=== pe_config_sequencer ===
### src/rtl/pe_config_sequencer.sv
// Loads one instruction word per PE through a one-hot strobe, then drives operand_en for iter_count cycles.
// Latency: a word reaches instr_en/instr_data one cycle after its handshake; done follows the last operand_en.
// Backpressure: cfg_ready is high only while loading; stalls of any length hold the sequence in place.
module pe_config_sequencer #(
    parameter int NUM_PE = 4,
    parameter int ITER_W = 16
) (
    input  logic                      clock,
    input  logic                      reset,
    input  logic                      start,
    input  logic                      abort,
    input  logic [ITER_W-1:0]         iter_count,
    input  logic                      cfg_valid,
    input  logic [31:0]               cfg_word,
    output logic                      cfg_ready,
    output logic [NUM_PE-1:0]         instr_en,
    output logic [31:0]               instr_data,
    output logic                      operand_en,
    output logic                      pe_clear,
    output logic                      busy,
    output logic                      done,
    output logic [$clog2(NUM_PE)-1:0] pe_idx
);

    localparam int IDX_W = $clog2(NUM_PE);

    typedef enum logic [2:0] {
        S_IDLE,
        S_CLEAR,
        S_LOAD,
        S_EXEC,
        S_DONE
    } state_t;

    state_t             state, state_nxt;
    logic [ITER_W-1:0]  iter_q, iter_q_nxt;
    logic [ITER_W-1:0]  iter_cnt, iter_cnt_nxt;
    logic [NUM_PE-1:0]  instr_en_nxt;
    logic [31:0]        instr_data_nxt;
    logic               operand_en_nxt;
    logic               pe_clear_nxt;
    logic               done_nxt;
    logic [IDX_W-1:0]   pe_idx_nxt;
    logic               cfg_hs;

    assign cfg_ready = (state == S_LOAD) && !abort;
    assign cfg_hs    = cfg_valid && cfg_ready;

    always_comb begin
        state_nxt      = state;
        iter_q_nxt     = iter_q;
        iter_cnt_nxt   = iter_cnt;
        instr_en_nxt   = '0;
        instr_data_nxt = instr_data;
        operand_en_nxt = 1'b0;
        pe_clear_nxt   = 1'b0;
        done_nxt       = 1'b0;
        pe_idx_nxt     = pe_idx;

        if (abort) begin
            state_nxt  = S_IDLE;
            pe_idx_nxt = '0;
        end else begin
            case (state)
                S_IDLE: begin
                    if (start) begin
                        state_nxt    = S_CLEAR;
                        pe_clear_nxt = 1'b1;
                        pe_idx_nxt   = '0;
                        iter_q_nxt   = iter_count;
                        iter_cnt_nxt = '0;
                    end
                end
                S_CLEAR: state_nxt = S_LOAD;
                S_LOAD: begin
                    if (cfg_hs) begin
                        instr_en_nxt[pe_idx] = 1'b1;
                        instr_data_nxt       = cfg_word;
                        if (pe_idx == IDX_W'(NUM_PE - 1)) begin
                            pe_idx_nxt = '0;
                            state_nxt  = S_EXEC;
                        end else begin
                            pe_idx_nxt = pe_idx + 1'b1;
                        end
                    end
                end
                // First EXEC cycle carries the final instruction write, so operand_en
                // starts one cycle later and the two strobes never overlap.
                S_EXEC: begin
                    if (iter_cnt == iter_q) begin
                        state_nxt = S_DONE;
                        done_nxt  = 1'b1;
                    end else begin
                        operand_en_nxt = 1'b1;
                        iter_cnt_nxt   = iter_cnt + 1'b1;
                    end
                end
                S_DONE:  state_nxt = S_IDLE;
                default: state_nxt = S_IDLE;
            endcase
        end
    end

    always_ff @(posedge clock) begin
        if (reset) begin
            state      <= S_IDLE;
            iter_q     <= '0;
            iter_cnt   <= '0;
            instr_en   <= '0;
            instr_data <= '0;
            operand_en <= 1'b0;
            pe_clear   <= 1'b0;
            done       <= 1'b0;
            busy       <= 1'b0;
            pe_idx     <= '0;
        end else begin
            state      <= state_nxt;
            iter_q     <= iter_q_nxt;
            iter_cnt   <= iter_cnt_nxt;
            instr_en   <= instr_en_nxt;
            instr_data <= instr_data_nxt;
            operand_en <= operand_en_nxt;
            pe_clear   <= pe_clear_nxt;
            done       <= done_nxt;
            busy       <= (state_nxt != S_IDLE);
            pe_idx     <= pe_idx_nxt;
        end
    end

endmodule

### config.mk
export PLATFORM = sky130hd
export DESIGN_NAME = pe_config_sequencer
export DESIGN_NICKNAME = d
export VERILOG_FILES = /design/src/rtl/pe_config_sequencer.sv
export SDC_FILE = /design/constraint.sdc
export NUM_CORES = 1
export LEC_CHECK = 0
export CORE_UTILIZATION = 43
export DETAILED_ROUTE_END_ITERATION = 8
export MAX_ROUTING_LAYER = met4
export PLACE_DENSITY = 0.82
export SYNTH_ARGS = -nofsm -noshare
export SYNTH_HDL_FRONTEND = slang
export SYNTH_SLANG_ARGS = --single-unit
### constraint.sdc
create_clock -name clock -period 2.13 [get_ports clock]
set_input_delay 0.5325 -clock clock [delete_from_list [all_inputs] [get_ports clock]]
set_output_delay 0.5325 -clock clock [all_outputs]
set_load 0.1 [all_outputs]
=== hazard_ctrl ===
===== config.mk =====
export PLATFORM = sky130hd
export DESIGN_NAME = hazard_ctrl
export DESIGN_NICKNAME = d
export VERILOG_FILES = /design/src/rtl/hazard_ctrl.sv
export SDC_FILE = /design/constraint.sdc
export NUM_CORES = 1
export LEC_CHECK = 0
export ABC_AREA = 1
export CORE_ASPECT_RATIO = 1.1
export CORE_MARGIN = 3
export CORE_UTILIZATION = 53
export DETAILED_ROUTE_END_ITERATION = 16
export PLACE_DENSITY_LB_ADDON = 0.25
export SLEW_MARGIN = 10
export SYNTH_ARGS = -nofsm -noshare
export SYNTH_HDL_FRONTEND = slang
export SYNTH_SLANG_ARGS = --single-unit

===== constraint.sdc =====
create_clock -name clk -period 3.2 [get_ports clk]
set_clock_uncertainty 0.05 [all_clocks]
set_input_delay 0.96 -clock clk [delete_from_list [all_inputs] [get_ports clk]]
set_output_delay 0.96 -clock clk [all_outputs]
set_load 0.005 [all_outputs]

===== src/rtl/hazard_ctrl.sv =====
// Issue/hazard controller: int/float pending-write scoreboard, FPU busy counter, stall/bubble/flush FSM.
// Optional macro WB_BYPASS_EN: a source cleared by a same-cycle WB commit is not a RAW hazard.
module hazard_ctrl #(
  parameter int FPU_LATENCY  = 4,
  parameter int FLUSH_CYCLES = 2,
  parameter int CNT_W        = 16
) (
  input  logic             clk,
  input  logic             rst,
  input  logic             id_valid,
  input  logic [4:0]       id_rs1,
  input  logic [4:0]       id_rs2,
  input  logic             id_use_rs1,
  input  logic             id_use_rs2,
  input  logic             id_rs1_flt,
  input  logic             id_rs2_flt,
  input  logic [4:0]       id_rd,
  input  logic             id_wr_int,
  input  logic             id_wr_flt,
  input  logic             id_fpu_op,
  input  logic             ex_branch_taken,
  input  logic             wb_wr_int,
  input  logic             wb_wr_flt,
  input  logic [4:0]       wb_rd,
  output logic             stall,
  output logic             bubble,
  output logic             flush,
  output logic             issue,
  output logic             fpu_busy,
  output logic [CNT_W-1:0] stall_cnt,
  output logic [CNT_W-1:0] flush_cnt
);

  localparam int FW        = (FPU_LATENCY > 1) ? $clog2(FPU_LATENCY) : 1;
  localparam int FCW       = (FLUSH_CYCLES > 2) ? $clog2(FLUSH_CYCLES - 1) : 1;
  // The branch cycle itself raises flush, so the FLUSH state covers the remaining cycles.
  localparam int FL_LOAD_I = (FLUSH_CYCLES > 1) ? FLUSH_CYCLES - 2 : 0;

  typedef enum logic [1:0] {RUN = 2'd0, HOLD = 2'd1, FLUSH = 2'd2} state_t;

  state_t          state, state_nxt;
  logic [31:0]     pend_int, pend_flt;
  logic [31:0]     clr_int, clr_flt, set_int, set_flt, rd_int, rd_flt;
  logic [FW-1:0]   fpu_ctr;
  logic [FCW-1:0]  fl_ctr;
  logic            raw, waw, structural, hazard, branch_go;

  assign fpu_busy = (fpu_ctr != '0);

  always_comb begin
    clr_int = wb_wr_int ? (32'd1 << wb_rd) : 32'd0;
    clr_flt = wb_wr_flt ? (32'd1 << wb_rd) : 32'd0;
    set_int = (issue && id_wr_int && id_rd != 5'd0) ? (32'd1 << id_rd) : 32'd0;
    set_flt = (issue && id_wr_flt) ? (32'd1 << id_rd) : 32'd0;
`ifdef WB_BYPASS_EN
    rd_int  = pend_int & ~clr_int;
    rd_flt  = pend_flt & ~clr_flt;
`else
    rd_int  = pend_int;
    rd_flt  = pend_flt;
`endif
    raw        = (id_use_rs1 && (id_rs1_flt ? rd_flt[id_rs1] : rd_int[id_rs1])) ||
                 (id_use_rs2 && (id_rs2_flt ? rd_flt[id_rs2] : rd_int[id_rs2]));
    waw        = (id_wr_int && pend_int[id_rd]) || (id_wr_flt && pend_flt[id_rd]);
    structural = id_fpu_op && fpu_busy;
    hazard     = id_valid && (raw || waw || structural);
  end

  // NOTE: every output and next-state gets a default before the case, so no latches are inferred.
  always_comb begin
    state_nxt = state;
    stall     = 1'b0;
    bubble    = 1'b0;
    flush     = 1'b0;
    issue     = 1'b0;
    branch_go = 1'b0;
    if (rst) begin
      case (state)
        RUN, HOLD: begin
          if (ex_branch_taken) begin
            flush     = 1'b1;
            branch_go = 1'b1;
            state_nxt = (FLUSH_CYCLES > 1) ? FLUSH : RUN;
          end else if (hazard) begin
            stall     = 1'b1;
            bubble    = 1'b1;
            state_nxt = HOLD;
          end else begin
            issue     = id_valid;
            state_nxt = RUN;
          end
        end
        FLUSH: begin
          flush  = 1'b1;
          bubble = 1'b1;
          if (fl_ctr == '0) state_nxt = RUN;
        end
        default: state_nxt = RUN;
      endcase
    end
  end

  // NOTE: the scoreboard is a handful of flops, not a RAM, so it is cleared by reset like all other state.
  always_ff @(posedge clk or negedge rst) begin
    if (!rst) begin
      state     <= RUN;
      pend_int  <= '0;
      pend_flt  <= '0;
      fpu_ctr   <= '0;
      fl_ctr    <= '0;
      stall_cnt <= '0;
      flush_cnt <= '0;
    end else begin
      // NOTE: non-blocking assignments so every register samples pre-edge values.
      state    <= state_nxt;
      pend_int <= (pend_int & ~clr_int) | set_int;
      pend_flt <= (pend_flt & ~clr_flt) | set_flt;

      if (issue && id_fpu_op)  fpu_ctr <= FW'(FPU_LATENCY - 1);
      else if (fpu_busy)       fpu_ctr <= fpu_ctr - 1'b1;

      if (branch_go)                           fl_ctr <= FCW'(FL_LOAD_I);
      else if (state == FLUSH && fl_ctr != '0) fl_ctr <= fl_ctr - 1'b1;

      if (stall && !(&stall_cnt))     stall_cnt <= stall_cnt + 1'b1;
      if (branch_go && !(&flush_cnt)) flush_cnt <= flush_cnt + 1'b1;
    end
  end

endmodule


=== bus_txn_scheduler ===
`config.mk`:
```
export PLATFORM = sky130hd
export DESIGN_NAME = bus_txn_scheduler
export DESIGN_NICKNAME = d
export VERILOG_FILES = /design/src/rtl/bus_sched_pkg.sv /design/src/rtl/rr_arbiter.sv /design/src/rtl/bus_txn_scheduler.sv
export SDC_FILE = /design/constraint.sdc
export NUM_CORES = 1
export LEC_CHECK = 0
export CORE_MARGIN = 4
export CORE_UTILIZATION = 45
export CTS_BUF_LIST = sky130_fd_sc_hd__clkbuf_16
export DETAILED_ROUTE_END_ITERATION = 10
export PLACE_DENSITY = 0.8
export SYNTH_ARGS = -nofsm -noshare
export SYNTH_HDL_FRONTEND = slang
export SYNTH_HIERARCHICAL = 1
export SYNTH_SLANG_ARGS = --single-unit
```
`constraint.sdc`:
```
create_clock -name clk -period 5.55 [get_ports clk]
set_input_delay 0.555 -clock clk [delete_from_list [all_inputs] [get_ports clk]]
set_output_delay 0.555 -clock clk [all_outputs]
set_load 0.1 [all_outputs]
```
`src/rtl/bus_sched_pkg.sv`:
```
// Shared types and defaults for the supervised bus transaction scheduler.
// No logic here; state encoding and parameter defaults only.
package bus_sched_pkg;

  typedef enum logic [1:0] {IDLE, START, WAIT, ABORT} sched_state_t;

  localparam int DEF_N_REQ   = 4;
  localparam int DEF_TIMEOUT = 5;

endpackage

```
`src/rtl/rr_arbiter.sv`:
```
// Round-robin pick: first set req bit searching upward from last+1, wrapping.
// Purely combinational, zero latency; the caller decides when the pick is taken.
module rr_arbiter #(
  parameter int N_REQ = 4,
  parameter int ID_W  = $clog2(N_REQ)
) (
  input  logic [N_REQ-1:0] req,
  input  logic [ID_W-1:0]  last,
  output logic [N_REQ-1:0] pick,
  output logic [ID_W-1:0]  pick_id,
  output logic             pick_valid
);

  logic [ID_W-1:0] idx;

  always_comb begin
    pick       = '0;
    pick_id    = '0;
    pick_valid = 1'b0;
    idx        = '0;
    // k = N_REQ lands back on last itself, so a lone repeat requester still wins.
    for (int k = 1; k <= N_REQ; k++) begin
      idx = ID_W'((int'(last) + k) % N_REQ);
      if (!pick_valid && req[idx]) begin
        pick_valid = 1'b1;
        pick_id    = idx;
        pick[idx]  = 1'b1;
      end
    end
  end

endmodule

```
`src/rtl/bus_txn_scheduler.sv`:
```
// Round-robin bus owner: one transaction at a time, watchdog-aborted after TIMEOUT.
// All outputs registered; grant appears with bus_start one cycle after a request is seen in IDLE.
module bus_txn_scheduler
  import bus_sched_pkg::*;
#(
  parameter  int N_REQ   = DEF_N_REQ,
  parameter  int TIMEOUT = DEF_TIMEOUT,
  localparam int ID_W    = $clog2(N_REQ),
  localparam int CNT_W   = $clog2(TIMEOUT + 1)
) (
  input  logic             clk,
  input  logic             reset,
  input  logic [N_REQ-1:0] req,
  input  logic [N_REQ-1:0] err_clear,
  input  logic             bus_complete,
  output logic [N_REQ-1:0] gnt,
  output logic             bus_start,
  output logic             bus_abort,
  output logic [N_REQ-1:0] done,
  output logic             timeout_error,
  output logic [ID_W-1:0]  timeout_id,
  output logic [N_REQ-1:0] err_status,
  output logic             busy
);

  localparam logic [CNT_W-1:0] CNT_MAX = CNT_W'(TIMEOUT);

  sched_state_t     state, state_nxt;
  logic [ID_W-1:0]  id, id_nxt, last, last_nxt, tid_nxt;
  logic [CNT_W-1:0] cnt, cnt_nxt;
  logic [N_REQ-1:0] gnt_nxt, done_nxt, err_nxt, err_set, id_onehot;
  logic [N_REQ-1:0] pick;
  logic [ID_W-1:0]  pick_id;
  logic             pick_valid;
  logic             start_nxt, abort_nxt, terr_nxt, busy_nxt;

  rr_arbiter #(
    .N_REQ (N_REQ),
    .ID_W  (ID_W)
  ) u_arb (
    .req        (req),
    .last       (last),
    .pick       (pick),
    .pick_id    (pick_id),
    .pick_valid (pick_valid)
  );

  assign id_onehot = N_REQ'(1) << id;

  always_comb begin
    state_nxt = state;
    id_nxt    = id;
    last_nxt  = last;
    cnt_nxt   = cnt;
    gnt_nxt   = gnt;
    start_nxt = 1'b0;
    abort_nxt = 1'b0;
    done_nxt  = '0;
    terr_nxt  = 1'b0;
    tid_nxt   = timeout_id;
    err_set   = '0;
    case (state)
      IDLE: begin
        cnt_nxt = '0;
        if (pick_valid) begin
          state_nxt = START;
          id_nxt    = pick_id;
          gnt_nxt   = pick;
          start_nxt = 1'b1;
        end
      end
      START: begin
        cnt_nxt   = CNT_W'(1);
        state_nxt = WAIT;
      end
      WAIT: begin
        // Completion wins over the watchdog on the limit cycle.
        if (bus_complete) begin
          state_nxt = IDLE;
          done_nxt  = id_onehot;
          gnt_nxt   = '0;
          last_nxt  = id;
          cnt_nxt   = '0;
        end else if (cnt == CNT_MAX) begin
          state_nxt = ABORT;
          abort_nxt = 1'b1;
          terr_nxt  = 1'b1;
          tid_nxt   = id;
          err_set   = id_onehot;
          gnt_nxt   = '0;
          last_nxt  = id;
        end else begin
          cnt_nxt = cnt + 1'b1;
        end
      end
      ABORT: begin
        // Re-assert the set while in ABORT so a clear landing on the abort pulse loses.
        state_nxt = IDLE;
        err_set   = id_onehot;
        cnt_nxt   = '0;
      end
      default: state_nxt = IDLE;
    endcase
    busy_nxt = (state_nxt != IDLE);
    err_nxt  = (err_status & ~err_clear) | err_set;
  end

  always_ff @(posedge clk) begin
    if (reset) begin
      state         <= IDLE;
      id            <= '0;
      last          <= ID_W'(N_REQ - 1);
      cnt           <= '0;
      gnt           <= '0;
      bus_start     <= 1'b0;
      bus_abort     <= 1'b0;
      done          <= '0;
      timeout_error <= 1'b0;
      timeout_id    <= '0;
      err_status    <= '0;
      busy          <= 1'b0;
    end else begin
      state         <= state_nxt;
      id            <= id_nxt;
      last          <= last_nxt;
      cnt           <= cnt_nxt;
      gnt           <= gnt_nxt;
      bus_start     <= start_nxt;
      bus_abort     <= abort_nxt;
      done          <= done_nxt;
      timeout_error <= terr_nxt;
      timeout_id    <= tid_nxt;
      err_status    <= err_nxt;
      busy          <= busy_nxt;
    end
  end

endmodule

```
=== btn_event ===
### config.mk
export PLATFORM = sky130hd
export DESIGN_NAME = btn_event
export DESIGN_NICKNAME = d
export VERILOG_FILES = /design/src/rtl/btn_event.sv
export SDC_FILE = /design/constraint.sdc
export NUM_CORES = 1
export LEC_CHECK = 0
export ABC_AREA = 0
export CAP_MARGIN = 20
export CORE_MARGIN = 3
export CORE_UTILIZATION = 50
export DETAILED_ROUTE_END_ITERATION = 8
export GPL_ROUTABILITY_DRIVEN = 0
export PLACE_DENSITY = 0.68
export SYNTH_ARGS = -nofsm -noshare
export SYNTH_HDL_FRONTEND = slang
export SYNTH_SLANG_ARGS = --single-unit
### constraint.sdc
create_clock -name clk -period 5.15 [get_ports clk]
set_input_delay 1.03 -clock clk [delete_from_list [all_inputs] [get_ports clk]]
set_output_delay 1.03 -clock clk [all_outputs]
set_load 0.02 [all_outputs]
### src/rtl/btn_event.sv
// btn_event: turns the debounced button level into one-cycle event pulses.
//
// Ports:
//   clk            system clock, rising edge
//   rst_n          asynchronous active-low reset
//   level          debounced button level, 1 = pressed
//   held           high while the button is in a pressed state
//   press          pulse on an accepted press
//   release_pulse  pulse on release from a pressed state
//   click          pulse on release before the long threshold (with release_pulse)
//   long_press     pulse when the hold reaches LONG_CYCLES
//   repeat_pulse   pulse every REPEAT_CYCLES while in the long-hold state
//
// state     | meaning
// ----------+-----------------------------------------------------------
// WAIT_LOW  | after reset; ignore the button until it is seen released
// IDLE      | released, waiting for a press
// PRESSED   | held, shorter than LONG_CYCLES so far
// LONG      | held past LONG_CYCLES, auto-repeat running
module btn_event #(
   parameter int LONG_CYCLES   = 50_000_000,
   parameter int REPEAT_CYCLES = 15_000_000,
   parameter bit REPEAT_EN     = 1'b1,
   parameter int CTR_W         = 27
) (
   input  logic clk,
   input  logic rst_n,
   input  logic level,
   output logic held,
   output logic press,
   output logic release_pulse,
   output logic click,
   output logic long_press,
   output logic repeat_pulse
);

   typedef enum logic [1:0] {
      S_WAIT_LOW = 2'd0,
      S_IDLE     = 2'd1,
      S_PRESSED  = 2'd2,
      S_LONG     = 2'd3
   } state_t;

   // Terminal-count values; the counter starts at 0 so the threshold is N-1.
   localparam logic [CTR_W-1:0] LONG_TC   = CTR_W'(LONG_CYCLES - 1);
   localparam logic [CTR_W-1:0] REPEAT_TC = CTR_W'(REPEAT_CYCLES - 1);

   state_t           state, state_nx;
   logic [CTR_W-1:0] ctr, ctr_nx;
   logic             held_nx, press_nx, release_nx, click_nx, long_nx, repeat_nx;

   always_ff @(posedge clk or negedge rst_n) begin
      if (!rst_n) begin
         state         <= S_WAIT_LOW;
         ctr           <= '0;
         held          <= 1'b0;
         press         <= 1'b0;
         release_pulse <= 1'b0;
         click         <= 1'b0;
         long_press    <= 1'b0;
         repeat_pulse  <= 1'b0;
      end else begin
         state         <= state_nx;
         ctr           <= ctr_nx;
         held          <= held_nx;
         press         <= press_nx;
         release_pulse <= release_nx;
         click         <= click_nx;
         long_press    <= long_nx;
         repeat_pulse  <= repeat_nx;
      end
   end

   always_comb begin
      state_nx   = state;
      ctr_nx     = ctr;
      press_nx   = 1'b0;
      release_nx = 1'b0;
      click_nx   = 1'b0;
      long_nx    = 1'b0;
      repeat_nx  = 1'b0;
      case (state)
         S_WAIT_LOW: begin
            if (!level) state_nx = S_IDLE;
         end
         S_IDLE: begin
            if (level) begin
               state_nx = S_PRESSED;
               ctr_nx   = '0;
               press_nx = 1'b1;
            end
         end
         S_PRESSED: begin
            // Release is tested first so it wins over the long threshold.
            if (!level) begin
               state_nx   = S_IDLE;
               release_nx = 1'b1;
               click_nx   = 1'b1;
            end else if (ctr == LONG_TC) begin
               state_nx = S_LONG;
               ctr_nx   = '0;
               long_nx  = 1'b1;
            end else begin
               ctr_nx = ctr + 1'b1;
            end
         end
         S_LONG: begin
            if (!level) begin
               state_nx   = S_IDLE;
               release_nx = 1'b1;
            end else if (ctr == REPEAT_TC) begin
               ctr_nx    = '0;
               repeat_nx = REPEAT_EN;
            end else begin
               ctr_nx = ctr + 1'b1;
            end
         end
         default: begin
            state_nx = S_WAIT_LOW;
            ctr_nx   = '0;
         end
      endcase
      held_nx = (state_nx == S_PRESSED) || (state_nx == S_LONG);
   end

endmodule

=== tdc_pulse_gen ===
==> config.mk <==
export PLATFORM = sky130hd
export DESIGN_NAME = tdc_pulse_gen
export DESIGN_NICKNAME = d
export VERILOG_FILES = /design/src/rtl/tdc_pkg.sv /design/src/rtl/tdc_pulse_gen.sv
export SDC_FILE = /design/constraint.sdc
export NUM_CORES = 1
export LEC_CHECK = 0
export ABC_CLOCK_PERIOD_IN_PS = 2550
export CAP_MARGIN = 20
export CORE_UTILIZATION = 50
export CTS_BUF_LIST = sky130_fd_sc_hd__clkbuf_16
export DETAILED_ROUTE_END_ITERATION = 16
export PLACE_DENSITY = 0.73
export SETUP_SLACK_MARGIN = 0.15
export SYNTH_ARGS = -nofsm -noshare
export SYNTH_HDL_FRONTEND = slang
export SYNTH_SLANG_ARGS = --single-unit
==> constraint.sdc <==
create_clock -name clk -period 2.55 [get_ports clk]
set_input_delay 0.51 -clock clk [delete_from_list [all_inputs] [get_ports clk]]
set_output_delay 0.51 -clock clk [all_outputs]
set_load 0.02 [all_outputs]
==> src/rtl/tdc_pkg.sv <==
// Shared constants and state encoding for the TDC loopback pulse generator.
// Field layout of a 40-bit measurement word: {6'b0, coarse[27:0], fine[5:0]}.
package tdc_pkg;

    localparam int MEAS_W     = 40;
    localparam int COARSE_LSB = 6;
    localparam int COARSE_W   = 28;
    localparam int FINE_W     = 6;
    localparam int PULSE_W    = 8;
    localparam int REPEAT_W   = 8;

    typedef enum logic [1:0] {
        ST_IDLE   = 2'd0,
        ST_FIRST  = 2'd1,
        ST_WAIT   = 2'd2,
        ST_SECOND = 2'd3
    } tdc_state_e;

endpackage

==> src/rtl/tdc_pulse_gen.sv <==
// Generates a pair (or train) of pulses spaced C clk ticks apart for TDC loopback.
// Optional macro TDC_PULSE_GEN_REPEAT_EN adds repeat_count: 2+repeat_count rising edges per run.
module tdc_pulse_gen #(
    parameter int COARSE_W = tdc_pkg::COARSE_W,
    parameter int FINE_W   = tdc_pkg::FINE_W
) (
    input  logic                        clk,
    input  logic                        rst_n,
    input  logic                        start,
    input  logic                        abort,
    input  logic [tdc_pkg::MEAS_W-1:0]  interval,
    input  logic [tdc_pkg::PULSE_W-1:0] pulse_width,
`ifdef TDC_PULSE_GEN_REPEAT_EN
    input  logic [tdc_pkg::REPEAT_W-1:0] repeat_count,
`endif
    output logic                        signal_out,
    output logic                        busy,
    output logic                        done,
    output logic                        err,
    output logic [tdc_pkg::MEAS_W-1:0]  expected,
    output logic [1:0]                  state_out
);

    import tdc_pkg::*;

    tdc_state_e            state;
    logic [COARSE_W-1:0]   cnt;
    logic [COARSE_W-1:0]   coarse_last;
    logic [PULSE_W-1:0]    width_last;
    logic [REPEAT_W-1:0]   edges_left;

    logic [COARSE_W-1:0]   in_coarse;
    logic [FINE_W-1:0]     in_fine;
    logic [PULSE_W-1:0]    in_weff;
    logic                  in_invalid;
    logic [REPEAT_W-1:0]   in_repeat;
    logic [COARSE_W-1:0]   width_last_ext;
    logic                  unused_interval_bits;

    assign in_coarse  = interval[COARSE_LSB +: COARSE_W];
    assign in_fine    = interval[FINE_W-1:0];
    assign in_weff    = (pulse_width == '0) ? PULSE_W'(1) : pulse_width;
    // C < Weff+1 is the same as C <= Weff; widened so Weff never truncates.
    assign in_invalid = ({1'b0, in_coarse} <= (COARSE_W+1)'(in_weff));
    assign unused_interval_bits = ^interval[MEAS_W-1:COARSE_LSB+COARSE_W];

`ifdef TDC_PULSE_GEN_REPEAT_EN
    assign in_repeat = repeat_count;
`else
    assign in_repeat = '0;
`endif

    assign width_last_ext = COARSE_W'(width_last);
    assign busy           = (state != ST_IDLE);
    assign state_out      = state;

    // cnt counts cycles since the most recent rising edge: 0 in the first high cycle.
    // NOTE: every register is cleared by the async reset, including the latched
    // parameters and expected word, so a reset mid-run leaves no stale state behind.
    always_ff @(posedge clk or negedge rst_n) begin
        if (!rst_n) begin
            state       <= ST_IDLE;
            signal_out  <= 1'b0;
            done        <= 1'b0;
            err         <= 1'b0;
            expected    <= '0;
            cnt         <= '0;
            coarse_last <= '0;
            width_last  <= '0;
            edges_left  <= '0;
        end else begin
            // NOTE: non-blocking defaults first; later assignments in this block win,
            // which turns done/err into single-cycle strobes.
            done <= 1'b0;
            err  <= 1'b0;

            if (state != ST_IDLE && abort) begin
                state      <= ST_IDLE;
                signal_out <= 1'b0;
                cnt        <= '0;
                edges_left <= '0;
            end else begin
                case (state)
                    ST_IDLE: begin
                        if (start && !abort) begin
                            expected    <= MEAS_W'({in_coarse, in_fine});
                            coarse_last <= in_coarse - COARSE_W'(1);
                            width_last  <= in_weff - PULSE_W'(1);
                            edges_left  <= in_repeat;
                            cnt         <= '0;
                            if (in_invalid) begin
                                done <= 1'b1;
                                err  <= 1'b1;
                            end else begin
                                state      <= ST_FIRST;
                                signal_out <= 1'b1;
                            end
                        end
                    end

                    ST_FIRST, ST_SECOND: begin
                        cnt <= cnt + COARSE_W'(1);
                        if (cnt == width_last_ext) begin
                            signal_out <= 1'b0;
                            if (state == ST_FIRST) begin
                                state <= ST_WAIT;
                            end else if (edges_left != '0) begin
                                state      <= ST_WAIT;
                                edges_left <= edges_left - REPEAT_W'(1);
                            end else begin
                                state <= ST_IDLE;
                                done  <= 1'b1;
                                cnt   <= '0;
                            end
                        end
                    end

                    ST_WAIT: begin
                        // Counter reaches C in the cycle the next pulse goes high.
                        if (cnt == coarse_last) begin
                            state      <= ST_SECOND;
                            signal_out <= 1'b1;
                            cnt        <= '0;
                        end else begin
                            cnt <= cnt + COARSE_W'(1);
                        end
                    end

                    default: begin
                        state      <= ST_IDLE;
                        signal_out <= 1'b0;
                    end
                endcase
            end
        end
    end

endmodule


==> gallery <==
I/O pins on the die edge.
Pins as bars across the die edge, other pins in grey.
shot_01.png
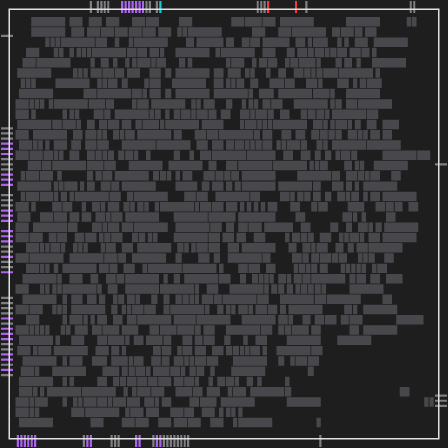
shot_02.png
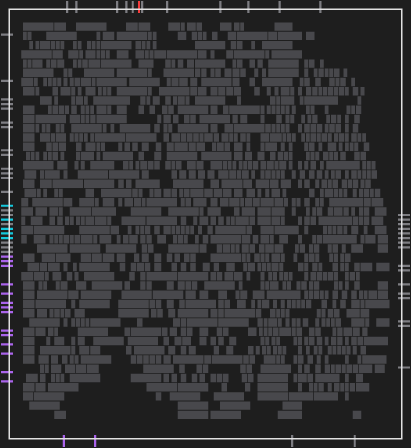
shot_03.png
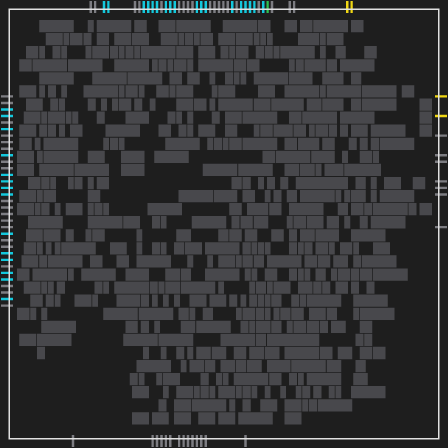
shot_04.png
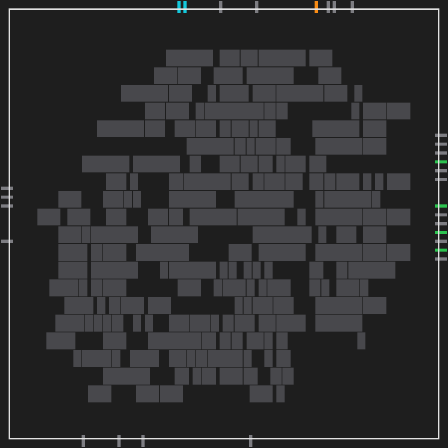
The one with the fewest pins is shot_04.png.
shot_02.png is hazard_ctrl.
shot_01.png is tdc_pulse_gen.
shot_03.png is pe_config_sequencer.
shot_04.png is bus_txn_scheduler.

Fig. 1: pe_config_sequencer, clock nets
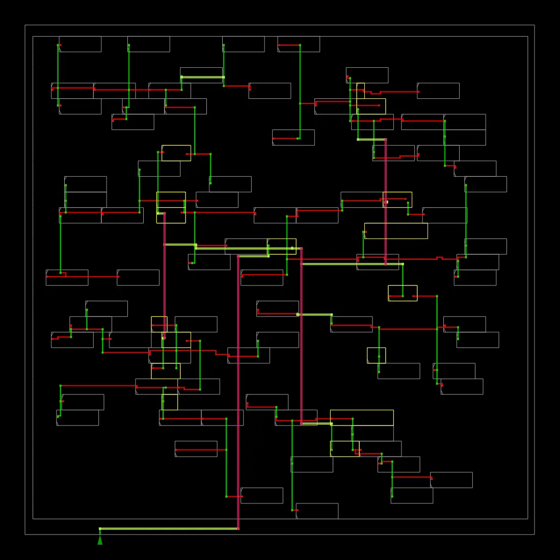
clock insertion delay at the later pin of the skew report: 0.35 ns
power attributed to the clock group: 1240 µW
number of clock-tree buffers in the layout: 11
TritonCTS buffer count: 9
sinks on the clock net: 77

==> run summary, pe_config_sequencer <==
run metrics: run status=finished, final reports clean, clock group share of total power=0.408, Max Clock Freq=0.487 GHz, wire length of the first global-routing pass=13000 µm, transition time at the pin with the least slew margin=0.474 ns, count of plain and timing-repair buffers=118, Non-Filler Cell Area, Final=4580 µm², total iterations of the first detailed-routing run=4, part of the total power dissipated in combinational logic=0.107, Syn Std Cell Area=3260 µm², area delta synth->final=40.5%, count of non-CTS inverters in the layout=5, synthesized instance count=403, clock-cell share of area=0.0492, dpl cells=595, flip-flop and latch count after synthesis=77, number of design rule violations left after detail routing=0, worst hold endpoint=instr_data[0], largest cells by area after synthesis=sky130_fd_sc_hd__dfxtp_1 47%, sky130_fd_sc_hd__nand2_1 14%, sky130_fd_sc_hd__a21oi_1 9.1%, met3 Usage GRT=0.0416, Top pwr grp=registers, most frequent cell on the critical path=sky130_fd_sc_hd__buf_4, crit-path max cell delay=0.53 ns, Combinational Gates=296, Met1 Routed Length=3580 µm, Detailed Route Iter0 Violations=189
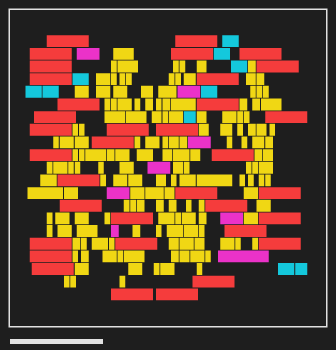
Fig. 2. Placement by cell class (btn_event).
Bar = 20 µm.
[remaining logic cells] yellow | cells: 156 | share of their area: 48%
[registers] red | cells: 35 | share of their area: 42%
[clock drivers and dummy loads] magenta | cells: 8 | share of their area: 5.6%
[remaining buffers and delay cells] cyan | cells: 10 | share of their area: 4.5%
core area: 3520 µm²
Non-Filler Cell Area, Final: 2150 µm²
number of cell rows: 21
flip-flop and latch share of the layout cell area: 0.407
final core occ: 0.611

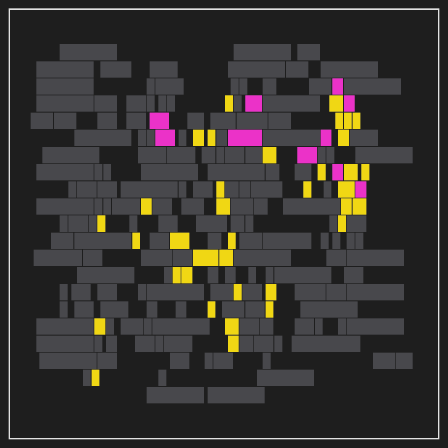
Fig. 3. Logic cells by family (btn_event).
[nand cells] yellow | cells: 36 | most used: nand2_1
[aoi and oai cells] magenta | cells: 10 | most used: o21ai_0
post-route insts no fill: 255
most common cell after layout, fill and taps aside: sky130_fd_sc_hd__nor2_1
fraction of area in multi-input gates: 0.450

==> run summary, btn_event <==
run metrics: Met1 Routed Length=1770 µm, run status=finished, final reports clean, Clock Tree Buf Depth=2, peak fanout along the critical path=9, Vias=1435, Combinational Gates=146, kind of path behind the tightest hold check=reg2reg, total wire length=3810 µm, Max IR drop VDD=0.217 mV, met2 demand-to-capacity share in global routing=0.305, Switching Fraction=0.328, area delta synth->final=12.3%, number of antenna violations at the first check in global routing=0, crit-path max cell delay=0.66 ns, Synth warnings=0, pins over their slew limit=0, net load switching power=257 µW, critical path arrival=2.89 ns, Async S/R FF share, synth=1.00, met3 Usage GRT=0.0411
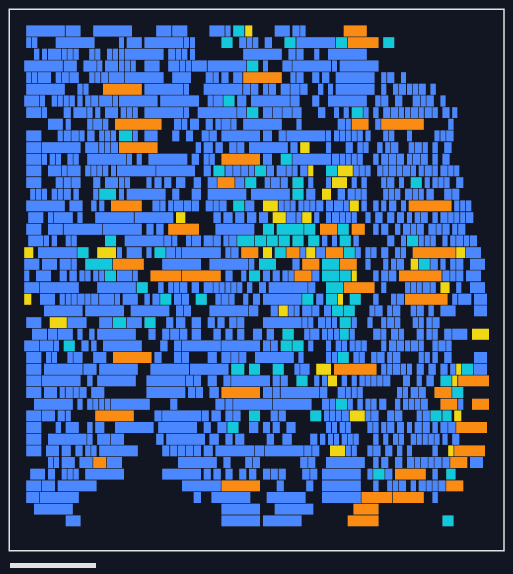
Fig. 4. Cell sizes after repair (hazard_ctrl).
Bar = 20 µm.
[x3 and x4] cyan | cells: 79
[x2] yellow | cells: 32
[x6 and larger] orange | cells: 47
[x1 and smaller] blue | cells: 992

==> run summary, hazard_ctrl <==
run metrics: area taken by flip-flops and latches=2530 µm², Synth warnings=0, Crit Path Class=in2out, Syn Std Cell Area=6930 µm², tightest slew margin relative to the limit=0.512, number of clock-tree buffers in the layout=9, HPWL after detailed placement=16100 µm, depth of the most critical reg-to-reg path=16, final setup fails=3, Max IR drop VDD=0.382 mV, flip-flop and latch share of the layout cell area=0.285, number of design rule violations left after detail routing=0, flop-to-flop setup slack=0.56 ns, CTS tree=done, crit-path max cell delay=0.14 ns, leakage power total=0.00409 µW, RD Place Congestion=1.03, buffers and inverters on the worst path=5, post-layout total power=3510 µW, min cycle time layout=3.67 ns, power density over cell area=395 nW/µm², die boundary width=115 µm, Tool Warnings=29, share of synthesized area occupied by flip-flops and latches=0.365, number of library cell types mapped by synthesis=31, total track usage=0.328, count of input and output buffers=69, most frequent cell on the critical path=sky130_fd_sc_hd__nand3_2, biggest area consumer among synthesized cells=sky130_fd_sc_hd__dfrtp_1, Total Nets Final=1181, Switching Fraction=0.311, TritonCTS buffer count=9, violations in the final reports=negative setup slack, number of nets with antenna violations after routing=0, run status=finished, violations left, fin worst setup slack=-0.471 ns, transition time at the pin with the least slew margin=0.727 ns, effective utilization at floorplan=0.546, Detailed Route Iter0 Violations=1248
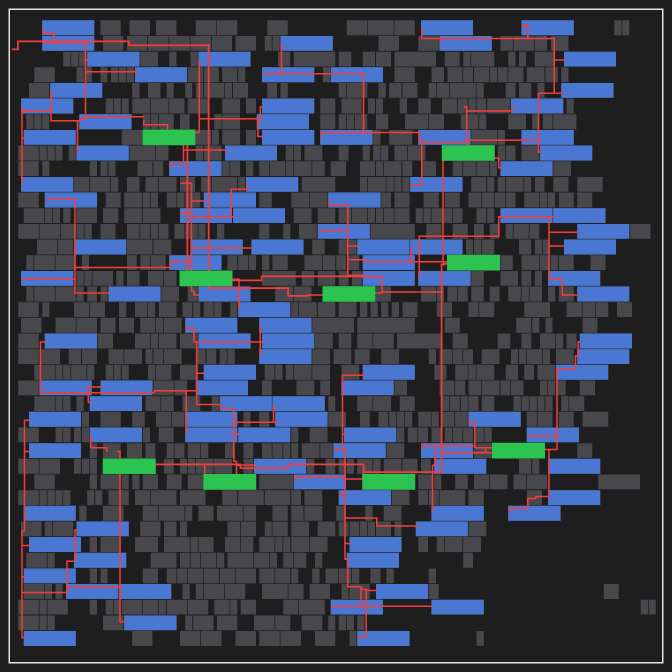
Fig. 5. Routed clock nets over the placement (tdc_pulse_gen).
[clock wires] red | length: 1280 µm
[clock-net drivers] green | count: 9
[flip-flops] blue | count: 111
routed clock nets: 10
flops lie: widely spread
clock group share of total power: 0.235
worst clock skew on the final layout: 0.0115 ns
power attributed to the clock group: 1320 µW
clock insertion delay at the later pin of the skew report: 0.36 ns

==> run summary, tdc_pulse_gen <==
run metrics: net load switching power=1950 µW, FILL cells=924, unrepaired setup endpoints after global routing=yes, Signal buf overhead=0.201, number of flip-flops under the largest register name=34, min cycle time layout=2.44 ns, share of synthesized area occupied by flip-flops and latches=0.449, buffers and inverters on the worst path=1, wire length of the first global-routing pass=27600 µm, post-cts hold-fix buffer tally=0, largest cells by area after synthesis=sky130_fd_sc_hd__dfrtp_1 45%, sky130_fd_sc_hd__nand2_1 12%, sky130_fd_sc_hd__xnor2_1 7.9%, Avg Cell Area, Syn=8.48 µm², Syn Std Cell Area=6190 µm², pins over their slew limit=0, crit-path max cell delay=0.44 ns, number of design rule violations left after detail routing=0, fa+ha+maj area frac=0.0263, share of the synthesized area in the top cell type=0.449, run status=finished, final reports clean, top cell type by instance count after synthesis=sky130_fd_sc_hd__nand2_1, critical path depth=10
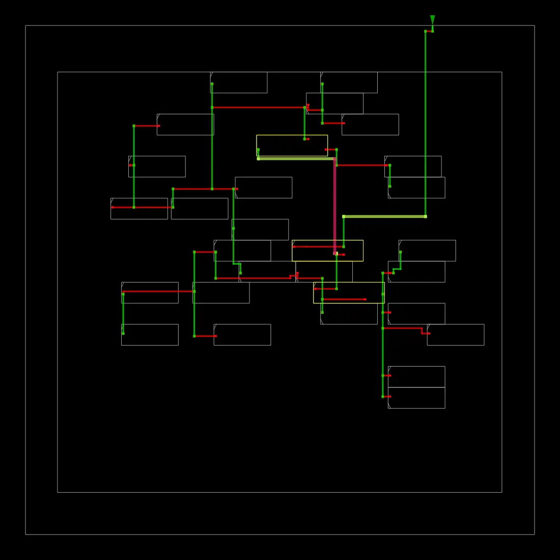
Fig. 6. Clock nets (bus_txn_scheduler).
worst clock skew on the final layout: 0.00152 ns
Seq Cell Count: 26
sinks on the clock net: 26

==> run summary, bus_txn_scheduler <==
run metrics: number of hold-slack violations in the final timing report=0, total overflow reported by the global router=0, mux cell area share after synthesis=0.0698, final hold slack=0.453 ns, GRT busiest layer=met2, clock insertion delay at the later pin of the skew report=0.25 ns, count of non-CTS inverters in the layout=7, Boundary Pins=29, Async S/R FF share, synth=0, critical path arrival=2.72 ns, Switching Fraction=0.305, min cycle time layout=2.59 ns, Detailed Route Iter0 Violations=59, RD Place Congestion=0.897, part of the total power dissipated in combinational logic=0.251, leakage power total=0.000682 µW, Root Driver=sky130_fd_sc_hd__clkbuf_16, met2 wire len=1650 µm, Tool Warnings=34, largest cells by area after synthesis=sky130_fd_sc_hd__dfxtp_1 35%, sky130_fd_sc_hd__ha_1 8.3%, sky130_fd_sc_hd__nand2_1 5.0%, post-route insts no fill=234, routed len/inst=13.9 µm, Met1 Routed Length=1400 µm, pins over their slew limit=0, most used flip-flop cell=sky130_fd_sc_hd__dfxtp_1, simple-gate portion of the synthesized area=0.207, number of design rule violations left after detail routing=0, number of antenna violations at the first check in global routing=0, buffers and inverters on the worst path=1, number of flops mapped to enable cells by yosys=0, run status=finished, final reports clean, effective utilization at floorplan=0.482, Seq group=207 µW, Critical Path Slowest Stage Cell=sky130_fd_sc_hd__dfxtp_1

=== alu_ctrl_seq ===
Fig. 7: alu_ctrl_seq, I/O pins on the die edge
Pins as bars across the die edge, other pins in grey.
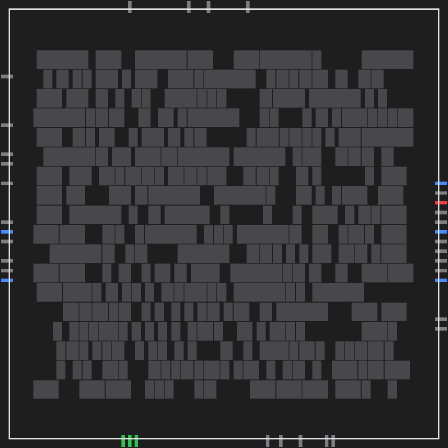

[src/rtl/alu_ctrl_pkg.sv]
// alu_ctrl_pkg: operation codes, ALUOp classes, state encoding and decode helpers
package alu_ctrl_pkg;

  typedef enum logic [4:0] {
    OP_AND    = 5'b00000,
    OP_SUB    = 5'b00001,
    OP_ADD    = 5'b00010,
    OP_BNE    = 5'b00011,
    OP_OR     = 5'b00100,
    OP_XOR    = 5'b00101,
    OP_SLL    = 5'b00110,
    OP_SRL    = 5'b00111,
    OP_BEQ    = 5'b01000,
    OP_SRA    = 5'b01001,
    OP_SLT    = 5'b01010,
    OP_SLTU   = 5'b01011,
    OP_BLT    = 5'b01100,
    OP_BGE    = 5'b01101,
    OP_BLTU   = 5'b01110,
    OP_BGEU   = 5'b01111,
    OP_MUL    = 5'b10000,
    OP_MULH   = 5'b10001,
    OP_MULHSU = 5'b10010,
    OP_MULHU  = 5'b10011,
    OP_DIV    = 5'b10100,
    OP_DIVU   = 5'b10101,
    OP_REM    = 5'b10110,
    OP_REMU   = 5'b10111
  } op_t;

  localparam logic [1:0] ALU_MEM = 2'b00;
  localparam logic [1:0] ALU_BR  = 2'b01;
  localparam logic [1:0] ALU_R   = 2'b10;
  localparam logic [1:0] ALU_I   = 2'b11;

  localparam logic [6:0] F7_BASE = 7'b0000000;
  localparam logic [6:0] F7_ALT  = 7'b0100000;
  localparam logic [6:0] F7_M    = 7'b0000001;

  typedef enum logic [1:0] {IDLE, OUT, WAIT} state_t;

  function automatic op_t base_op(input logic [2:0] f3);
    case (f3)
      3'b000:  return OP_ADD;
      3'b001:  return OP_SLL;
      3'b010:  return OP_SLT;
      3'b011:  return OP_SLTU;
      3'b100:  return OP_XOR;
      3'b101:  return OP_SRL;
      3'b110:  return OP_OR;
      default: return OP_AND;
    endcase
  endfunction

  function automatic op_t branch_op(input logic [2:0] f3);
    case (f3)
      3'b001:  return OP_BNE;
      3'b100:  return OP_BLT;
      3'b101:  return OP_BGE;
      3'b110:  return OP_BLTU;
      3'b111:  return OP_BGEU;
      default: return OP_BEQ;
    endcase
  endfunction

endpackage

[src/rtl/alu_ctrl_seq_decode.sv]
// alu_ctrl_decode: combinational ALUOp/funct3/funct7 to operation code decoder
module alu_ctrl_decode
  import alu_ctrl_pkg::*;
#(
  parameter bit ENABLE_M = 1'b1
) (
  input  logic [1:0] alu_op,
  input  logic [2:0] funct3,
  input  logic [6:0] funct7,
  output logic [4:0] operation,
  output logic       illegal,
  output logic       multi_cycle
);

  logic [4:0] op;
  logic       bad;
  logic       mc;

  // raw decode per ALUOp class; illegal encodings collapse to ADD below
  always_comb begin
    op  = OP_ADD;
    bad = 1'b0;
    mc  = 1'b0;
    case (alu_op)
      ALU_BR: begin
        op  = branch_op(funct3);
        bad = funct3[2:1] == 2'b01;
      end
      ALU_R: begin
        if (funct7 == F7_BASE) op = base_op(funct3);
        else if (funct7 == F7_ALT && funct3 == 3'b000) op = OP_SUB;
        else if (funct7 == F7_ALT && funct3 == 3'b101) op = OP_SRA;
        else if (funct7 == F7_M && ENABLE_M) begin
          op = {2'b10, funct3};
          mc = 1'b1;
        end
        else bad = 1'b1;
      end
      ALU_I: begin
        op  = (funct3 == 3'b101 && funct7 == F7_ALT) ? OP_SRA : base_op(funct3);
        bad = (funct3 == 3'b001 && funct7 != F7_BASE) ||
              (funct3 == 3'b101 && funct7 != F7_BASE && funct7 != F7_ALT);
      end
      default: op = OP_ADD;
    endcase
    operation   = bad ? OP_ADD : op;
    illegal     = bad;
    multi_cycle = mc;
  end

endmodule

[src/rtl/alu_ctrl_seq.sv]
// alu_ctrl_seq: registered ALU control stage with handshake, M-op latency countdown and illegal counter
module alu_ctrl_seq
  import alu_ctrl_pkg::*;
#(
  parameter bit ENABLE_M = 1'b1,
  parameter int MUL_LAT  = 3,
  parameter int DIV_LAT  = 32,
  parameter int CNT_W    = 8
) (
  input  logic             clk,
  input  logic             reset,
  input  logic             in_valid,
  output logic             in_ready,
  input  logic [1:0]       alu_op,
  input  logic [2:0]       funct3,
  input  logic [6:0]       funct7,
  input  logic             flush,
  output logic             out_valid,
  input  logic             out_ready,
  output logic [4:0]       operation,
  output logic             multi_cycle,
  output logic             stall,
  output logic             op_done,
  output logic             illegal,
  output logic [CNT_W-1:0] illegal_count
);

  localparam int LAT_MAX = MUL_LAT > DIV_LAT ? MUL_LAT : DIV_LAT;
  localparam int LW      = $clog2(LAT_MAX + 1);
  localparam logic [LW-1:0] MUL_INIT = LW'(MUL_LAT - 1);
  localparam logic [LW-1:0] DIV_INIT = LW'(DIV_LAT - 1);

  state_t          state;
  state_t          state_n;
  logic [LW-1:0]   cnt;
  logic [4:0]      dec_op;
  logic            dec_ill;
  logic            dec_mc;
  logic            accept;
  logic            consume;

  alu_ctrl_decode #(.ENABLE_M(ENABLE_M)) u_dec (
    .alu_op      (alu_op),
    .funct3      (funct3),
    .funct7      (funct7),
    .operation   (dec_op),
    .illegal     (dec_ill),
    .multi_cycle (dec_mc)
  );

  // handshake, status outputs and next state; flush wins over everything
  always_comb begin
    in_ready  = !reset && !flush &&
                (state == IDLE || (state == OUT && out_ready && !multi_cycle));
    out_valid = state == OUT;
    stall     = state == WAIT;
    op_done   = stall && cnt == '0 && !flush;
    accept    = in_valid && in_ready;
    consume   = out_valid && out_ready;
    state_n   = flush                 ? IDLE :
                accept                ? OUT :
                consume               ? (multi_cycle ? WAIT : IDLE) :
                (stall && cnt == '0)  ? IDLE : state;
  end

  // state register
  always_ff @(posedge clk) begin
    if (reset) state <= IDLE;
    else state <= state_n;
  end

  // output register, latency countdown and saturating illegal counter
  always_ff @(posedge clk) begin
    if (reset) begin
      operation     <= '0;
      illegal       <= 1'b0;
      multi_cycle   <= 1'b0;
      cnt           <= '0;
      illegal_count <= '0;
    end else begin
      if (accept) begin
        operation   <= dec_op;
        illegal     <= dec_ill;
        multi_cycle <= dec_mc;
        if (dec_ill && !(&illegal_count)) illegal_count <= illegal_count + CNT_W'(1);
      end
      if (consume && multi_cycle) cnt <= operation[2] ? DIV_INIT : MUL_INIT;
      else if (stall && cnt != '0) cnt <= cnt - LW'(1);
    end
  end

endmodule

[config.mk]
export PLATFORM = sky130hd
export DESIGN_NAME = alu_ctrl_seq
export DESIGN_NICKNAME = d
export VERILOG_FILES = /design/src/rtl/alu_ctrl_pkg.sv /design/src/rtl/alu_ctrl_seq_decode.sv /design/src/rtl/alu_ctrl_seq.sv
export SDC_FILE = /design/constraint.sdc
export NUM_CORES = 1
export LEC_CHECK = 0
export ABC_AREA = 1
export ABC_CLOCK_PERIOD_IN_PS = 3800
export CORE_MARGIN = 3
export CORE_UTILIZATION = 54
export CTS_CLUSTER_DIAMETER = 100
export DETAILED_ROUTE_END_ITERATION = 10
export PLACE_DENSITY = 0.85
export SYNTH_ARGS = -nofsm -noshare
export SYNTH_HDL_FRONTEND = slang
export SYNTH_SLANG_ARGS = --single-unit
[constraint.sdc]
create_clock -name clk -period 3.8 [get_ports clk]
set_input_delay 0.57 -clock clk [delete_from_list [all_inputs] [get_ports clk]]
set_output_delay 0.57 -clock clk [all_outputs]
set_load 0.005 [all_outputs]
=== wb_commit_serializer ===
===== config.mk =====
export PLATFORM = sky130hd
export DESIGN_NAME = wb_commit_serializer
export DESIGN_NICKNAME = d
export VERILOG_FILES = /design/src/rtl/wb_commit_serializer.sv
export SDC_FILE = /design/constraint.sdc
export NUM_CORES = 1
export LEC_CHECK = 0
export CORE_AREA = 4 4 347 349
export DETAILED_ROUTE_END_ITERATION = 7
export DIE_AREA = 0 0 351 353
export HOLD_SLACK_MARGIN = 0.02
export MAX_ROUTING_LAYER = met4
export PLACE_DENSITY = 0.52
export SYNTH_ARGS = -nofsm -noshare
export SYNTH_HDL_FRONTEND = slang
export SYNTH_SLANG_ARGS = --single-unit

===== constraint.sdc =====
create_clock -name clk -period 18.1 [get_ports clk]
set_input_delay 5.43 -clock clk [delete_from_list [all_inputs] [get_ports clk]]
set_output_delay 5.43 -clock clk [all_outputs]
set_load 0.05 [all_outputs]

===== src/rtl/wb_commit_serializer.sv =====
// rtl/wb_commit_serializer.sv - dual-issue writeback to single-lane debug trace serializer
// Optional commit/drop counters are enabled by defining WB_COMMIT_CNT_EN.
module wb_commit_serializer #(
  parameter int DEPTH     = 8,
  parameter int FILTER_R0 = 1
) (
  input  logic        clk,
  input  logic        resetn,
  input  logic        wb0_en,
  input  logic [4:0]  wb0_rd,
  input  logic [31:0] wb0_wdata,
  input  logic [31:0] wb0_pc,
  input  logic        wb1_en,
  input  logic [4:0]  wb1_rd,
  input  logic [31:0] wb1_wdata,
  input  logic [31:0] wb1_pc,
  output logic        in_ready,
  output logic [31:0] debug_wb_pc,
  output logic [3:0]  debug_wb_rf_wen,
  output logic [4:0]  debug_wb_rf_wnum,
  output logic [31:0] debug_wb_rf_wdata,
  output logic        overflow,
  output logic        empty
`ifdef WB_COMMIT_CNT_EN
  ,
  output logic [31:0] commit_cnt,
  output logic [15:0] drop_cnt
`endif
);

  localparam int AW = $clog2(DEPTH);
  localparam int CW = AW + 1;

  logic [31:0]   pc_mem [DEPTH];
  logic [4:0]    rd_mem [DEPTH];
  logic [31:0]   wd_mem [DEPTH];

  logic [AW-1:0] head, tail, tail_p1;
  logic [CW-1:0] count, count_nxt;
  logic          v0, v1, any_v, enq, deq, drop;
  logic [1:0]    n_valid;

  assign v0      = wb0_en && !((FILTER_R0 != 0) && (wb0_rd == 5'd0));
  assign v1      = wb1_en && !((FILTER_R0 != 0) && (wb1_rd == 5'd0));
  assign any_v   = v0 || v1;
  assign n_valid = {1'b0, v0} + {1'b0, v1};
  assign tail_p1 = tail + AW'(1);

  // Two free slots guarantee a dual write always fits; depends on registered count only.
  assign in_ready = (count <= CW'(DEPTH - 2));
  assign empty    = (count == '0);
  assign enq      = in_ready && any_v;
  assign drop     = !in_ready && any_v;
  assign deq      = (count != '0);

  always_comb begin
    count_nxt = count;
    if (enq) count_nxt = count_nxt + CW'(n_valid);
    if (deq) count_nxt = count_nxt - CW'(1);
  end

  always_ff @(posedge clk or negedge resetn) begin
    if (!resetn) begin
      head              <= '0;
      tail              <= '0;
      count             <= '0;
      overflow          <= 1'b0;
      debug_wb_pc       <= '0;
      debug_wb_rf_wen   <= 4'h0;
      debug_wb_rf_wnum  <= '0;
      debug_wb_rf_wdata <= '0;
    end else begin
      count <= count_nxt;
      if (enq) tail <= tail + AW'(n_valid);
      if (drop) overflow <= 1'b1;
      if (deq) begin
        head              <= head + AW'(1);
        debug_wb_pc       <= pc_mem[head];
        debug_wb_rf_wen   <= 4'hf;
        debug_wb_rf_wnum  <= rd_mem[head];
        debug_wb_rf_wdata <= wd_mem[head];
      end else begin
        // PC is left at the last commit so the trace keeps a stable reference.
        debug_wb_rf_wen   <= 4'h0;
        debug_wb_rf_wnum  <= '0;
        debug_wb_rf_wdata <= '0;
      end
    end
  end

  // The oldest valid slot always lands at tail; slot 1 follows only on a dual write.
  always_ff @(posedge clk) begin
    if (enq) begin
      pc_mem[tail] <= v0 ? wb0_pc    : wb1_pc;
      rd_mem[tail] <= v0 ? wb0_rd    : wb1_rd;
      wd_mem[tail] <= v0 ? wb0_wdata : wb1_wdata;
      if (v0 && v1) begin
        pc_mem[tail_p1] <= wb1_pc;
        rd_mem[tail_p1] <= wb1_rd;
        wd_mem[tail_p1] <= wb1_wdata;
      end
    end
  end

`ifdef WB_COMMIT_CNT_EN
  logic [16:0] drop_sum;
  assign drop_sum = {1'b0, drop_cnt} + 17'(n_valid);

  always_ff @(posedge clk or negedge resetn) begin
    if (!resetn) begin
      commit_cnt <= '0;
      drop_cnt   <= '0;
    end else begin
      if (deq)  commit_cnt <= commit_cnt + 32'd1;
      if (drop) drop_cnt   <= drop_sum[16] ? 16'hffff : drop_sum[15:0];
    end
  end
`endif

endmodule


==> notes/layouts.md <==
Pictures saved along the way, in no particular order.

Routed clock nets over the placement.
(a)
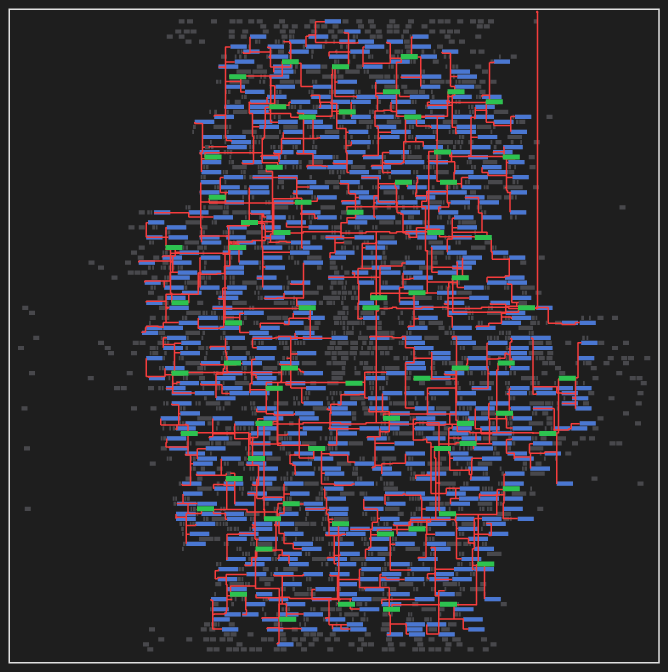
(b)
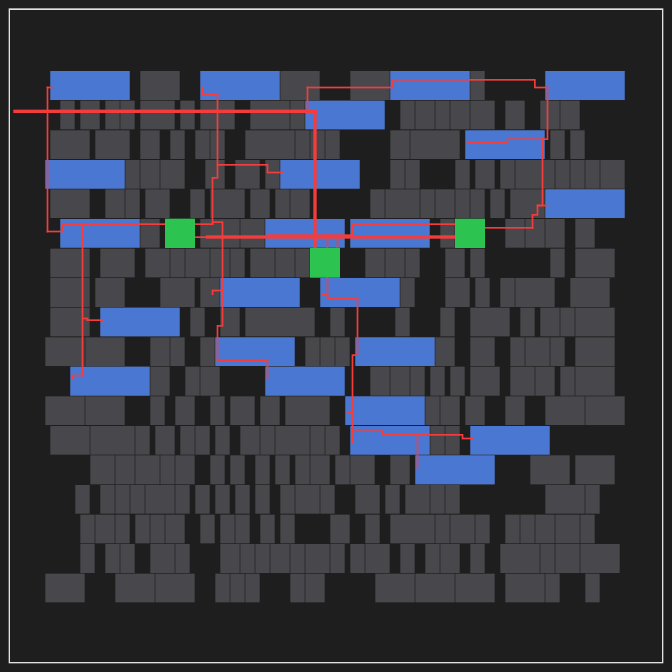
- (b) = alu_ctrl_seq
- (a) = wb_commit_serializer
- most sequential cells: (a)

Fig. 8: alu_ctrl_seq, placement by cell class
Bar = 20 µm.
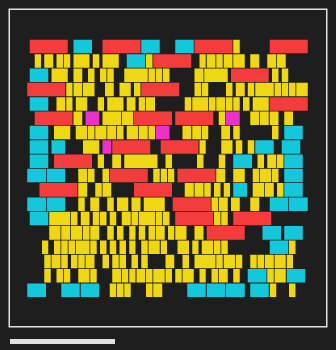
[remaining buffers and delay cells] cyan | cells: 37 | share of their area: 19%
[registers] red | cells: 23 | share of their area: 24%
[remaining logic cells] yellow | cells: 226 | share of their area: 56%
[clock drivers and dummy loads] magenta | cells: 4 | share of their area: 1.4%

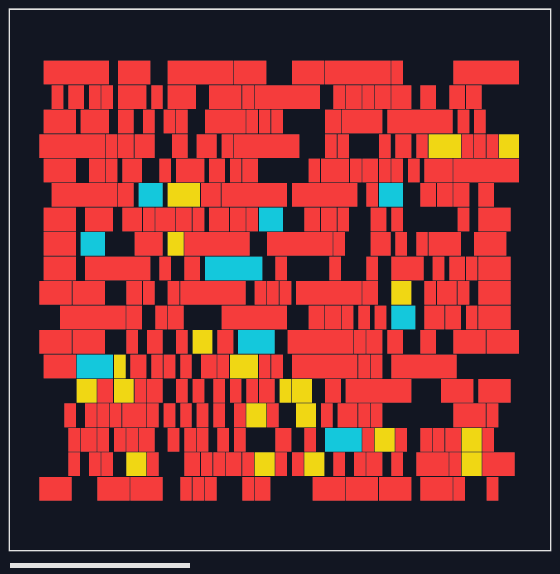
Fig. 9. Cell sizes after repair (alu_ctrl_seq).
Bar = 20 µm.
[x3 and x4] cyan | cells: 9
[x2] yellow | cells: 20
[x1 and smaller] red | cells: 261

Notes on Fig. 7 above:
[op_done] red | pins: 1 | direction: output | edge: right
[funct3] green | pins: 3 | direction: input | edge: bottom
[operation] blue | pins: 5 | direction: output | edge: 3 right, 2 left
all pins by edge: 13 right, 11 left, 8 bottom, 4 top
count of input and output buffers: 35
die boundary width: 60.0 µm
height of the die: 60.0 µm

==> run summary, alu_ctrl_seq <==
run metrics: CP Launch Type=input pin, crit-path max cell delay=0.49 ns, wire length of the first global-routing pass=6020 µm, leakage power total=0.000881 µW, Root Driver=sky130_fd_sc_hd__clkbuf_4, Syn Std Cell Area=1570 µm², CTS H-Tree Depth=1, Total Nets Final=310, power attributed to the clock group=114 µW, post-route insts no fill=320, post-layout total power=432 µW, depth of the most critical reg-to-reg path=8, met2 demand-to-capacity share in global routing=0.319, run status=finished, final reports clean, combinational cell area excluding buffers and inverters=960 µm², Max IR drop VDD=0.329 mV, ao+oa area frac=0.125, min cycle time layout=2.51 ns, met2 wire len=1420 µm, FILL cells=241, number of nets with antenna violations after routing=0, total track usage=0.214, GRT busiest layer=met2, most frequent cells in the layout=62 x sky130_fd_sc_hd__nand2_1, 35 x sky130_fd_sc_hd__clkdlybuf4s50_1, 32 x sky130_fd_sc_hd__inv_1
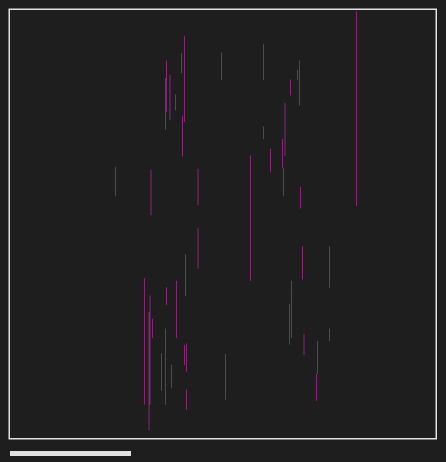
Fig. 10. M4 wires (wb_commit_serializer).
Bar = 100 µm.
nets with wire on the layer: 23
share of all routed wire: 1.9%
wire length on this layer: 1720 µm
main direction: vertical
total wire length: 89200 µm
Vias: 19650

==> run summary, wb_commit_serializer <==
run metrics: run status=finished, final reports clean, Met1 Routed Length=38500 µm, core area=117000 µm², top cells by count=593 x sky130_fd_sc_hd__nor2_1, 552 x sky130_fd_sc_hd__edfxtp_1, 544 x sky130_fd_sc_hd__a21oi_1, 138 x sky130_fd_sc_hd__mux4_2, 134 x sky130_fd_sc_hd__mux2i_1, flop-to-flop setup slack=13.67 ns, number of library cell types mapped by synthesis=42, hold path depth=2, unrepaired setup endpoints after global routing=no, power attributed to the clock group=1400 µW, Setup Slack @ Placement=7.71 ns, die boundary width=351 µm, area delta synth->final=18.4%, maximum number of pins on one net before global-route repair=104, Clock Tree Buf Depth=3, number of antenna violations at the first check in global routing=19, net load switching power=1900 µW, biggest area consumer among synthesized cells=sky130_fd_sc_hd__edfxtp_1, main combinational cell family by area after synthesis=multiplexers, dpl cells=3993, source of the worst register-to-register timing path=head[0], Critical Path Slowest Stage Cell=sky130_fd_sc_hd__buf_4, area taken by flip-flops and latches=18600 µm², CP Launch Type=input pin, diode count=18, simple-gate portion of the synthesized area=0.0845, Syn Std Cell Area=30300 µm², Root Driver=sky130_fd_sc_hd__clkbuf_16, Boundary Pins=218, number of setup buffers added after CTS=0, Sequential Power Share=0.393, depth of the most critical reg-to-reg path=6

=== traffic_conflict_monitor ===
## src/rtl/traffic_pkg.sv

```systemverilog
// traffic_pkg: fault codes and monitor state encodings shared by the conflict monitor.
// Rev 1.0
`default_nettype none

package traffic_pkg;

  localparam logic [2:0] FC_NONE      = 3'd0;
  localparam logic [2:0] FC_CONFLICT  = 3'd1;
  localparam logic [2:0] FC_MULTI     = 3'd2;
  localparam logic [2:0] FC_DARK      = 3'd3;
  localparam logic [2:0] FC_SHORT_YEL = 3'd4;

  typedef enum logic [1:0] {
    MONITOR     = 2'd0,
    FAULT_FLASH = 2'd1,
    CLEARING    = 2'd2
  } state_t;

  // Lamp vector order used throughout: {g_a, y_a, r_a, g_b, y_b, r_b}
  localparam logic [5:0] LAMPS_SAFE = 6'b001_001;

endpackage

`default_nettype wire

```

## src/rtl/traffic_dir_checker.sv

```systemverilog
// traffic_dir_checker: per-direction multi-lamp, dark-run and short-yellow detection.
// Rev 1.0
`default_nettype none

module traffic_dir_checker
  import traffic_pkg::*;
#(
  parameter int MIN_YELLOW = 3,
  parameter int MAX_DARK   = 2
) (
  input  logic clk,
  input  logic reset,
  input  logic clr,
  input  logic r,
  input  logic y,
  input  logic g,
  output logic multi,
  output logic dark,
  output logic short_yel
);

  localparam int DARK_W = $clog2(MAX_DARK + 1);
  localparam int YEL_W  = $clog2(MIN_YELLOW + 1);

  logic [DARK_W-1:0] dark_cnt_q, dark_cnt_d;
  logic [YEL_W-1:0]  yel_cnt_q, yel_cnt_d;
  logic [2:0]        prev_q, prev_d;  // {g, y, r} of the previous cycle
  logic              no_lamp;

  always_comb begin
    no_lamp    = !(r || y || g);
    multi      = (r && y) || (r && g) || (y && g);
    // Counter holds the dark cycles before this one, so this is run length MAX_DARK+1.
    dark       = no_lamp && (dark_cnt_q >= DARK_W'(MAX_DARK));
    short_yel  = (prev_q[1] && !y && (yel_cnt_q < YEL_W'(MIN_YELLOW)))
              || (prev_q[2] && !g && r && !prev_q[0] && !y);

    dark_cnt_d = '0;
    yel_cnt_d  = '0;
    prev_d     = '0;
    if (!clr) begin
      prev_d = {g, y, r};
      if (no_lamp) begin
        dark_cnt_d = (dark_cnt_q == DARK_W'(MAX_DARK)) ? dark_cnt_q : dark_cnt_q + 1'b1;
      end
      if (y) begin
        yel_cnt_d = (yel_cnt_q == YEL_W'(MIN_YELLOW)) ? yel_cnt_q : yel_cnt_q + 1'b1;
      end
    end
  end

  always_ff @(posedge clk or posedge reset) begin
    if (reset) begin
      dark_cnt_q <= '0;
      yel_cnt_q  <= '0;
      prev_q     <= '0;
    end else begin
      dark_cnt_q <= dark_cnt_d;
      yel_cnt_q  <= yel_cnt_d;
      prev_q     <= prev_d;
    end
  end

endmodule

`default_nettype wire

```

## src/rtl/traffic_conflict_monitor.sv

```systemverilog
// traffic_conflict_monitor: registered lamp pass-through with fault latch and all-red flash.
// Rev 1.0
`default_nettype none

module traffic_conflict_monitor
  import traffic_pkg::*;
#(
  parameter int MIN_YELLOW = 3,
  parameter int MAX_DARK   = 2,
  parameter int FLASH_HALF = 50,
  parameter int CLR_HOLD   = 4
) (
  input  logic       clk,
  input  logic       reset,
  input  logic       green_a,
  input  logic       yellow_a,
  input  logic       red_a,
  input  logic       green_b,
  input  logic       yellow_b,
  input  logic       red_b,
  input  logic       clear_fault,
  output logic       lamp_g_a,
  output logic       lamp_y_a,
  output logic       lamp_r_a,
  output logic       lamp_g_b,
  output logic       lamp_y_b,
  output logic       lamp_r_b,
  output logic       fault,
  output logic [2:0] fault_code
);

  localparam int FLASH_W = $clog2(FLASH_HALF + 1);
  localparam int HOLD_W  = $clog2(CLR_HOLD + 1);

  state_t             state_q, state_d;
  logic [5:0]         lamps_q, lamps_d;
  logic [2:0]         code_q, code_d;
  logic               phase_q, phase_d;
  logic [FLASH_W-1:0] flash_cnt_q, flash_cnt_d;
  logic [HOLD_W-1:0]  hold_cnt_q, hold_cnt_d;

  logic       multi_a, dark_a, short_a;
  logic       multi_b, dark_b, short_b;
  logic       dir_clr;
  logic       conflict;
  logic       all_red;
  logic [2:0] code_det;
  logic [5:0] lamps_in;

  // History is held clear while faulted so the return to MONITOR starts fresh.
  assign dir_clr = (state_q != MONITOR);

  traffic_dir_checker #(.MIN_YELLOW(MIN_YELLOW), .MAX_DARK(MAX_DARK)) u_chk_a (
    .clk(clk), .reset(reset), .clr(dir_clr),
    .r(red_a), .y(yellow_a), .g(green_a),
    .multi(multi_a), .dark(dark_a), .short_yel(short_a)
  );

  traffic_dir_checker #(.MIN_YELLOW(MIN_YELLOW), .MAX_DARK(MAX_DARK)) u_chk_b (
    .clk(clk), .reset(reset), .clr(dir_clr),
    .r(red_b), .y(yellow_b), .g(green_b),
    .multi(multi_b), .dark(dark_b), .short_yel(short_b)
  );

  always_comb begin
    lamps_in = {green_a, yellow_a, red_a, green_b, yellow_b, red_b};
    conflict = (green_a || yellow_a) && (green_b || yellow_b);
    all_red  = red_a && red_b && !(green_a || yellow_a || green_b || yellow_b);

    if (conflict)                code_det = FC_CONFLICT;
    else if (multi_a || multi_b) code_det = FC_MULTI;
    else if (dark_a || dark_b)   code_det = FC_DARK;
    else if (short_a || short_b) code_det = FC_SHORT_YEL;
    else                         code_det = FC_NONE;

    state_d     = state_q;
    lamps_d     = lamps_q;
    code_d      = code_q;
    phase_d     = phase_q;
    flash_cnt_d = '0;
    hold_cnt_d  = '0;

    case (state_q)
      MONITOR: begin
        if (code_det != FC_NONE) begin
          state_d = FAULT_FLASH;
          code_d  = code_det;
          lamps_d = LAMPS_SAFE;
          phase_d = 1'b1;
        end else begin
          lamps_d = lamps_in;
        end
      end
      FAULT_FLASH: begin
        if (flash_cnt_q == FLASH_W'(FLASH_HALF - 1)) begin
          phase_d = !phase_q;
        end else begin
          flash_cnt_d = flash_cnt_q + 1'b1;
        end
        lamps_d = {2'b00, phase_d, 2'b00, phase_d};
        if (clear_fault) begin
          if (hold_cnt_q == HOLD_W'(CLR_HOLD - 1)) begin
            state_d = CLEARING;
            lamps_d = LAMPS_SAFE;
          end else begin
            hold_cnt_d = hold_cnt_q + 1'b1;
          end
        end
      end
      CLEARING: begin
        lamps_d = LAMPS_SAFE;
        if (all_red) begin
          state_d = MONITOR;
          code_d  = FC_NONE;
          lamps_d = lamps_in;
        end
      end
      default: begin
        state_d = MONITOR;
        lamps_d = LAMPS_SAFE;
        code_d  = FC_NONE;
      end
    endcase
  end

  always_ff @(posedge clk or posedge reset) begin
    if (reset) begin
      state_q     <= MONITOR;
      lamps_q     <= LAMPS_SAFE;
      code_q      <= FC_NONE;
      phase_q     <= 1'b1;
      flash_cnt_q <= '0;
      hold_cnt_q  <= '0;
    end else begin
      state_q     <= state_d;
      lamps_q     <= lamps_d;
      code_q      <= code_d;
      phase_q     <= phase_d;
      flash_cnt_q <= flash_cnt_d;
      hold_cnt_q  <= hold_cnt_d;
    end
  end

  assign {lamp_g_a, lamp_y_a, lamp_r_a, lamp_g_b, lamp_y_b, lamp_r_b} = lamps_q;
  assign fault      = (state_q != MONITOR);
  assign fault_code = code_q;

endmodule

`default_nettype wire
```

## config.mk

```make
export PLATFORM = sky130hd
export DESIGN_NAME = traffic_conflict_monitor
export DESIGN_NICKNAME = d
export VERILOG_FILES = /design/src/rtl/traffic_pkg.sv /design/src/rtl/traffic_dir_checker.sv /design/src/rtl/traffic_conflict_monitor.sv
export SDC_FILE = /design/constraint.sdc
export NUM_CORES = 1
export LEC_CHECK = 0
export CORE_MARGIN = 4
export CORE_UTILIZATION = 50
export DETAILED_ROUTE_END_ITERATION = 10
export PLACE_DENSITY_LB_ADDON = 0.3
export SYNTH_ARGS = -nofsm -noshare
export SYNTH_HDL_FRONTEND = slang
export SYNTH_SLANG_ARGS = --single-unit
```

## constraint.sdc

```tcl
create_clock -name clk -period 2 [get_ports clk]
set_input_delay 0.4 -clock clk [delete_from_list [all_inputs] [get_ports clk]]
set_output_delay 0.4 -clock clk [all_outputs]
set_load 0.01 [all_outputs]
```

=== pio_fifo ===
`src/rtl/pio_fifo.sv`:
```
// pio_fifo: TX/RX word FIFO pair between the host bus and one PIO state machine.
// Ports: clk/reset (async, active-high); mach_en qualifies machine strobes;
//   join_tx/join_rx pool storage into one direction; flush clears both FIFOs;
//   TX: tx_wr/tx_wdata (host) -> tx_pull/tx_rdata (machine), tx_empty/full/level;
//   RX: rx_push/rx_wdata (machine) -> rx_rd/rx_rdata (host), rx_empty/full/level;
//   flags [0] tx_overflow [1] rx_overflow [2] rx_underflow, cleared by flag_clr.
module pio_fifo #(
    parameter int DEPTH = 4,
    parameter int LW    = $clog2(2*DEPTH)+1
) (
    input  logic          clk,
    input  logic          reset,
    input  logic          mach_en,
    input  logic          join_tx,
    input  logic          join_rx,
    input  logic          flush,
    input  logic          tx_wr,
    input  logic [31:0]   tx_wdata,
    input  logic          tx_pull,
    output logic [31:0]   tx_rdata,
    output logic          tx_empty,
    output logic          tx_full,
    output logic [LW-1:0] tx_level,
    input  logic          rx_push,
    input  logic [31:0]   rx_wdata,
    output logic          rx_full,
    input  logic          rx_rd,
    output logic [31:0]   rx_rdata,
    output logic          rx_empty,
    output logic [LW-1:0] rx_level,
    input  logic [2:0]    flag_clr,
    output logic [2:0]    flags
);

    localparam int NW = 2*DEPTH;
    localparam int AW = $clog2(NW);

    // Shared storage: TX owns the low half, RX the high half, unless joined.
    logic [31:0]   mem_q [NW];

    logic [AW-1:0] tx_rp_q, tx_rp_d, tx_wp_q, tx_wp_d;
    logic [AW-1:0] rx_rp_q, rx_rp_d, rx_wp_q, rx_wp_d;
    logic [LW-1:0] tx_lvl_q, tx_lvl_d, rx_lvl_q, rx_lvl_d;
    logic [1:0]    join_q;
    logic [2:0]    flags_q, flags_d;

    logic          jtx, jrx, clr, tx_on, rx_on;
    logic [LW-1:0] tx_cap, rx_cap;
    logic [AW-1:0] tx_mask, rx_mask, rx_base, rx_ra, rx_wa;
    logic          tx_full_w, tx_empty_w, rx_full_w, rx_empty_w;
    logic          tx_pop, rx_wr, tx_we, tx_re, rx_we, rx_re;
    logic [2:0]    flag_set;

    assign jtx   = join_tx;
    assign jrx   = join_rx & ~join_tx;
    // A join-mode change reshapes the storage, so it behaves like a flush.
    assign clr   = flush | ({join_tx, join_rx} != join_q);
    assign tx_on = ~jrx;
    assign rx_on = ~jtx;

    assign tx_cap  = jtx ? LW'(NW) : LW'(DEPTH);
    assign rx_cap  = jrx ? LW'(NW) : LW'(DEPTH);
    assign tx_mask = jtx ? AW'(NW-1) : AW'(DEPTH-1);
    assign rx_mask = jrx ? AW'(NW-1) : AW'(DEPTH-1);
    assign rx_base = jrx ? '0 : AW'(DEPTH);
    assign rx_ra   = rx_base + rx_rp_q;
    assign rx_wa   = rx_base + rx_wp_q;

    // A direction whose storage is lent away looks both empty and full.
    assign tx_full_w  = ~tx_on | (tx_lvl_q == tx_cap);
    assign tx_empty_w = ~tx_on | (tx_lvl_q == '0);
    assign rx_full_w  = ~rx_on | (rx_lvl_q == rx_cap);
    assign rx_empty_w = ~rx_on | (rx_lvl_q == '0);

    assign tx_pop = tx_pull & mach_en;
    assign rx_wr  = rx_push & mach_en;

    assign tx_we = tx_wr & ~tx_full_w  & ~clr;
    assign tx_re = tx_pop & ~tx_empty_w & ~clr;
    assign rx_we = rx_wr & ~rx_full_w  & ~clr;
    assign rx_re = rx_rd & ~rx_empty_w & ~clr;

    // Writes into a lent-away direction are silently dropped.
    assign flag_set[0] = tx_wr & tx_full_w  & tx_on & ~clr;
    assign flag_set[1] = rx_wr & rx_full_w  & rx_on & ~clr;
    assign flag_set[2] = rx_rd & rx_empty_w & ~clr;

    always_comb begin
        tx_rp_d  = tx_rp_q;
        tx_wp_d  = tx_wp_q;
        rx_rp_d  = rx_rp_q;
        rx_wp_d  = rx_wp_q;
        tx_lvl_d = tx_lvl_q;
        rx_lvl_d = rx_lvl_q;
        if (clr) begin
            tx_rp_d  = '0;
            tx_wp_d  = '0;
            rx_rp_d  = '0;
            rx_wp_d  = '0;
            tx_lvl_d = '0;
            rx_lvl_d = '0;
        end else begin
            if (tx_we) tx_wp_d = (tx_wp_q + AW'(1)) & tx_mask;
            if (tx_re) tx_rp_d = (tx_rp_q + AW'(1)) & tx_mask;
            if (rx_we) rx_wp_d = (rx_wp_q + AW'(1)) & rx_mask;
            if (rx_re) rx_rp_d = (rx_rp_q + AW'(1)) & rx_mask;
            tx_lvl_d = tx_lvl_q + LW'(tx_we) - LW'(tx_re);
            rx_lvl_d = rx_lvl_q + LW'(rx_we) - LW'(rx_re);
        end
        // Set beats clear on the same bit.
        flags_d = (flags_q & ~flag_clr) | flag_set;
    end

    always_ff @(posedge clk or posedge reset) begin
        if (reset) begin
            tx_rp_q  <= '0;
            tx_wp_q  <= '0;
            rx_rp_q  <= '0;
            rx_wp_q  <= '0;
            tx_lvl_q <= '0;
            rx_lvl_q <= '0;
            join_q   <= '0;
            flags_q  <= '0;
        end else begin
            tx_rp_q  <= tx_rp_d;
            tx_wp_q  <= tx_wp_d;
            rx_rp_q  <= rx_rp_d;
            rx_wp_q  <= rx_wp_d;
            tx_lvl_q <= tx_lvl_d;
            rx_lvl_q <= rx_lvl_d;
            join_q   <= {join_tx, join_rx};
            flags_q  <= flags_d;
        end
    end

    // TX and RX regions never overlap, so both writes can land together.
    always_ff @(posedge clk) begin
        if (tx_we) mem_q[tx_wp_q] <= tx_wdata;
        if (rx_we) mem_q[rx_wa]   <= rx_wdata;
    end

    assign tx_rdata = tx_empty_w ? 32'd0 : mem_q[tx_rp_q];
    assign rx_rdata = rx_empty_w ? 32'd0 : mem_q[rx_ra];
    assign tx_empty = tx_empty_w;
    assign tx_full  = tx_full_w;
    assign rx_empty = rx_empty_w;
    assign rx_full  = rx_full_w;
    assign tx_level = tx_on ? tx_lvl_q : '0;
    assign rx_level = rx_on ? rx_lvl_q : '0;
    assign flags    = flags_q;

endmodule

```
`config.mk`:
```
export PLATFORM = sky130hd
export DESIGN_NAME = pio_fifo
export DESIGN_NICKNAME = d
export VERILOG_FILES = /design/src/rtl/pio_fifo.sv
export SDC_FILE = /design/constraint.sdc
export NUM_CORES = 1
export LEC_CHECK = 0
export ABC_AREA = 0
export ABC_CLOCK_PERIOD_IN_PS = 5800
export CAP_MARGIN = 20
export CORE_MARGIN = 2
export CORE_UTILIZATION = 30
export CTS_CLUSTER_SIZE = 16
export DETAILED_ROUTE_END_ITERATION = 6
export HOLD_SLACK_MARGIN = 0.12
export PLACE_DENSITY = 0.5
export SLEW_MARGIN = 5
export SYNTH_ARGS = -nofsm -noshare
export SYNTH_HDL_FRONTEND = slang
export SYNTH_SLANG_ARGS = --single-unit
```
`constraint.sdc`:
```
create_clock -name clk -period 5.8 [get_ports clk]
set_clock_uncertainty 0.1 [all_clocks]
set_input_delay 1.16 -clock clk [delete_from_list [all_inputs] [get_ports clk]]
set_output_delay 1.16 -clock clk [all_outputs]
set_load 0.01 [all_outputs]
```
=== mem_port_arbiter ===
**src/rtl/mem_port_arbiter.sv**
```systemverilog
// mem_port_arbiter: single-port memory shared by fetch and load/store.
// Grants one access at a time and waits out the fixed memory latency.
//
// Ports:
//   clk, rst        clock, async active-low reset
//   ifReq/ifAddr    fetch request in; ifGnt/ifRvalid/ifRdata out
//   dReq/dWe/dAddr  data request in, with dWdata/dByteEn
//   dGnt/dRvalid    data grant and completion; dRdata load data
//   mem*            memory strobe/address/data out, memRdata in
//   busy            access in flight
//   ifGrantCnt, dGrantCnt, conflictCnt
//                   perf counters, live only with MEM_ARB_PERF_CNT_EN
module mem_port_arbiter #(
  parameter int ADDR_W       = 32,
  parameter int DATA_W       = 32,
  parameter int MEM_LATENCY  = 2,
  parameter int STARVE_LIMIT = 4
) (
  input  logic              clk,
  input  logic              rst,
  input  logic              ifReq,
  input  logic [ADDR_W-1:0] ifAddr,
  output logic              ifGnt,
  output logic              ifRvalid,
  output logic [DATA_W-1:0] ifRdata,
  input  logic              dReq,
  input  logic              dWe,
  input  logic [ADDR_W-1:0] dAddr,
  input  logic [DATA_W-1:0] dWdata,
  input  logic [3:0]        dByteEn,
  output logic              dGnt,
  output logic              dRvalid,
  output logic [DATA_W-1:0] dRdata,
  output logic              memReq,
  output logic              memWe,
  output logic [ADDR_W-1:0] memAddr,
  output logic [DATA_W-1:0] memWdata,
  output logic [3:0]        memByteEn,
  input  logic [DATA_W-1:0] memRdata,
  output logic              busy,
  output logic [31:0]       ifGrantCnt,
  output logic [31:0]       dGrantCnt,
  output logic [31:0]       conflictCnt
);

  localparam logic [3:0] LAT = 4'(MEM_LATENCY);
  localparam logic [3:0] LIM = 4'(STARVE_LIMIT);

  typedef enum logic {
    IDLE = 1'b0,
    WAIT = 1'b1
  } state_t;

  state_t            state_q, state_d;
  logic [3:0]        cnt_q, cnt_d;
  logic [3:0]        starve_q, starve_d;
  logic              own_q, own_d;
  logic [DATA_W-1:0] ifrd_q, drd_q;

  logic idle;
  logic force_if;
  logic win_if;
  logic win_d;
  logic done;

  // Gating with rst keeps every output low while reset is held,
  // even though the Mealy grant path sees live requests.
  always_comb begin
    idle     = rst && (state_q == IDLE);
    force_if = ifReq && (starve_q == LIM);
    win_d    = idle && dReq && !force_if;
    win_if   = idle && ifReq && !win_d;
    done     = rst && (state_q == WAIT)
               && (cnt_q == 4'd1);
  end

  always_comb begin
    ifGnt     = 1'b0;
    dGnt      = 1'b0;
    memReq    = 1'b0;
    memWe     = 1'b0;
    memAddr   = '0;
    memWdata  = '0;
    memByteEn = 4'h0;
    unique case (1'b1)
      win_d: begin
        dGnt      = 1'b1;
        memReq    = 1'b1;
        memWe     = dWe;
        memAddr   = dAddr;
        memWdata  = dWdata;
        memByteEn = dByteEn;
      end
      win_if: begin
        ifGnt     = 1'b1;
        memReq    = 1'b1;
        memAddr   = ifAddr;
        memByteEn = 4'hF;
      end
      default: ;
    endcase
  end

  always_comb begin
    ifRvalid = done && !own_q;
    dRvalid  = done && own_q;
    ifRdata  = ifRvalid ? memRdata : ifrd_q;
    dRdata   = dRvalid ? memRdata : drd_q;
    busy     = rst && (state_q == WAIT);
  end

  always_comb begin
    state_d  = state_q;
    cnt_d    = cnt_q;
    own_d    = own_q;
    starve_d = starve_q;
    case (state_q)
      IDLE: begin
        if (win_if || win_d) begin
          state_d = WAIT;
          cnt_d   = LAT;
          own_d   = win_d;
        end
      end
      WAIT: begin
        cnt_d = cnt_q - 4'd1;
        if (cnt_q == 4'd1) begin
          state_d = IDLE;
        end
      end
      default: state_d = IDLE;
    endcase
    // Only D grants taken while fetch waits count as starvation.
    if (win_if) begin
      starve_d = 4'd0;
    end else if (win_d && ifReq
                 && starve_q != LIM) begin
      starve_d = starve_q + 4'd1;
    end
  end

  always_ff @(posedge clk or negedge rst) begin
    if (!rst) begin
      state_q  <= IDLE;
      cnt_q    <= 4'd0;
      starve_q <= 4'd0;
      own_q    <= 1'b0;
      ifrd_q   <= '0;
      drd_q    <= '0;
    end else begin
      state_q  <= state_d;
      cnt_q    <= cnt_d;
      starve_q <= starve_d;
      own_q    <= own_d;
      if (ifRvalid) begin
        ifrd_q <= memRdata;
      end
      if (dRvalid) begin
        drd_q <= memRdata;
      end
    end
  end

`ifdef MEM_ARB_PERF_CNT_EN
  logic [31:0] ifc_q, dc_q, cc_q;

  always_ff @(posedge clk or negedge rst) begin
    if (!rst) begin
      ifc_q <= 32'd0;
      dc_q  <= 32'd0;
      cc_q  <= 32'd0;
    end else begin
      if (win_if) begin
        ifc_q <= ifc_q + 32'd1;
      end
      if (win_d) begin
        dc_q <= dc_q + 32'd1;
      end
      if (idle && ifReq && dReq) begin
        cc_q <= cc_q + 32'd1;
      end
    end
  end

  assign ifGrantCnt  = ifc_q;
  assign dGrantCnt   = dc_q;
  assign conflictCnt = cc_q;
`else
  assign ifGrantCnt  = 32'h0;
  assign dGrantCnt   = 32'h0;
  assign conflictCnt = 32'h0;
`endif

endmodule

```
**config.mk**
```make
export PLATFORM = sky130hd
export DESIGN_NAME = mem_port_arbiter
export DESIGN_NICKNAME = d
export VERILOG_FILES = /design/src/rtl/mem_port_arbiter.sv
export SDC_FILE = /design/constraint.sdc
export NUM_CORES = 1
export LEC_CHECK = 0
export CORE_AREA = 2 2 144 146
export DETAILED_ROUTE_END_ITERATION = 12
export DIE_AREA = 0 0 146 148
export HOLD_SLACK_MARGIN = 0.02
export SLEW_MARGIN = 20
export SYNTH_ARGS = -nofsm -noshare
export SYNTH_HDL_FRONTEND = slang
export SYNTH_SLANG_ARGS = --single-unit
```
**constraint.sdc**
```tcl
create_clock -name clk -period 3 [get_ports clk]
set_clock_uncertainty 0.1 [all_clocks]
set_input_delay 0.3 -clock clk [delete_from_list [all_inputs] [get_ports clk]]
set_output_delay 0.3 -clock clk [all_outputs]
set_load 0.05 [all_outputs]
```

## Gallery

Routed clock nets over the placement.
image #1
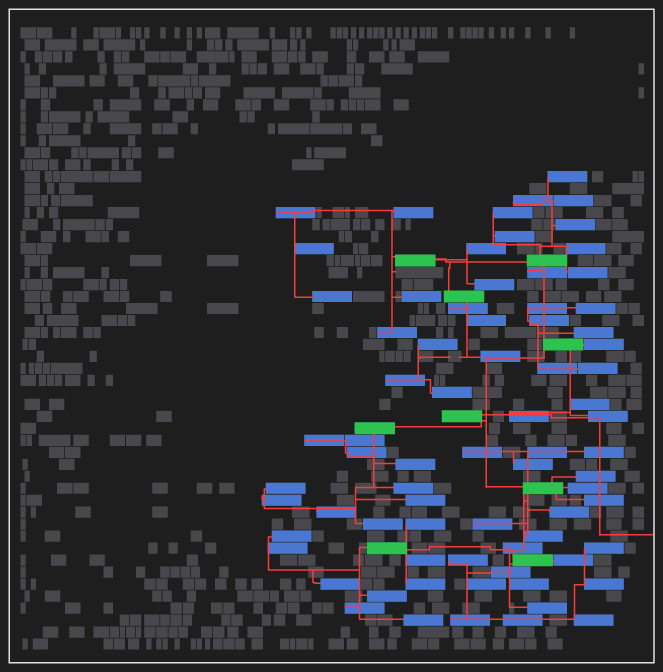
image #2
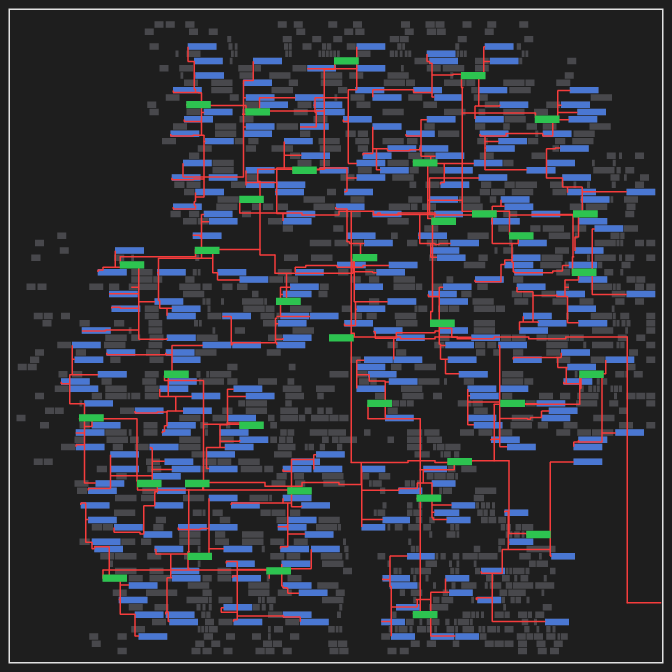
image #3
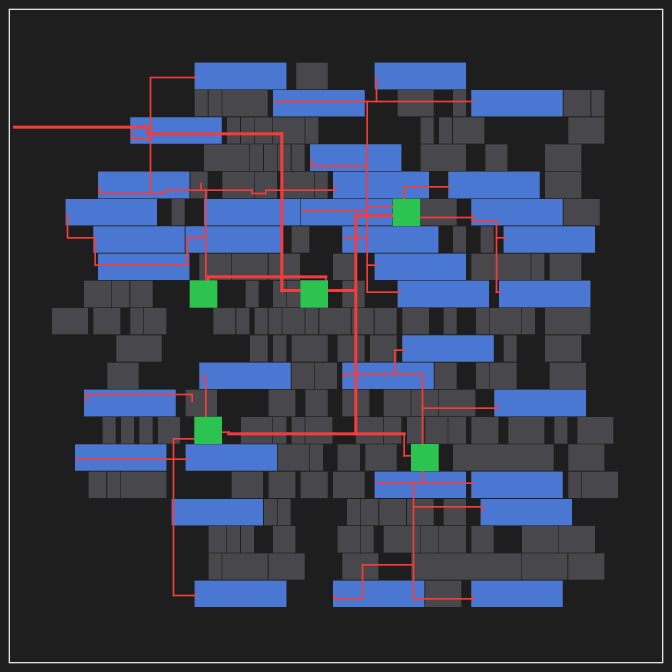
mem_port_arbiter is image #1.
traffic_conflict_monitor is image #3.
pio_fifo is image #2.
Of these, most sequential cells: image #2

Key to image #1:
[flip-flops] blue | count: 74
[clock-net drivers] green | count: 9
[clock wires] red | length: 963 µm
routed clock nets: 10

Fig. 11: pio_fifo, I/O pins on the die edge
Pins as bars across the die edge, other pins in grey.
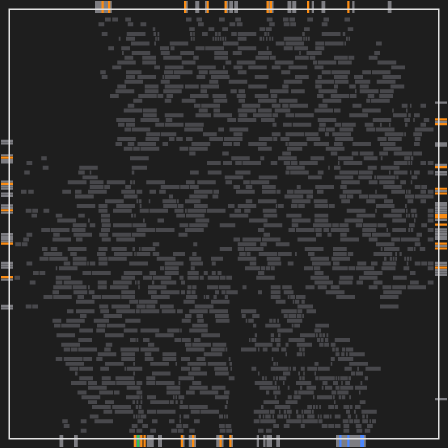
[rx_level] blue | pins: 4 | direction: output | edge: bottom
[rx_empty] green | pins: 1 | direction: output | edge: bottom
[rx_rdata] orange | pins: 32 | direction: output | edge: 11 right, 9 top, 7 bottom, 5 left
all pins by edge: 53 bottom, 38 top, 37 right, 28 left

==> run summary, pio_fifo <==
run metrics: part of the total power dissipated in combinational logic=0.069, Total Nets Final=1333, net load switching power=1010 µW, cell type taking the most area=multi-input combinational cells, Root Driver=sky130_fd_sc_hd__clkbuf_16, fa+ha+maj area frac=0.0125, number of setup buffers added after CTS=0, number of antenna violations at the first check in global routing=6, hold path depth=2, main combinational cell family by area after synthesis=multiplexers, effective utilization at floorplan=0.304, critical path arrival=3.71 ns, Tool Warnings=26, total placed instance area=19800 µm², Max IR drop VDD=0.166 mV, flip-flop and latch count after synthesis=281, run status=finished, final reports clean, post-layout total power=4590 µW, Met1 Routed Length=22400 µm
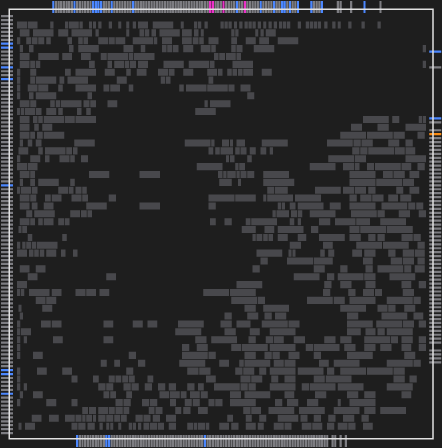
Fig. 12. I/O pins on the die edge (mem_port_arbiter).
Pins as bars across the die edge, other pins in grey.
[ifRvalid] orange | pins: 1 | direction: output | edge: right
[conflictCnt] blue | pins: 32 | direction: output | edge: 18 top, 8 left, 4 bottom, 2 right
[dByteEn] magenta | pins: 4 | direction: input | edge: top

==> run summary, mem_port_arbiter <==
run metrics: run status=finished, final reports clean, Vias=4008, Critical Path Slowest Stage Cell=sky130_fd_sc_hd__or3b_4, number of instances resized during post-cts repair=0, fa+ha+maj area frac=0.0109, RD Place Congestion=0.727, XOR/XNOR Fraction of Synth Area=0, number of setup buffers added after CTS=0, number of antenna violations at the first check in global routing=0, Max IR drop VDD=0.318 mV, Worst Setup EP=ifRdata[27], Boundary Pins=372, die boundary width=146 µm, share of the synthesized area in the top cell type=0.404, number of flops mapped to enable cells by yosys=0, depth of the most critical reg-to-reg path=6, height of the die=148 µm, number of hold-slack violations in the final timing report=0, clock-pin slew on the worst setup and hold paths=0.06 ns, Tapcell Cnt=270
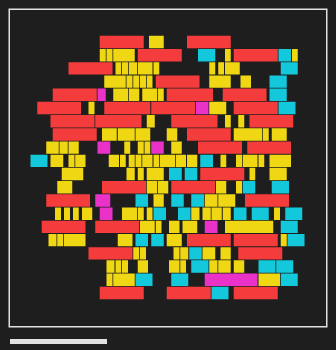
Fig. 13. Placement by cell class (traffic_conflict_monitor).
Bar = 20 µm.
[clock drivers and dummy loads] magenta | cells: 8 | share of their area: 4.1%
[registers] red | cells: 35 | share of their area: 44%
[remaining buffers and delay cells] cyan | cells: 32 | share of their area: 14%
[remaining logic cells] yellow | cells: 116 | share of their area: 37%
Non-Filler Cell Area, Final: 2040 µm²
final core occ: 0.663
number of cell rows: 20
core area: 3080 µm²

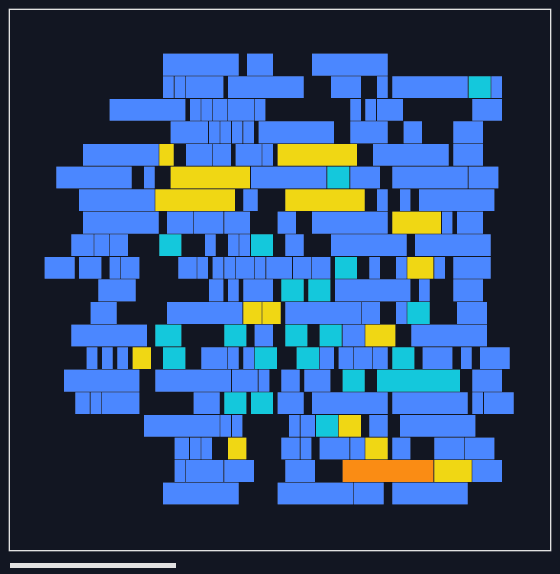
Fig. 14. Cell sizes after repair (traffic_conflict_monitor).
Bar = 20 µm.
[x2] yellow | cells: 15
[x3 and x4] cyan | cells: 21
[x1 and smaller] blue | cells: 154
[x6 and larger] orange | cells: 1

==> run summary, traffic_conflict_monitor <==
run metrics: top cell type by instance count after synthesis=sky130_fd_sc_hd__dfrtp_1, number of antenna violations at the first check in global routing=0, flip-flop and latch count after synthesis=35, fraction of area in multi-input gates=0.342, final setup fails=0, count of non-CTS inverters in the layout=11, source of the worst register-to-register timing path=u_chk_a.dark_cnt_q[0], run status=finished, final reports clean, Vias/cell=5.18, required time reported for the critical path endpoint=1.60 ns, share of synthesized area occupied by flip-flops and latches=0.540, peak fanout along the critical path=6, total overflow reported by the global router=0, clock group share of total power=0.244, leading registers by flop count=flash_cnt_q: 6 flops, lamps_q: 6 flops, combinational power=574 µW, flop-to-flop setup slack=0.15 ns

=== exp_core_sequencer_flat ===
Fig. 15: exp_core_sequencer_flat, cell sizes after repair
Bar = 20 µm.
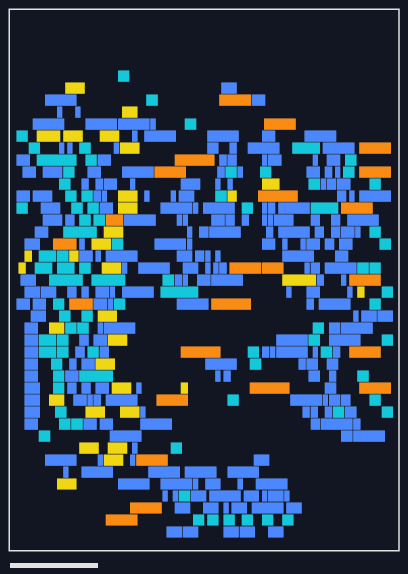

==> src/rtl/exp_core_sequencer_if.sv <==
// Sample-in / result-out handshakes plus the exponent-core input/output pair.
// master is the sequencer's view, slave is the surrounding source/sink/core.
interface exp_core_sequencer_if #(
    parameter int INT_WIDTH       = 4,
    parameter int FRAC_WIDTH      = 4,
    parameter int CORE_INT_WIDTH  = 17,
    parameter int CORE_FRAC_WIDTH = 28,
    parameter int OUT_INT_WIDTH   = 8,
    parameter int OUT_FRAC_WIDTH  = 8,
    parameter int CNT_WIDTH       = 16
);
    logic [INT_WIDTH+FRAC_WIDTH-1:0]           s_data;
    logic                                      s_valid;
    logic                                      s_ready;
    logic [INT_WIDTH+FRAC_WIDTH-1:0]           core_inp;
    logic [CORE_INT_WIDTH+CORE_FRAC_WIDTH-1:0] core_outp;
    logic [OUT_INT_WIDTH+OUT_FRAC_WIDTH-1:0]   m_data;
    logic                                      m_sat;
    logic                                      m_valid;
    logic                                      m_ready;
    logic                                      busy;
    logic [CNT_WIDTH-1:0]                      done_count;

    modport master (
        input  s_data, s_valid, core_outp, m_ready,
        output s_ready, core_inp, m_data, m_sat, m_valid, busy, done_count
    );

    modport slave (
        output s_data, s_valid, core_outp, m_ready,
        input  s_ready, core_inp, m_data, m_sat, m_valid, busy, done_count
    );
endinterface

==> src/rtl/exp_core_sequencer.sv <==
// Holds each Q4.4 sample on the exponent core for CORE_LATENCY+1 edges, then rounds/saturates
// the Q17.28 result to Q8.8; result held until m_ready, no new sample accepted while busy.
module exp_core_sequencer #(
    parameter int INT_WIDTH       = 4,
    parameter int FRAC_WIDTH      = 4,
    parameter int CORE_INT_WIDTH  = 17,
    parameter int CORE_FRAC_WIDTH = 28,
    parameter int CORE_LATENCY    = 12,
    parameter int OUT_INT_WIDTH   = 8,
    parameter int OUT_FRAC_WIDTH  = 8,
    parameter int CNT_WIDTH       = 16
) (
    input  logic                 clk,
    input  logic                 rst,
    exp_core_sequencer_if.master bus
);
    localparam int CORE_W = CORE_INT_WIDTH + CORE_FRAC_WIDTH;
    localparam int OUT_W  = OUT_INT_WIDTH + OUT_FRAC_WIDTH;
    localparam int LSB    = CORE_FRAC_WIDTH - OUT_FRAC_WIDTH;
    localparam int WAIT_W = $clog2(CORE_LATENCY + 1);

    typedef enum logic [1:0] {
        ST_IDLE,
        ST_WAIT,
        ST_OUT
    } state_t;

    state_t            state;
    logic [WAIT_W-1:0] wait_cnt;

    logic [OUT_W-1:0]        trunc;
    logic                    round_bit;
    logic [CORE_W-1:LSB+OUT_W] upper;
    logic [OUT_W:0]          rounded;
    logic                    sat;
    logic                    unused_low;

    // Bits below the round position never influence the result.
    assign trunc      = bus.core_outp[LSB+OUT_W-1:LSB];
    assign round_bit  = bus.core_outp[LSB-1];
    assign upper      = bus.core_outp[CORE_W-1:LSB+OUT_W];
    assign unused_low = ^bus.core_outp[LSB-2:0];
    assign rounded    = {1'b0, trunc} + (OUT_W+1)'(round_bit);
    assign sat        = (|upper) | rounded[OUT_W];

    always_ff @(posedge clk) begin
        if (rst) begin
            state          <= ST_IDLE;
            wait_cnt       <= '0;
            bus.core_inp   <= '0;
            bus.m_data     <= '0;
            bus.m_sat      <= 1'b0;
            bus.m_valid    <= 1'b0;
            bus.s_ready    <= 1'b1;
            bus.busy       <= 1'b0;
            bus.done_count <= '0;
        end else begin
            case (state)
                ST_IDLE: begin
                    if (bus.s_valid) begin
                        bus.core_inp <= bus.s_data;
                        wait_cnt     <= WAIT_W'(CORE_LATENCY);
                        bus.s_ready  <= 1'b0;
                        bus.busy     <= 1'b1;
                        state        <= ST_WAIT;
                    end
                end
                ST_WAIT: begin
                    // The core output is only trusted once the counter has drained.
                    if (wait_cnt == '0) begin
                        bus.m_data  <= sat ? '1 : rounded[OUT_W-1:0];
                        bus.m_sat   <= sat;
                        bus.m_valid <= 1'b1;
                        state       <= ST_OUT;
                    end else begin
                        wait_cnt <= wait_cnt - WAIT_W'(1);
                    end
                end
                ST_OUT: begin
                    if (bus.m_ready) begin
                        bus.m_valid    <= 1'b0;
                        bus.done_count <= bus.done_count + CNT_WIDTH'(1);
                        bus.s_ready    <= 1'b1;
                        bus.busy       <= 1'b0;
                        state          <= ST_IDLE;
                    end
                end
                default: begin
                    state       <= ST_IDLE;
                    bus.m_valid <= 1'b0;
                    bus.s_ready <= 1'b1;
                    bus.busy    <= 1'b0;
                end
            endcase
        end
    end
endmodule

==> src/flat_wrapper.sv <==
// flat-port wrapper written by rule: the top's interface ports become plain ports
module exp_core_sequencer_flat 
#(
    parameter int INT_WIDTH       = 4,
    parameter int FRAC_WIDTH      = 4,
    parameter int CORE_INT_WIDTH  = 17,
    parameter int CORE_FRAC_WIDTH = 28,
    parameter int CORE_LATENCY    = 12,
    parameter int OUT_INT_WIDTH   = 8,
    parameter int OUT_FRAC_WIDTH  = 8,
    parameter int CNT_WIDTH       = 16
)
  (clk, rst, bus_s_data, bus_s_valid, bus_core_outp, bus_m_ready, bus_s_ready, bus_core_inp, bus_m_data, bus_m_sat, bus_m_valid, bus_busy, bus_done_count);
  exp_core_sequencer_if #(.INT_WIDTH(INT_WIDTH), .FRAC_WIDTH(FRAC_WIDTH), .CORE_INT_WIDTH(CORE_INT_WIDTH), .CORE_FRAC_WIDTH(CORE_FRAC_WIDTH), .OUT_INT_WIDTH(OUT_INT_WIDTH), .OUT_FRAC_WIDTH(OUT_FRAC_WIDTH), .CNT_WIDTH(CNT_WIDTH)) bus_i ();
  input  logic clk;
  input  logic rst;
  input wire logic [$bits(bus_i.s_data)-1:0] bus_s_data;
  input wire logic [$bits(bus_i.s_valid)-1:0] bus_s_valid;
  input wire logic [$bits(bus_i.core_outp)-1:0] bus_core_outp;
  input wire logic [$bits(bus_i.m_ready)-1:0] bus_m_ready;
  output wire logic [$bits(bus_i.s_ready)-1:0] bus_s_ready;
  output wire logic [$bits(bus_i.core_inp)-1:0] bus_core_inp;
  output wire logic [$bits(bus_i.m_data)-1:0] bus_m_data;
  output wire logic [$bits(bus_i.m_sat)-1:0] bus_m_sat;
  output wire logic [$bits(bus_i.m_valid)-1:0] bus_m_valid;
  output wire logic [$bits(bus_i.busy)-1:0] bus_busy;
  output wire logic [$bits(bus_i.done_count)-1:0] bus_done_count;
  assign bus_i.s_data = bus_s_data;
  assign bus_i.s_valid = bus_s_valid;
  assign bus_i.core_outp = bus_core_outp;
  assign bus_i.m_ready = bus_m_ready;
  assign bus_s_ready = bus_i.s_ready;
  assign bus_core_inp = bus_i.core_inp;
  assign bus_m_data = bus_i.m_data;
  assign bus_m_sat = bus_i.m_sat;
  assign bus_m_valid = bus_i.m_valid;
  assign bus_busy = bus_i.busy;
  assign bus_done_count = bus_i.done_count;
  exp_core_sequencer #(.INT_WIDTH(INT_WIDTH), .FRAC_WIDTH(FRAC_WIDTH), .CORE_INT_WIDTH(CORE_INT_WIDTH), .CORE_FRAC_WIDTH(CORE_FRAC_WIDTH), .CORE_LATENCY(CORE_LATENCY), .OUT_INT_WIDTH(OUT_INT_WIDTH), .OUT_FRAC_WIDTH(OUT_FRAC_WIDTH), .CNT_WIDTH(CNT_WIDTH)) u_core (.clk(clk), .rst(rst), .bus(bus_i));
endmodule
==> config.mk <==
export PLATFORM = sky130hd
export DESIGN_NAME = exp_core_sequencer_flat
export DESIGN_NICKNAME = d
export VERILOG_FILES = /design/src/rtl/exp_core_sequencer_if.sv /design/src/rtl/exp_core_sequencer.sv /design/src/flat_wrapper.sv
export SDC_FILE = /design/constraint.sdc
export NUM_CORES = 1
export LEC_CHECK = 0
export ABC_AREA = 0
export CAP_MARGIN = 15
export CORE_ASPECT_RATIO = 1.4
export CORE_UTILIZATION = 23
export CTS_CLUSTER_DIAMETER = 120
export DETAILED_ROUTE_END_ITERATION = 12
export GPL_ROUTABILITY_DRIVEN = 1
export PLACE_DENSITY = 0.6
export SETUP_SLACK_MARGIN = 0.02
export SYNTH_ARGS = -nofsm -noshare
export SYNTH_HDL_FRONTEND = slang
export SYNTH_SLANG_ARGS = --single-unit
==> constraint.sdc <==
create_clock -name clk -period 1.85 [get_ports clk]
set_input_delay 0.555 -clock clk [delete_from_list [all_inputs] [get_ports clk]]
set_output_delay 0.555 -clock clk [all_outputs]
set_load 0.05 [all_outputs]
=== truth_table_sweeper ===
`config.mk`:
```
export PLATFORM = sky130hd
export DESIGN_NAME = truth_table_sweeper
export DESIGN_NICKNAME = d
export VERILOG_FILES = /design/src/rtl/truth_table_sweeper.sv
export SDC_FILE = /design/constraint.sdc
export NUM_CORES = 1
export LEC_CHECK = 0
export ABC_AREA = 0
export CAP_MARGIN = 20
export CORE_ASPECT_RATIO = 0.6
export CORE_MARGIN = 4
export CORE_UTILIZATION = 40
export DETAILED_ROUTE_END_ITERATION = 7
export SYNTH_ARGS = -nofsm -noshare
export SYNTH_HDL_FRONTEND = slang
export SYNTH_SLANG_ARGS = --single-unit
```
`constraint.sdc`:
```
create_clock -name clk -period 6.2 [get_ports clk]
set_clock_uncertainty 0.2 [all_clocks]
set_input_delay 1.24 -clock clk [delete_from_list [all_inputs] [get_ports clk]]
set_output_delay 1.24 -clock clk [all_outputs]
set_load 0.005 [all_outputs]
```
`src/rtl/truth_table_sweeper.sv`:
```
// Exhaustive 4-input truth-table sweeper: steps x_out through 0..15, holds each code
// HOLD_CYCLES cycles, captures y_in per code and counts mismatches against a latched golden table.
module truth_table_sweeper #(
  parameter int unsigned HOLD_CYCLES = 20
) (
  input  logic        clk,
  input  logic        rst_n,
  input  logic        start,
  input  logic        abort,
  input  logic [15:0] expected,
  input  logic        y_in,
  output logic [3:0]  x_out,
  output logic [15:0] table_out,
  output logic [4:0]  mismatch_cnt,
  output logic        busy,
  output logic        done,
  output logic        pass
);

  typedef enum logic [1:0] {
    ST_IDLE = 2'd0,
    ST_RUN  = 2'd1,
    ST_DONE = 2'd2
  } state_e;

  localparam logic [7:0] HOLD_LAST = 8'(HOLD_CYCLES - 1);
  localparam logic [4:0] MM_MAX    = 5'd16;

  state_e      state_q, state_d;
  logic [3:0]  x_q, x_d;
  logic [7:0]  cnt_q, cnt_d;
  logic [15:0] table_q, table_d;
  logic [15:0] exp_lat_q, exp_lat_d;
  logic [4:0]  mm_q, mm_d;
  logic        busy_q, busy_d;
  logic        done_q, done_d;
  logic        pass_q, pass_d;

  always_ff @(posedge clk or negedge rst_n) begin
    if (!rst_n) begin
      state_q   <= ST_IDLE;
      x_q       <= 4'd0;
      cnt_q     <= 8'd0;
      table_q   <= 16'd0;
      exp_lat_q <= 16'd0;
      mm_q      <= 5'd0;
      busy_q    <= 1'b0;
      done_q    <= 1'b0;
      pass_q    <= 1'b0;
    end else begin
      state_q   <= state_d;
      x_q       <= x_d;
      cnt_q     <= cnt_d;
      table_q   <= table_d;
      exp_lat_q <= exp_lat_d;
      mm_q      <= mm_d;
      busy_q    <= busy_d;
      done_q    <= done_d;
      pass_q    <= pass_d;
    end
  end

  // Control: start is a level sampled on the rising edge and accepted only outside RUN;
  // abort is sampled only in RUN and wins over a simultaneous start there.
  always_comb begin
    state_d   = state_q;
    x_d       = x_q;
    cnt_d     = cnt_q;
    table_d   = table_q;
    exp_lat_d = exp_lat_q;
    mm_d      = mm_q;
    busy_d    = busy_q;
    done_d    = done_q;

    case (state_q)
      ST_IDLE, ST_DONE: begin
        if (start) begin
          state_d   = ST_RUN;
          x_d       = 4'd0;
          cnt_d     = 8'd0;
          table_d   = 16'd0;
          mm_d      = 5'd0;
          exp_lat_d = expected;
          busy_d    = 1'b1;
          done_d    = 1'b0;
        end
      end
      ST_RUN: begin
        if (abort) begin
          // Partial table and count are kept for inspection after an abort.
          state_d = ST_IDLE;
          x_d     = 4'd0;
          cnt_d   = 8'd0;
          busy_d  = 1'b0;
          done_d  = 1'b0;
        end else if (cnt_q == HOLD_LAST) begin
          cnt_d          = 8'd0;
          table_d[x_q]   = y_in;
          if ((y_in != exp_lat_q[x_q]) && (mm_q != MM_MAX)) begin
            mm_d = mm_q + 5'd1;
          end
          if (x_q == 4'hF) begin
            state_d = ST_DONE;
            busy_d  = 1'b0;
            done_d  = 1'b1;
          end else begin
            x_d = x_q + 4'd1;
          end
        end else begin
          cnt_d = cnt_q + 8'd1;
        end
      end
      default: begin
        state_d = ST_IDLE;
        x_d     = 4'd0;
        cnt_d   = 8'd0;
        busy_d  = 1'b0;
        done_d  = 1'b0;
      end
    endcase

    // Registered so pass never glitches with y_in.
    pass_d = done_d && (mm_d == 5'd0);
  end

  assign x_out        = x_q;
  assign table_out    = table_q;
  assign mismatch_cnt = mm_q;
  assign busy         = busy_q;
  assign done         = done_q;
  assign pass         = pass_q;

endmodule
```
Fig. 16: exp_core_sequencer_flat, I/O pins on the die edge
Pins as bars across the die edge, other pins in grey.
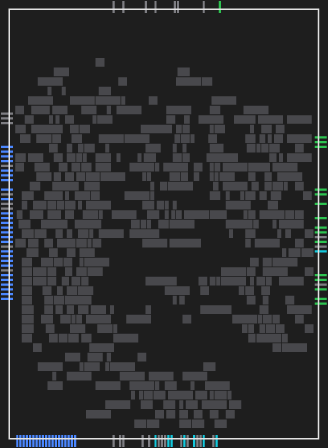
[bus_done_count] green | pins: 16 | direction: output | edge: 15 right, 1 top
[bus_core_outp] blue | pins: 45 | direction: input | edge: 26 left, 19 bottom
[bus_core_inp] cyan | pins: 8 | direction: output | edge: 7 bottom, 1 right
all pins by edge: 39 bottom, 35 left, 19 right, 8 top

About Fig. 15:
[x1 and smaller] blue | cells: 243
[x6 and larger] orange | cells: 23
[x2] yellow | cells: 31
[x3 and x4] cyan | cells: 82
area delta synth->final: 66.8%
Non-Filler Cell Area, Final: 3980 µm²

==> run summary, exp_core_sequencer_flat <==
run metrics: Async S/R FF share, synth=0, CP Launch Type=input pin, part of the total power dissipated in combinational logic=0.304, hold path depth=2, total placed instance area=3640 µm², count of non-CTS inverters in the layout=7, clock-pin slew on the worst setup and hold paths=0.07 ns, Tool Warnings=47, Critical Path Slowest Stage Cell=sky130_fd_sc_hd__clkdlybuf4s50_1, buffers and inverters on the worst path=2, Root Driver=sky130_fd_sc_hd__clkbuf_16, main combinational cell family by area after synthesis=simple AND/OR/NAND/NOR gates, Max IR drop VDD=0.332 mV, number of nets with antenna violations after routing=0, total length of routed met3 wires=316 µm, source of the worst register-to-register timing path=u_core.state[1], die boundary width=88.0 µm, Power Internal=2110 µW, HPWL after detailed placement=4730 µm, share of synthesized area occupied by flip-flops and latches=0.420, total iterations of the first detailed-routing run=4, met2 wire len=3450 µm, final hold slack=0.483 ns, dpl cells=503, number of setup buffers added after CTS=2, total track usage=0.126, Max Clock Freq=0.559 GHz, number of clock-tree buffers in the layout=6, combinational power=952 µW, met3 Usage GRT=0.0289, run status=finished, final reports clean, crit-path max cell delay=0.40 ns, tightest slew margin relative to the limit=0.799, Critical R2R Capture=u_core.bus.m_data[15], mux cell area share after synthesis=0.0462, Sequential Power Share=0.399, Vias/cell=4.56, Yosys chip area=2380 µm², largest cells by area after synthesis=sky130_fd_sc_hd__dfxtp_1 42%, sky130_fd_sc_hd__nor2_1 7.7%, sky130_fd_sc_hd__xor2_1 5.5%, final setup fails=0, clock insertion delay at the later pin of the skew report=0.29 ns, Worst setup startpoint=bus_core_outp[36], category of cells accounting for the largest share of critical-path delay=buffers and inverters, height of the die=122 µm
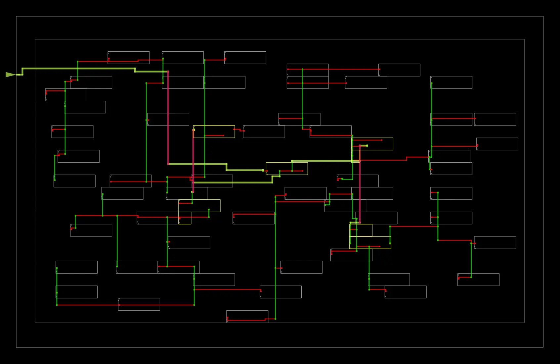
Fig. 17. Clock nets (truth_table_sweeper).
Seq Cell Count: 54
power attributed to the clock group: 293 µW
sinks on the clock net: 54
clock insertion delay at the later pin of the skew report: 0.29 ns

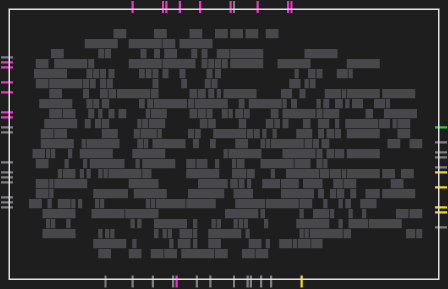
Fig. 18. I/O pins on the die edge (truth_table_sweeper).
Pins as bars across the die edge, other pins in grey.
[mismatch_cnt] yellow | pins: 5 | direction: output | edge: 4 right, 1 bottom
[abort] green | pins: 1 | direction: input | edge: right
[table_out] magenta | pins: 16 | direction: output | edge: 9 top, 6 left, 1 bottom
all pins by edge: 16 left, 13 bottom, 10 right, 10 top

==> run summary, truth_table_sweeper <==
run metrics: total wire length=6690 µm, share of synthesized area occupied by flip-flops and latches=0.479, Top pwr grp=registers, Root Driver=sky130_fd_sc_hd__clkbuf_16, share of the synthesized area in the top cell type=0.479, clock-cell share of area=0.0433, tightest slew margin relative to the limit=0.280, main combinational cell family by area after synthesis=simple AND/OR/NAND/NOR gates, diode count=0, Tool Warnings=30, CP Launch Type=input pin, Critical R2R Capture=mismatch_cnt[1], run status=finished, final reports clean, top cell type by instance count after synthesis=sky130_fd_sc_hd__nand2_1, Critical Path Slowest Stage Cell=sky130_fd_sc_hd__nor3b_2, GRT busiest layer=met1, total iterations of the first detailed-routing run=4, CTS tree=done, TritonCTS buffer count=5

=== ram_arbiter_flat ===
Fig. 19: ram_arbiter_flat, routed clock nets over the placement
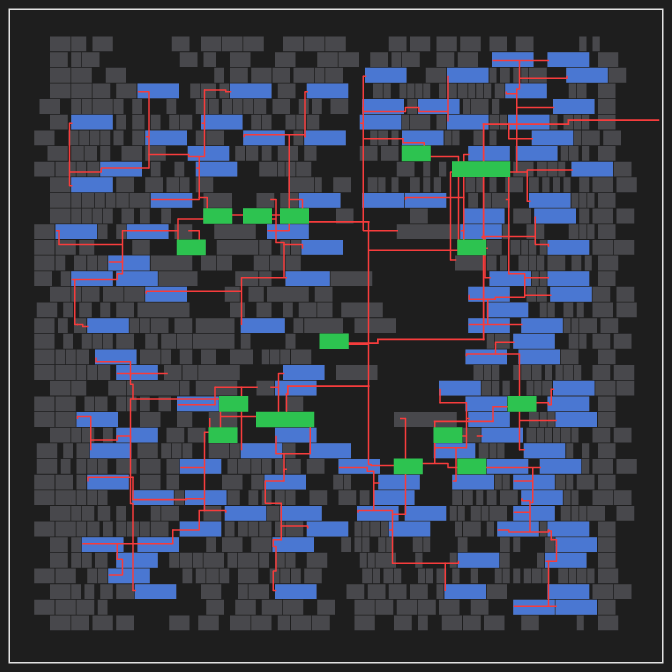

**config.mk**
```make
export PLATFORM = sky130hd
export DESIGN_NAME = ram_arbiter_flat
export DESIGN_NICKNAME = d
export VERILOG_FILES = /design/src/rtl/ram_arbiter_if.sv /design/src/rtl/ram_arbiter.sv /design/src/flat_wrapper.sv
export SDC_FILE = /design/constraint.sdc
export NUM_CORES = 1
export LEC_CHECK = 0
export CAP_MARGIN = 10
export CORE_MARGIN = 4
export CORE_UTILIZATION = 41
export CTS_BUF_LIST = sky130_fd_sc_hd__clkbuf_4 sky130_fd_sc_hd__clkbuf_8
export DETAILED_ROUTE_END_ITERATION = 8
export HOLD_SLACK_MARGIN = 0.02
export PLACE_DENSITY = 0.84
export SLEW_MARGIN = 5
export SYNTH_ARGS = -nofsm -noshare
export SYNTH_HDL_FRONTEND = slang
export SYNTH_SLANG_ARGS = --single-unit
export TNS_END_PERCENT = 10
```
**constraint.sdc**
```tcl
create_clock -name clk -period 1.5 [get_ports clk]
set_input_delay 0.3 -clock clk [delete_from_list [all_inputs] [get_ports clk]]
set_output_delay 0.3 -clock clk [all_outputs]
set_load 0.01 [all_outputs]
```
**src/rtl/ram_arbiter_if.sv**
```systemverilog
// rtl/ram_arbiter_if.sv - requester and RAM-side signal bundle for ram_arbiter
// Signals:
//   m0_*/m1_* : requester handshake (req, wr, addr, wdata in; gnt, rvalid, rdata out)
//   ram_*     : single-port synchronous RAM pins (addr, wdata, wr out; rdata in)
// Modports:
//   slave  : arbiter view
//   master : requester / RAM environment view
interface ram_arbiter_if #(
   parameter int ADDR_W = 11,
   parameter int DATA_W = 32
);
   logic              m0_req;
   logic              m0_wr;
   logic [ADDR_W-1:0] m0_addr;
   logic [DATA_W-1:0] m0_wdata;
   logic              m0_gnt;
   logic              m0_rvalid;
   logic [DATA_W-1:0] m0_rdata;

   logic              m1_req;
   logic              m1_wr;
   logic [ADDR_W-1:0] m1_addr;
   logic [DATA_W-1:0] m1_wdata;
   logic              m1_gnt;
   logic              m1_rvalid;
   logic [DATA_W-1:0] m1_rdata;

   logic [ADDR_W-1:0] ram_addr;
   logic [DATA_W-1:0] ram_wdata;
   logic              ram_wr;
   logic [DATA_W-1:0] ram_rdata;

   modport slave (
      input  m0_req, m0_wr, m0_addr, m0_wdata,
      input  m1_req, m1_wr, m1_addr, m1_wdata,
      input  ram_rdata,
      output m0_gnt, m0_rvalid, m0_rdata,
      output m1_gnt, m1_rvalid, m1_rdata,
      output ram_addr, ram_wdata, ram_wr
   );

   modport master (
      output m0_req, m0_wr, m0_addr, m0_wdata,
      output m1_req, m1_wr, m1_addr, m1_wdata,
      output ram_rdata,
      input  m0_gnt, m0_rvalid, m0_rdata,
      input  m1_gnt, m1_rvalid, m1_rdata,
      input  ram_addr, ram_wdata, ram_wr
   );
endinterface

```
**src/rtl/ram_arbiter.sv**
```systemverilog
// rtl/ram_arbiter.sv - two-requester arbiter and sequencer for a 2K x 32 single-port RAM
// Ports:
//   clk   : clock, all logic on rising edge
//   rst_n : synchronous active-low reset
//   bus   : ram_arbiter_if.slave (m0/m1 handshakes and RAM pins), all outputs registered
// Build option:
//   RAM_ARB_FIXED_PRIO_EN : m0 always wins a tie (m1 may starve); default is round-robin
module ram_arbiter #(
   parameter int ADDR_W = 11,
   parameter int DATA_W = 32
) (
   input  logic         clk,
   input  logic         rst_n,
   ram_arbiter_if.slave bus
);
   typedef enum logic [1:0] {
      IDLE   = 2'd0,
      ACCESS = 2'd1,
      RESP   = 2'd2
   } state_t;

   state_t            r_state;
   logic              r_win;        // 0 = m0 owns the access in flight, 1 = m1
   logic              w_pick_m1;
   logic              w_any_req;
   logic              w_win_wr;
   logic [ADDR_W-1:0] w_win_addr;
   logic [DATA_W-1:0] w_win_wdata;

`ifdef RAM_ARB_FIXED_PRIO_EN
   always_comb begin
      w_pick_m1 = bus.m1_req && !bus.m0_req;
   end
`else
   logic r_last_gnt;                // 0 = m0 granted last, 1 = m1 granted last

   // On a tie the requester that was not granted last wins.
   always_comb begin
      w_pick_m1 = bus.m1_req && (!bus.m0_req || !r_last_gnt);
   end
`endif

   always_comb begin
      w_any_req   = bus.m0_req || bus.m1_req;
      w_win_wr    = w_pick_m1 ? bus.m1_wr    : bus.m0_wr;
      w_win_addr  = w_pick_m1 ? bus.m1_addr  : bus.m0_addr;
      w_win_wdata = w_pick_m1 ? bus.m1_wdata : bus.m0_wdata;
   end

   always_ff @(posedge clk) begin
      if (!rst_n) begin
         r_state       <= IDLE;
         r_win         <= 1'b0;
`ifdef RAM_ARB_FIXED_PRIO_EN
`else
         r_last_gnt    <= 1'b1;     // m0 wins the first tie
`endif
         bus.m0_gnt    <= 1'b0;
         bus.m1_gnt    <= 1'b0;
         bus.m0_rvalid <= 1'b0;
         bus.m1_rvalid <= 1'b0;
         bus.m0_rdata  <= '0;
         bus.m1_rdata  <= '0;
         bus.ram_addr  <= '0;
         bus.ram_wdata <= '0;
         bus.ram_wr    <= 1'b0;
      end else begin
         bus.m0_rvalid <= 1'b0;
         bus.m1_rvalid <= 1'b0;
         case (r_state)
            IDLE: begin
               if (w_any_req) begin
                  bus.ram_addr  <= w_win_addr;
                  bus.ram_wdata <= w_win_wdata;
                  bus.ram_wr    <= w_win_wr;
                  bus.m0_gnt    <= !w_pick_m1;
                  bus.m1_gnt    <= w_pick_m1;
                  r_win         <= w_pick_m1;
`ifdef RAM_ARB_FIXED_PRIO_EN
`else
                  r_last_gnt    <= w_pick_m1;
`endif
                  r_state       <= ACCESS;
               end
            end
            ACCESS: begin
               // ram_wr still holds the direction of this access
               bus.m0_gnt <= 1'b0;
               bus.m1_gnt <= 1'b0;
               bus.ram_wr <= 1'b0;
               r_state    <= bus.ram_wr ? IDLE : RESP;
            end
            RESP: begin
               if (r_win) begin
                  bus.m1_rdata  <= bus.ram_rdata;
                  bus.m1_rvalid <= 1'b1;
               end else begin
                  bus.m0_rdata  <= bus.ram_rdata;
                  bus.m0_rvalid <= 1'b1;
               end
               r_state <= IDLE;
            end
            default: r_state <= IDLE;
         endcase
      end
   end
endmodule

```
**src/flat_wrapper.sv**
```systemverilog
// flat-port wrapper written by rule: the top's interface ports become plain ports
module ram_arbiter_flat 
#(
   parameter int ADDR_W = 11,
   parameter int DATA_W = 32
)
  (clk, rst_n, bus_m0_req, bus_m0_wr, bus_m0_addr, bus_m0_wdata, bus_m1_req, bus_m1_wr, bus_m1_addr, bus_m1_wdata, bus_ram_rdata, bus_m0_gnt, bus_m0_rvalid, bus_m0_rdata, bus_m1_gnt, bus_m1_rvalid, bus_m1_rdata, bus_ram_addr, bus_ram_wdata, bus_ram_wr);
  ram_arbiter_if #(.ADDR_W(ADDR_W), .DATA_W(DATA_W)) bus_i ();
  input  logic clk;
  input  logic rst_n;
  input wire logic [$bits(bus_i.m0_req)-1:0] bus_m0_req;
  input wire logic [$bits(bus_i.m0_wr)-1:0] bus_m0_wr;
  input wire logic [$bits(bus_i.m0_addr)-1:0] bus_m0_addr;
  input wire logic [$bits(bus_i.m0_wdata)-1:0] bus_m0_wdata;
  input wire logic [$bits(bus_i.m1_req)-1:0] bus_m1_req;
  input wire logic [$bits(bus_i.m1_wr)-1:0] bus_m1_wr;
  input wire logic [$bits(bus_i.m1_addr)-1:0] bus_m1_addr;
  input wire logic [$bits(bus_i.m1_wdata)-1:0] bus_m1_wdata;
  input wire logic [$bits(bus_i.ram_rdata)-1:0] bus_ram_rdata;
  output wire logic [$bits(bus_i.m0_gnt)-1:0] bus_m0_gnt;
  output wire logic [$bits(bus_i.m0_rvalid)-1:0] bus_m0_rvalid;
  output wire logic [$bits(bus_i.m0_rdata)-1:0] bus_m0_rdata;
  output wire logic [$bits(bus_i.m1_gnt)-1:0] bus_m1_gnt;
  output wire logic [$bits(bus_i.m1_rvalid)-1:0] bus_m1_rvalid;
  output wire logic [$bits(bus_i.m1_rdata)-1:0] bus_m1_rdata;
  output wire logic [$bits(bus_i.ram_addr)-1:0] bus_ram_addr;
  output wire logic [$bits(bus_i.ram_wdata)-1:0] bus_ram_wdata;
  output wire logic [$bits(bus_i.ram_wr)-1:0] bus_ram_wr;
  assign bus_i.m0_req = bus_m0_req;
  assign bus_i.m0_wr = bus_m0_wr;
  assign bus_i.m0_addr = bus_m0_addr;
  assign bus_i.m0_wdata = bus_m0_wdata;
  assign bus_i.m1_req = bus_m1_req;
  assign bus_i.m1_wr = bus_m1_wr;
  assign bus_i.m1_addr = bus_m1_addr;
  assign bus_i.m1_wdata = bus_m1_wdata;
  assign bus_i.ram_rdata = bus_ram_rdata;
  assign bus_m0_gnt = bus_i.m0_gnt;
  assign bus_m0_rvalid = bus_i.m0_rvalid;
  assign bus_m0_rdata = bus_i.m0_rdata;
  assign bus_m1_gnt = bus_i.m1_gnt;
  assign bus_m1_rvalid = bus_i.m1_rvalid;
  assign bus_m1_rdata = bus_i.m1_rdata;
  assign bus_ram_addr = bus_i.ram_addr;
  assign bus_ram_wdata = bus_i.ram_wdata;
  assign bus_ram_wr = bus_i.ram_wr;
  ram_arbiter #(.ADDR_W(ADDR_W), .DATA_W(DATA_W)) u_core (.clk(clk), .rst_n(rst_n), .bus(bus_i));
endmodule
```
=== spi_slave_framed ===
## src/rtl/spi_pkg.sv

```systemverilog
// Shared types and mode-decode helpers for the framed SPI slave.
// Maps CPOL/CPHA onto the SCLK edge that samples MOSI and the edge that shifts MISO.
package spi_pkg;

  typedef enum logic [0:0] {StIdle, StSel} sel_state_e;

  typedef enum logic [0:0] {EdgeRise, EdgeFall} edge_e;

  function automatic edge_e other_edge(input edge_e e);
    return (e == EdgeRise) ? EdgeFall : EdgeRise;
  endfunction

  function automatic edge_e lead_edge(input bit cpol);
    return cpol ? EdgeFall : EdgeRise;
  endfunction

  function automatic edge_e sample_edge(input bit cpol, input bit cpha);
    return cpha ? other_edge(lead_edge(cpol)) : lead_edge(cpol);
  endfunction

  // Word bit position for the cnt-th bit on the wire.
  function automatic int unsigned bit_index(input int unsigned cnt, input bit msb_first,
                                            input int unsigned width);
    return msb_first ? (width - 1 - cnt) : cnt;
  endfunction

endpackage

```

## src/rtl/spi_sync_edge.sv

```systemverilog
// Multi-flop synchroniser with one extra delay stage for rise/fall pulse detection.
module spi_sync_edge #(
  parameter int unsigned SYNC_STAGES = 2,
  parameter logic        RESET_VAL   = 1'b0
) (
  input  logic clk_in,
  input  logic rst_in,
  input  logic d_i,
  output logic q_o,
  output logic rise_o,
  output logic fall_o
);

  logic [SYNC_STAGES-1:0] sync_q;
  logic                   dly_q;

  always_ff @(posedge clk_in) begin
    if (rst_in) begin
      sync_q <= {SYNC_STAGES{RESET_VAL}};
      dly_q  <= RESET_VAL;
    end else begin
      sync_q <= {sync_q[SYNC_STAGES-2:0], d_i};
      dly_q  <= sync_q[SYNC_STAGES-1];
    end
  end

  assign q_o    = sync_q[SYNC_STAGES-1];
  assign rise_o = q_o & ~dly_q;
  assign fall_o = ~q_o & dly_q;

endmodule

```

## src/rtl/spi_slave_framed.sv

```systemverilog
// Parametrised SPI slave: any CPOL/CPHA, MSB/LSB first, valid/ready on RX and TX,
// plus per-frame status. Everything runs in the clk_in domain off synchronised pins.
module spi_slave_framed
  import spi_pkg::*;
#(
  parameter int unsigned           DATA_WIDTH  = 8,
  parameter bit                    CPOL        = 1'b0,
  parameter bit                    CPHA        = 1'b0,
  parameter bit                    MSB_FIRST   = 1'b1,
  parameter int unsigned           SYNC_STAGES = 2,
  parameter logic [DATA_WIDTH-1:0] TX_IDLE     = '0,
  parameter int unsigned           COUNT_WIDTH = 8
) (
  input  logic                   clk_in,
  input  logic                   rst_in,
  input  logic                   spi_sclk,
  input  logic                   spi_mosi,
  input  logic                   spi_n_ss,
  output logic                   spi_miso,
  output logic                   spi_miso_oe,
  input  logic [DATA_WIDTH-1:0]  tx_data,
  input  logic                   tx_valid,
  output logic                   tx_ready,
  output logic                   tx_underrun,
  output logic [DATA_WIDTH-1:0]  rx_data,
  output logic                   rx_valid,
  input  logic                   rx_ready,
  output logic                   rx_overrun,
  output logic                   frame_start,
  output logic                   frame_end,
  output logic                   frame_error,
  output logic [COUNT_WIDTH-1:0] word_count
);

  localparam int unsigned CntW       = $clog2(DATA_WIDTH);
  localparam edge_e       SampleEdge = sample_edge(CPOL, CPHA);
  localparam int unsigned ArmW       = $clog2(SYNC_STAGES + 2);
  localparam logic [ArmW-1:0] ArmLast = ArmW'(SYNC_STAGES);

  function automatic logic [CntW-1:0] idx(input logic [CntW-1:0] cnt);
    return CntW'(bit_index(32'(cnt), MSB_FIRST, DATA_WIDTH));
  endfunction

  logic sclk_rise, sclk_fall, unused_sclk_q;
  logic nss_sync, nss_fall, unused_nss_rise;
  logic mosi_sync, unused_mosi_rise, unused_mosi_fall;

  spi_sync_edge #(.SYNC_STAGES(SYNC_STAGES), .RESET_VAL(CPOL)) u_sync_sclk (
    .clk_in (clk_in),
    .rst_in (rst_in),
    .d_i    (spi_sclk),
    .q_o    (unused_sclk_q),
    .rise_o (sclk_rise),
    .fall_o (sclk_fall)
  );

  spi_sync_edge #(.SYNC_STAGES(SYNC_STAGES), .RESET_VAL(1'b1)) u_sync_nss (
    .clk_in (clk_in),
    .rst_in (rst_in),
    .d_i    (spi_n_ss),
    .q_o    (nss_sync),
    .rise_o (unused_nss_rise),
    .fall_o (nss_fall)
  );

  spi_sync_edge #(.SYNC_STAGES(SYNC_STAGES), .RESET_VAL(1'b0)) u_sync_mosi (
    .clk_in (clk_in),
    .rst_in (rst_in),
    .d_i    (spi_mosi),
    .q_o    (mosi_sync),
    .rise_o (unused_mosi_rise),
    .fall_o (unused_mosi_fall)
  );

  logic samp_ev, shift_ev;
  assign samp_ev  = (SampleEdge == EdgeRise) ? sclk_rise : sclk_fall;
  assign shift_ev = (SampleEdge == EdgeRise) ? sclk_fall : sclk_rise;

  sel_state_e             state_q, state_d;
  logic                   nss_prev_q, nss_prev_d;
  logic                   armed_q, armed_d;
  logic [ArmW-1:0]        arm_cnt_q, arm_cnt_d;
  logic [CntW-1:0]        bit_cnt_q, bit_cnt_d;
  logic [DATA_WIDTH-1:0]  tx_shift_q, tx_shift_d;
  logic [DATA_WIDTH-1:0]  rx_shift_q, rx_shift_d;
  logic [DATA_WIDTH-1:0]  rx_data_q, rx_data_d;
  logic                   rx_valid_q, rx_valid_d;
  logic                   miso_q, miso_d;
  logic                   miso_oe_q, miso_oe_d;
  logic [COUNT_WIDTH-1:0] word_count_q, word_count_d;
  logic                   tx_ready_q, tx_ready_d;
  logic                   tx_underrun_q, tx_underrun_d;
  logic                   rx_overrun_q, rx_overrun_d;
  logic                   frame_start_q, frame_start_d;
  logic                   frame_end_q, frame_end_d;
  logic                   frame_error_q, frame_error_d;

  logic                   tx_load, word_done;
  logic [DATA_WIDTH-1:0]  tx_word, rx_word;

  always_comb begin
    state_d       = state_q;
    nss_prev_d    = nss_sync;
    armed_d       = armed_q;
    arm_cnt_d     = arm_cnt_q;
    bit_cnt_d     = bit_cnt_q;
    tx_shift_d    = tx_shift_q;
    rx_shift_d    = rx_shift_q;
    rx_data_d     = rx_data_q;
    rx_valid_d    = rx_valid_q;
    miso_d        = miso_q;
    miso_oe_d     = miso_oe_q;
    word_count_d  = word_count_q;
    tx_ready_d    = 1'b0;
    tx_underrun_d = 1'b0;
    rx_overrun_d  = 1'b0;
    frame_start_d = 1'b0;
    frame_end_d   = 1'b0;
    frame_error_d = 1'b0;
    tx_load       = 1'b0;
    word_done     = 1'b0;
    tx_word       = TX_IDLE;
    rx_word       = rx_shift_q;

    // The synchroniser restarts high after reset, so a still-low n_ss shows up as a
    // fall. Only accept frames once n_ss has been seen high for longer than that.
    if (!armed_q) begin
      if (nss_sync) begin
        if (arm_cnt_q == ArmLast) armed_d = 1'b1;
        else                      arm_cnt_d = arm_cnt_q + 1'b1;
      end else begin
        arm_cnt_d = '0;
      end
    end

    unique case (state_q)
      StIdle: begin
        if (armed_q && nss_fall) begin
          state_d       = StSel;
          frame_start_d = 1'b1;
          word_count_d  = '0;
          bit_cnt_d     = '0;
          miso_oe_d     = 1'b1;
          tx_load       = !CPHA;
        end
      end
      StSel: begin
        if (nss_sync && nss_prev_q) begin
          state_d       = StIdle;
          frame_end_d   = 1'b1;
          frame_error_d = (bit_cnt_q != '0);
          miso_oe_d     = 1'b0;
          miso_d        = 1'b0;
          bit_cnt_d     = '0;
        end else if (shift_ev) begin
          if (bit_cnt_q == '0) tx_load = 1'b1;
          else                 miso_d  = tx_shift_q[idx(bit_cnt_q)];
        end else if (samp_ev) begin
          rx_word[idx(bit_cnt_q)] = mosi_sync;
          rx_shift_d = rx_word;
          if (bit_cnt_q == CntW'(DATA_WIDTH - 1)) begin
            bit_cnt_d = '0;
            word_done = 1'b1;
            if (word_count_q != {COUNT_WIDTH{1'b1}}) word_count_d = word_count_q + 1'b1;
          end else begin
            bit_cnt_d = bit_cnt_q + 1'b1;
          end
        end
      end
      default: state_d = StIdle;
    endcase

    if (tx_load) begin
      if (tx_valid) begin
        tx_word    = tx_data;
        tx_ready_d = 1'b1;
      end else begin
        tx_underrun_d = 1'b1;
      end
      tx_shift_d = tx_word;
      miso_d     = tx_word[idx('0)];
    end

    if (word_done) begin
      if (!rx_valid_q || rx_ready) begin
        rx_data_d  = rx_word;
        rx_valid_d = 1'b1;
      end else begin
        rx_overrun_d = 1'b1;
      end
    end else if (rx_valid_q && rx_ready) begin
      rx_valid_d = 1'b0;
    end
  end

  always_ff @(posedge clk_in) begin
    if (rst_in) begin
      state_q       <= StIdle;
      nss_prev_q    <= 1'b1;
      armed_q       <= 1'b0;
      arm_cnt_q     <= '0;
      bit_cnt_q     <= '0;
      tx_shift_q    <= '0;
      rx_shift_q    <= '0;
      rx_data_q     <= '0;
      rx_valid_q    <= 1'b0;
      miso_q        <= 1'b0;
      miso_oe_q     <= 1'b0;
      word_count_q  <= '0;
      tx_ready_q    <= 1'b0;
      tx_underrun_q <= 1'b0;
      rx_overrun_q  <= 1'b0;
      frame_start_q <= 1'b0;
      frame_end_q   <= 1'b0;
      frame_error_q <= 1'b0;
    end else begin
      state_q       <= state_d;
      nss_prev_q    <= nss_prev_d;
      armed_q       <= armed_d;
      arm_cnt_q     <= arm_cnt_d;
      bit_cnt_q     <= bit_cnt_d;
      tx_shift_q    <= tx_shift_d;
      rx_shift_q    <= rx_shift_d;
      rx_data_q     <= rx_data_d;
      rx_valid_q    <= rx_valid_d;
      miso_q        <= miso_d;
      miso_oe_q     <= miso_oe_d;
      word_count_q  <= word_count_d;
      tx_ready_q    <= tx_ready_d;
      tx_underrun_q <= tx_underrun_d;
      rx_overrun_q  <= rx_overrun_d;
      frame_start_q <= frame_start_d;
      frame_end_q   <= frame_end_d;
      frame_error_q <= frame_error_d;
    end
  end

  assign spi_miso    = miso_q;
  assign spi_miso_oe = miso_oe_q;
  assign tx_ready    = tx_ready_q;
  assign tx_underrun = tx_underrun_q;
  assign rx_data     = rx_data_q;
  assign rx_valid    = rx_valid_q;
  assign rx_overrun  = rx_overrun_q;
  assign frame_start = frame_start_q;
  assign frame_end   = frame_end_q;
  assign frame_error = frame_error_q;
  assign word_count  = word_count_q;

endmodule
```

## config.mk

```make
export PLATFORM = sky130hd
export DESIGN_NAME = spi_slave_framed
export DESIGN_NICKNAME = d
export VERILOG_FILES = /design/src/rtl/spi_pkg.sv /design/src/rtl/spi_sync_edge.sv /design/src/rtl/spi_slave_framed.sv
export SDC_FILE = /design/constraint.sdc
export NUM_CORES = 1
export LEC_CHECK = 0
export ABC_AREA = 1
export CAP_MARGIN = 40
export CORE_MARGIN = 1
export CORE_UTILIZATION = 60
export CTS_BUF_LIST = sky130_fd_sc_hd__clkbuf_4
export CTS_CLUSTER_SIZE = 25
export DETAILED_ROUTE_END_ITERATION = 10
export GPL_TIMING_DRIVEN = 0
export PLACE_DENSITY = 0.86
export SLEW_MARGIN = 20
export SYNTH_ARGS = -nofsm -noshare
export SYNTH_HDL_FRONTEND = slang
export SYNTH_HIERARCHICAL = 1
export SYNTH_SLANG_ARGS = --single-unit
```

## constraint.sdc

```tcl
create_clock -name clk_in -period 2.55 [get_ports clk_in]
set_clock_uncertainty 0.05 [all_clocks]
set_input_delay 0.51 -clock clk_in [delete_from_list [all_inputs] [get_ports clk_in]]
set_output_delay 0.51 -clock clk_in [all_outputs]
set_load 0.1 [all_outputs]
```

Fig. 20: ram_arbiter_flat, I/O pins on the die edge
Pins as bars across the die edge, other pins in grey.
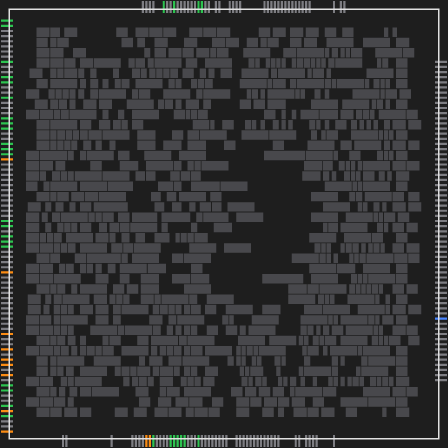
[bus_ram_addr] orange | pins: 11 | direction: output | edge: 9 left, 2 bottom
[bus_m0_wdata] green | pins: 32 | direction: input | edge: 21 left, 7 bottom, 4 top
[bus_m0_rvalid] blue | pins: 1 | direction: output | edge: right

Notes on Fig. 19 above:
[clock wires] red | length: 1330 µm
[flip-flops] blue | count: 116
[clock-net drivers] green | count: 17
routed clock nets: 18
power attributed to the clock group: 2940 µW
worst clock skew on the final layout: 0.0160 ns
clock group share of total power: 0.383

==> run summary, ram_arbiter_flat <==
run metrics: number of flops mapped to enable cells by yosys=0, Seq group=3340 µW, count of non-CTS inverters in the layout=1, Sequential Power Share=0.434, CTS tree=done, Crit Path Class=in2reg, run status=finished, final reports clean, count of input and output buffers=235, TritonCTS buffer count=17, Combinational Gates=393, flop-to-flop setup slack=0.04 ns, synthesized instance count=565, cell type taking the most area=non-clock buffers, Die Size=12800 µm², number of cell rows=38, number of clock-tree buffers in the layout=20
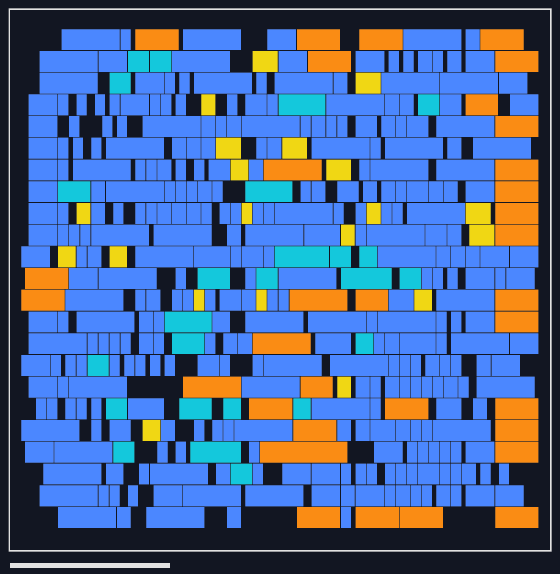
Fig. 21. Cell sizes after repair (spi_slave_framed).
Bar = 20 µm.
[x6 and larger] orange | cells: 33
[x3 and x4] cyan | cells: 25
[x2] yellow | cells: 20
[x1 and smaller] blue | cells: 325

==> run summary, spi_slave_framed <==
run metrics: run status=finished, final reports clean, RD Place Congestion=0.797, critical path arrival=1.64 ns, clock-cell share of area=0.0364, Crit Path Class=reg2out, total length of routed met3 wires=415 µm, final core occ=0.873, total track usage=0.326, height of the die=67.6 µm, buffers and inverters on the worst path=2, sinks on the clock net=57, CP cell instances=clkdlybuf4s50_1 > buf_8, met3 Usage GRT=0.0760, Combinational Gates=222, Max Clock Freq=0.455 GHz, most frequent cells in the layout=77 x sky130_fd_sc_hd__nand2_1, 57 x sky130_fd_sc_hd__dfxtp_1, 39 x sky130_fd_sc_hd__clkdlybuf4s50_1, required time reported for the critical path endpoint=1.99 ns, peak fanout along the critical path=6

## Gallery

M4 wires.
Bar = 20 µm.
panel A
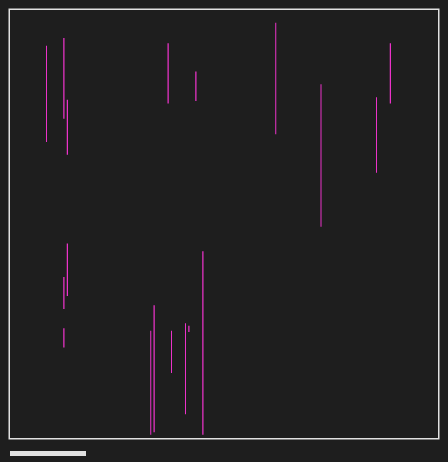
panel B
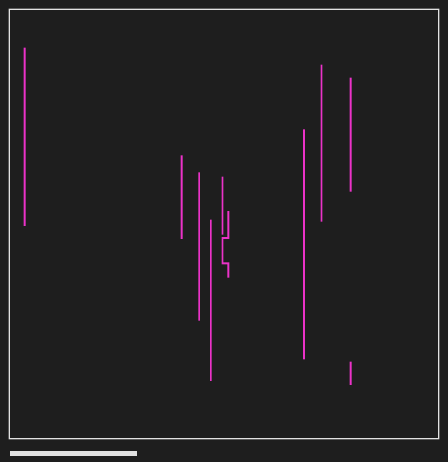
Panel A is ram_arbiter_flat.
Panel B is spi_slave_framed.
Of these, largest die: panel A

Key to panel A:
wire length on this layer: 357 µm
longest straight run: 48.3 µm
main direction: vertical
nets with wire on the layer: 16
share of all routed wire: 2.2%


=== tnn_threshold_accum ===
`config.mk`:
```
export PLATFORM = sky130hd
export DESIGN_NAME = tnn_threshold_accum
export DESIGN_NICKNAME = d
export VERILOG_FILES = /design/src/rtl/tnn_pkg.sv /design/src/rtl/tnn_operand_adder.sv /design/src/rtl/tnn_threshold_accum.sv
export SDC_FILE = /design/constraint.sdc
export NUM_CORES = 1
export LEC_CHECK = 0
export ABC_AREA = 1
export CORE_MARGIN = 8
export CORE_UTILIZATION = 41
export CTS_CLUSTER_SIZE = 16
export DETAILED_ROUTE_END_ITERATION = 7
export GPL_ROUTABILITY_DRIVEN = 0
export MAX_ROUTING_LAYER = met4
export PLACE_DENSITY = 0.63
export SLEW_MARGIN = 5
export SYNTH_ARGS = -nofsm -noshare
export SYNTH_HDL_FRONTEND = slang
export SYNTH_HIERARCHICAL = 1
export SYNTH_SLANG_ARGS = --single-unit
```
`constraint.sdc`:
```
create_clock -name clk -period 3.04 [get_ports clk]
set_input_delay 0.456 -clock clk [delete_from_list [all_inputs] [get_ports clk]]
set_output_delay 0.456 -clock clk [all_outputs]
set_load 0.05 [all_outputs]
```
`src/rtl/tnn_pkg.sv`:
```
`default_nettype none
// ============================================================================
// Module      : tnn_pkg
// Description : Shared definitions for the TNN threshold neuron: state
//               encoding, comparison-mode constants and accumulator width.
// Revision    : 1.0 - initial release
// ============================================================================
package tnn_pkg;

    // Controller state encoding
    typedef logic [1:0] tnn_state_t;
    localparam tnn_state_t ST_ACCUM = 2'd0;
    localparam tnn_state_t ST_DRAIN = 2'd1;
    localparam tnn_state_t ST_RESP  = 2'd2;

    // Comparison modes selected by CMP_GT
    localparam int c_CMP_GE = 0;
    localparam int c_CMP_GT = 1;

    // Smallest width that holds a full frame of all-ones operands
    function automatic int acc_width(input int w, input int n, input int max_beats);
        return $clog2(n * max_beats * ((1 << w) - 1) + 1);
    endfunction

endpackage
`default_nettype wire

```
`src/rtl/tnn_operand_adder.sv`:
```
`default_nettype none
// ============================================================================
// Module      : tnn_operand_adder
// Description : Combinational N-input adder; each W-bit operand is
//               zero-extended to ACC_W bits before summation.
// Revision    : 1.0 - initial release
// ============================================================================
module tnn_operand_adder #(
    parameter int W     = 3,
    parameter int N     = 2,
    parameter int ACC_W = 6
) (
    input  logic [N*W-1:0]   i_operands,
    output logic [ACC_W-1:0] o_sum
);

    logic [ACC_W-1:0] w_ext [N];
    logic [ACC_W-1:0] w_sum;

    generate
        for (genvar k = 0; k < N; k++) begin : g_ext
            assign w_ext[k] = ACC_W'(i_operands[k*W +: W]);
        end
    endgenerate

    // Sum all zero-extended operands of one beat
    always_comb begin
        w_sum = '0;
        for (int k = 0; k < N; k++) begin
            w_sum = w_sum + w_ext[k];
        end
    end

    assign o_sum = w_sum;

endmodule
`default_nettype wire

```
`src/rtl/tnn_threshold_accum.sv`:
```
`default_nettype none
// ============================================================================
// Module      : tnn_threshold_accum
// Description : Streaming threshold neuron. Accumulates the operands of a
//               multi-beat frame, compares the total against a threshold
//               latched on the first beat, and reports a fire decision over
//               a valid/ready handshake.
//               Optional macro TNN_EARLY_EXIT_EN: freeze the accumulator and
//               drain the rest of the frame once the comparison is met.
// Revision    : 1.0 - initial release
// ============================================================================
module tnn_threshold_accum
    import tnn_pkg::*;
#(
    parameter  int W         = 3,
    parameter  int N         = 2,
    parameter  int MAX_BEATS = 4,
    parameter  int CMP_GT    = 0,
    localparam int c_ACC_W   = acc_width(W, N, MAX_BEATS)
) (
    input  logic               clk,
    input  logic               rst,
    input  logic               in_valid,
    output logic               in_ready,
    input  logic [N*W-1:0]     in_data,
    input  logic               in_last,
    input  logic [c_ACC_W-1:0] in_thr,
    output logic               out_valid,
    input  logic               out_ready,
    output logic               out_fire,
    output logic [c_ACC_W-1:0] out_sum,
    output logic               out_err
);

    localparam int c_CNT_W = $clog2(MAX_BEATS + 1);

`ifdef TNN_EARLY_EXIT_EN
    localparam bit c_EARLY_EXIT = 1'b1;
`else
    localparam bit c_EARLY_EXIT = 1'b0;
`endif

    tnn_state_t         r_state;
    logic [c_ACC_W-1:0] r_acc;
    logic [c_ACC_W-1:0] r_thr;
    logic [c_CNT_W-1:0] r_cnt;
    logic               r_fire;
    logic               r_err;

    logic [c_ACC_W-1:0] w_beat_sum;
    logic               w_first;
    logic [c_ACC_W-1:0] w_acc_next;
    logic [c_ACC_W-1:0] w_thr_cur;
    logic [c_CNT_W-1:0] w_cnt_next;
    logic               w_meets;

    tnn_operand_adder #(
        .W     (W),
        .N     (N),
        .ACC_W (c_ACC_W)
    ) u_adder (
        .i_operands (in_data),
        .o_sum      (w_beat_sum)
    );

    // Next accumulator / threshold / count for a beat accepted in ACCUM;
    // a zero beat count marks the first beat of a frame.
    always_comb begin
        w_first    = (r_cnt == '0);
        w_acc_next = w_first ? w_beat_sum : (r_acc + w_beat_sum);
        w_thr_cur  = w_first ? in_thr : r_thr;
        w_cnt_next = w_first ? c_CNT_W'(1) : (r_cnt + c_CNT_W'(1));
        if (CMP_GT == c_CMP_GT) begin
            w_meets = (w_acc_next > w_thr_cur);
        end else begin
            w_meets = (w_acc_next >= w_thr_cur);
        end
    end

    // Frame controller: accumulate, drain overflow/early-exit beats, respond
    always_ff @(posedge clk or posedge rst) begin
        if (rst) begin
            r_state <= ST_ACCUM;
            r_acc   <= '0;
            r_thr   <= '0;
            r_cnt   <= '0;
            r_fire  <= 1'b0;
            r_err   <= 1'b0;
        end else begin
            case (r_state)
                ST_ACCUM: begin
                    if (in_valid) begin
                        r_acc  <= w_acc_next;
                        r_thr  <= w_thr_cur;
                        r_cnt  <= w_cnt_next;
                        r_fire <= w_meets;
                        if (in_last) begin
                            r_state <= ST_RESP;
                        end else if (w_cnt_next == c_CNT_W'(MAX_BEATS)) begin
                            r_err   <= 1'b1;
                            r_state <= ST_DRAIN;
                        end else if (c_EARLY_EXIT && w_meets) begin
                            r_state <= ST_DRAIN;
                        end
                    end
                end
                ST_DRAIN: begin
                    if (in_valid && in_last) begin
                        r_state <= ST_RESP;
                    end
                end
                ST_RESP: begin
                    if (out_ready) begin
                        r_state <= ST_ACCUM;
                        r_err   <= 1'b0;
                        r_cnt   <= '0;
                    end
                end
                default: begin
                    r_state <= ST_ACCUM;
                end
            endcase
        end
    end

    // Handshake flags decode the registered state only
    assign in_ready  = (r_state != ST_RESP);
    assign out_valid = (r_state == ST_RESP);
    assign out_fire  = r_fire;
    assign out_sum   = r_acc;
    assign out_err   = r_err;

endmodule
`default_nettype wire

```
=== dcache_miss_ctrl ===
`src/rtl/dcache_miss_ctrl.sv`:
```
// Data-cache miss controller: on a load/store miss it freezes the pipeline,
// writes back a dirty victim line word by word, refills the requested line
// word by word, then strobes a tag update so the retried access hits.
module dcache_miss_ctrl (
  input  logic        clk,
  input  logic        rst,
  input  logic        mem_access_M,
  input  logic [31:0] addr_M,
  input  logic        hit,
  input  logic        dirty,
  input  logic [31:0] victim_base,
  input  logic        mem_ack,
  output logic        stall_cache,
  output logic        mem_req,
  output logic        mem_we,
  output logic [31:0] mem_addr,
  output logic        line_we,
  output logic [1:0]  line_word,
  output logic        tag_update,
  output logic [15:0] miss_count
);

  localparam int LINE_WORDS = 4;
  localparam logic [1:0] LAST_WORD = 2'(LINE_WORDS - 1);

  typedef enum logic [1:0] {
    IDLE      = 2'b00,
    WRITEBACK = 2'b01,
    REFILL    = 2'b10,
    UPDATE    = 2'b11
  } state_t;

  state_t      state_r, state_nxt_s;
  logic [1:0]  word_cnt_r, word_cnt_nxt_s;
  logic [27:0] addr_lat_r, addr_lat_nxt_s;
  logic [27:0] victim_lat_r, victim_lat_nxt_s;
  logic [15:0] miss_count_r, miss_count_nxt_s;

  // Registered copies of the memory-side outputs, decoded from next state
  logic        mem_req_r, mem_req_nxt_s;
  logic        mem_we_r, mem_we_nxt_s;
  logic [31:0] mem_addr_r, mem_addr_nxt_s;
  logic [1:0]  line_word_r, line_word_nxt_s;
  logic        tag_update_r, tag_update_nxt_s;

  // Byte-offset bits of the incoming addresses are never needed
  logic unused_s;
  assign unused_s = ^{addr_M[3:0], victim_base[3:0]};

  // Next-state, latch and counter logic for the miss sequence
  always_comb begin
    state_nxt_s      = state_r;
    word_cnt_nxt_s   = word_cnt_r;
    addr_lat_nxt_s   = addr_lat_r;
    victim_lat_nxt_s = victim_lat_r;
    miss_count_nxt_s = miss_count_r;
    case (state_r)
      IDLE: begin
        if (mem_access_M && !hit) begin
          addr_lat_nxt_s   = addr_M[31:4];
          victim_lat_nxt_s = victim_base[31:4];
          word_cnt_nxt_s   = 2'd0;
          if (miss_count_r != 16'hFFFF) begin
            miss_count_nxt_s = miss_count_r + 16'd1;
          end else begin
            miss_count_nxt_s = miss_count_r;
          end
          if (dirty) begin
            state_nxt_s = WRITEBACK;
          end else begin
            state_nxt_s = REFILL;
          end
        end else begin
          state_nxt_s = IDLE;
        end
      end
      WRITEBACK: begin
        if (mem_ack) begin
          word_cnt_nxt_s = word_cnt_r + 2'd1;
          if (word_cnt_r == LAST_WORD) begin
            state_nxt_s = REFILL;
          end else begin
            state_nxt_s = WRITEBACK;
          end
        end else begin
          state_nxt_s = WRITEBACK;
        end
      end
      REFILL: begin
        if (mem_ack) begin
          word_cnt_nxt_s = word_cnt_r + 2'd1;
          if (word_cnt_r == LAST_WORD) begin
            state_nxt_s = UPDATE;
          end else begin
            state_nxt_s = REFILL;
          end
        end else begin
          state_nxt_s = REFILL;
        end
      end
      UPDATE: begin
        state_nxt_s = IDLE;
      end
      default: begin
        state_nxt_s = IDLE;
      end
    endcase
  end

  // Decode the memory-side outputs for the state being entered
  always_comb begin
    mem_req_nxt_s    = 1'b0;
    mem_we_nxt_s     = 1'b0;
    mem_addr_nxt_s   = 32'd0;
    line_word_nxt_s  = word_cnt_nxt_s;
    tag_update_nxt_s = 1'b0;
    case (state_nxt_s)
      WRITEBACK: begin
        mem_req_nxt_s  = 1'b1;
        mem_we_nxt_s   = 1'b1;
        mem_addr_nxt_s = {victim_lat_nxt_s, word_cnt_nxt_s, 2'b00};
      end
      REFILL: begin
        mem_req_nxt_s  = 1'b1;
        mem_addr_nxt_s = {addr_lat_nxt_s, word_cnt_nxt_s, 2'b00};
      end
      UPDATE: begin
        tag_update_nxt_s = 1'b1;
      end
      default: begin
        mem_req_nxt_s = 1'b0;
      end
    endcase
  end

  // State, latched addresses, counters and registered outputs
  always_ff @(posedge clk or posedge rst) begin
    if (rst) begin
      state_r      <= IDLE;
      word_cnt_r   <= 2'd0;
      addr_lat_r   <= 28'd0;
      victim_lat_r <= 28'd0;
      miss_count_r <= 16'd0;
      mem_req_r    <= 1'b0;
      mem_we_r     <= 1'b0;
      mem_addr_r   <= 32'd0;
      line_word_r  <= 2'd0;
      tag_update_r <= 1'b0;
    end else begin
      state_r      <= state_nxt_s;
      word_cnt_r   <= word_cnt_nxt_s;
      addr_lat_r   <= addr_lat_nxt_s;
      victim_lat_r <= victim_lat_nxt_s;
      miss_count_r <= miss_count_nxt_s;
      mem_req_r    <= mem_req_nxt_s;
      mem_we_r     <= mem_we_nxt_s;
      mem_addr_r   <= mem_addr_nxt_s;
      line_word_r  <= line_word_nxt_s;
      tag_update_r <= tag_update_nxt_s;
    end
  end

  // Stall must rise in the miss cycle itself, and the data-array write
  // follows the acknowledge of the word currently being refilled
  always_comb begin
    if (state_r == IDLE) begin
      stall_cache = mem_access_M & ~hit;
    end else begin
      stall_cache = 1'b1;
    end
    if (state_r == REFILL) begin
      line_we = mem_ack;
    end else begin
      line_we = 1'b0;
    end
  end

  assign mem_req    = mem_req_r;
  assign mem_we     = mem_we_r;
  assign mem_addr   = mem_addr_r;
  assign line_word  = line_word_r;
  assign tag_update = tag_update_r;
  assign miss_count = miss_count_r;

endmodule

```
`config.mk`:
```
export PLATFORM = sky130hd
export DESIGN_NAME = dcache_miss_ctrl
export DESIGN_NICKNAME = d
export VERILOG_FILES = /design/src/rtl/dcache_miss_ctrl.sv
export SDC_FILE = /design/constraint.sdc
export NUM_CORES = 1
export LEC_CHECK = 0
export CAP_MARGIN = 20
export CORE_ASPECT_RATIO = 1.1
export CORE_UTILIZATION = 48
export CTS_CLUSTER_DIAMETER = 150
export DETAILED_ROUTE_END_ITERATION = 10
export GPL_ROUTABILITY_DRIVEN = 0
export GPL_TIMING_DRIVEN = 1
export PLACE_DENSITY = 0.88
export SLEW_MARGIN = 20
export SYNTH_ARGS = -nofsm -noshare
export SYNTH_HDL_FRONTEND = slang
export SYNTH_SLANG_ARGS = --single-unit
```
`constraint.sdc`:
```
create_clock -name clk -period 5 [get_ports clk]
set_clock_uncertainty 0.1 [all_clocks]
set_input_delay 1 -clock clk [delete_from_list [all_inputs] [get_ports clk]]
set_output_delay 1 -clock clk [all_outputs]
set_load 0.05 [all_outputs]
```
=== mem_access_unit ===
### src/rtl/mau_pkg.sv
// mau_pkg: shared types and helpers for the memory access unit
package mau_pkg;
   typedef enum logic [1:0] {SZ_BYTE, SZ_HALF, SZ_WORD, SZ_ILLEGAL} mem_size_t;
   typedef enum logic [1:0] {IDLE, READ, WRITE, RESP} mau_state_t;
   function automatic logic is_aligned(input mem_size_t size, input logic [1:0] addr);
      return size == SZ_BYTE || (size == SZ_HALF && !addr[0]) || (size == SZ_WORD && addr == 2'b00);
   endfunction
endpackage

### src/rtl/mau_lane_align.sv
// mau_lane_align: little-endian lane extract/extend for loads and lane merge for stores
module mau_lane_align
   import mau_pkg::*;
#(
   parameter int DATA_W = 32,
   localparam int OW = $clog2(DATA_W / 8)
) (
   input  logic [DATA_W-1:0] word,
   input  logic [OW-1:0]     offset,
   input  mem_size_t         size,
   input  logic              sgn,
   input  logic [DATA_W-1:0] wdata,
   output logic [DATA_W-1:0] ext,
   output logic [DATA_W-1:0] merged
);
   logic [DATA_W-1:0] sh;
   logic [DATA_W-1:0] mask;
   // shift the addressed lanes down for loads, and up under a lane mask for stores
   always_comb begin
      sh = word >> {offset, 3'b000};
      ext = size == SZ_BYTE ? (sgn ? DATA_W'($signed(sh[7:0])) : DATA_W'(sh[7:0])) :
            size == SZ_HALF ? (sgn ? DATA_W'($signed(sh[15:0])) : DATA_W'(sh[15:0])) :
                              (sgn ? DATA_W'($signed(sh[31:0])) : DATA_W'(sh[31:0]));
      mask = (size == SZ_BYTE ? DATA_W'(8'hFF) : size == SZ_HALF ? DATA_W'(16'hFFFF) :
              DATA_W'(32'hFFFF_FFFF)) << {offset, 3'b000};
      merged = (word & ~mask) | ((wdata << {offset, 3'b000}) & mask);
   end
endmodule

### src/rtl/mem_access_unit.sv
// mem_access_unit: byte/half/word load-store unit with RMW, read latency and misalignment detection
module mem_access_unit
   import mau_pkg::*;
#(
   parameter int ADDR_W = 32,
   parameter int DATA_W = 32,
   parameter int MEM_RD_LAT = 1
) (
   input  logic              clk_100M,
   input  logic              rst,
   input  logic              clk_en,
   input  logic              req_valid,
   output logic              req_ready,
   input  logic              req_wr,
   input  logic [1:0]        req_size,
   input  logic              req_signed,
   input  logic [ADDR_W-1:0] req_addr,
   input  logic [DATA_W-1:0] req_wdata,
   output logic              rsp_valid,
   output logic              rsp_err,
   output logic [DATA_W-1:0] rsp_rdata,
   output logic [ADDR_W-1:0] mem_addr,
   output logic [DATA_W-1:0] w_data,
   output logic              wr_en,
   input  logic [DATA_W-1:0] r_data
);
   localparam int OW = $clog2(DATA_W / 8);
   localparam int CW = $clog2(MEM_RD_LAT) + 1;
   mau_state_t state;
   logic [CW-1:0] cnt;
   logic wr_q, sgn_q;
   mem_size_t size_q, req_sz;
   logic [OW-1:0] off_q;
   logic [DATA_W-1:0] wdata_q, ext, merged;
   assign req_sz = mem_size_t'(req_size);
   assign req_ready = state == IDLE;
   mau_lane_align #(.DATA_W(DATA_W)) u_align (
      .word(r_data), .offset(off_q), .size(size_q), .sgn(sgn_q),
      .wdata(wdata_q), .ext(ext), .merged(merged)
   );
   // request FSM with registered memory and response outputs; everything holds while clk_en is low
   always_ff @(posedge clk_100M) begin
      if (rst) begin
         state <= IDLE;
         cnt <= '0;
         rsp_valid <= 1'b0;
         rsp_err <= 1'b0;
         rsp_rdata <= '0;
         mem_addr <= '0;
         w_data <= '0;
         wr_en <= 1'b0;
      end else if (clk_en) begin
         rsp_valid <= 1'b0;
         wr_en <= 1'b0;
         case (state)
            IDLE: if (req_valid) begin
               wr_q <= req_wr;
               size_q <= req_sz;
               sgn_q <= req_signed;
               off_q <= req_addr[OW-1:0];
               wdata_q <= req_wdata;
               if (!is_aligned(req_sz, req_addr[1:0])) begin
                  state <= RESP;
                  rsp_valid <= 1'b1;
                  rsp_err <= 1'b1;
               end else begin
                  rsp_err <= 1'b0;
                  mem_addr <= {req_addr[ADDR_W-1:OW], OW'(0)};
                  if (req_wr && req_sz == SZ_WORD && DATA_W == 32) begin
                     state <= WRITE;
                     wr_en <= 1'b1;
                     w_data <= req_wdata;
                  end else begin
                     state <= READ;
                     cnt <= CW'(MEM_RD_LAT - 1);
                  end
               end
            end
            READ: if (cnt == '0) begin
               if (wr_q) begin
                  state <= WRITE;
                  wr_en <= 1'b1;
                  w_data <= merged;
               end else begin
                  state <= RESP;
                  rsp_valid <= 1'b1;
                  rsp_rdata <= ext;
               end
            end else cnt <= cnt - 1'b1;
            WRITE: begin
               state <= RESP;
               rsp_valid <= 1'b1;
            end
            default: state <= IDLE;
         endcase
      end
   end
endmodule

### config.mk
export PLATFORM = sky130hd
export DESIGN_NAME = mem_access_unit
export DESIGN_NICKNAME = d
export VERILOG_FILES = /design/src/rtl/mau_pkg.sv /design/src/rtl/mau_lane_align.sv /design/src/rtl/mem_access_unit.sv
export SDC_FILE = /design/constraint.sdc
export NUM_CORES = 1
export LEC_CHECK = 0
export CELL_PAD_IN_SITES_DETAIL_PLACEMENT = 2
export CELL_PAD_IN_SITES_GLOBAL_PLACEMENT = 2
export CORE_MARGIN = 5
export CORE_UTILIZATION = 30
export CTS_CLUSTER_SIZE = 10
export DETAILED_ROUTE_END_ITERATION = 7
export GPL_ROUTABILITY_DRIVEN = 0
export PLACE_DENSITY_LB_ADDON = 0.1
export RECOVER_POWER = 100
export SYNTH_ARGS = -nofsm -noshare
export SYNTH_HDL_FRONTEND = slang
export SYNTH_SLANG_ARGS = --single-unit
export TNS_END_PERCENT = 1
### constraint.sdc
create_clock -name clk_100M -period 6.25 [get_ports clk_100M]
set_input_delay 1.25 -clock clk_100M [delete_from_list [all_inputs] [get_ports clk_100M]]
set_output_delay 1.25 -clock clk_100M [all_outputs]
set_load 0.01 [all_outputs]
=== multi_channel_accumulator_flat ===
<file path="config.mk">
export PLATFORM = sky130hd
export DESIGN_NAME = multi_channel_accumulator_flat
export DESIGN_NICKNAME = d
export VERILOG_FILES = /design/src/rtl/multi_channel_accumulator_if.sv /design/src/rtl/multi_channel_accumulator.sv /design/src/flat_wrapper.sv
export SDC_FILE = /design/constraint.sdc
export NUM_CORES = 1
export LEC_CHECK = 0
export ABC_AREA = 1
export CAP_MARGIN = 20
export CORE_MARGIN = 4
export CORE_UTILIZATION = 30
export CTS_CLUSTER_DIAMETER = 80
export CTS_CLUSTER_SIZE = 10
export DETAILED_ROUTE_END_ITERATION = 8
export SETUP_SLACK_MARGIN = 0.15
export SYNTH_ARGS = -nofsm -noshare
export SYNTH_HDL_FRONTEND = slang
export SYNTH_SLANG_ARGS = --single-unit
</file>
<file path="constraint.sdc">
create_clock -name i_acc_clk -period 2.7 [get_ports i_acc_clk]
set_input_delay 0.675 -clock i_acc_clk [delete_from_list [all_inputs] [get_ports i_acc_clk]]
set_output_delay 0.675 -clock i_acc_clk [all_outputs]
set_load 0.02 [all_outputs]
</file>
<file path="src/rtl/multi_channel_accumulator_if.sv">
// Sample-stream and SPI pin bundle for multi_channel_accumulator.
// The master side drives samples and the SPI host pins; the slave side returns miso.
interface multi_channel_accumulator_if #(
  parameter int CH_COUNT = 2,
  parameter int SAMPLE_W = 12
);
  logic [CH_COUNT*SAMPLE_W-1:0] sample;
  logic [CH_COUNT-1:0]          sample_ovf;
  logic                         en;
  logic                         sck;
  logic                         mosi;
  logic                         cs;
  logic                         miso;

  modport master (
    output sample, sample_ovf, en, sck, mosi, cs,
    input  miso
  );

  modport slave (
    input  sample, sample_ovf, en, sck, mosi, cs,
    output miso
  );
endinterface

</file>
<file path="src/rtl/multi_channel_accumulator.sv">
// CH_COUNT-channel sample accumulator with sticky ovf/sat flags and an atomic SPI mode-0 snapshot.
// Optional CLEAR_ON_READ_EN: accumulators and counter restart in the snapshot cycle.
module multi_channel_accumulator #(
  parameter int CH_COUNT = 2,
  parameter int SAMPLE_W = 12,
  parameter int ACC_W    = 32,
  parameter int CNT_W    = 24
) (
  input  logic                        i_acc_clk,
  input  logic                        i_reset,
  multi_channel_accumulator_if.slave  io_bus,
  output logic                        o_led_1,
  output logic                        o_led_2,
  output logic                        o_led_3
);

  localparam int FRAME_W = CNT_W + CH_COUNT*ACC_W + 2*CH_COUNT;
  localparam int PTR_W   = $clog2(FRAME_W + 1);
  localparam logic [PTR_W-1:0] PTR_END = PTR_W'(FRAME_W);

  // state   | meaning
  // S_IDLE  | no frame; sck ignored, miso low
  // S_SNAP  | one cycle: load shadow frame, clear sticky flags
  // S_SHIFT | shadow MSB on miso, shift on each synchronised sck fall
  typedef enum logic [1:0] {S_IDLE, S_SNAP, S_SHIFT} state_t;

  state_t r_state;
  state_t w_state_nxt;
  logic   w_snap;
  logic   w_restart;

  logic [2:0] r_sck_sync;
  logic [2:0] r_cs_sync;
  logic [1:0] r_mosi_sync_unused;
  logic       w_sck_fall;
  logic       w_cs_fall;
  logic       w_cs_rise;

  logic [ACC_W-1:0]    r_acc [CH_COUNT];
  logic [CNT_W-1:0]    r_cnt;
  logic [CH_COUNT-1:0] r_ovf;
  logic [CH_COUNT-1:0] r_sat;
  logic                r_seen;

  logic [SAMPLE_W-1:0] w_samp [CH_COUNT];
  logic [ACC_W:0]      w_sum  [CH_COUNT];
  logic [CH_COUNT-1:0] w_sat_set;
  logic [FRAME_W-1:0]  w_frame;

  logic [FRAME_W-1:0]  r_shadow;
  logic [PTR_W-1:0]    r_ptr;

  always_ff @(posedge i_acc_clk) begin
    if (i_reset) begin
      r_sck_sync         <= '0;
      r_cs_sync          <= '0;
      r_mosi_sync_unused <= '0;
    end else begin
      r_sck_sync         <= {r_sck_sync[1:0], io_bus.sck};
      r_cs_sync          <= {r_cs_sync[1:0], io_bus.cs};
      r_mosi_sync_unused <= {r_mosi_sync_unused[0], io_bus.mosi};
    end
  end

  assign w_sck_fall = r_sck_sync[2] & ~r_sck_sync[1];
  assign w_cs_fall  = r_cs_sync[2]  & ~r_cs_sync[1];
  assign w_cs_rise  = ~r_cs_sync[2] &  r_cs_sync[1];

  always_ff @(posedge i_acc_clk) begin
    if (i_reset) r_state <= S_IDLE;
    else         r_state <= w_state_nxt;
  end

  always_comb begin
    w_state_nxt = r_state;
    w_snap      = 1'b0;
    case (r_state)
      S_IDLE:  if (w_cs_fall) w_state_nxt = S_SNAP;
      S_SNAP: begin
        w_snap      = 1'b1;
        w_state_nxt = w_cs_rise ? S_IDLE : S_SHIFT;
      end
      S_SHIFT: if (w_cs_rise) w_state_nxt = S_IDLE;
      default: w_state_nxt = S_IDLE;
    endcase
  end

`ifdef CLEAR_ON_READ_EN
  assign w_restart = w_snap;
`else
  assign w_restart = 1'b0;
`endif

  always_comb begin
    w_sat_set = '0;
    for (int c = 0; c < CH_COUNT; c++) begin
      w_samp[c]    = io_bus.sample[c*SAMPLE_W +: SAMPLE_W];
      w_sum[c]     = {1'b0, r_acc[c]} + (ACC_W+1)'(w_samp[c]);
      w_sat_set[c] = io_bus.en & w_sum[c][ACC_W] & ~w_restart;
    end
  end

  // A restart replaces the running totals with this cycle's sample so nothing is lost or counted twice.
  always_ff @(posedge i_acc_clk) begin
    if (i_reset) begin
      for (int c = 0; c < CH_COUNT; c++) r_acc[c] <= '0;
      r_cnt <= '0;
    end else if (w_restart) begin
      for (int c = 0; c < CH_COUNT; c++) r_acc[c] <= io_bus.en ? ACC_W'(w_samp[c]) : '0;
      r_cnt <= io_bus.en ? CNT_W'(1) : '0;
    end else if (io_bus.en) begin
      for (int c = 0; c < CH_COUNT; c++) r_acc[c] <= w_sum[c][ACC_W] ? '1 : w_sum[c][ACC_W-1:0];
      if (!(&r_cnt)) r_cnt <= r_cnt + CNT_W'(1);
    end
  end

  always_ff @(posedge i_acc_clk) begin
    if (i_reset) begin
      r_ovf  <= '0;
      r_sat  <= '0;
      r_seen <= 1'b0;
    end else begin
      r_ovf  <= (w_snap ? '0 : r_ovf) | (io_bus.en ? io_bus.sample_ovf : '0);
      r_sat  <= (w_snap ? '0 : r_sat) | w_sat_set;
      r_seen <= (~w_snap & r_seen) | io_bus.en;
    end
  end

  always_comb begin
    w_frame = '0;
    w_frame[FRAME_W-1 -: CNT_W] = r_cnt;
    for (int c = 0; c < CH_COUNT; c++) w_frame[2*CH_COUNT + c*ACC_W +: ACC_W] = r_acc[c];
    w_frame[2*CH_COUNT-1 -: CH_COUNT] = r_ovf;
    w_frame[CH_COUNT-1:0]             = r_sat;
  end

  // Zero fill on shift means miso reads 0 once every frame bit has gone out.
  always_ff @(posedge i_acc_clk) begin
    if (i_reset) begin
      r_shadow <= '0;
      r_ptr    <= '0;
    end else if (w_snap) begin
      r_shadow <= w_frame;
      r_ptr    <= '0;
    end else if (r_state == S_SHIFT && w_sck_fall && r_ptr < PTR_END) begin
      r_shadow <= {r_shadow[FRAME_W-2:0], 1'b0};
      r_ptr    <= r_ptr + PTR_W'(1);
    end
  end

  assign io_bus.miso = (r_state == S_SHIFT) & r_shadow[FRAME_W-1] & ~io_bus.cs;
  assign o_led_1     = r_seen;
  assign o_led_2     = (|r_ovf) | (|r_sat);
  assign o_led_3     = (r_state != S_IDLE);

endmodule

</file>
<file path="src/flat_wrapper.sv">
// flat-port wrapper written by rule: the top's interface ports become plain ports
module multi_channel_accumulator_flat 
#(
  parameter int CH_COUNT = 2,
  parameter int SAMPLE_W = 12,
  parameter int ACC_W    = 32,
  parameter int CNT_W    = 24
)
  (i_acc_clk, i_reset, o_led_1, o_led_2, o_led_3, io_bus_sample, io_bus_sample_ovf, io_bus_en, io_bus_sck, io_bus_mosi, io_bus_cs, io_bus_miso);
  multi_channel_accumulator_if #(.CH_COUNT(CH_COUNT), .SAMPLE_W(SAMPLE_W)) io_bus_i ();
  input  logic i_acc_clk;
  input  logic i_reset;
  output logic o_led_1;
  output logic o_led_2;
  output logic o_led_3;
  input wire logic [$bits(io_bus_i.sample)-1:0] io_bus_sample;
  input wire logic [$bits(io_bus_i.sample_ovf)-1:0] io_bus_sample_ovf;
  input wire logic [$bits(io_bus_i.en)-1:0] io_bus_en;
  input wire logic [$bits(io_bus_i.sck)-1:0] io_bus_sck;
  input wire logic [$bits(io_bus_i.mosi)-1:0] io_bus_mosi;
  input wire logic [$bits(io_bus_i.cs)-1:0] io_bus_cs;
  output wire logic [$bits(io_bus_i.miso)-1:0] io_bus_miso;
  assign io_bus_i.sample = io_bus_sample;
  assign io_bus_i.sample_ovf = io_bus_sample_ovf;
  assign io_bus_i.en = io_bus_en;
  assign io_bus_i.sck = io_bus_sck;
  assign io_bus_i.mosi = io_bus_mosi;
  assign io_bus_i.cs = io_bus_cs;
  assign io_bus_miso = io_bus_i.miso;
  multi_channel_accumulator #(.CH_COUNT(CH_COUNT), .SAMPLE_W(SAMPLE_W), .ACC_W(ACC_W), .CNT_W(CNT_W)) u_core (.i_acc_clk(i_acc_clk), .i_reset(i_reset), .io_bus(io_bus_i), .o_led_1(o_led_1), .o_led_2(o_led_2), .o_led_3(o_led_3));
endmodule
</file>
Fig. 22: mem_access_unit, routed clock nets over the placement
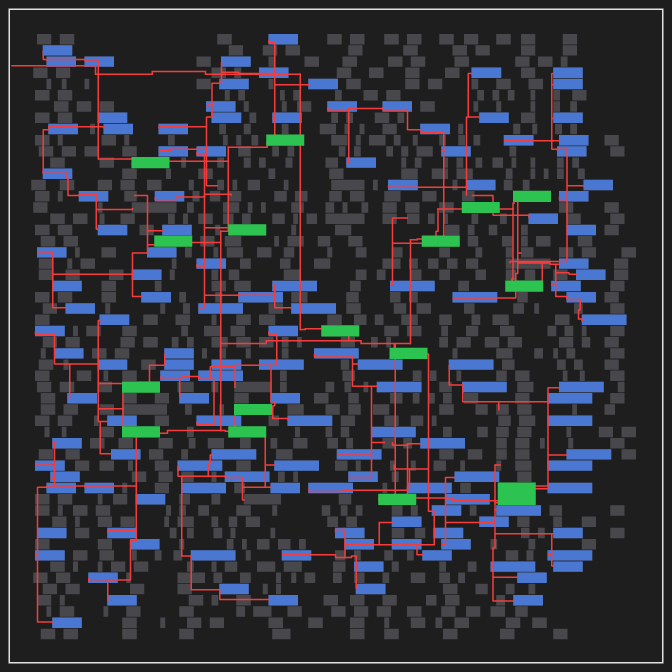
[flip-flops] blue | count: 137
[clock-net drivers] green | count: 17
[clock wires] red | length: 2160 µm
routed clock nets: 18
clock insertion delay at the later pin of the skew report: 0.43 ns
power attributed to the clock group: 1100 µW
worst clock skew on the final layout: 0.0120 ns
clock group share of total power: 0.443

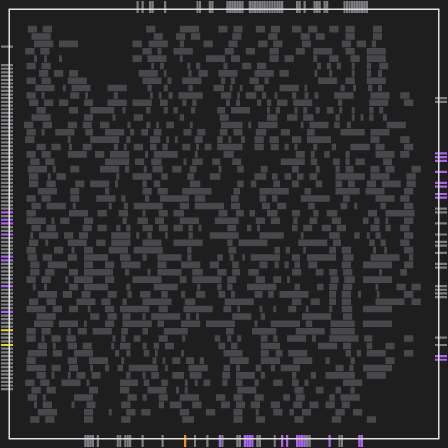
Fig. 23. I/O pins on the die edge (mem_access_unit).
Pins as bars across the die edge, other pins in grey.
[w_data] purple | pins: 32 | direction: output | edge: 14 bottom, 10 right, 8 left
[req_size] yellow | pins: 2 | direction: input | edge: left
[rsp_valid] orange | pins: 1 | direction: output | edge: bottom
height of the die: 158 µm
die boundary width: 158 µm

==> run summary, mem_access_unit <==
run metrics: count of non-CTS inverters in the layout=7, Detailed Route Iter0 Violations=268, number of instances resized during post-cts repair=0, Seq Cell Count=137, wire length of the first global-routing pass=40000 µm, power density over cell area=266 nW/µm², most used flip-flop cell=sky130_fd_sc_hd__dfxtp_1, GRT busiest layer=met2, sinks on the clock net=137, core area=21700 µm², dpl cells=1097, routed len/inst=23.4 µm, highest routing layer actually used=met5, min cycle time layout=3.98 ns, Setup Slack @ Placement=2.33 ns, pins over their slew limit=72, top cell type by instance count after synthesis=sky130_fd_sc_hd__dfxtp_1, max cap viols=2, Max IR drop VDD=0.169 mV, total wire length=26500 µm, flip-flop and latch share of the layout cell area=0.333, fa+ha+maj area frac=0.00761, violations in the final reports=max-capacitance violations, max-slew violations, run status=finished, violations left, Sequential Power Share=0.395, final hold slack=0.460 ns, post-layout total power=2490 µW, count of input and output buffers=201, peak fanout along the critical path=38, kind of path behind the tightest hold check=reg2reg, source of the worst register-to-register timing path=state[1], share of synthesized area occupied by flip-flops and latches=0.475, Vias=5944, final core occ=0.432, number of design rule violations left after detail routing=0
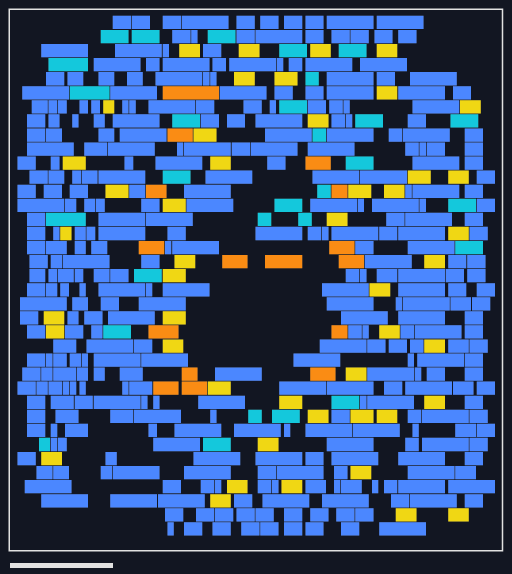
Fig. 24. Cell sizes after repair (dcache_miss_ctrl).
Bar = 20 µm.
[x1 and smaller] blue | cells: 354
[x6 and larger] orange | cells: 16
[x3 and x4] cyan | cells: 29
[x2] yellow | cells: 47
fin worst setup slack: 1.37 ns
area delta synth->final: 31.9%
Non-Filler Cell Area, Final: 6040 µm²

==> run summary, dcache_miss_ctrl <==
run metrics: run status=finished, final reports clean, most frequent cell on the critical path=sky130_fd_sc_hd__clkdlybuf4s50_1, clock group share of total power=0.250, clock insertion delay at the later pin of the skew report=0.36 ns, clock-cell share of area=0.0357, CP cell instances=clkdlybuf4s50_1 > and2_1 > clkdlybuf4s50_1, peak fanout along the critical path=6, effective utilization at floorplan=0.492, mux cell area share after synthesis=0.163, Async S/R FF share, synth=1.00, number of instances resized during post-cts repair=0, number of flip-flops under the largest register name=30, Max IR drop VDD=0.303 mV, met2 wire len=4560 µm, combinational power=596 µW, wire length of the first global-routing pass=15100 µm, biggest area consumer among synthesized cells=sky130_fd_sc_hd__dfrtp_1, Signal buf overhead=0.199, height of the die=104 µm, Synth warnings=0, Final Cycle Share=0.725, core area=9310 µm², largest cells by area after synthesis=sky130_fd_sc_hd__dfrtp_1 60%, sky130_fd_sc_hd__mux2_2 7.6%, sky130_fd_sc_hd__mux2_4 6.2%, Max Clock Freq=0.276 GHz, fraction of area in multi-input gates=0.284, maximum number of pins on one net before global-route repair=56, Switching Fraction=0.320
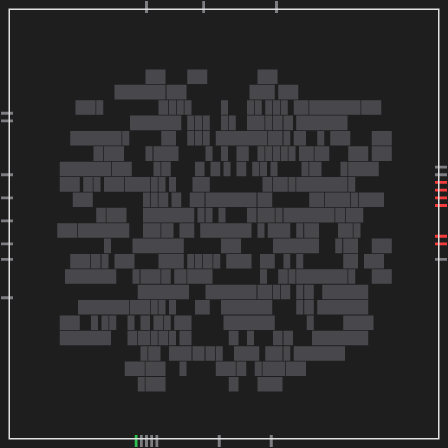
Fig. 25. I/O pins on the die edge (tnn_threshold_accum).
Pins as bars across the die edge, other pins in grey.
[in_last] green | pins: 1 | direction: input | edge: bottom
[in_data] red | pins: 6 | direction: input | edge: right
all pins by edge: 9 right, 8 left, 7 bottom, 3 top

==> run summary, tnn_threshold_accum <==
run metrics: buffers and inverters on the worst path=5, run status=finished, final reports clean, clock-cell share of area=0.0140, Tool Warnings=27, met2 wire len=1690 µm, fin worst setup slack=0.206 ns, number of clock-tree buffers in the layout=3, tightest slew margin relative to the limit=0.477, Boundary Pins=27, number of cell rows=21, Top pwr grp=combinational logic, post-layout total power=2140 µW, core area=3390 µm², part of the total power dissipated in combinational logic=0.722, area delta synth->final=34.6%, worst hold endpoint=out_err, main combinational cell family by area after synthesis=simple AND/OR/NAND/NOR gates, Max IR drop VDD=0.601 mV, ao+oa area frac=0.0941, post-route insts no fill=271, Non-Filler Cell Area, Final=1970 µm², simple-gate portion of the synthesized area=0.252, flip-flop and latch share of the layout cell area=0.242, number of flops mapped to enable cells by yosys=0, Met1 Routed Length=1570 µm, CTS tree=done, met2 demand-to-capacity share in global routing=0.225, required time reported for the critical path endpoint=3.26 ns, biggest area consumer among synthesized cells=sky130_fd_sc_hd__dfrtp_1, number of instances resized during post-cts repair=14, effective utilization at floorplan=0.432, Avg Cell Area, Syn=7.78 µm², number of setup buffers added after CTS=2, peak fanout along the critical path=3, combinational cell area excluding buffers and inverters=955 µm², GRT busiest layer=met2, share of layout cells above drive strength 1=0.200, worst clock skew on the final layout=0.00792 ns, fa+ha+maj area frac=0.164, flip-flop and latch count after synthesis=19, top cell type by instance count after synthesis=sky130_fd_sc_hd__nand2_1, hold path depth=2, Critical Path Slowest Stage Cell=sky130_fd_sc_hd__fa_2, sinks on the clock net=19, Sequential Power Share=0.216
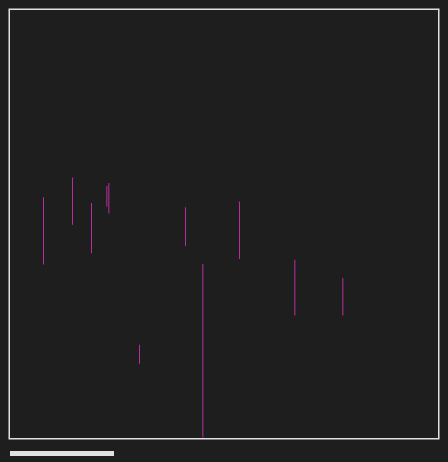
Fig. 26. M4 wires (multi_channel_accumulator_flat).
Bar = 50 µm.
main direction: vertical
share of all routed wire: 0.98%

==> run summary, multi_channel_accumulator_flat <==
run metrics: worst clock skew on the final layout=0.0143 ns, maximum number of pins on one net before global-route repair=93, Global Route met1 Usage=0.197, via count of the first global-routing pass=9939, Switching Fraction=0.290, min cycle time layout=2.45 ns, most used flip-flop cell=sky130_fd_sc_hd__dfxtp_1, Combinational Gates=1199, run status=finished, final reports clean, critical path depth=14, total track usage=0.139, ao+oa area frac=0.105, clock-cell share of area=0.0409, Critical R2R Capture=u_core.r_acc[0][1], area taken by flip-flops and latches=4640 µm², final hold slack=0.401 ns, highest routing layer actually used=met4, post-route setup TNS=0 ns, largest cells by area after synthesis=sky130_fd_sc_hd__dfxtp_1 23%, sky130_fd_sc_hd__nand2_1 19%, sky130_fd_sc_hd__edfxtp_1 16%, leakage power total=0.00561 µW, Avg Cell Area, Syn=7.11 µm², biggest area consumer among synthesized cells=sky130_fd_sc_hd__dfxtp_1, number of nets with antenna violations after routing=0, HPWL after detailed placement=20500 µm

==> notes/layouts.md <==
Pictures saved along the way, in no particular order.

Clock nets.
picture 1
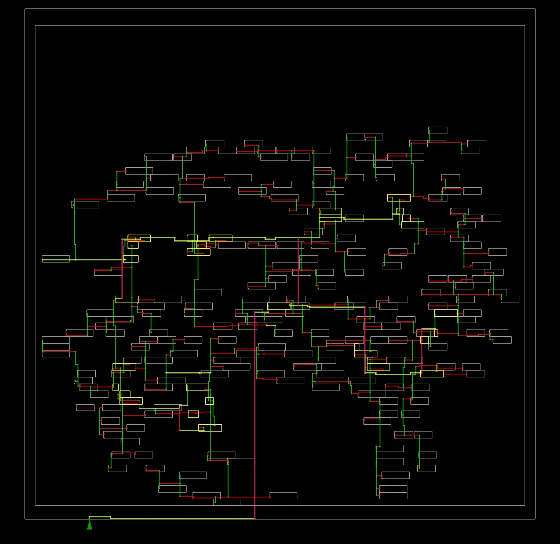
picture 2
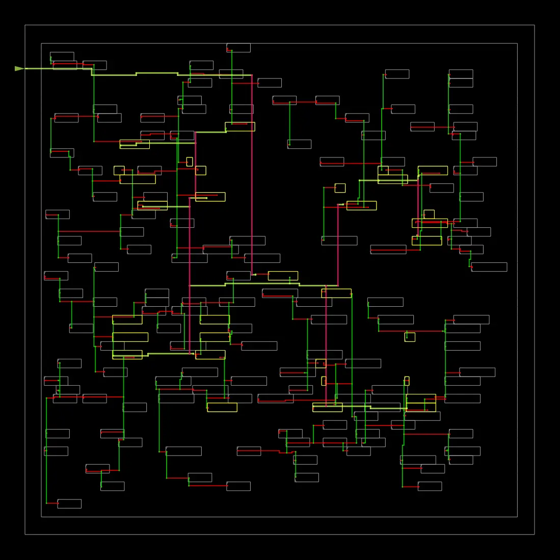
picture 3
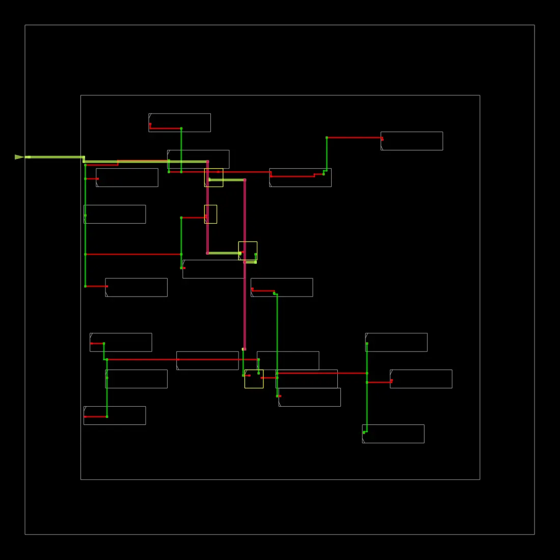
picture 4
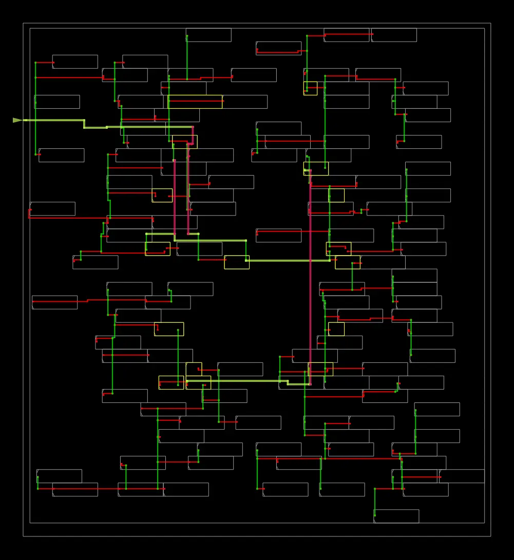
picture 1: multi_channel_accumulator_flat
picture 3: tnn_threshold_accum
picture 4: dcache_miss_ctrl
picture 2: mem_access_unit



==> screenshots <==
I/O pins on the die edge.
Pins as bars across the die edge, other pins in grey.
Plate I
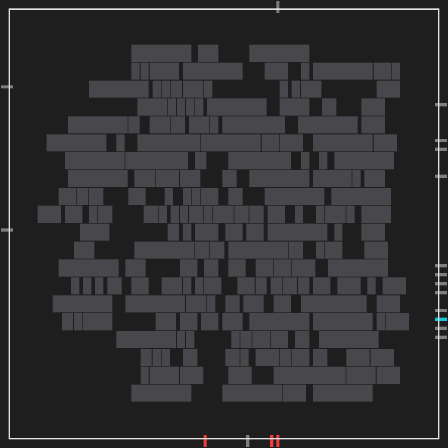
Plate II
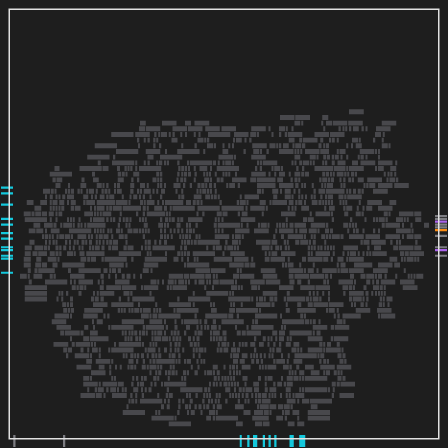
Plate III
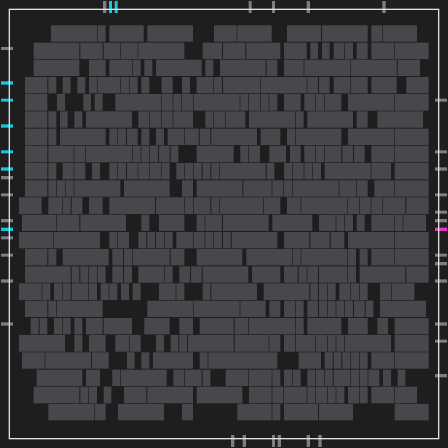
Plate IV
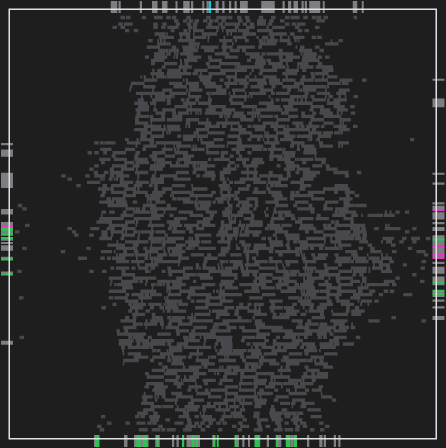
Plate V
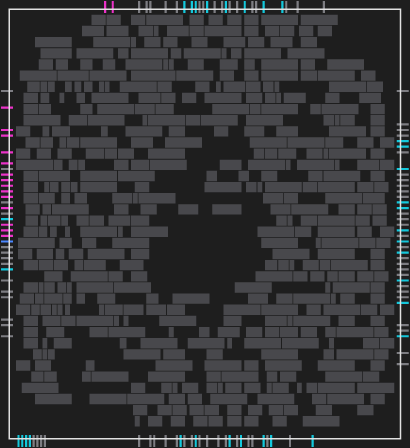
Plate V: dcache_miss_ctrl
Plate III: spi_slave_framed
Plate I: traffic_conflict_monitor
Plate IV: wb_commit_serializer
Plate II: multi_channel_accumulator_flat
Of these, most pins: Plate IV
Of these, fewest pins: Plate I

Key to Plate IV:
[wb1_rd] magenta | pins: 5 | direction: input | edge: 4 right, 1 left
[overflow] cyan | pins: 1 | direction: output | edge: top
[wb0_wdata] green | pins: 32 | direction: input | edge: 22 bottom, 6 left, 4 right


==> notes/layouts.md <==
Pictures saved along the way, in no particular order.

Placement by cell class.
Bar = 20 µm.
panel A
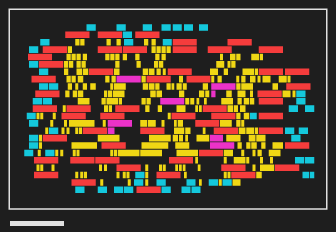
panel B
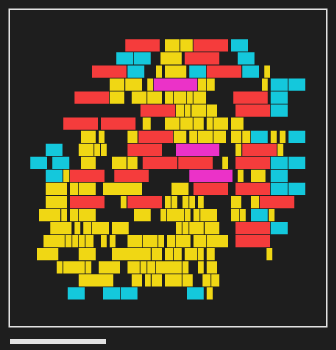
panel C
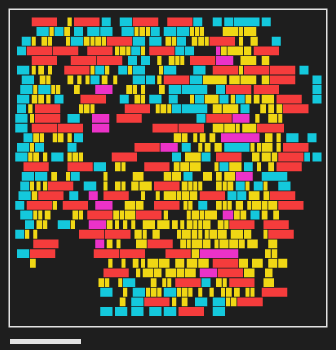
panel D
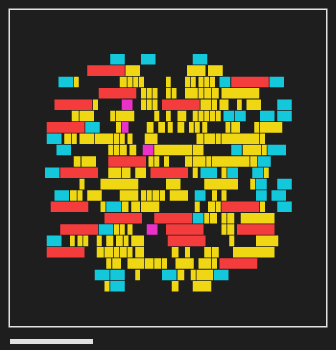
- panel C = pe_config_sequencer
- panel B = bus_txn_scheduler
- panel D = tnn_threshold_accum
- panel A = truth_table_sweeper

Key to panel C:
[remaining buffers and delay cells] cyan | cells: 118 | share of their area: 24%
[registers] red | cells: 77 | share of their area: 35%
[clock drivers and dummy loads] magenta | cells: 16 | share of their area: 5.1%
[remaining logic cells] yellow | cells: 301 | share of their area: 36%

Power is estimated from default activity; no workload was simulated.
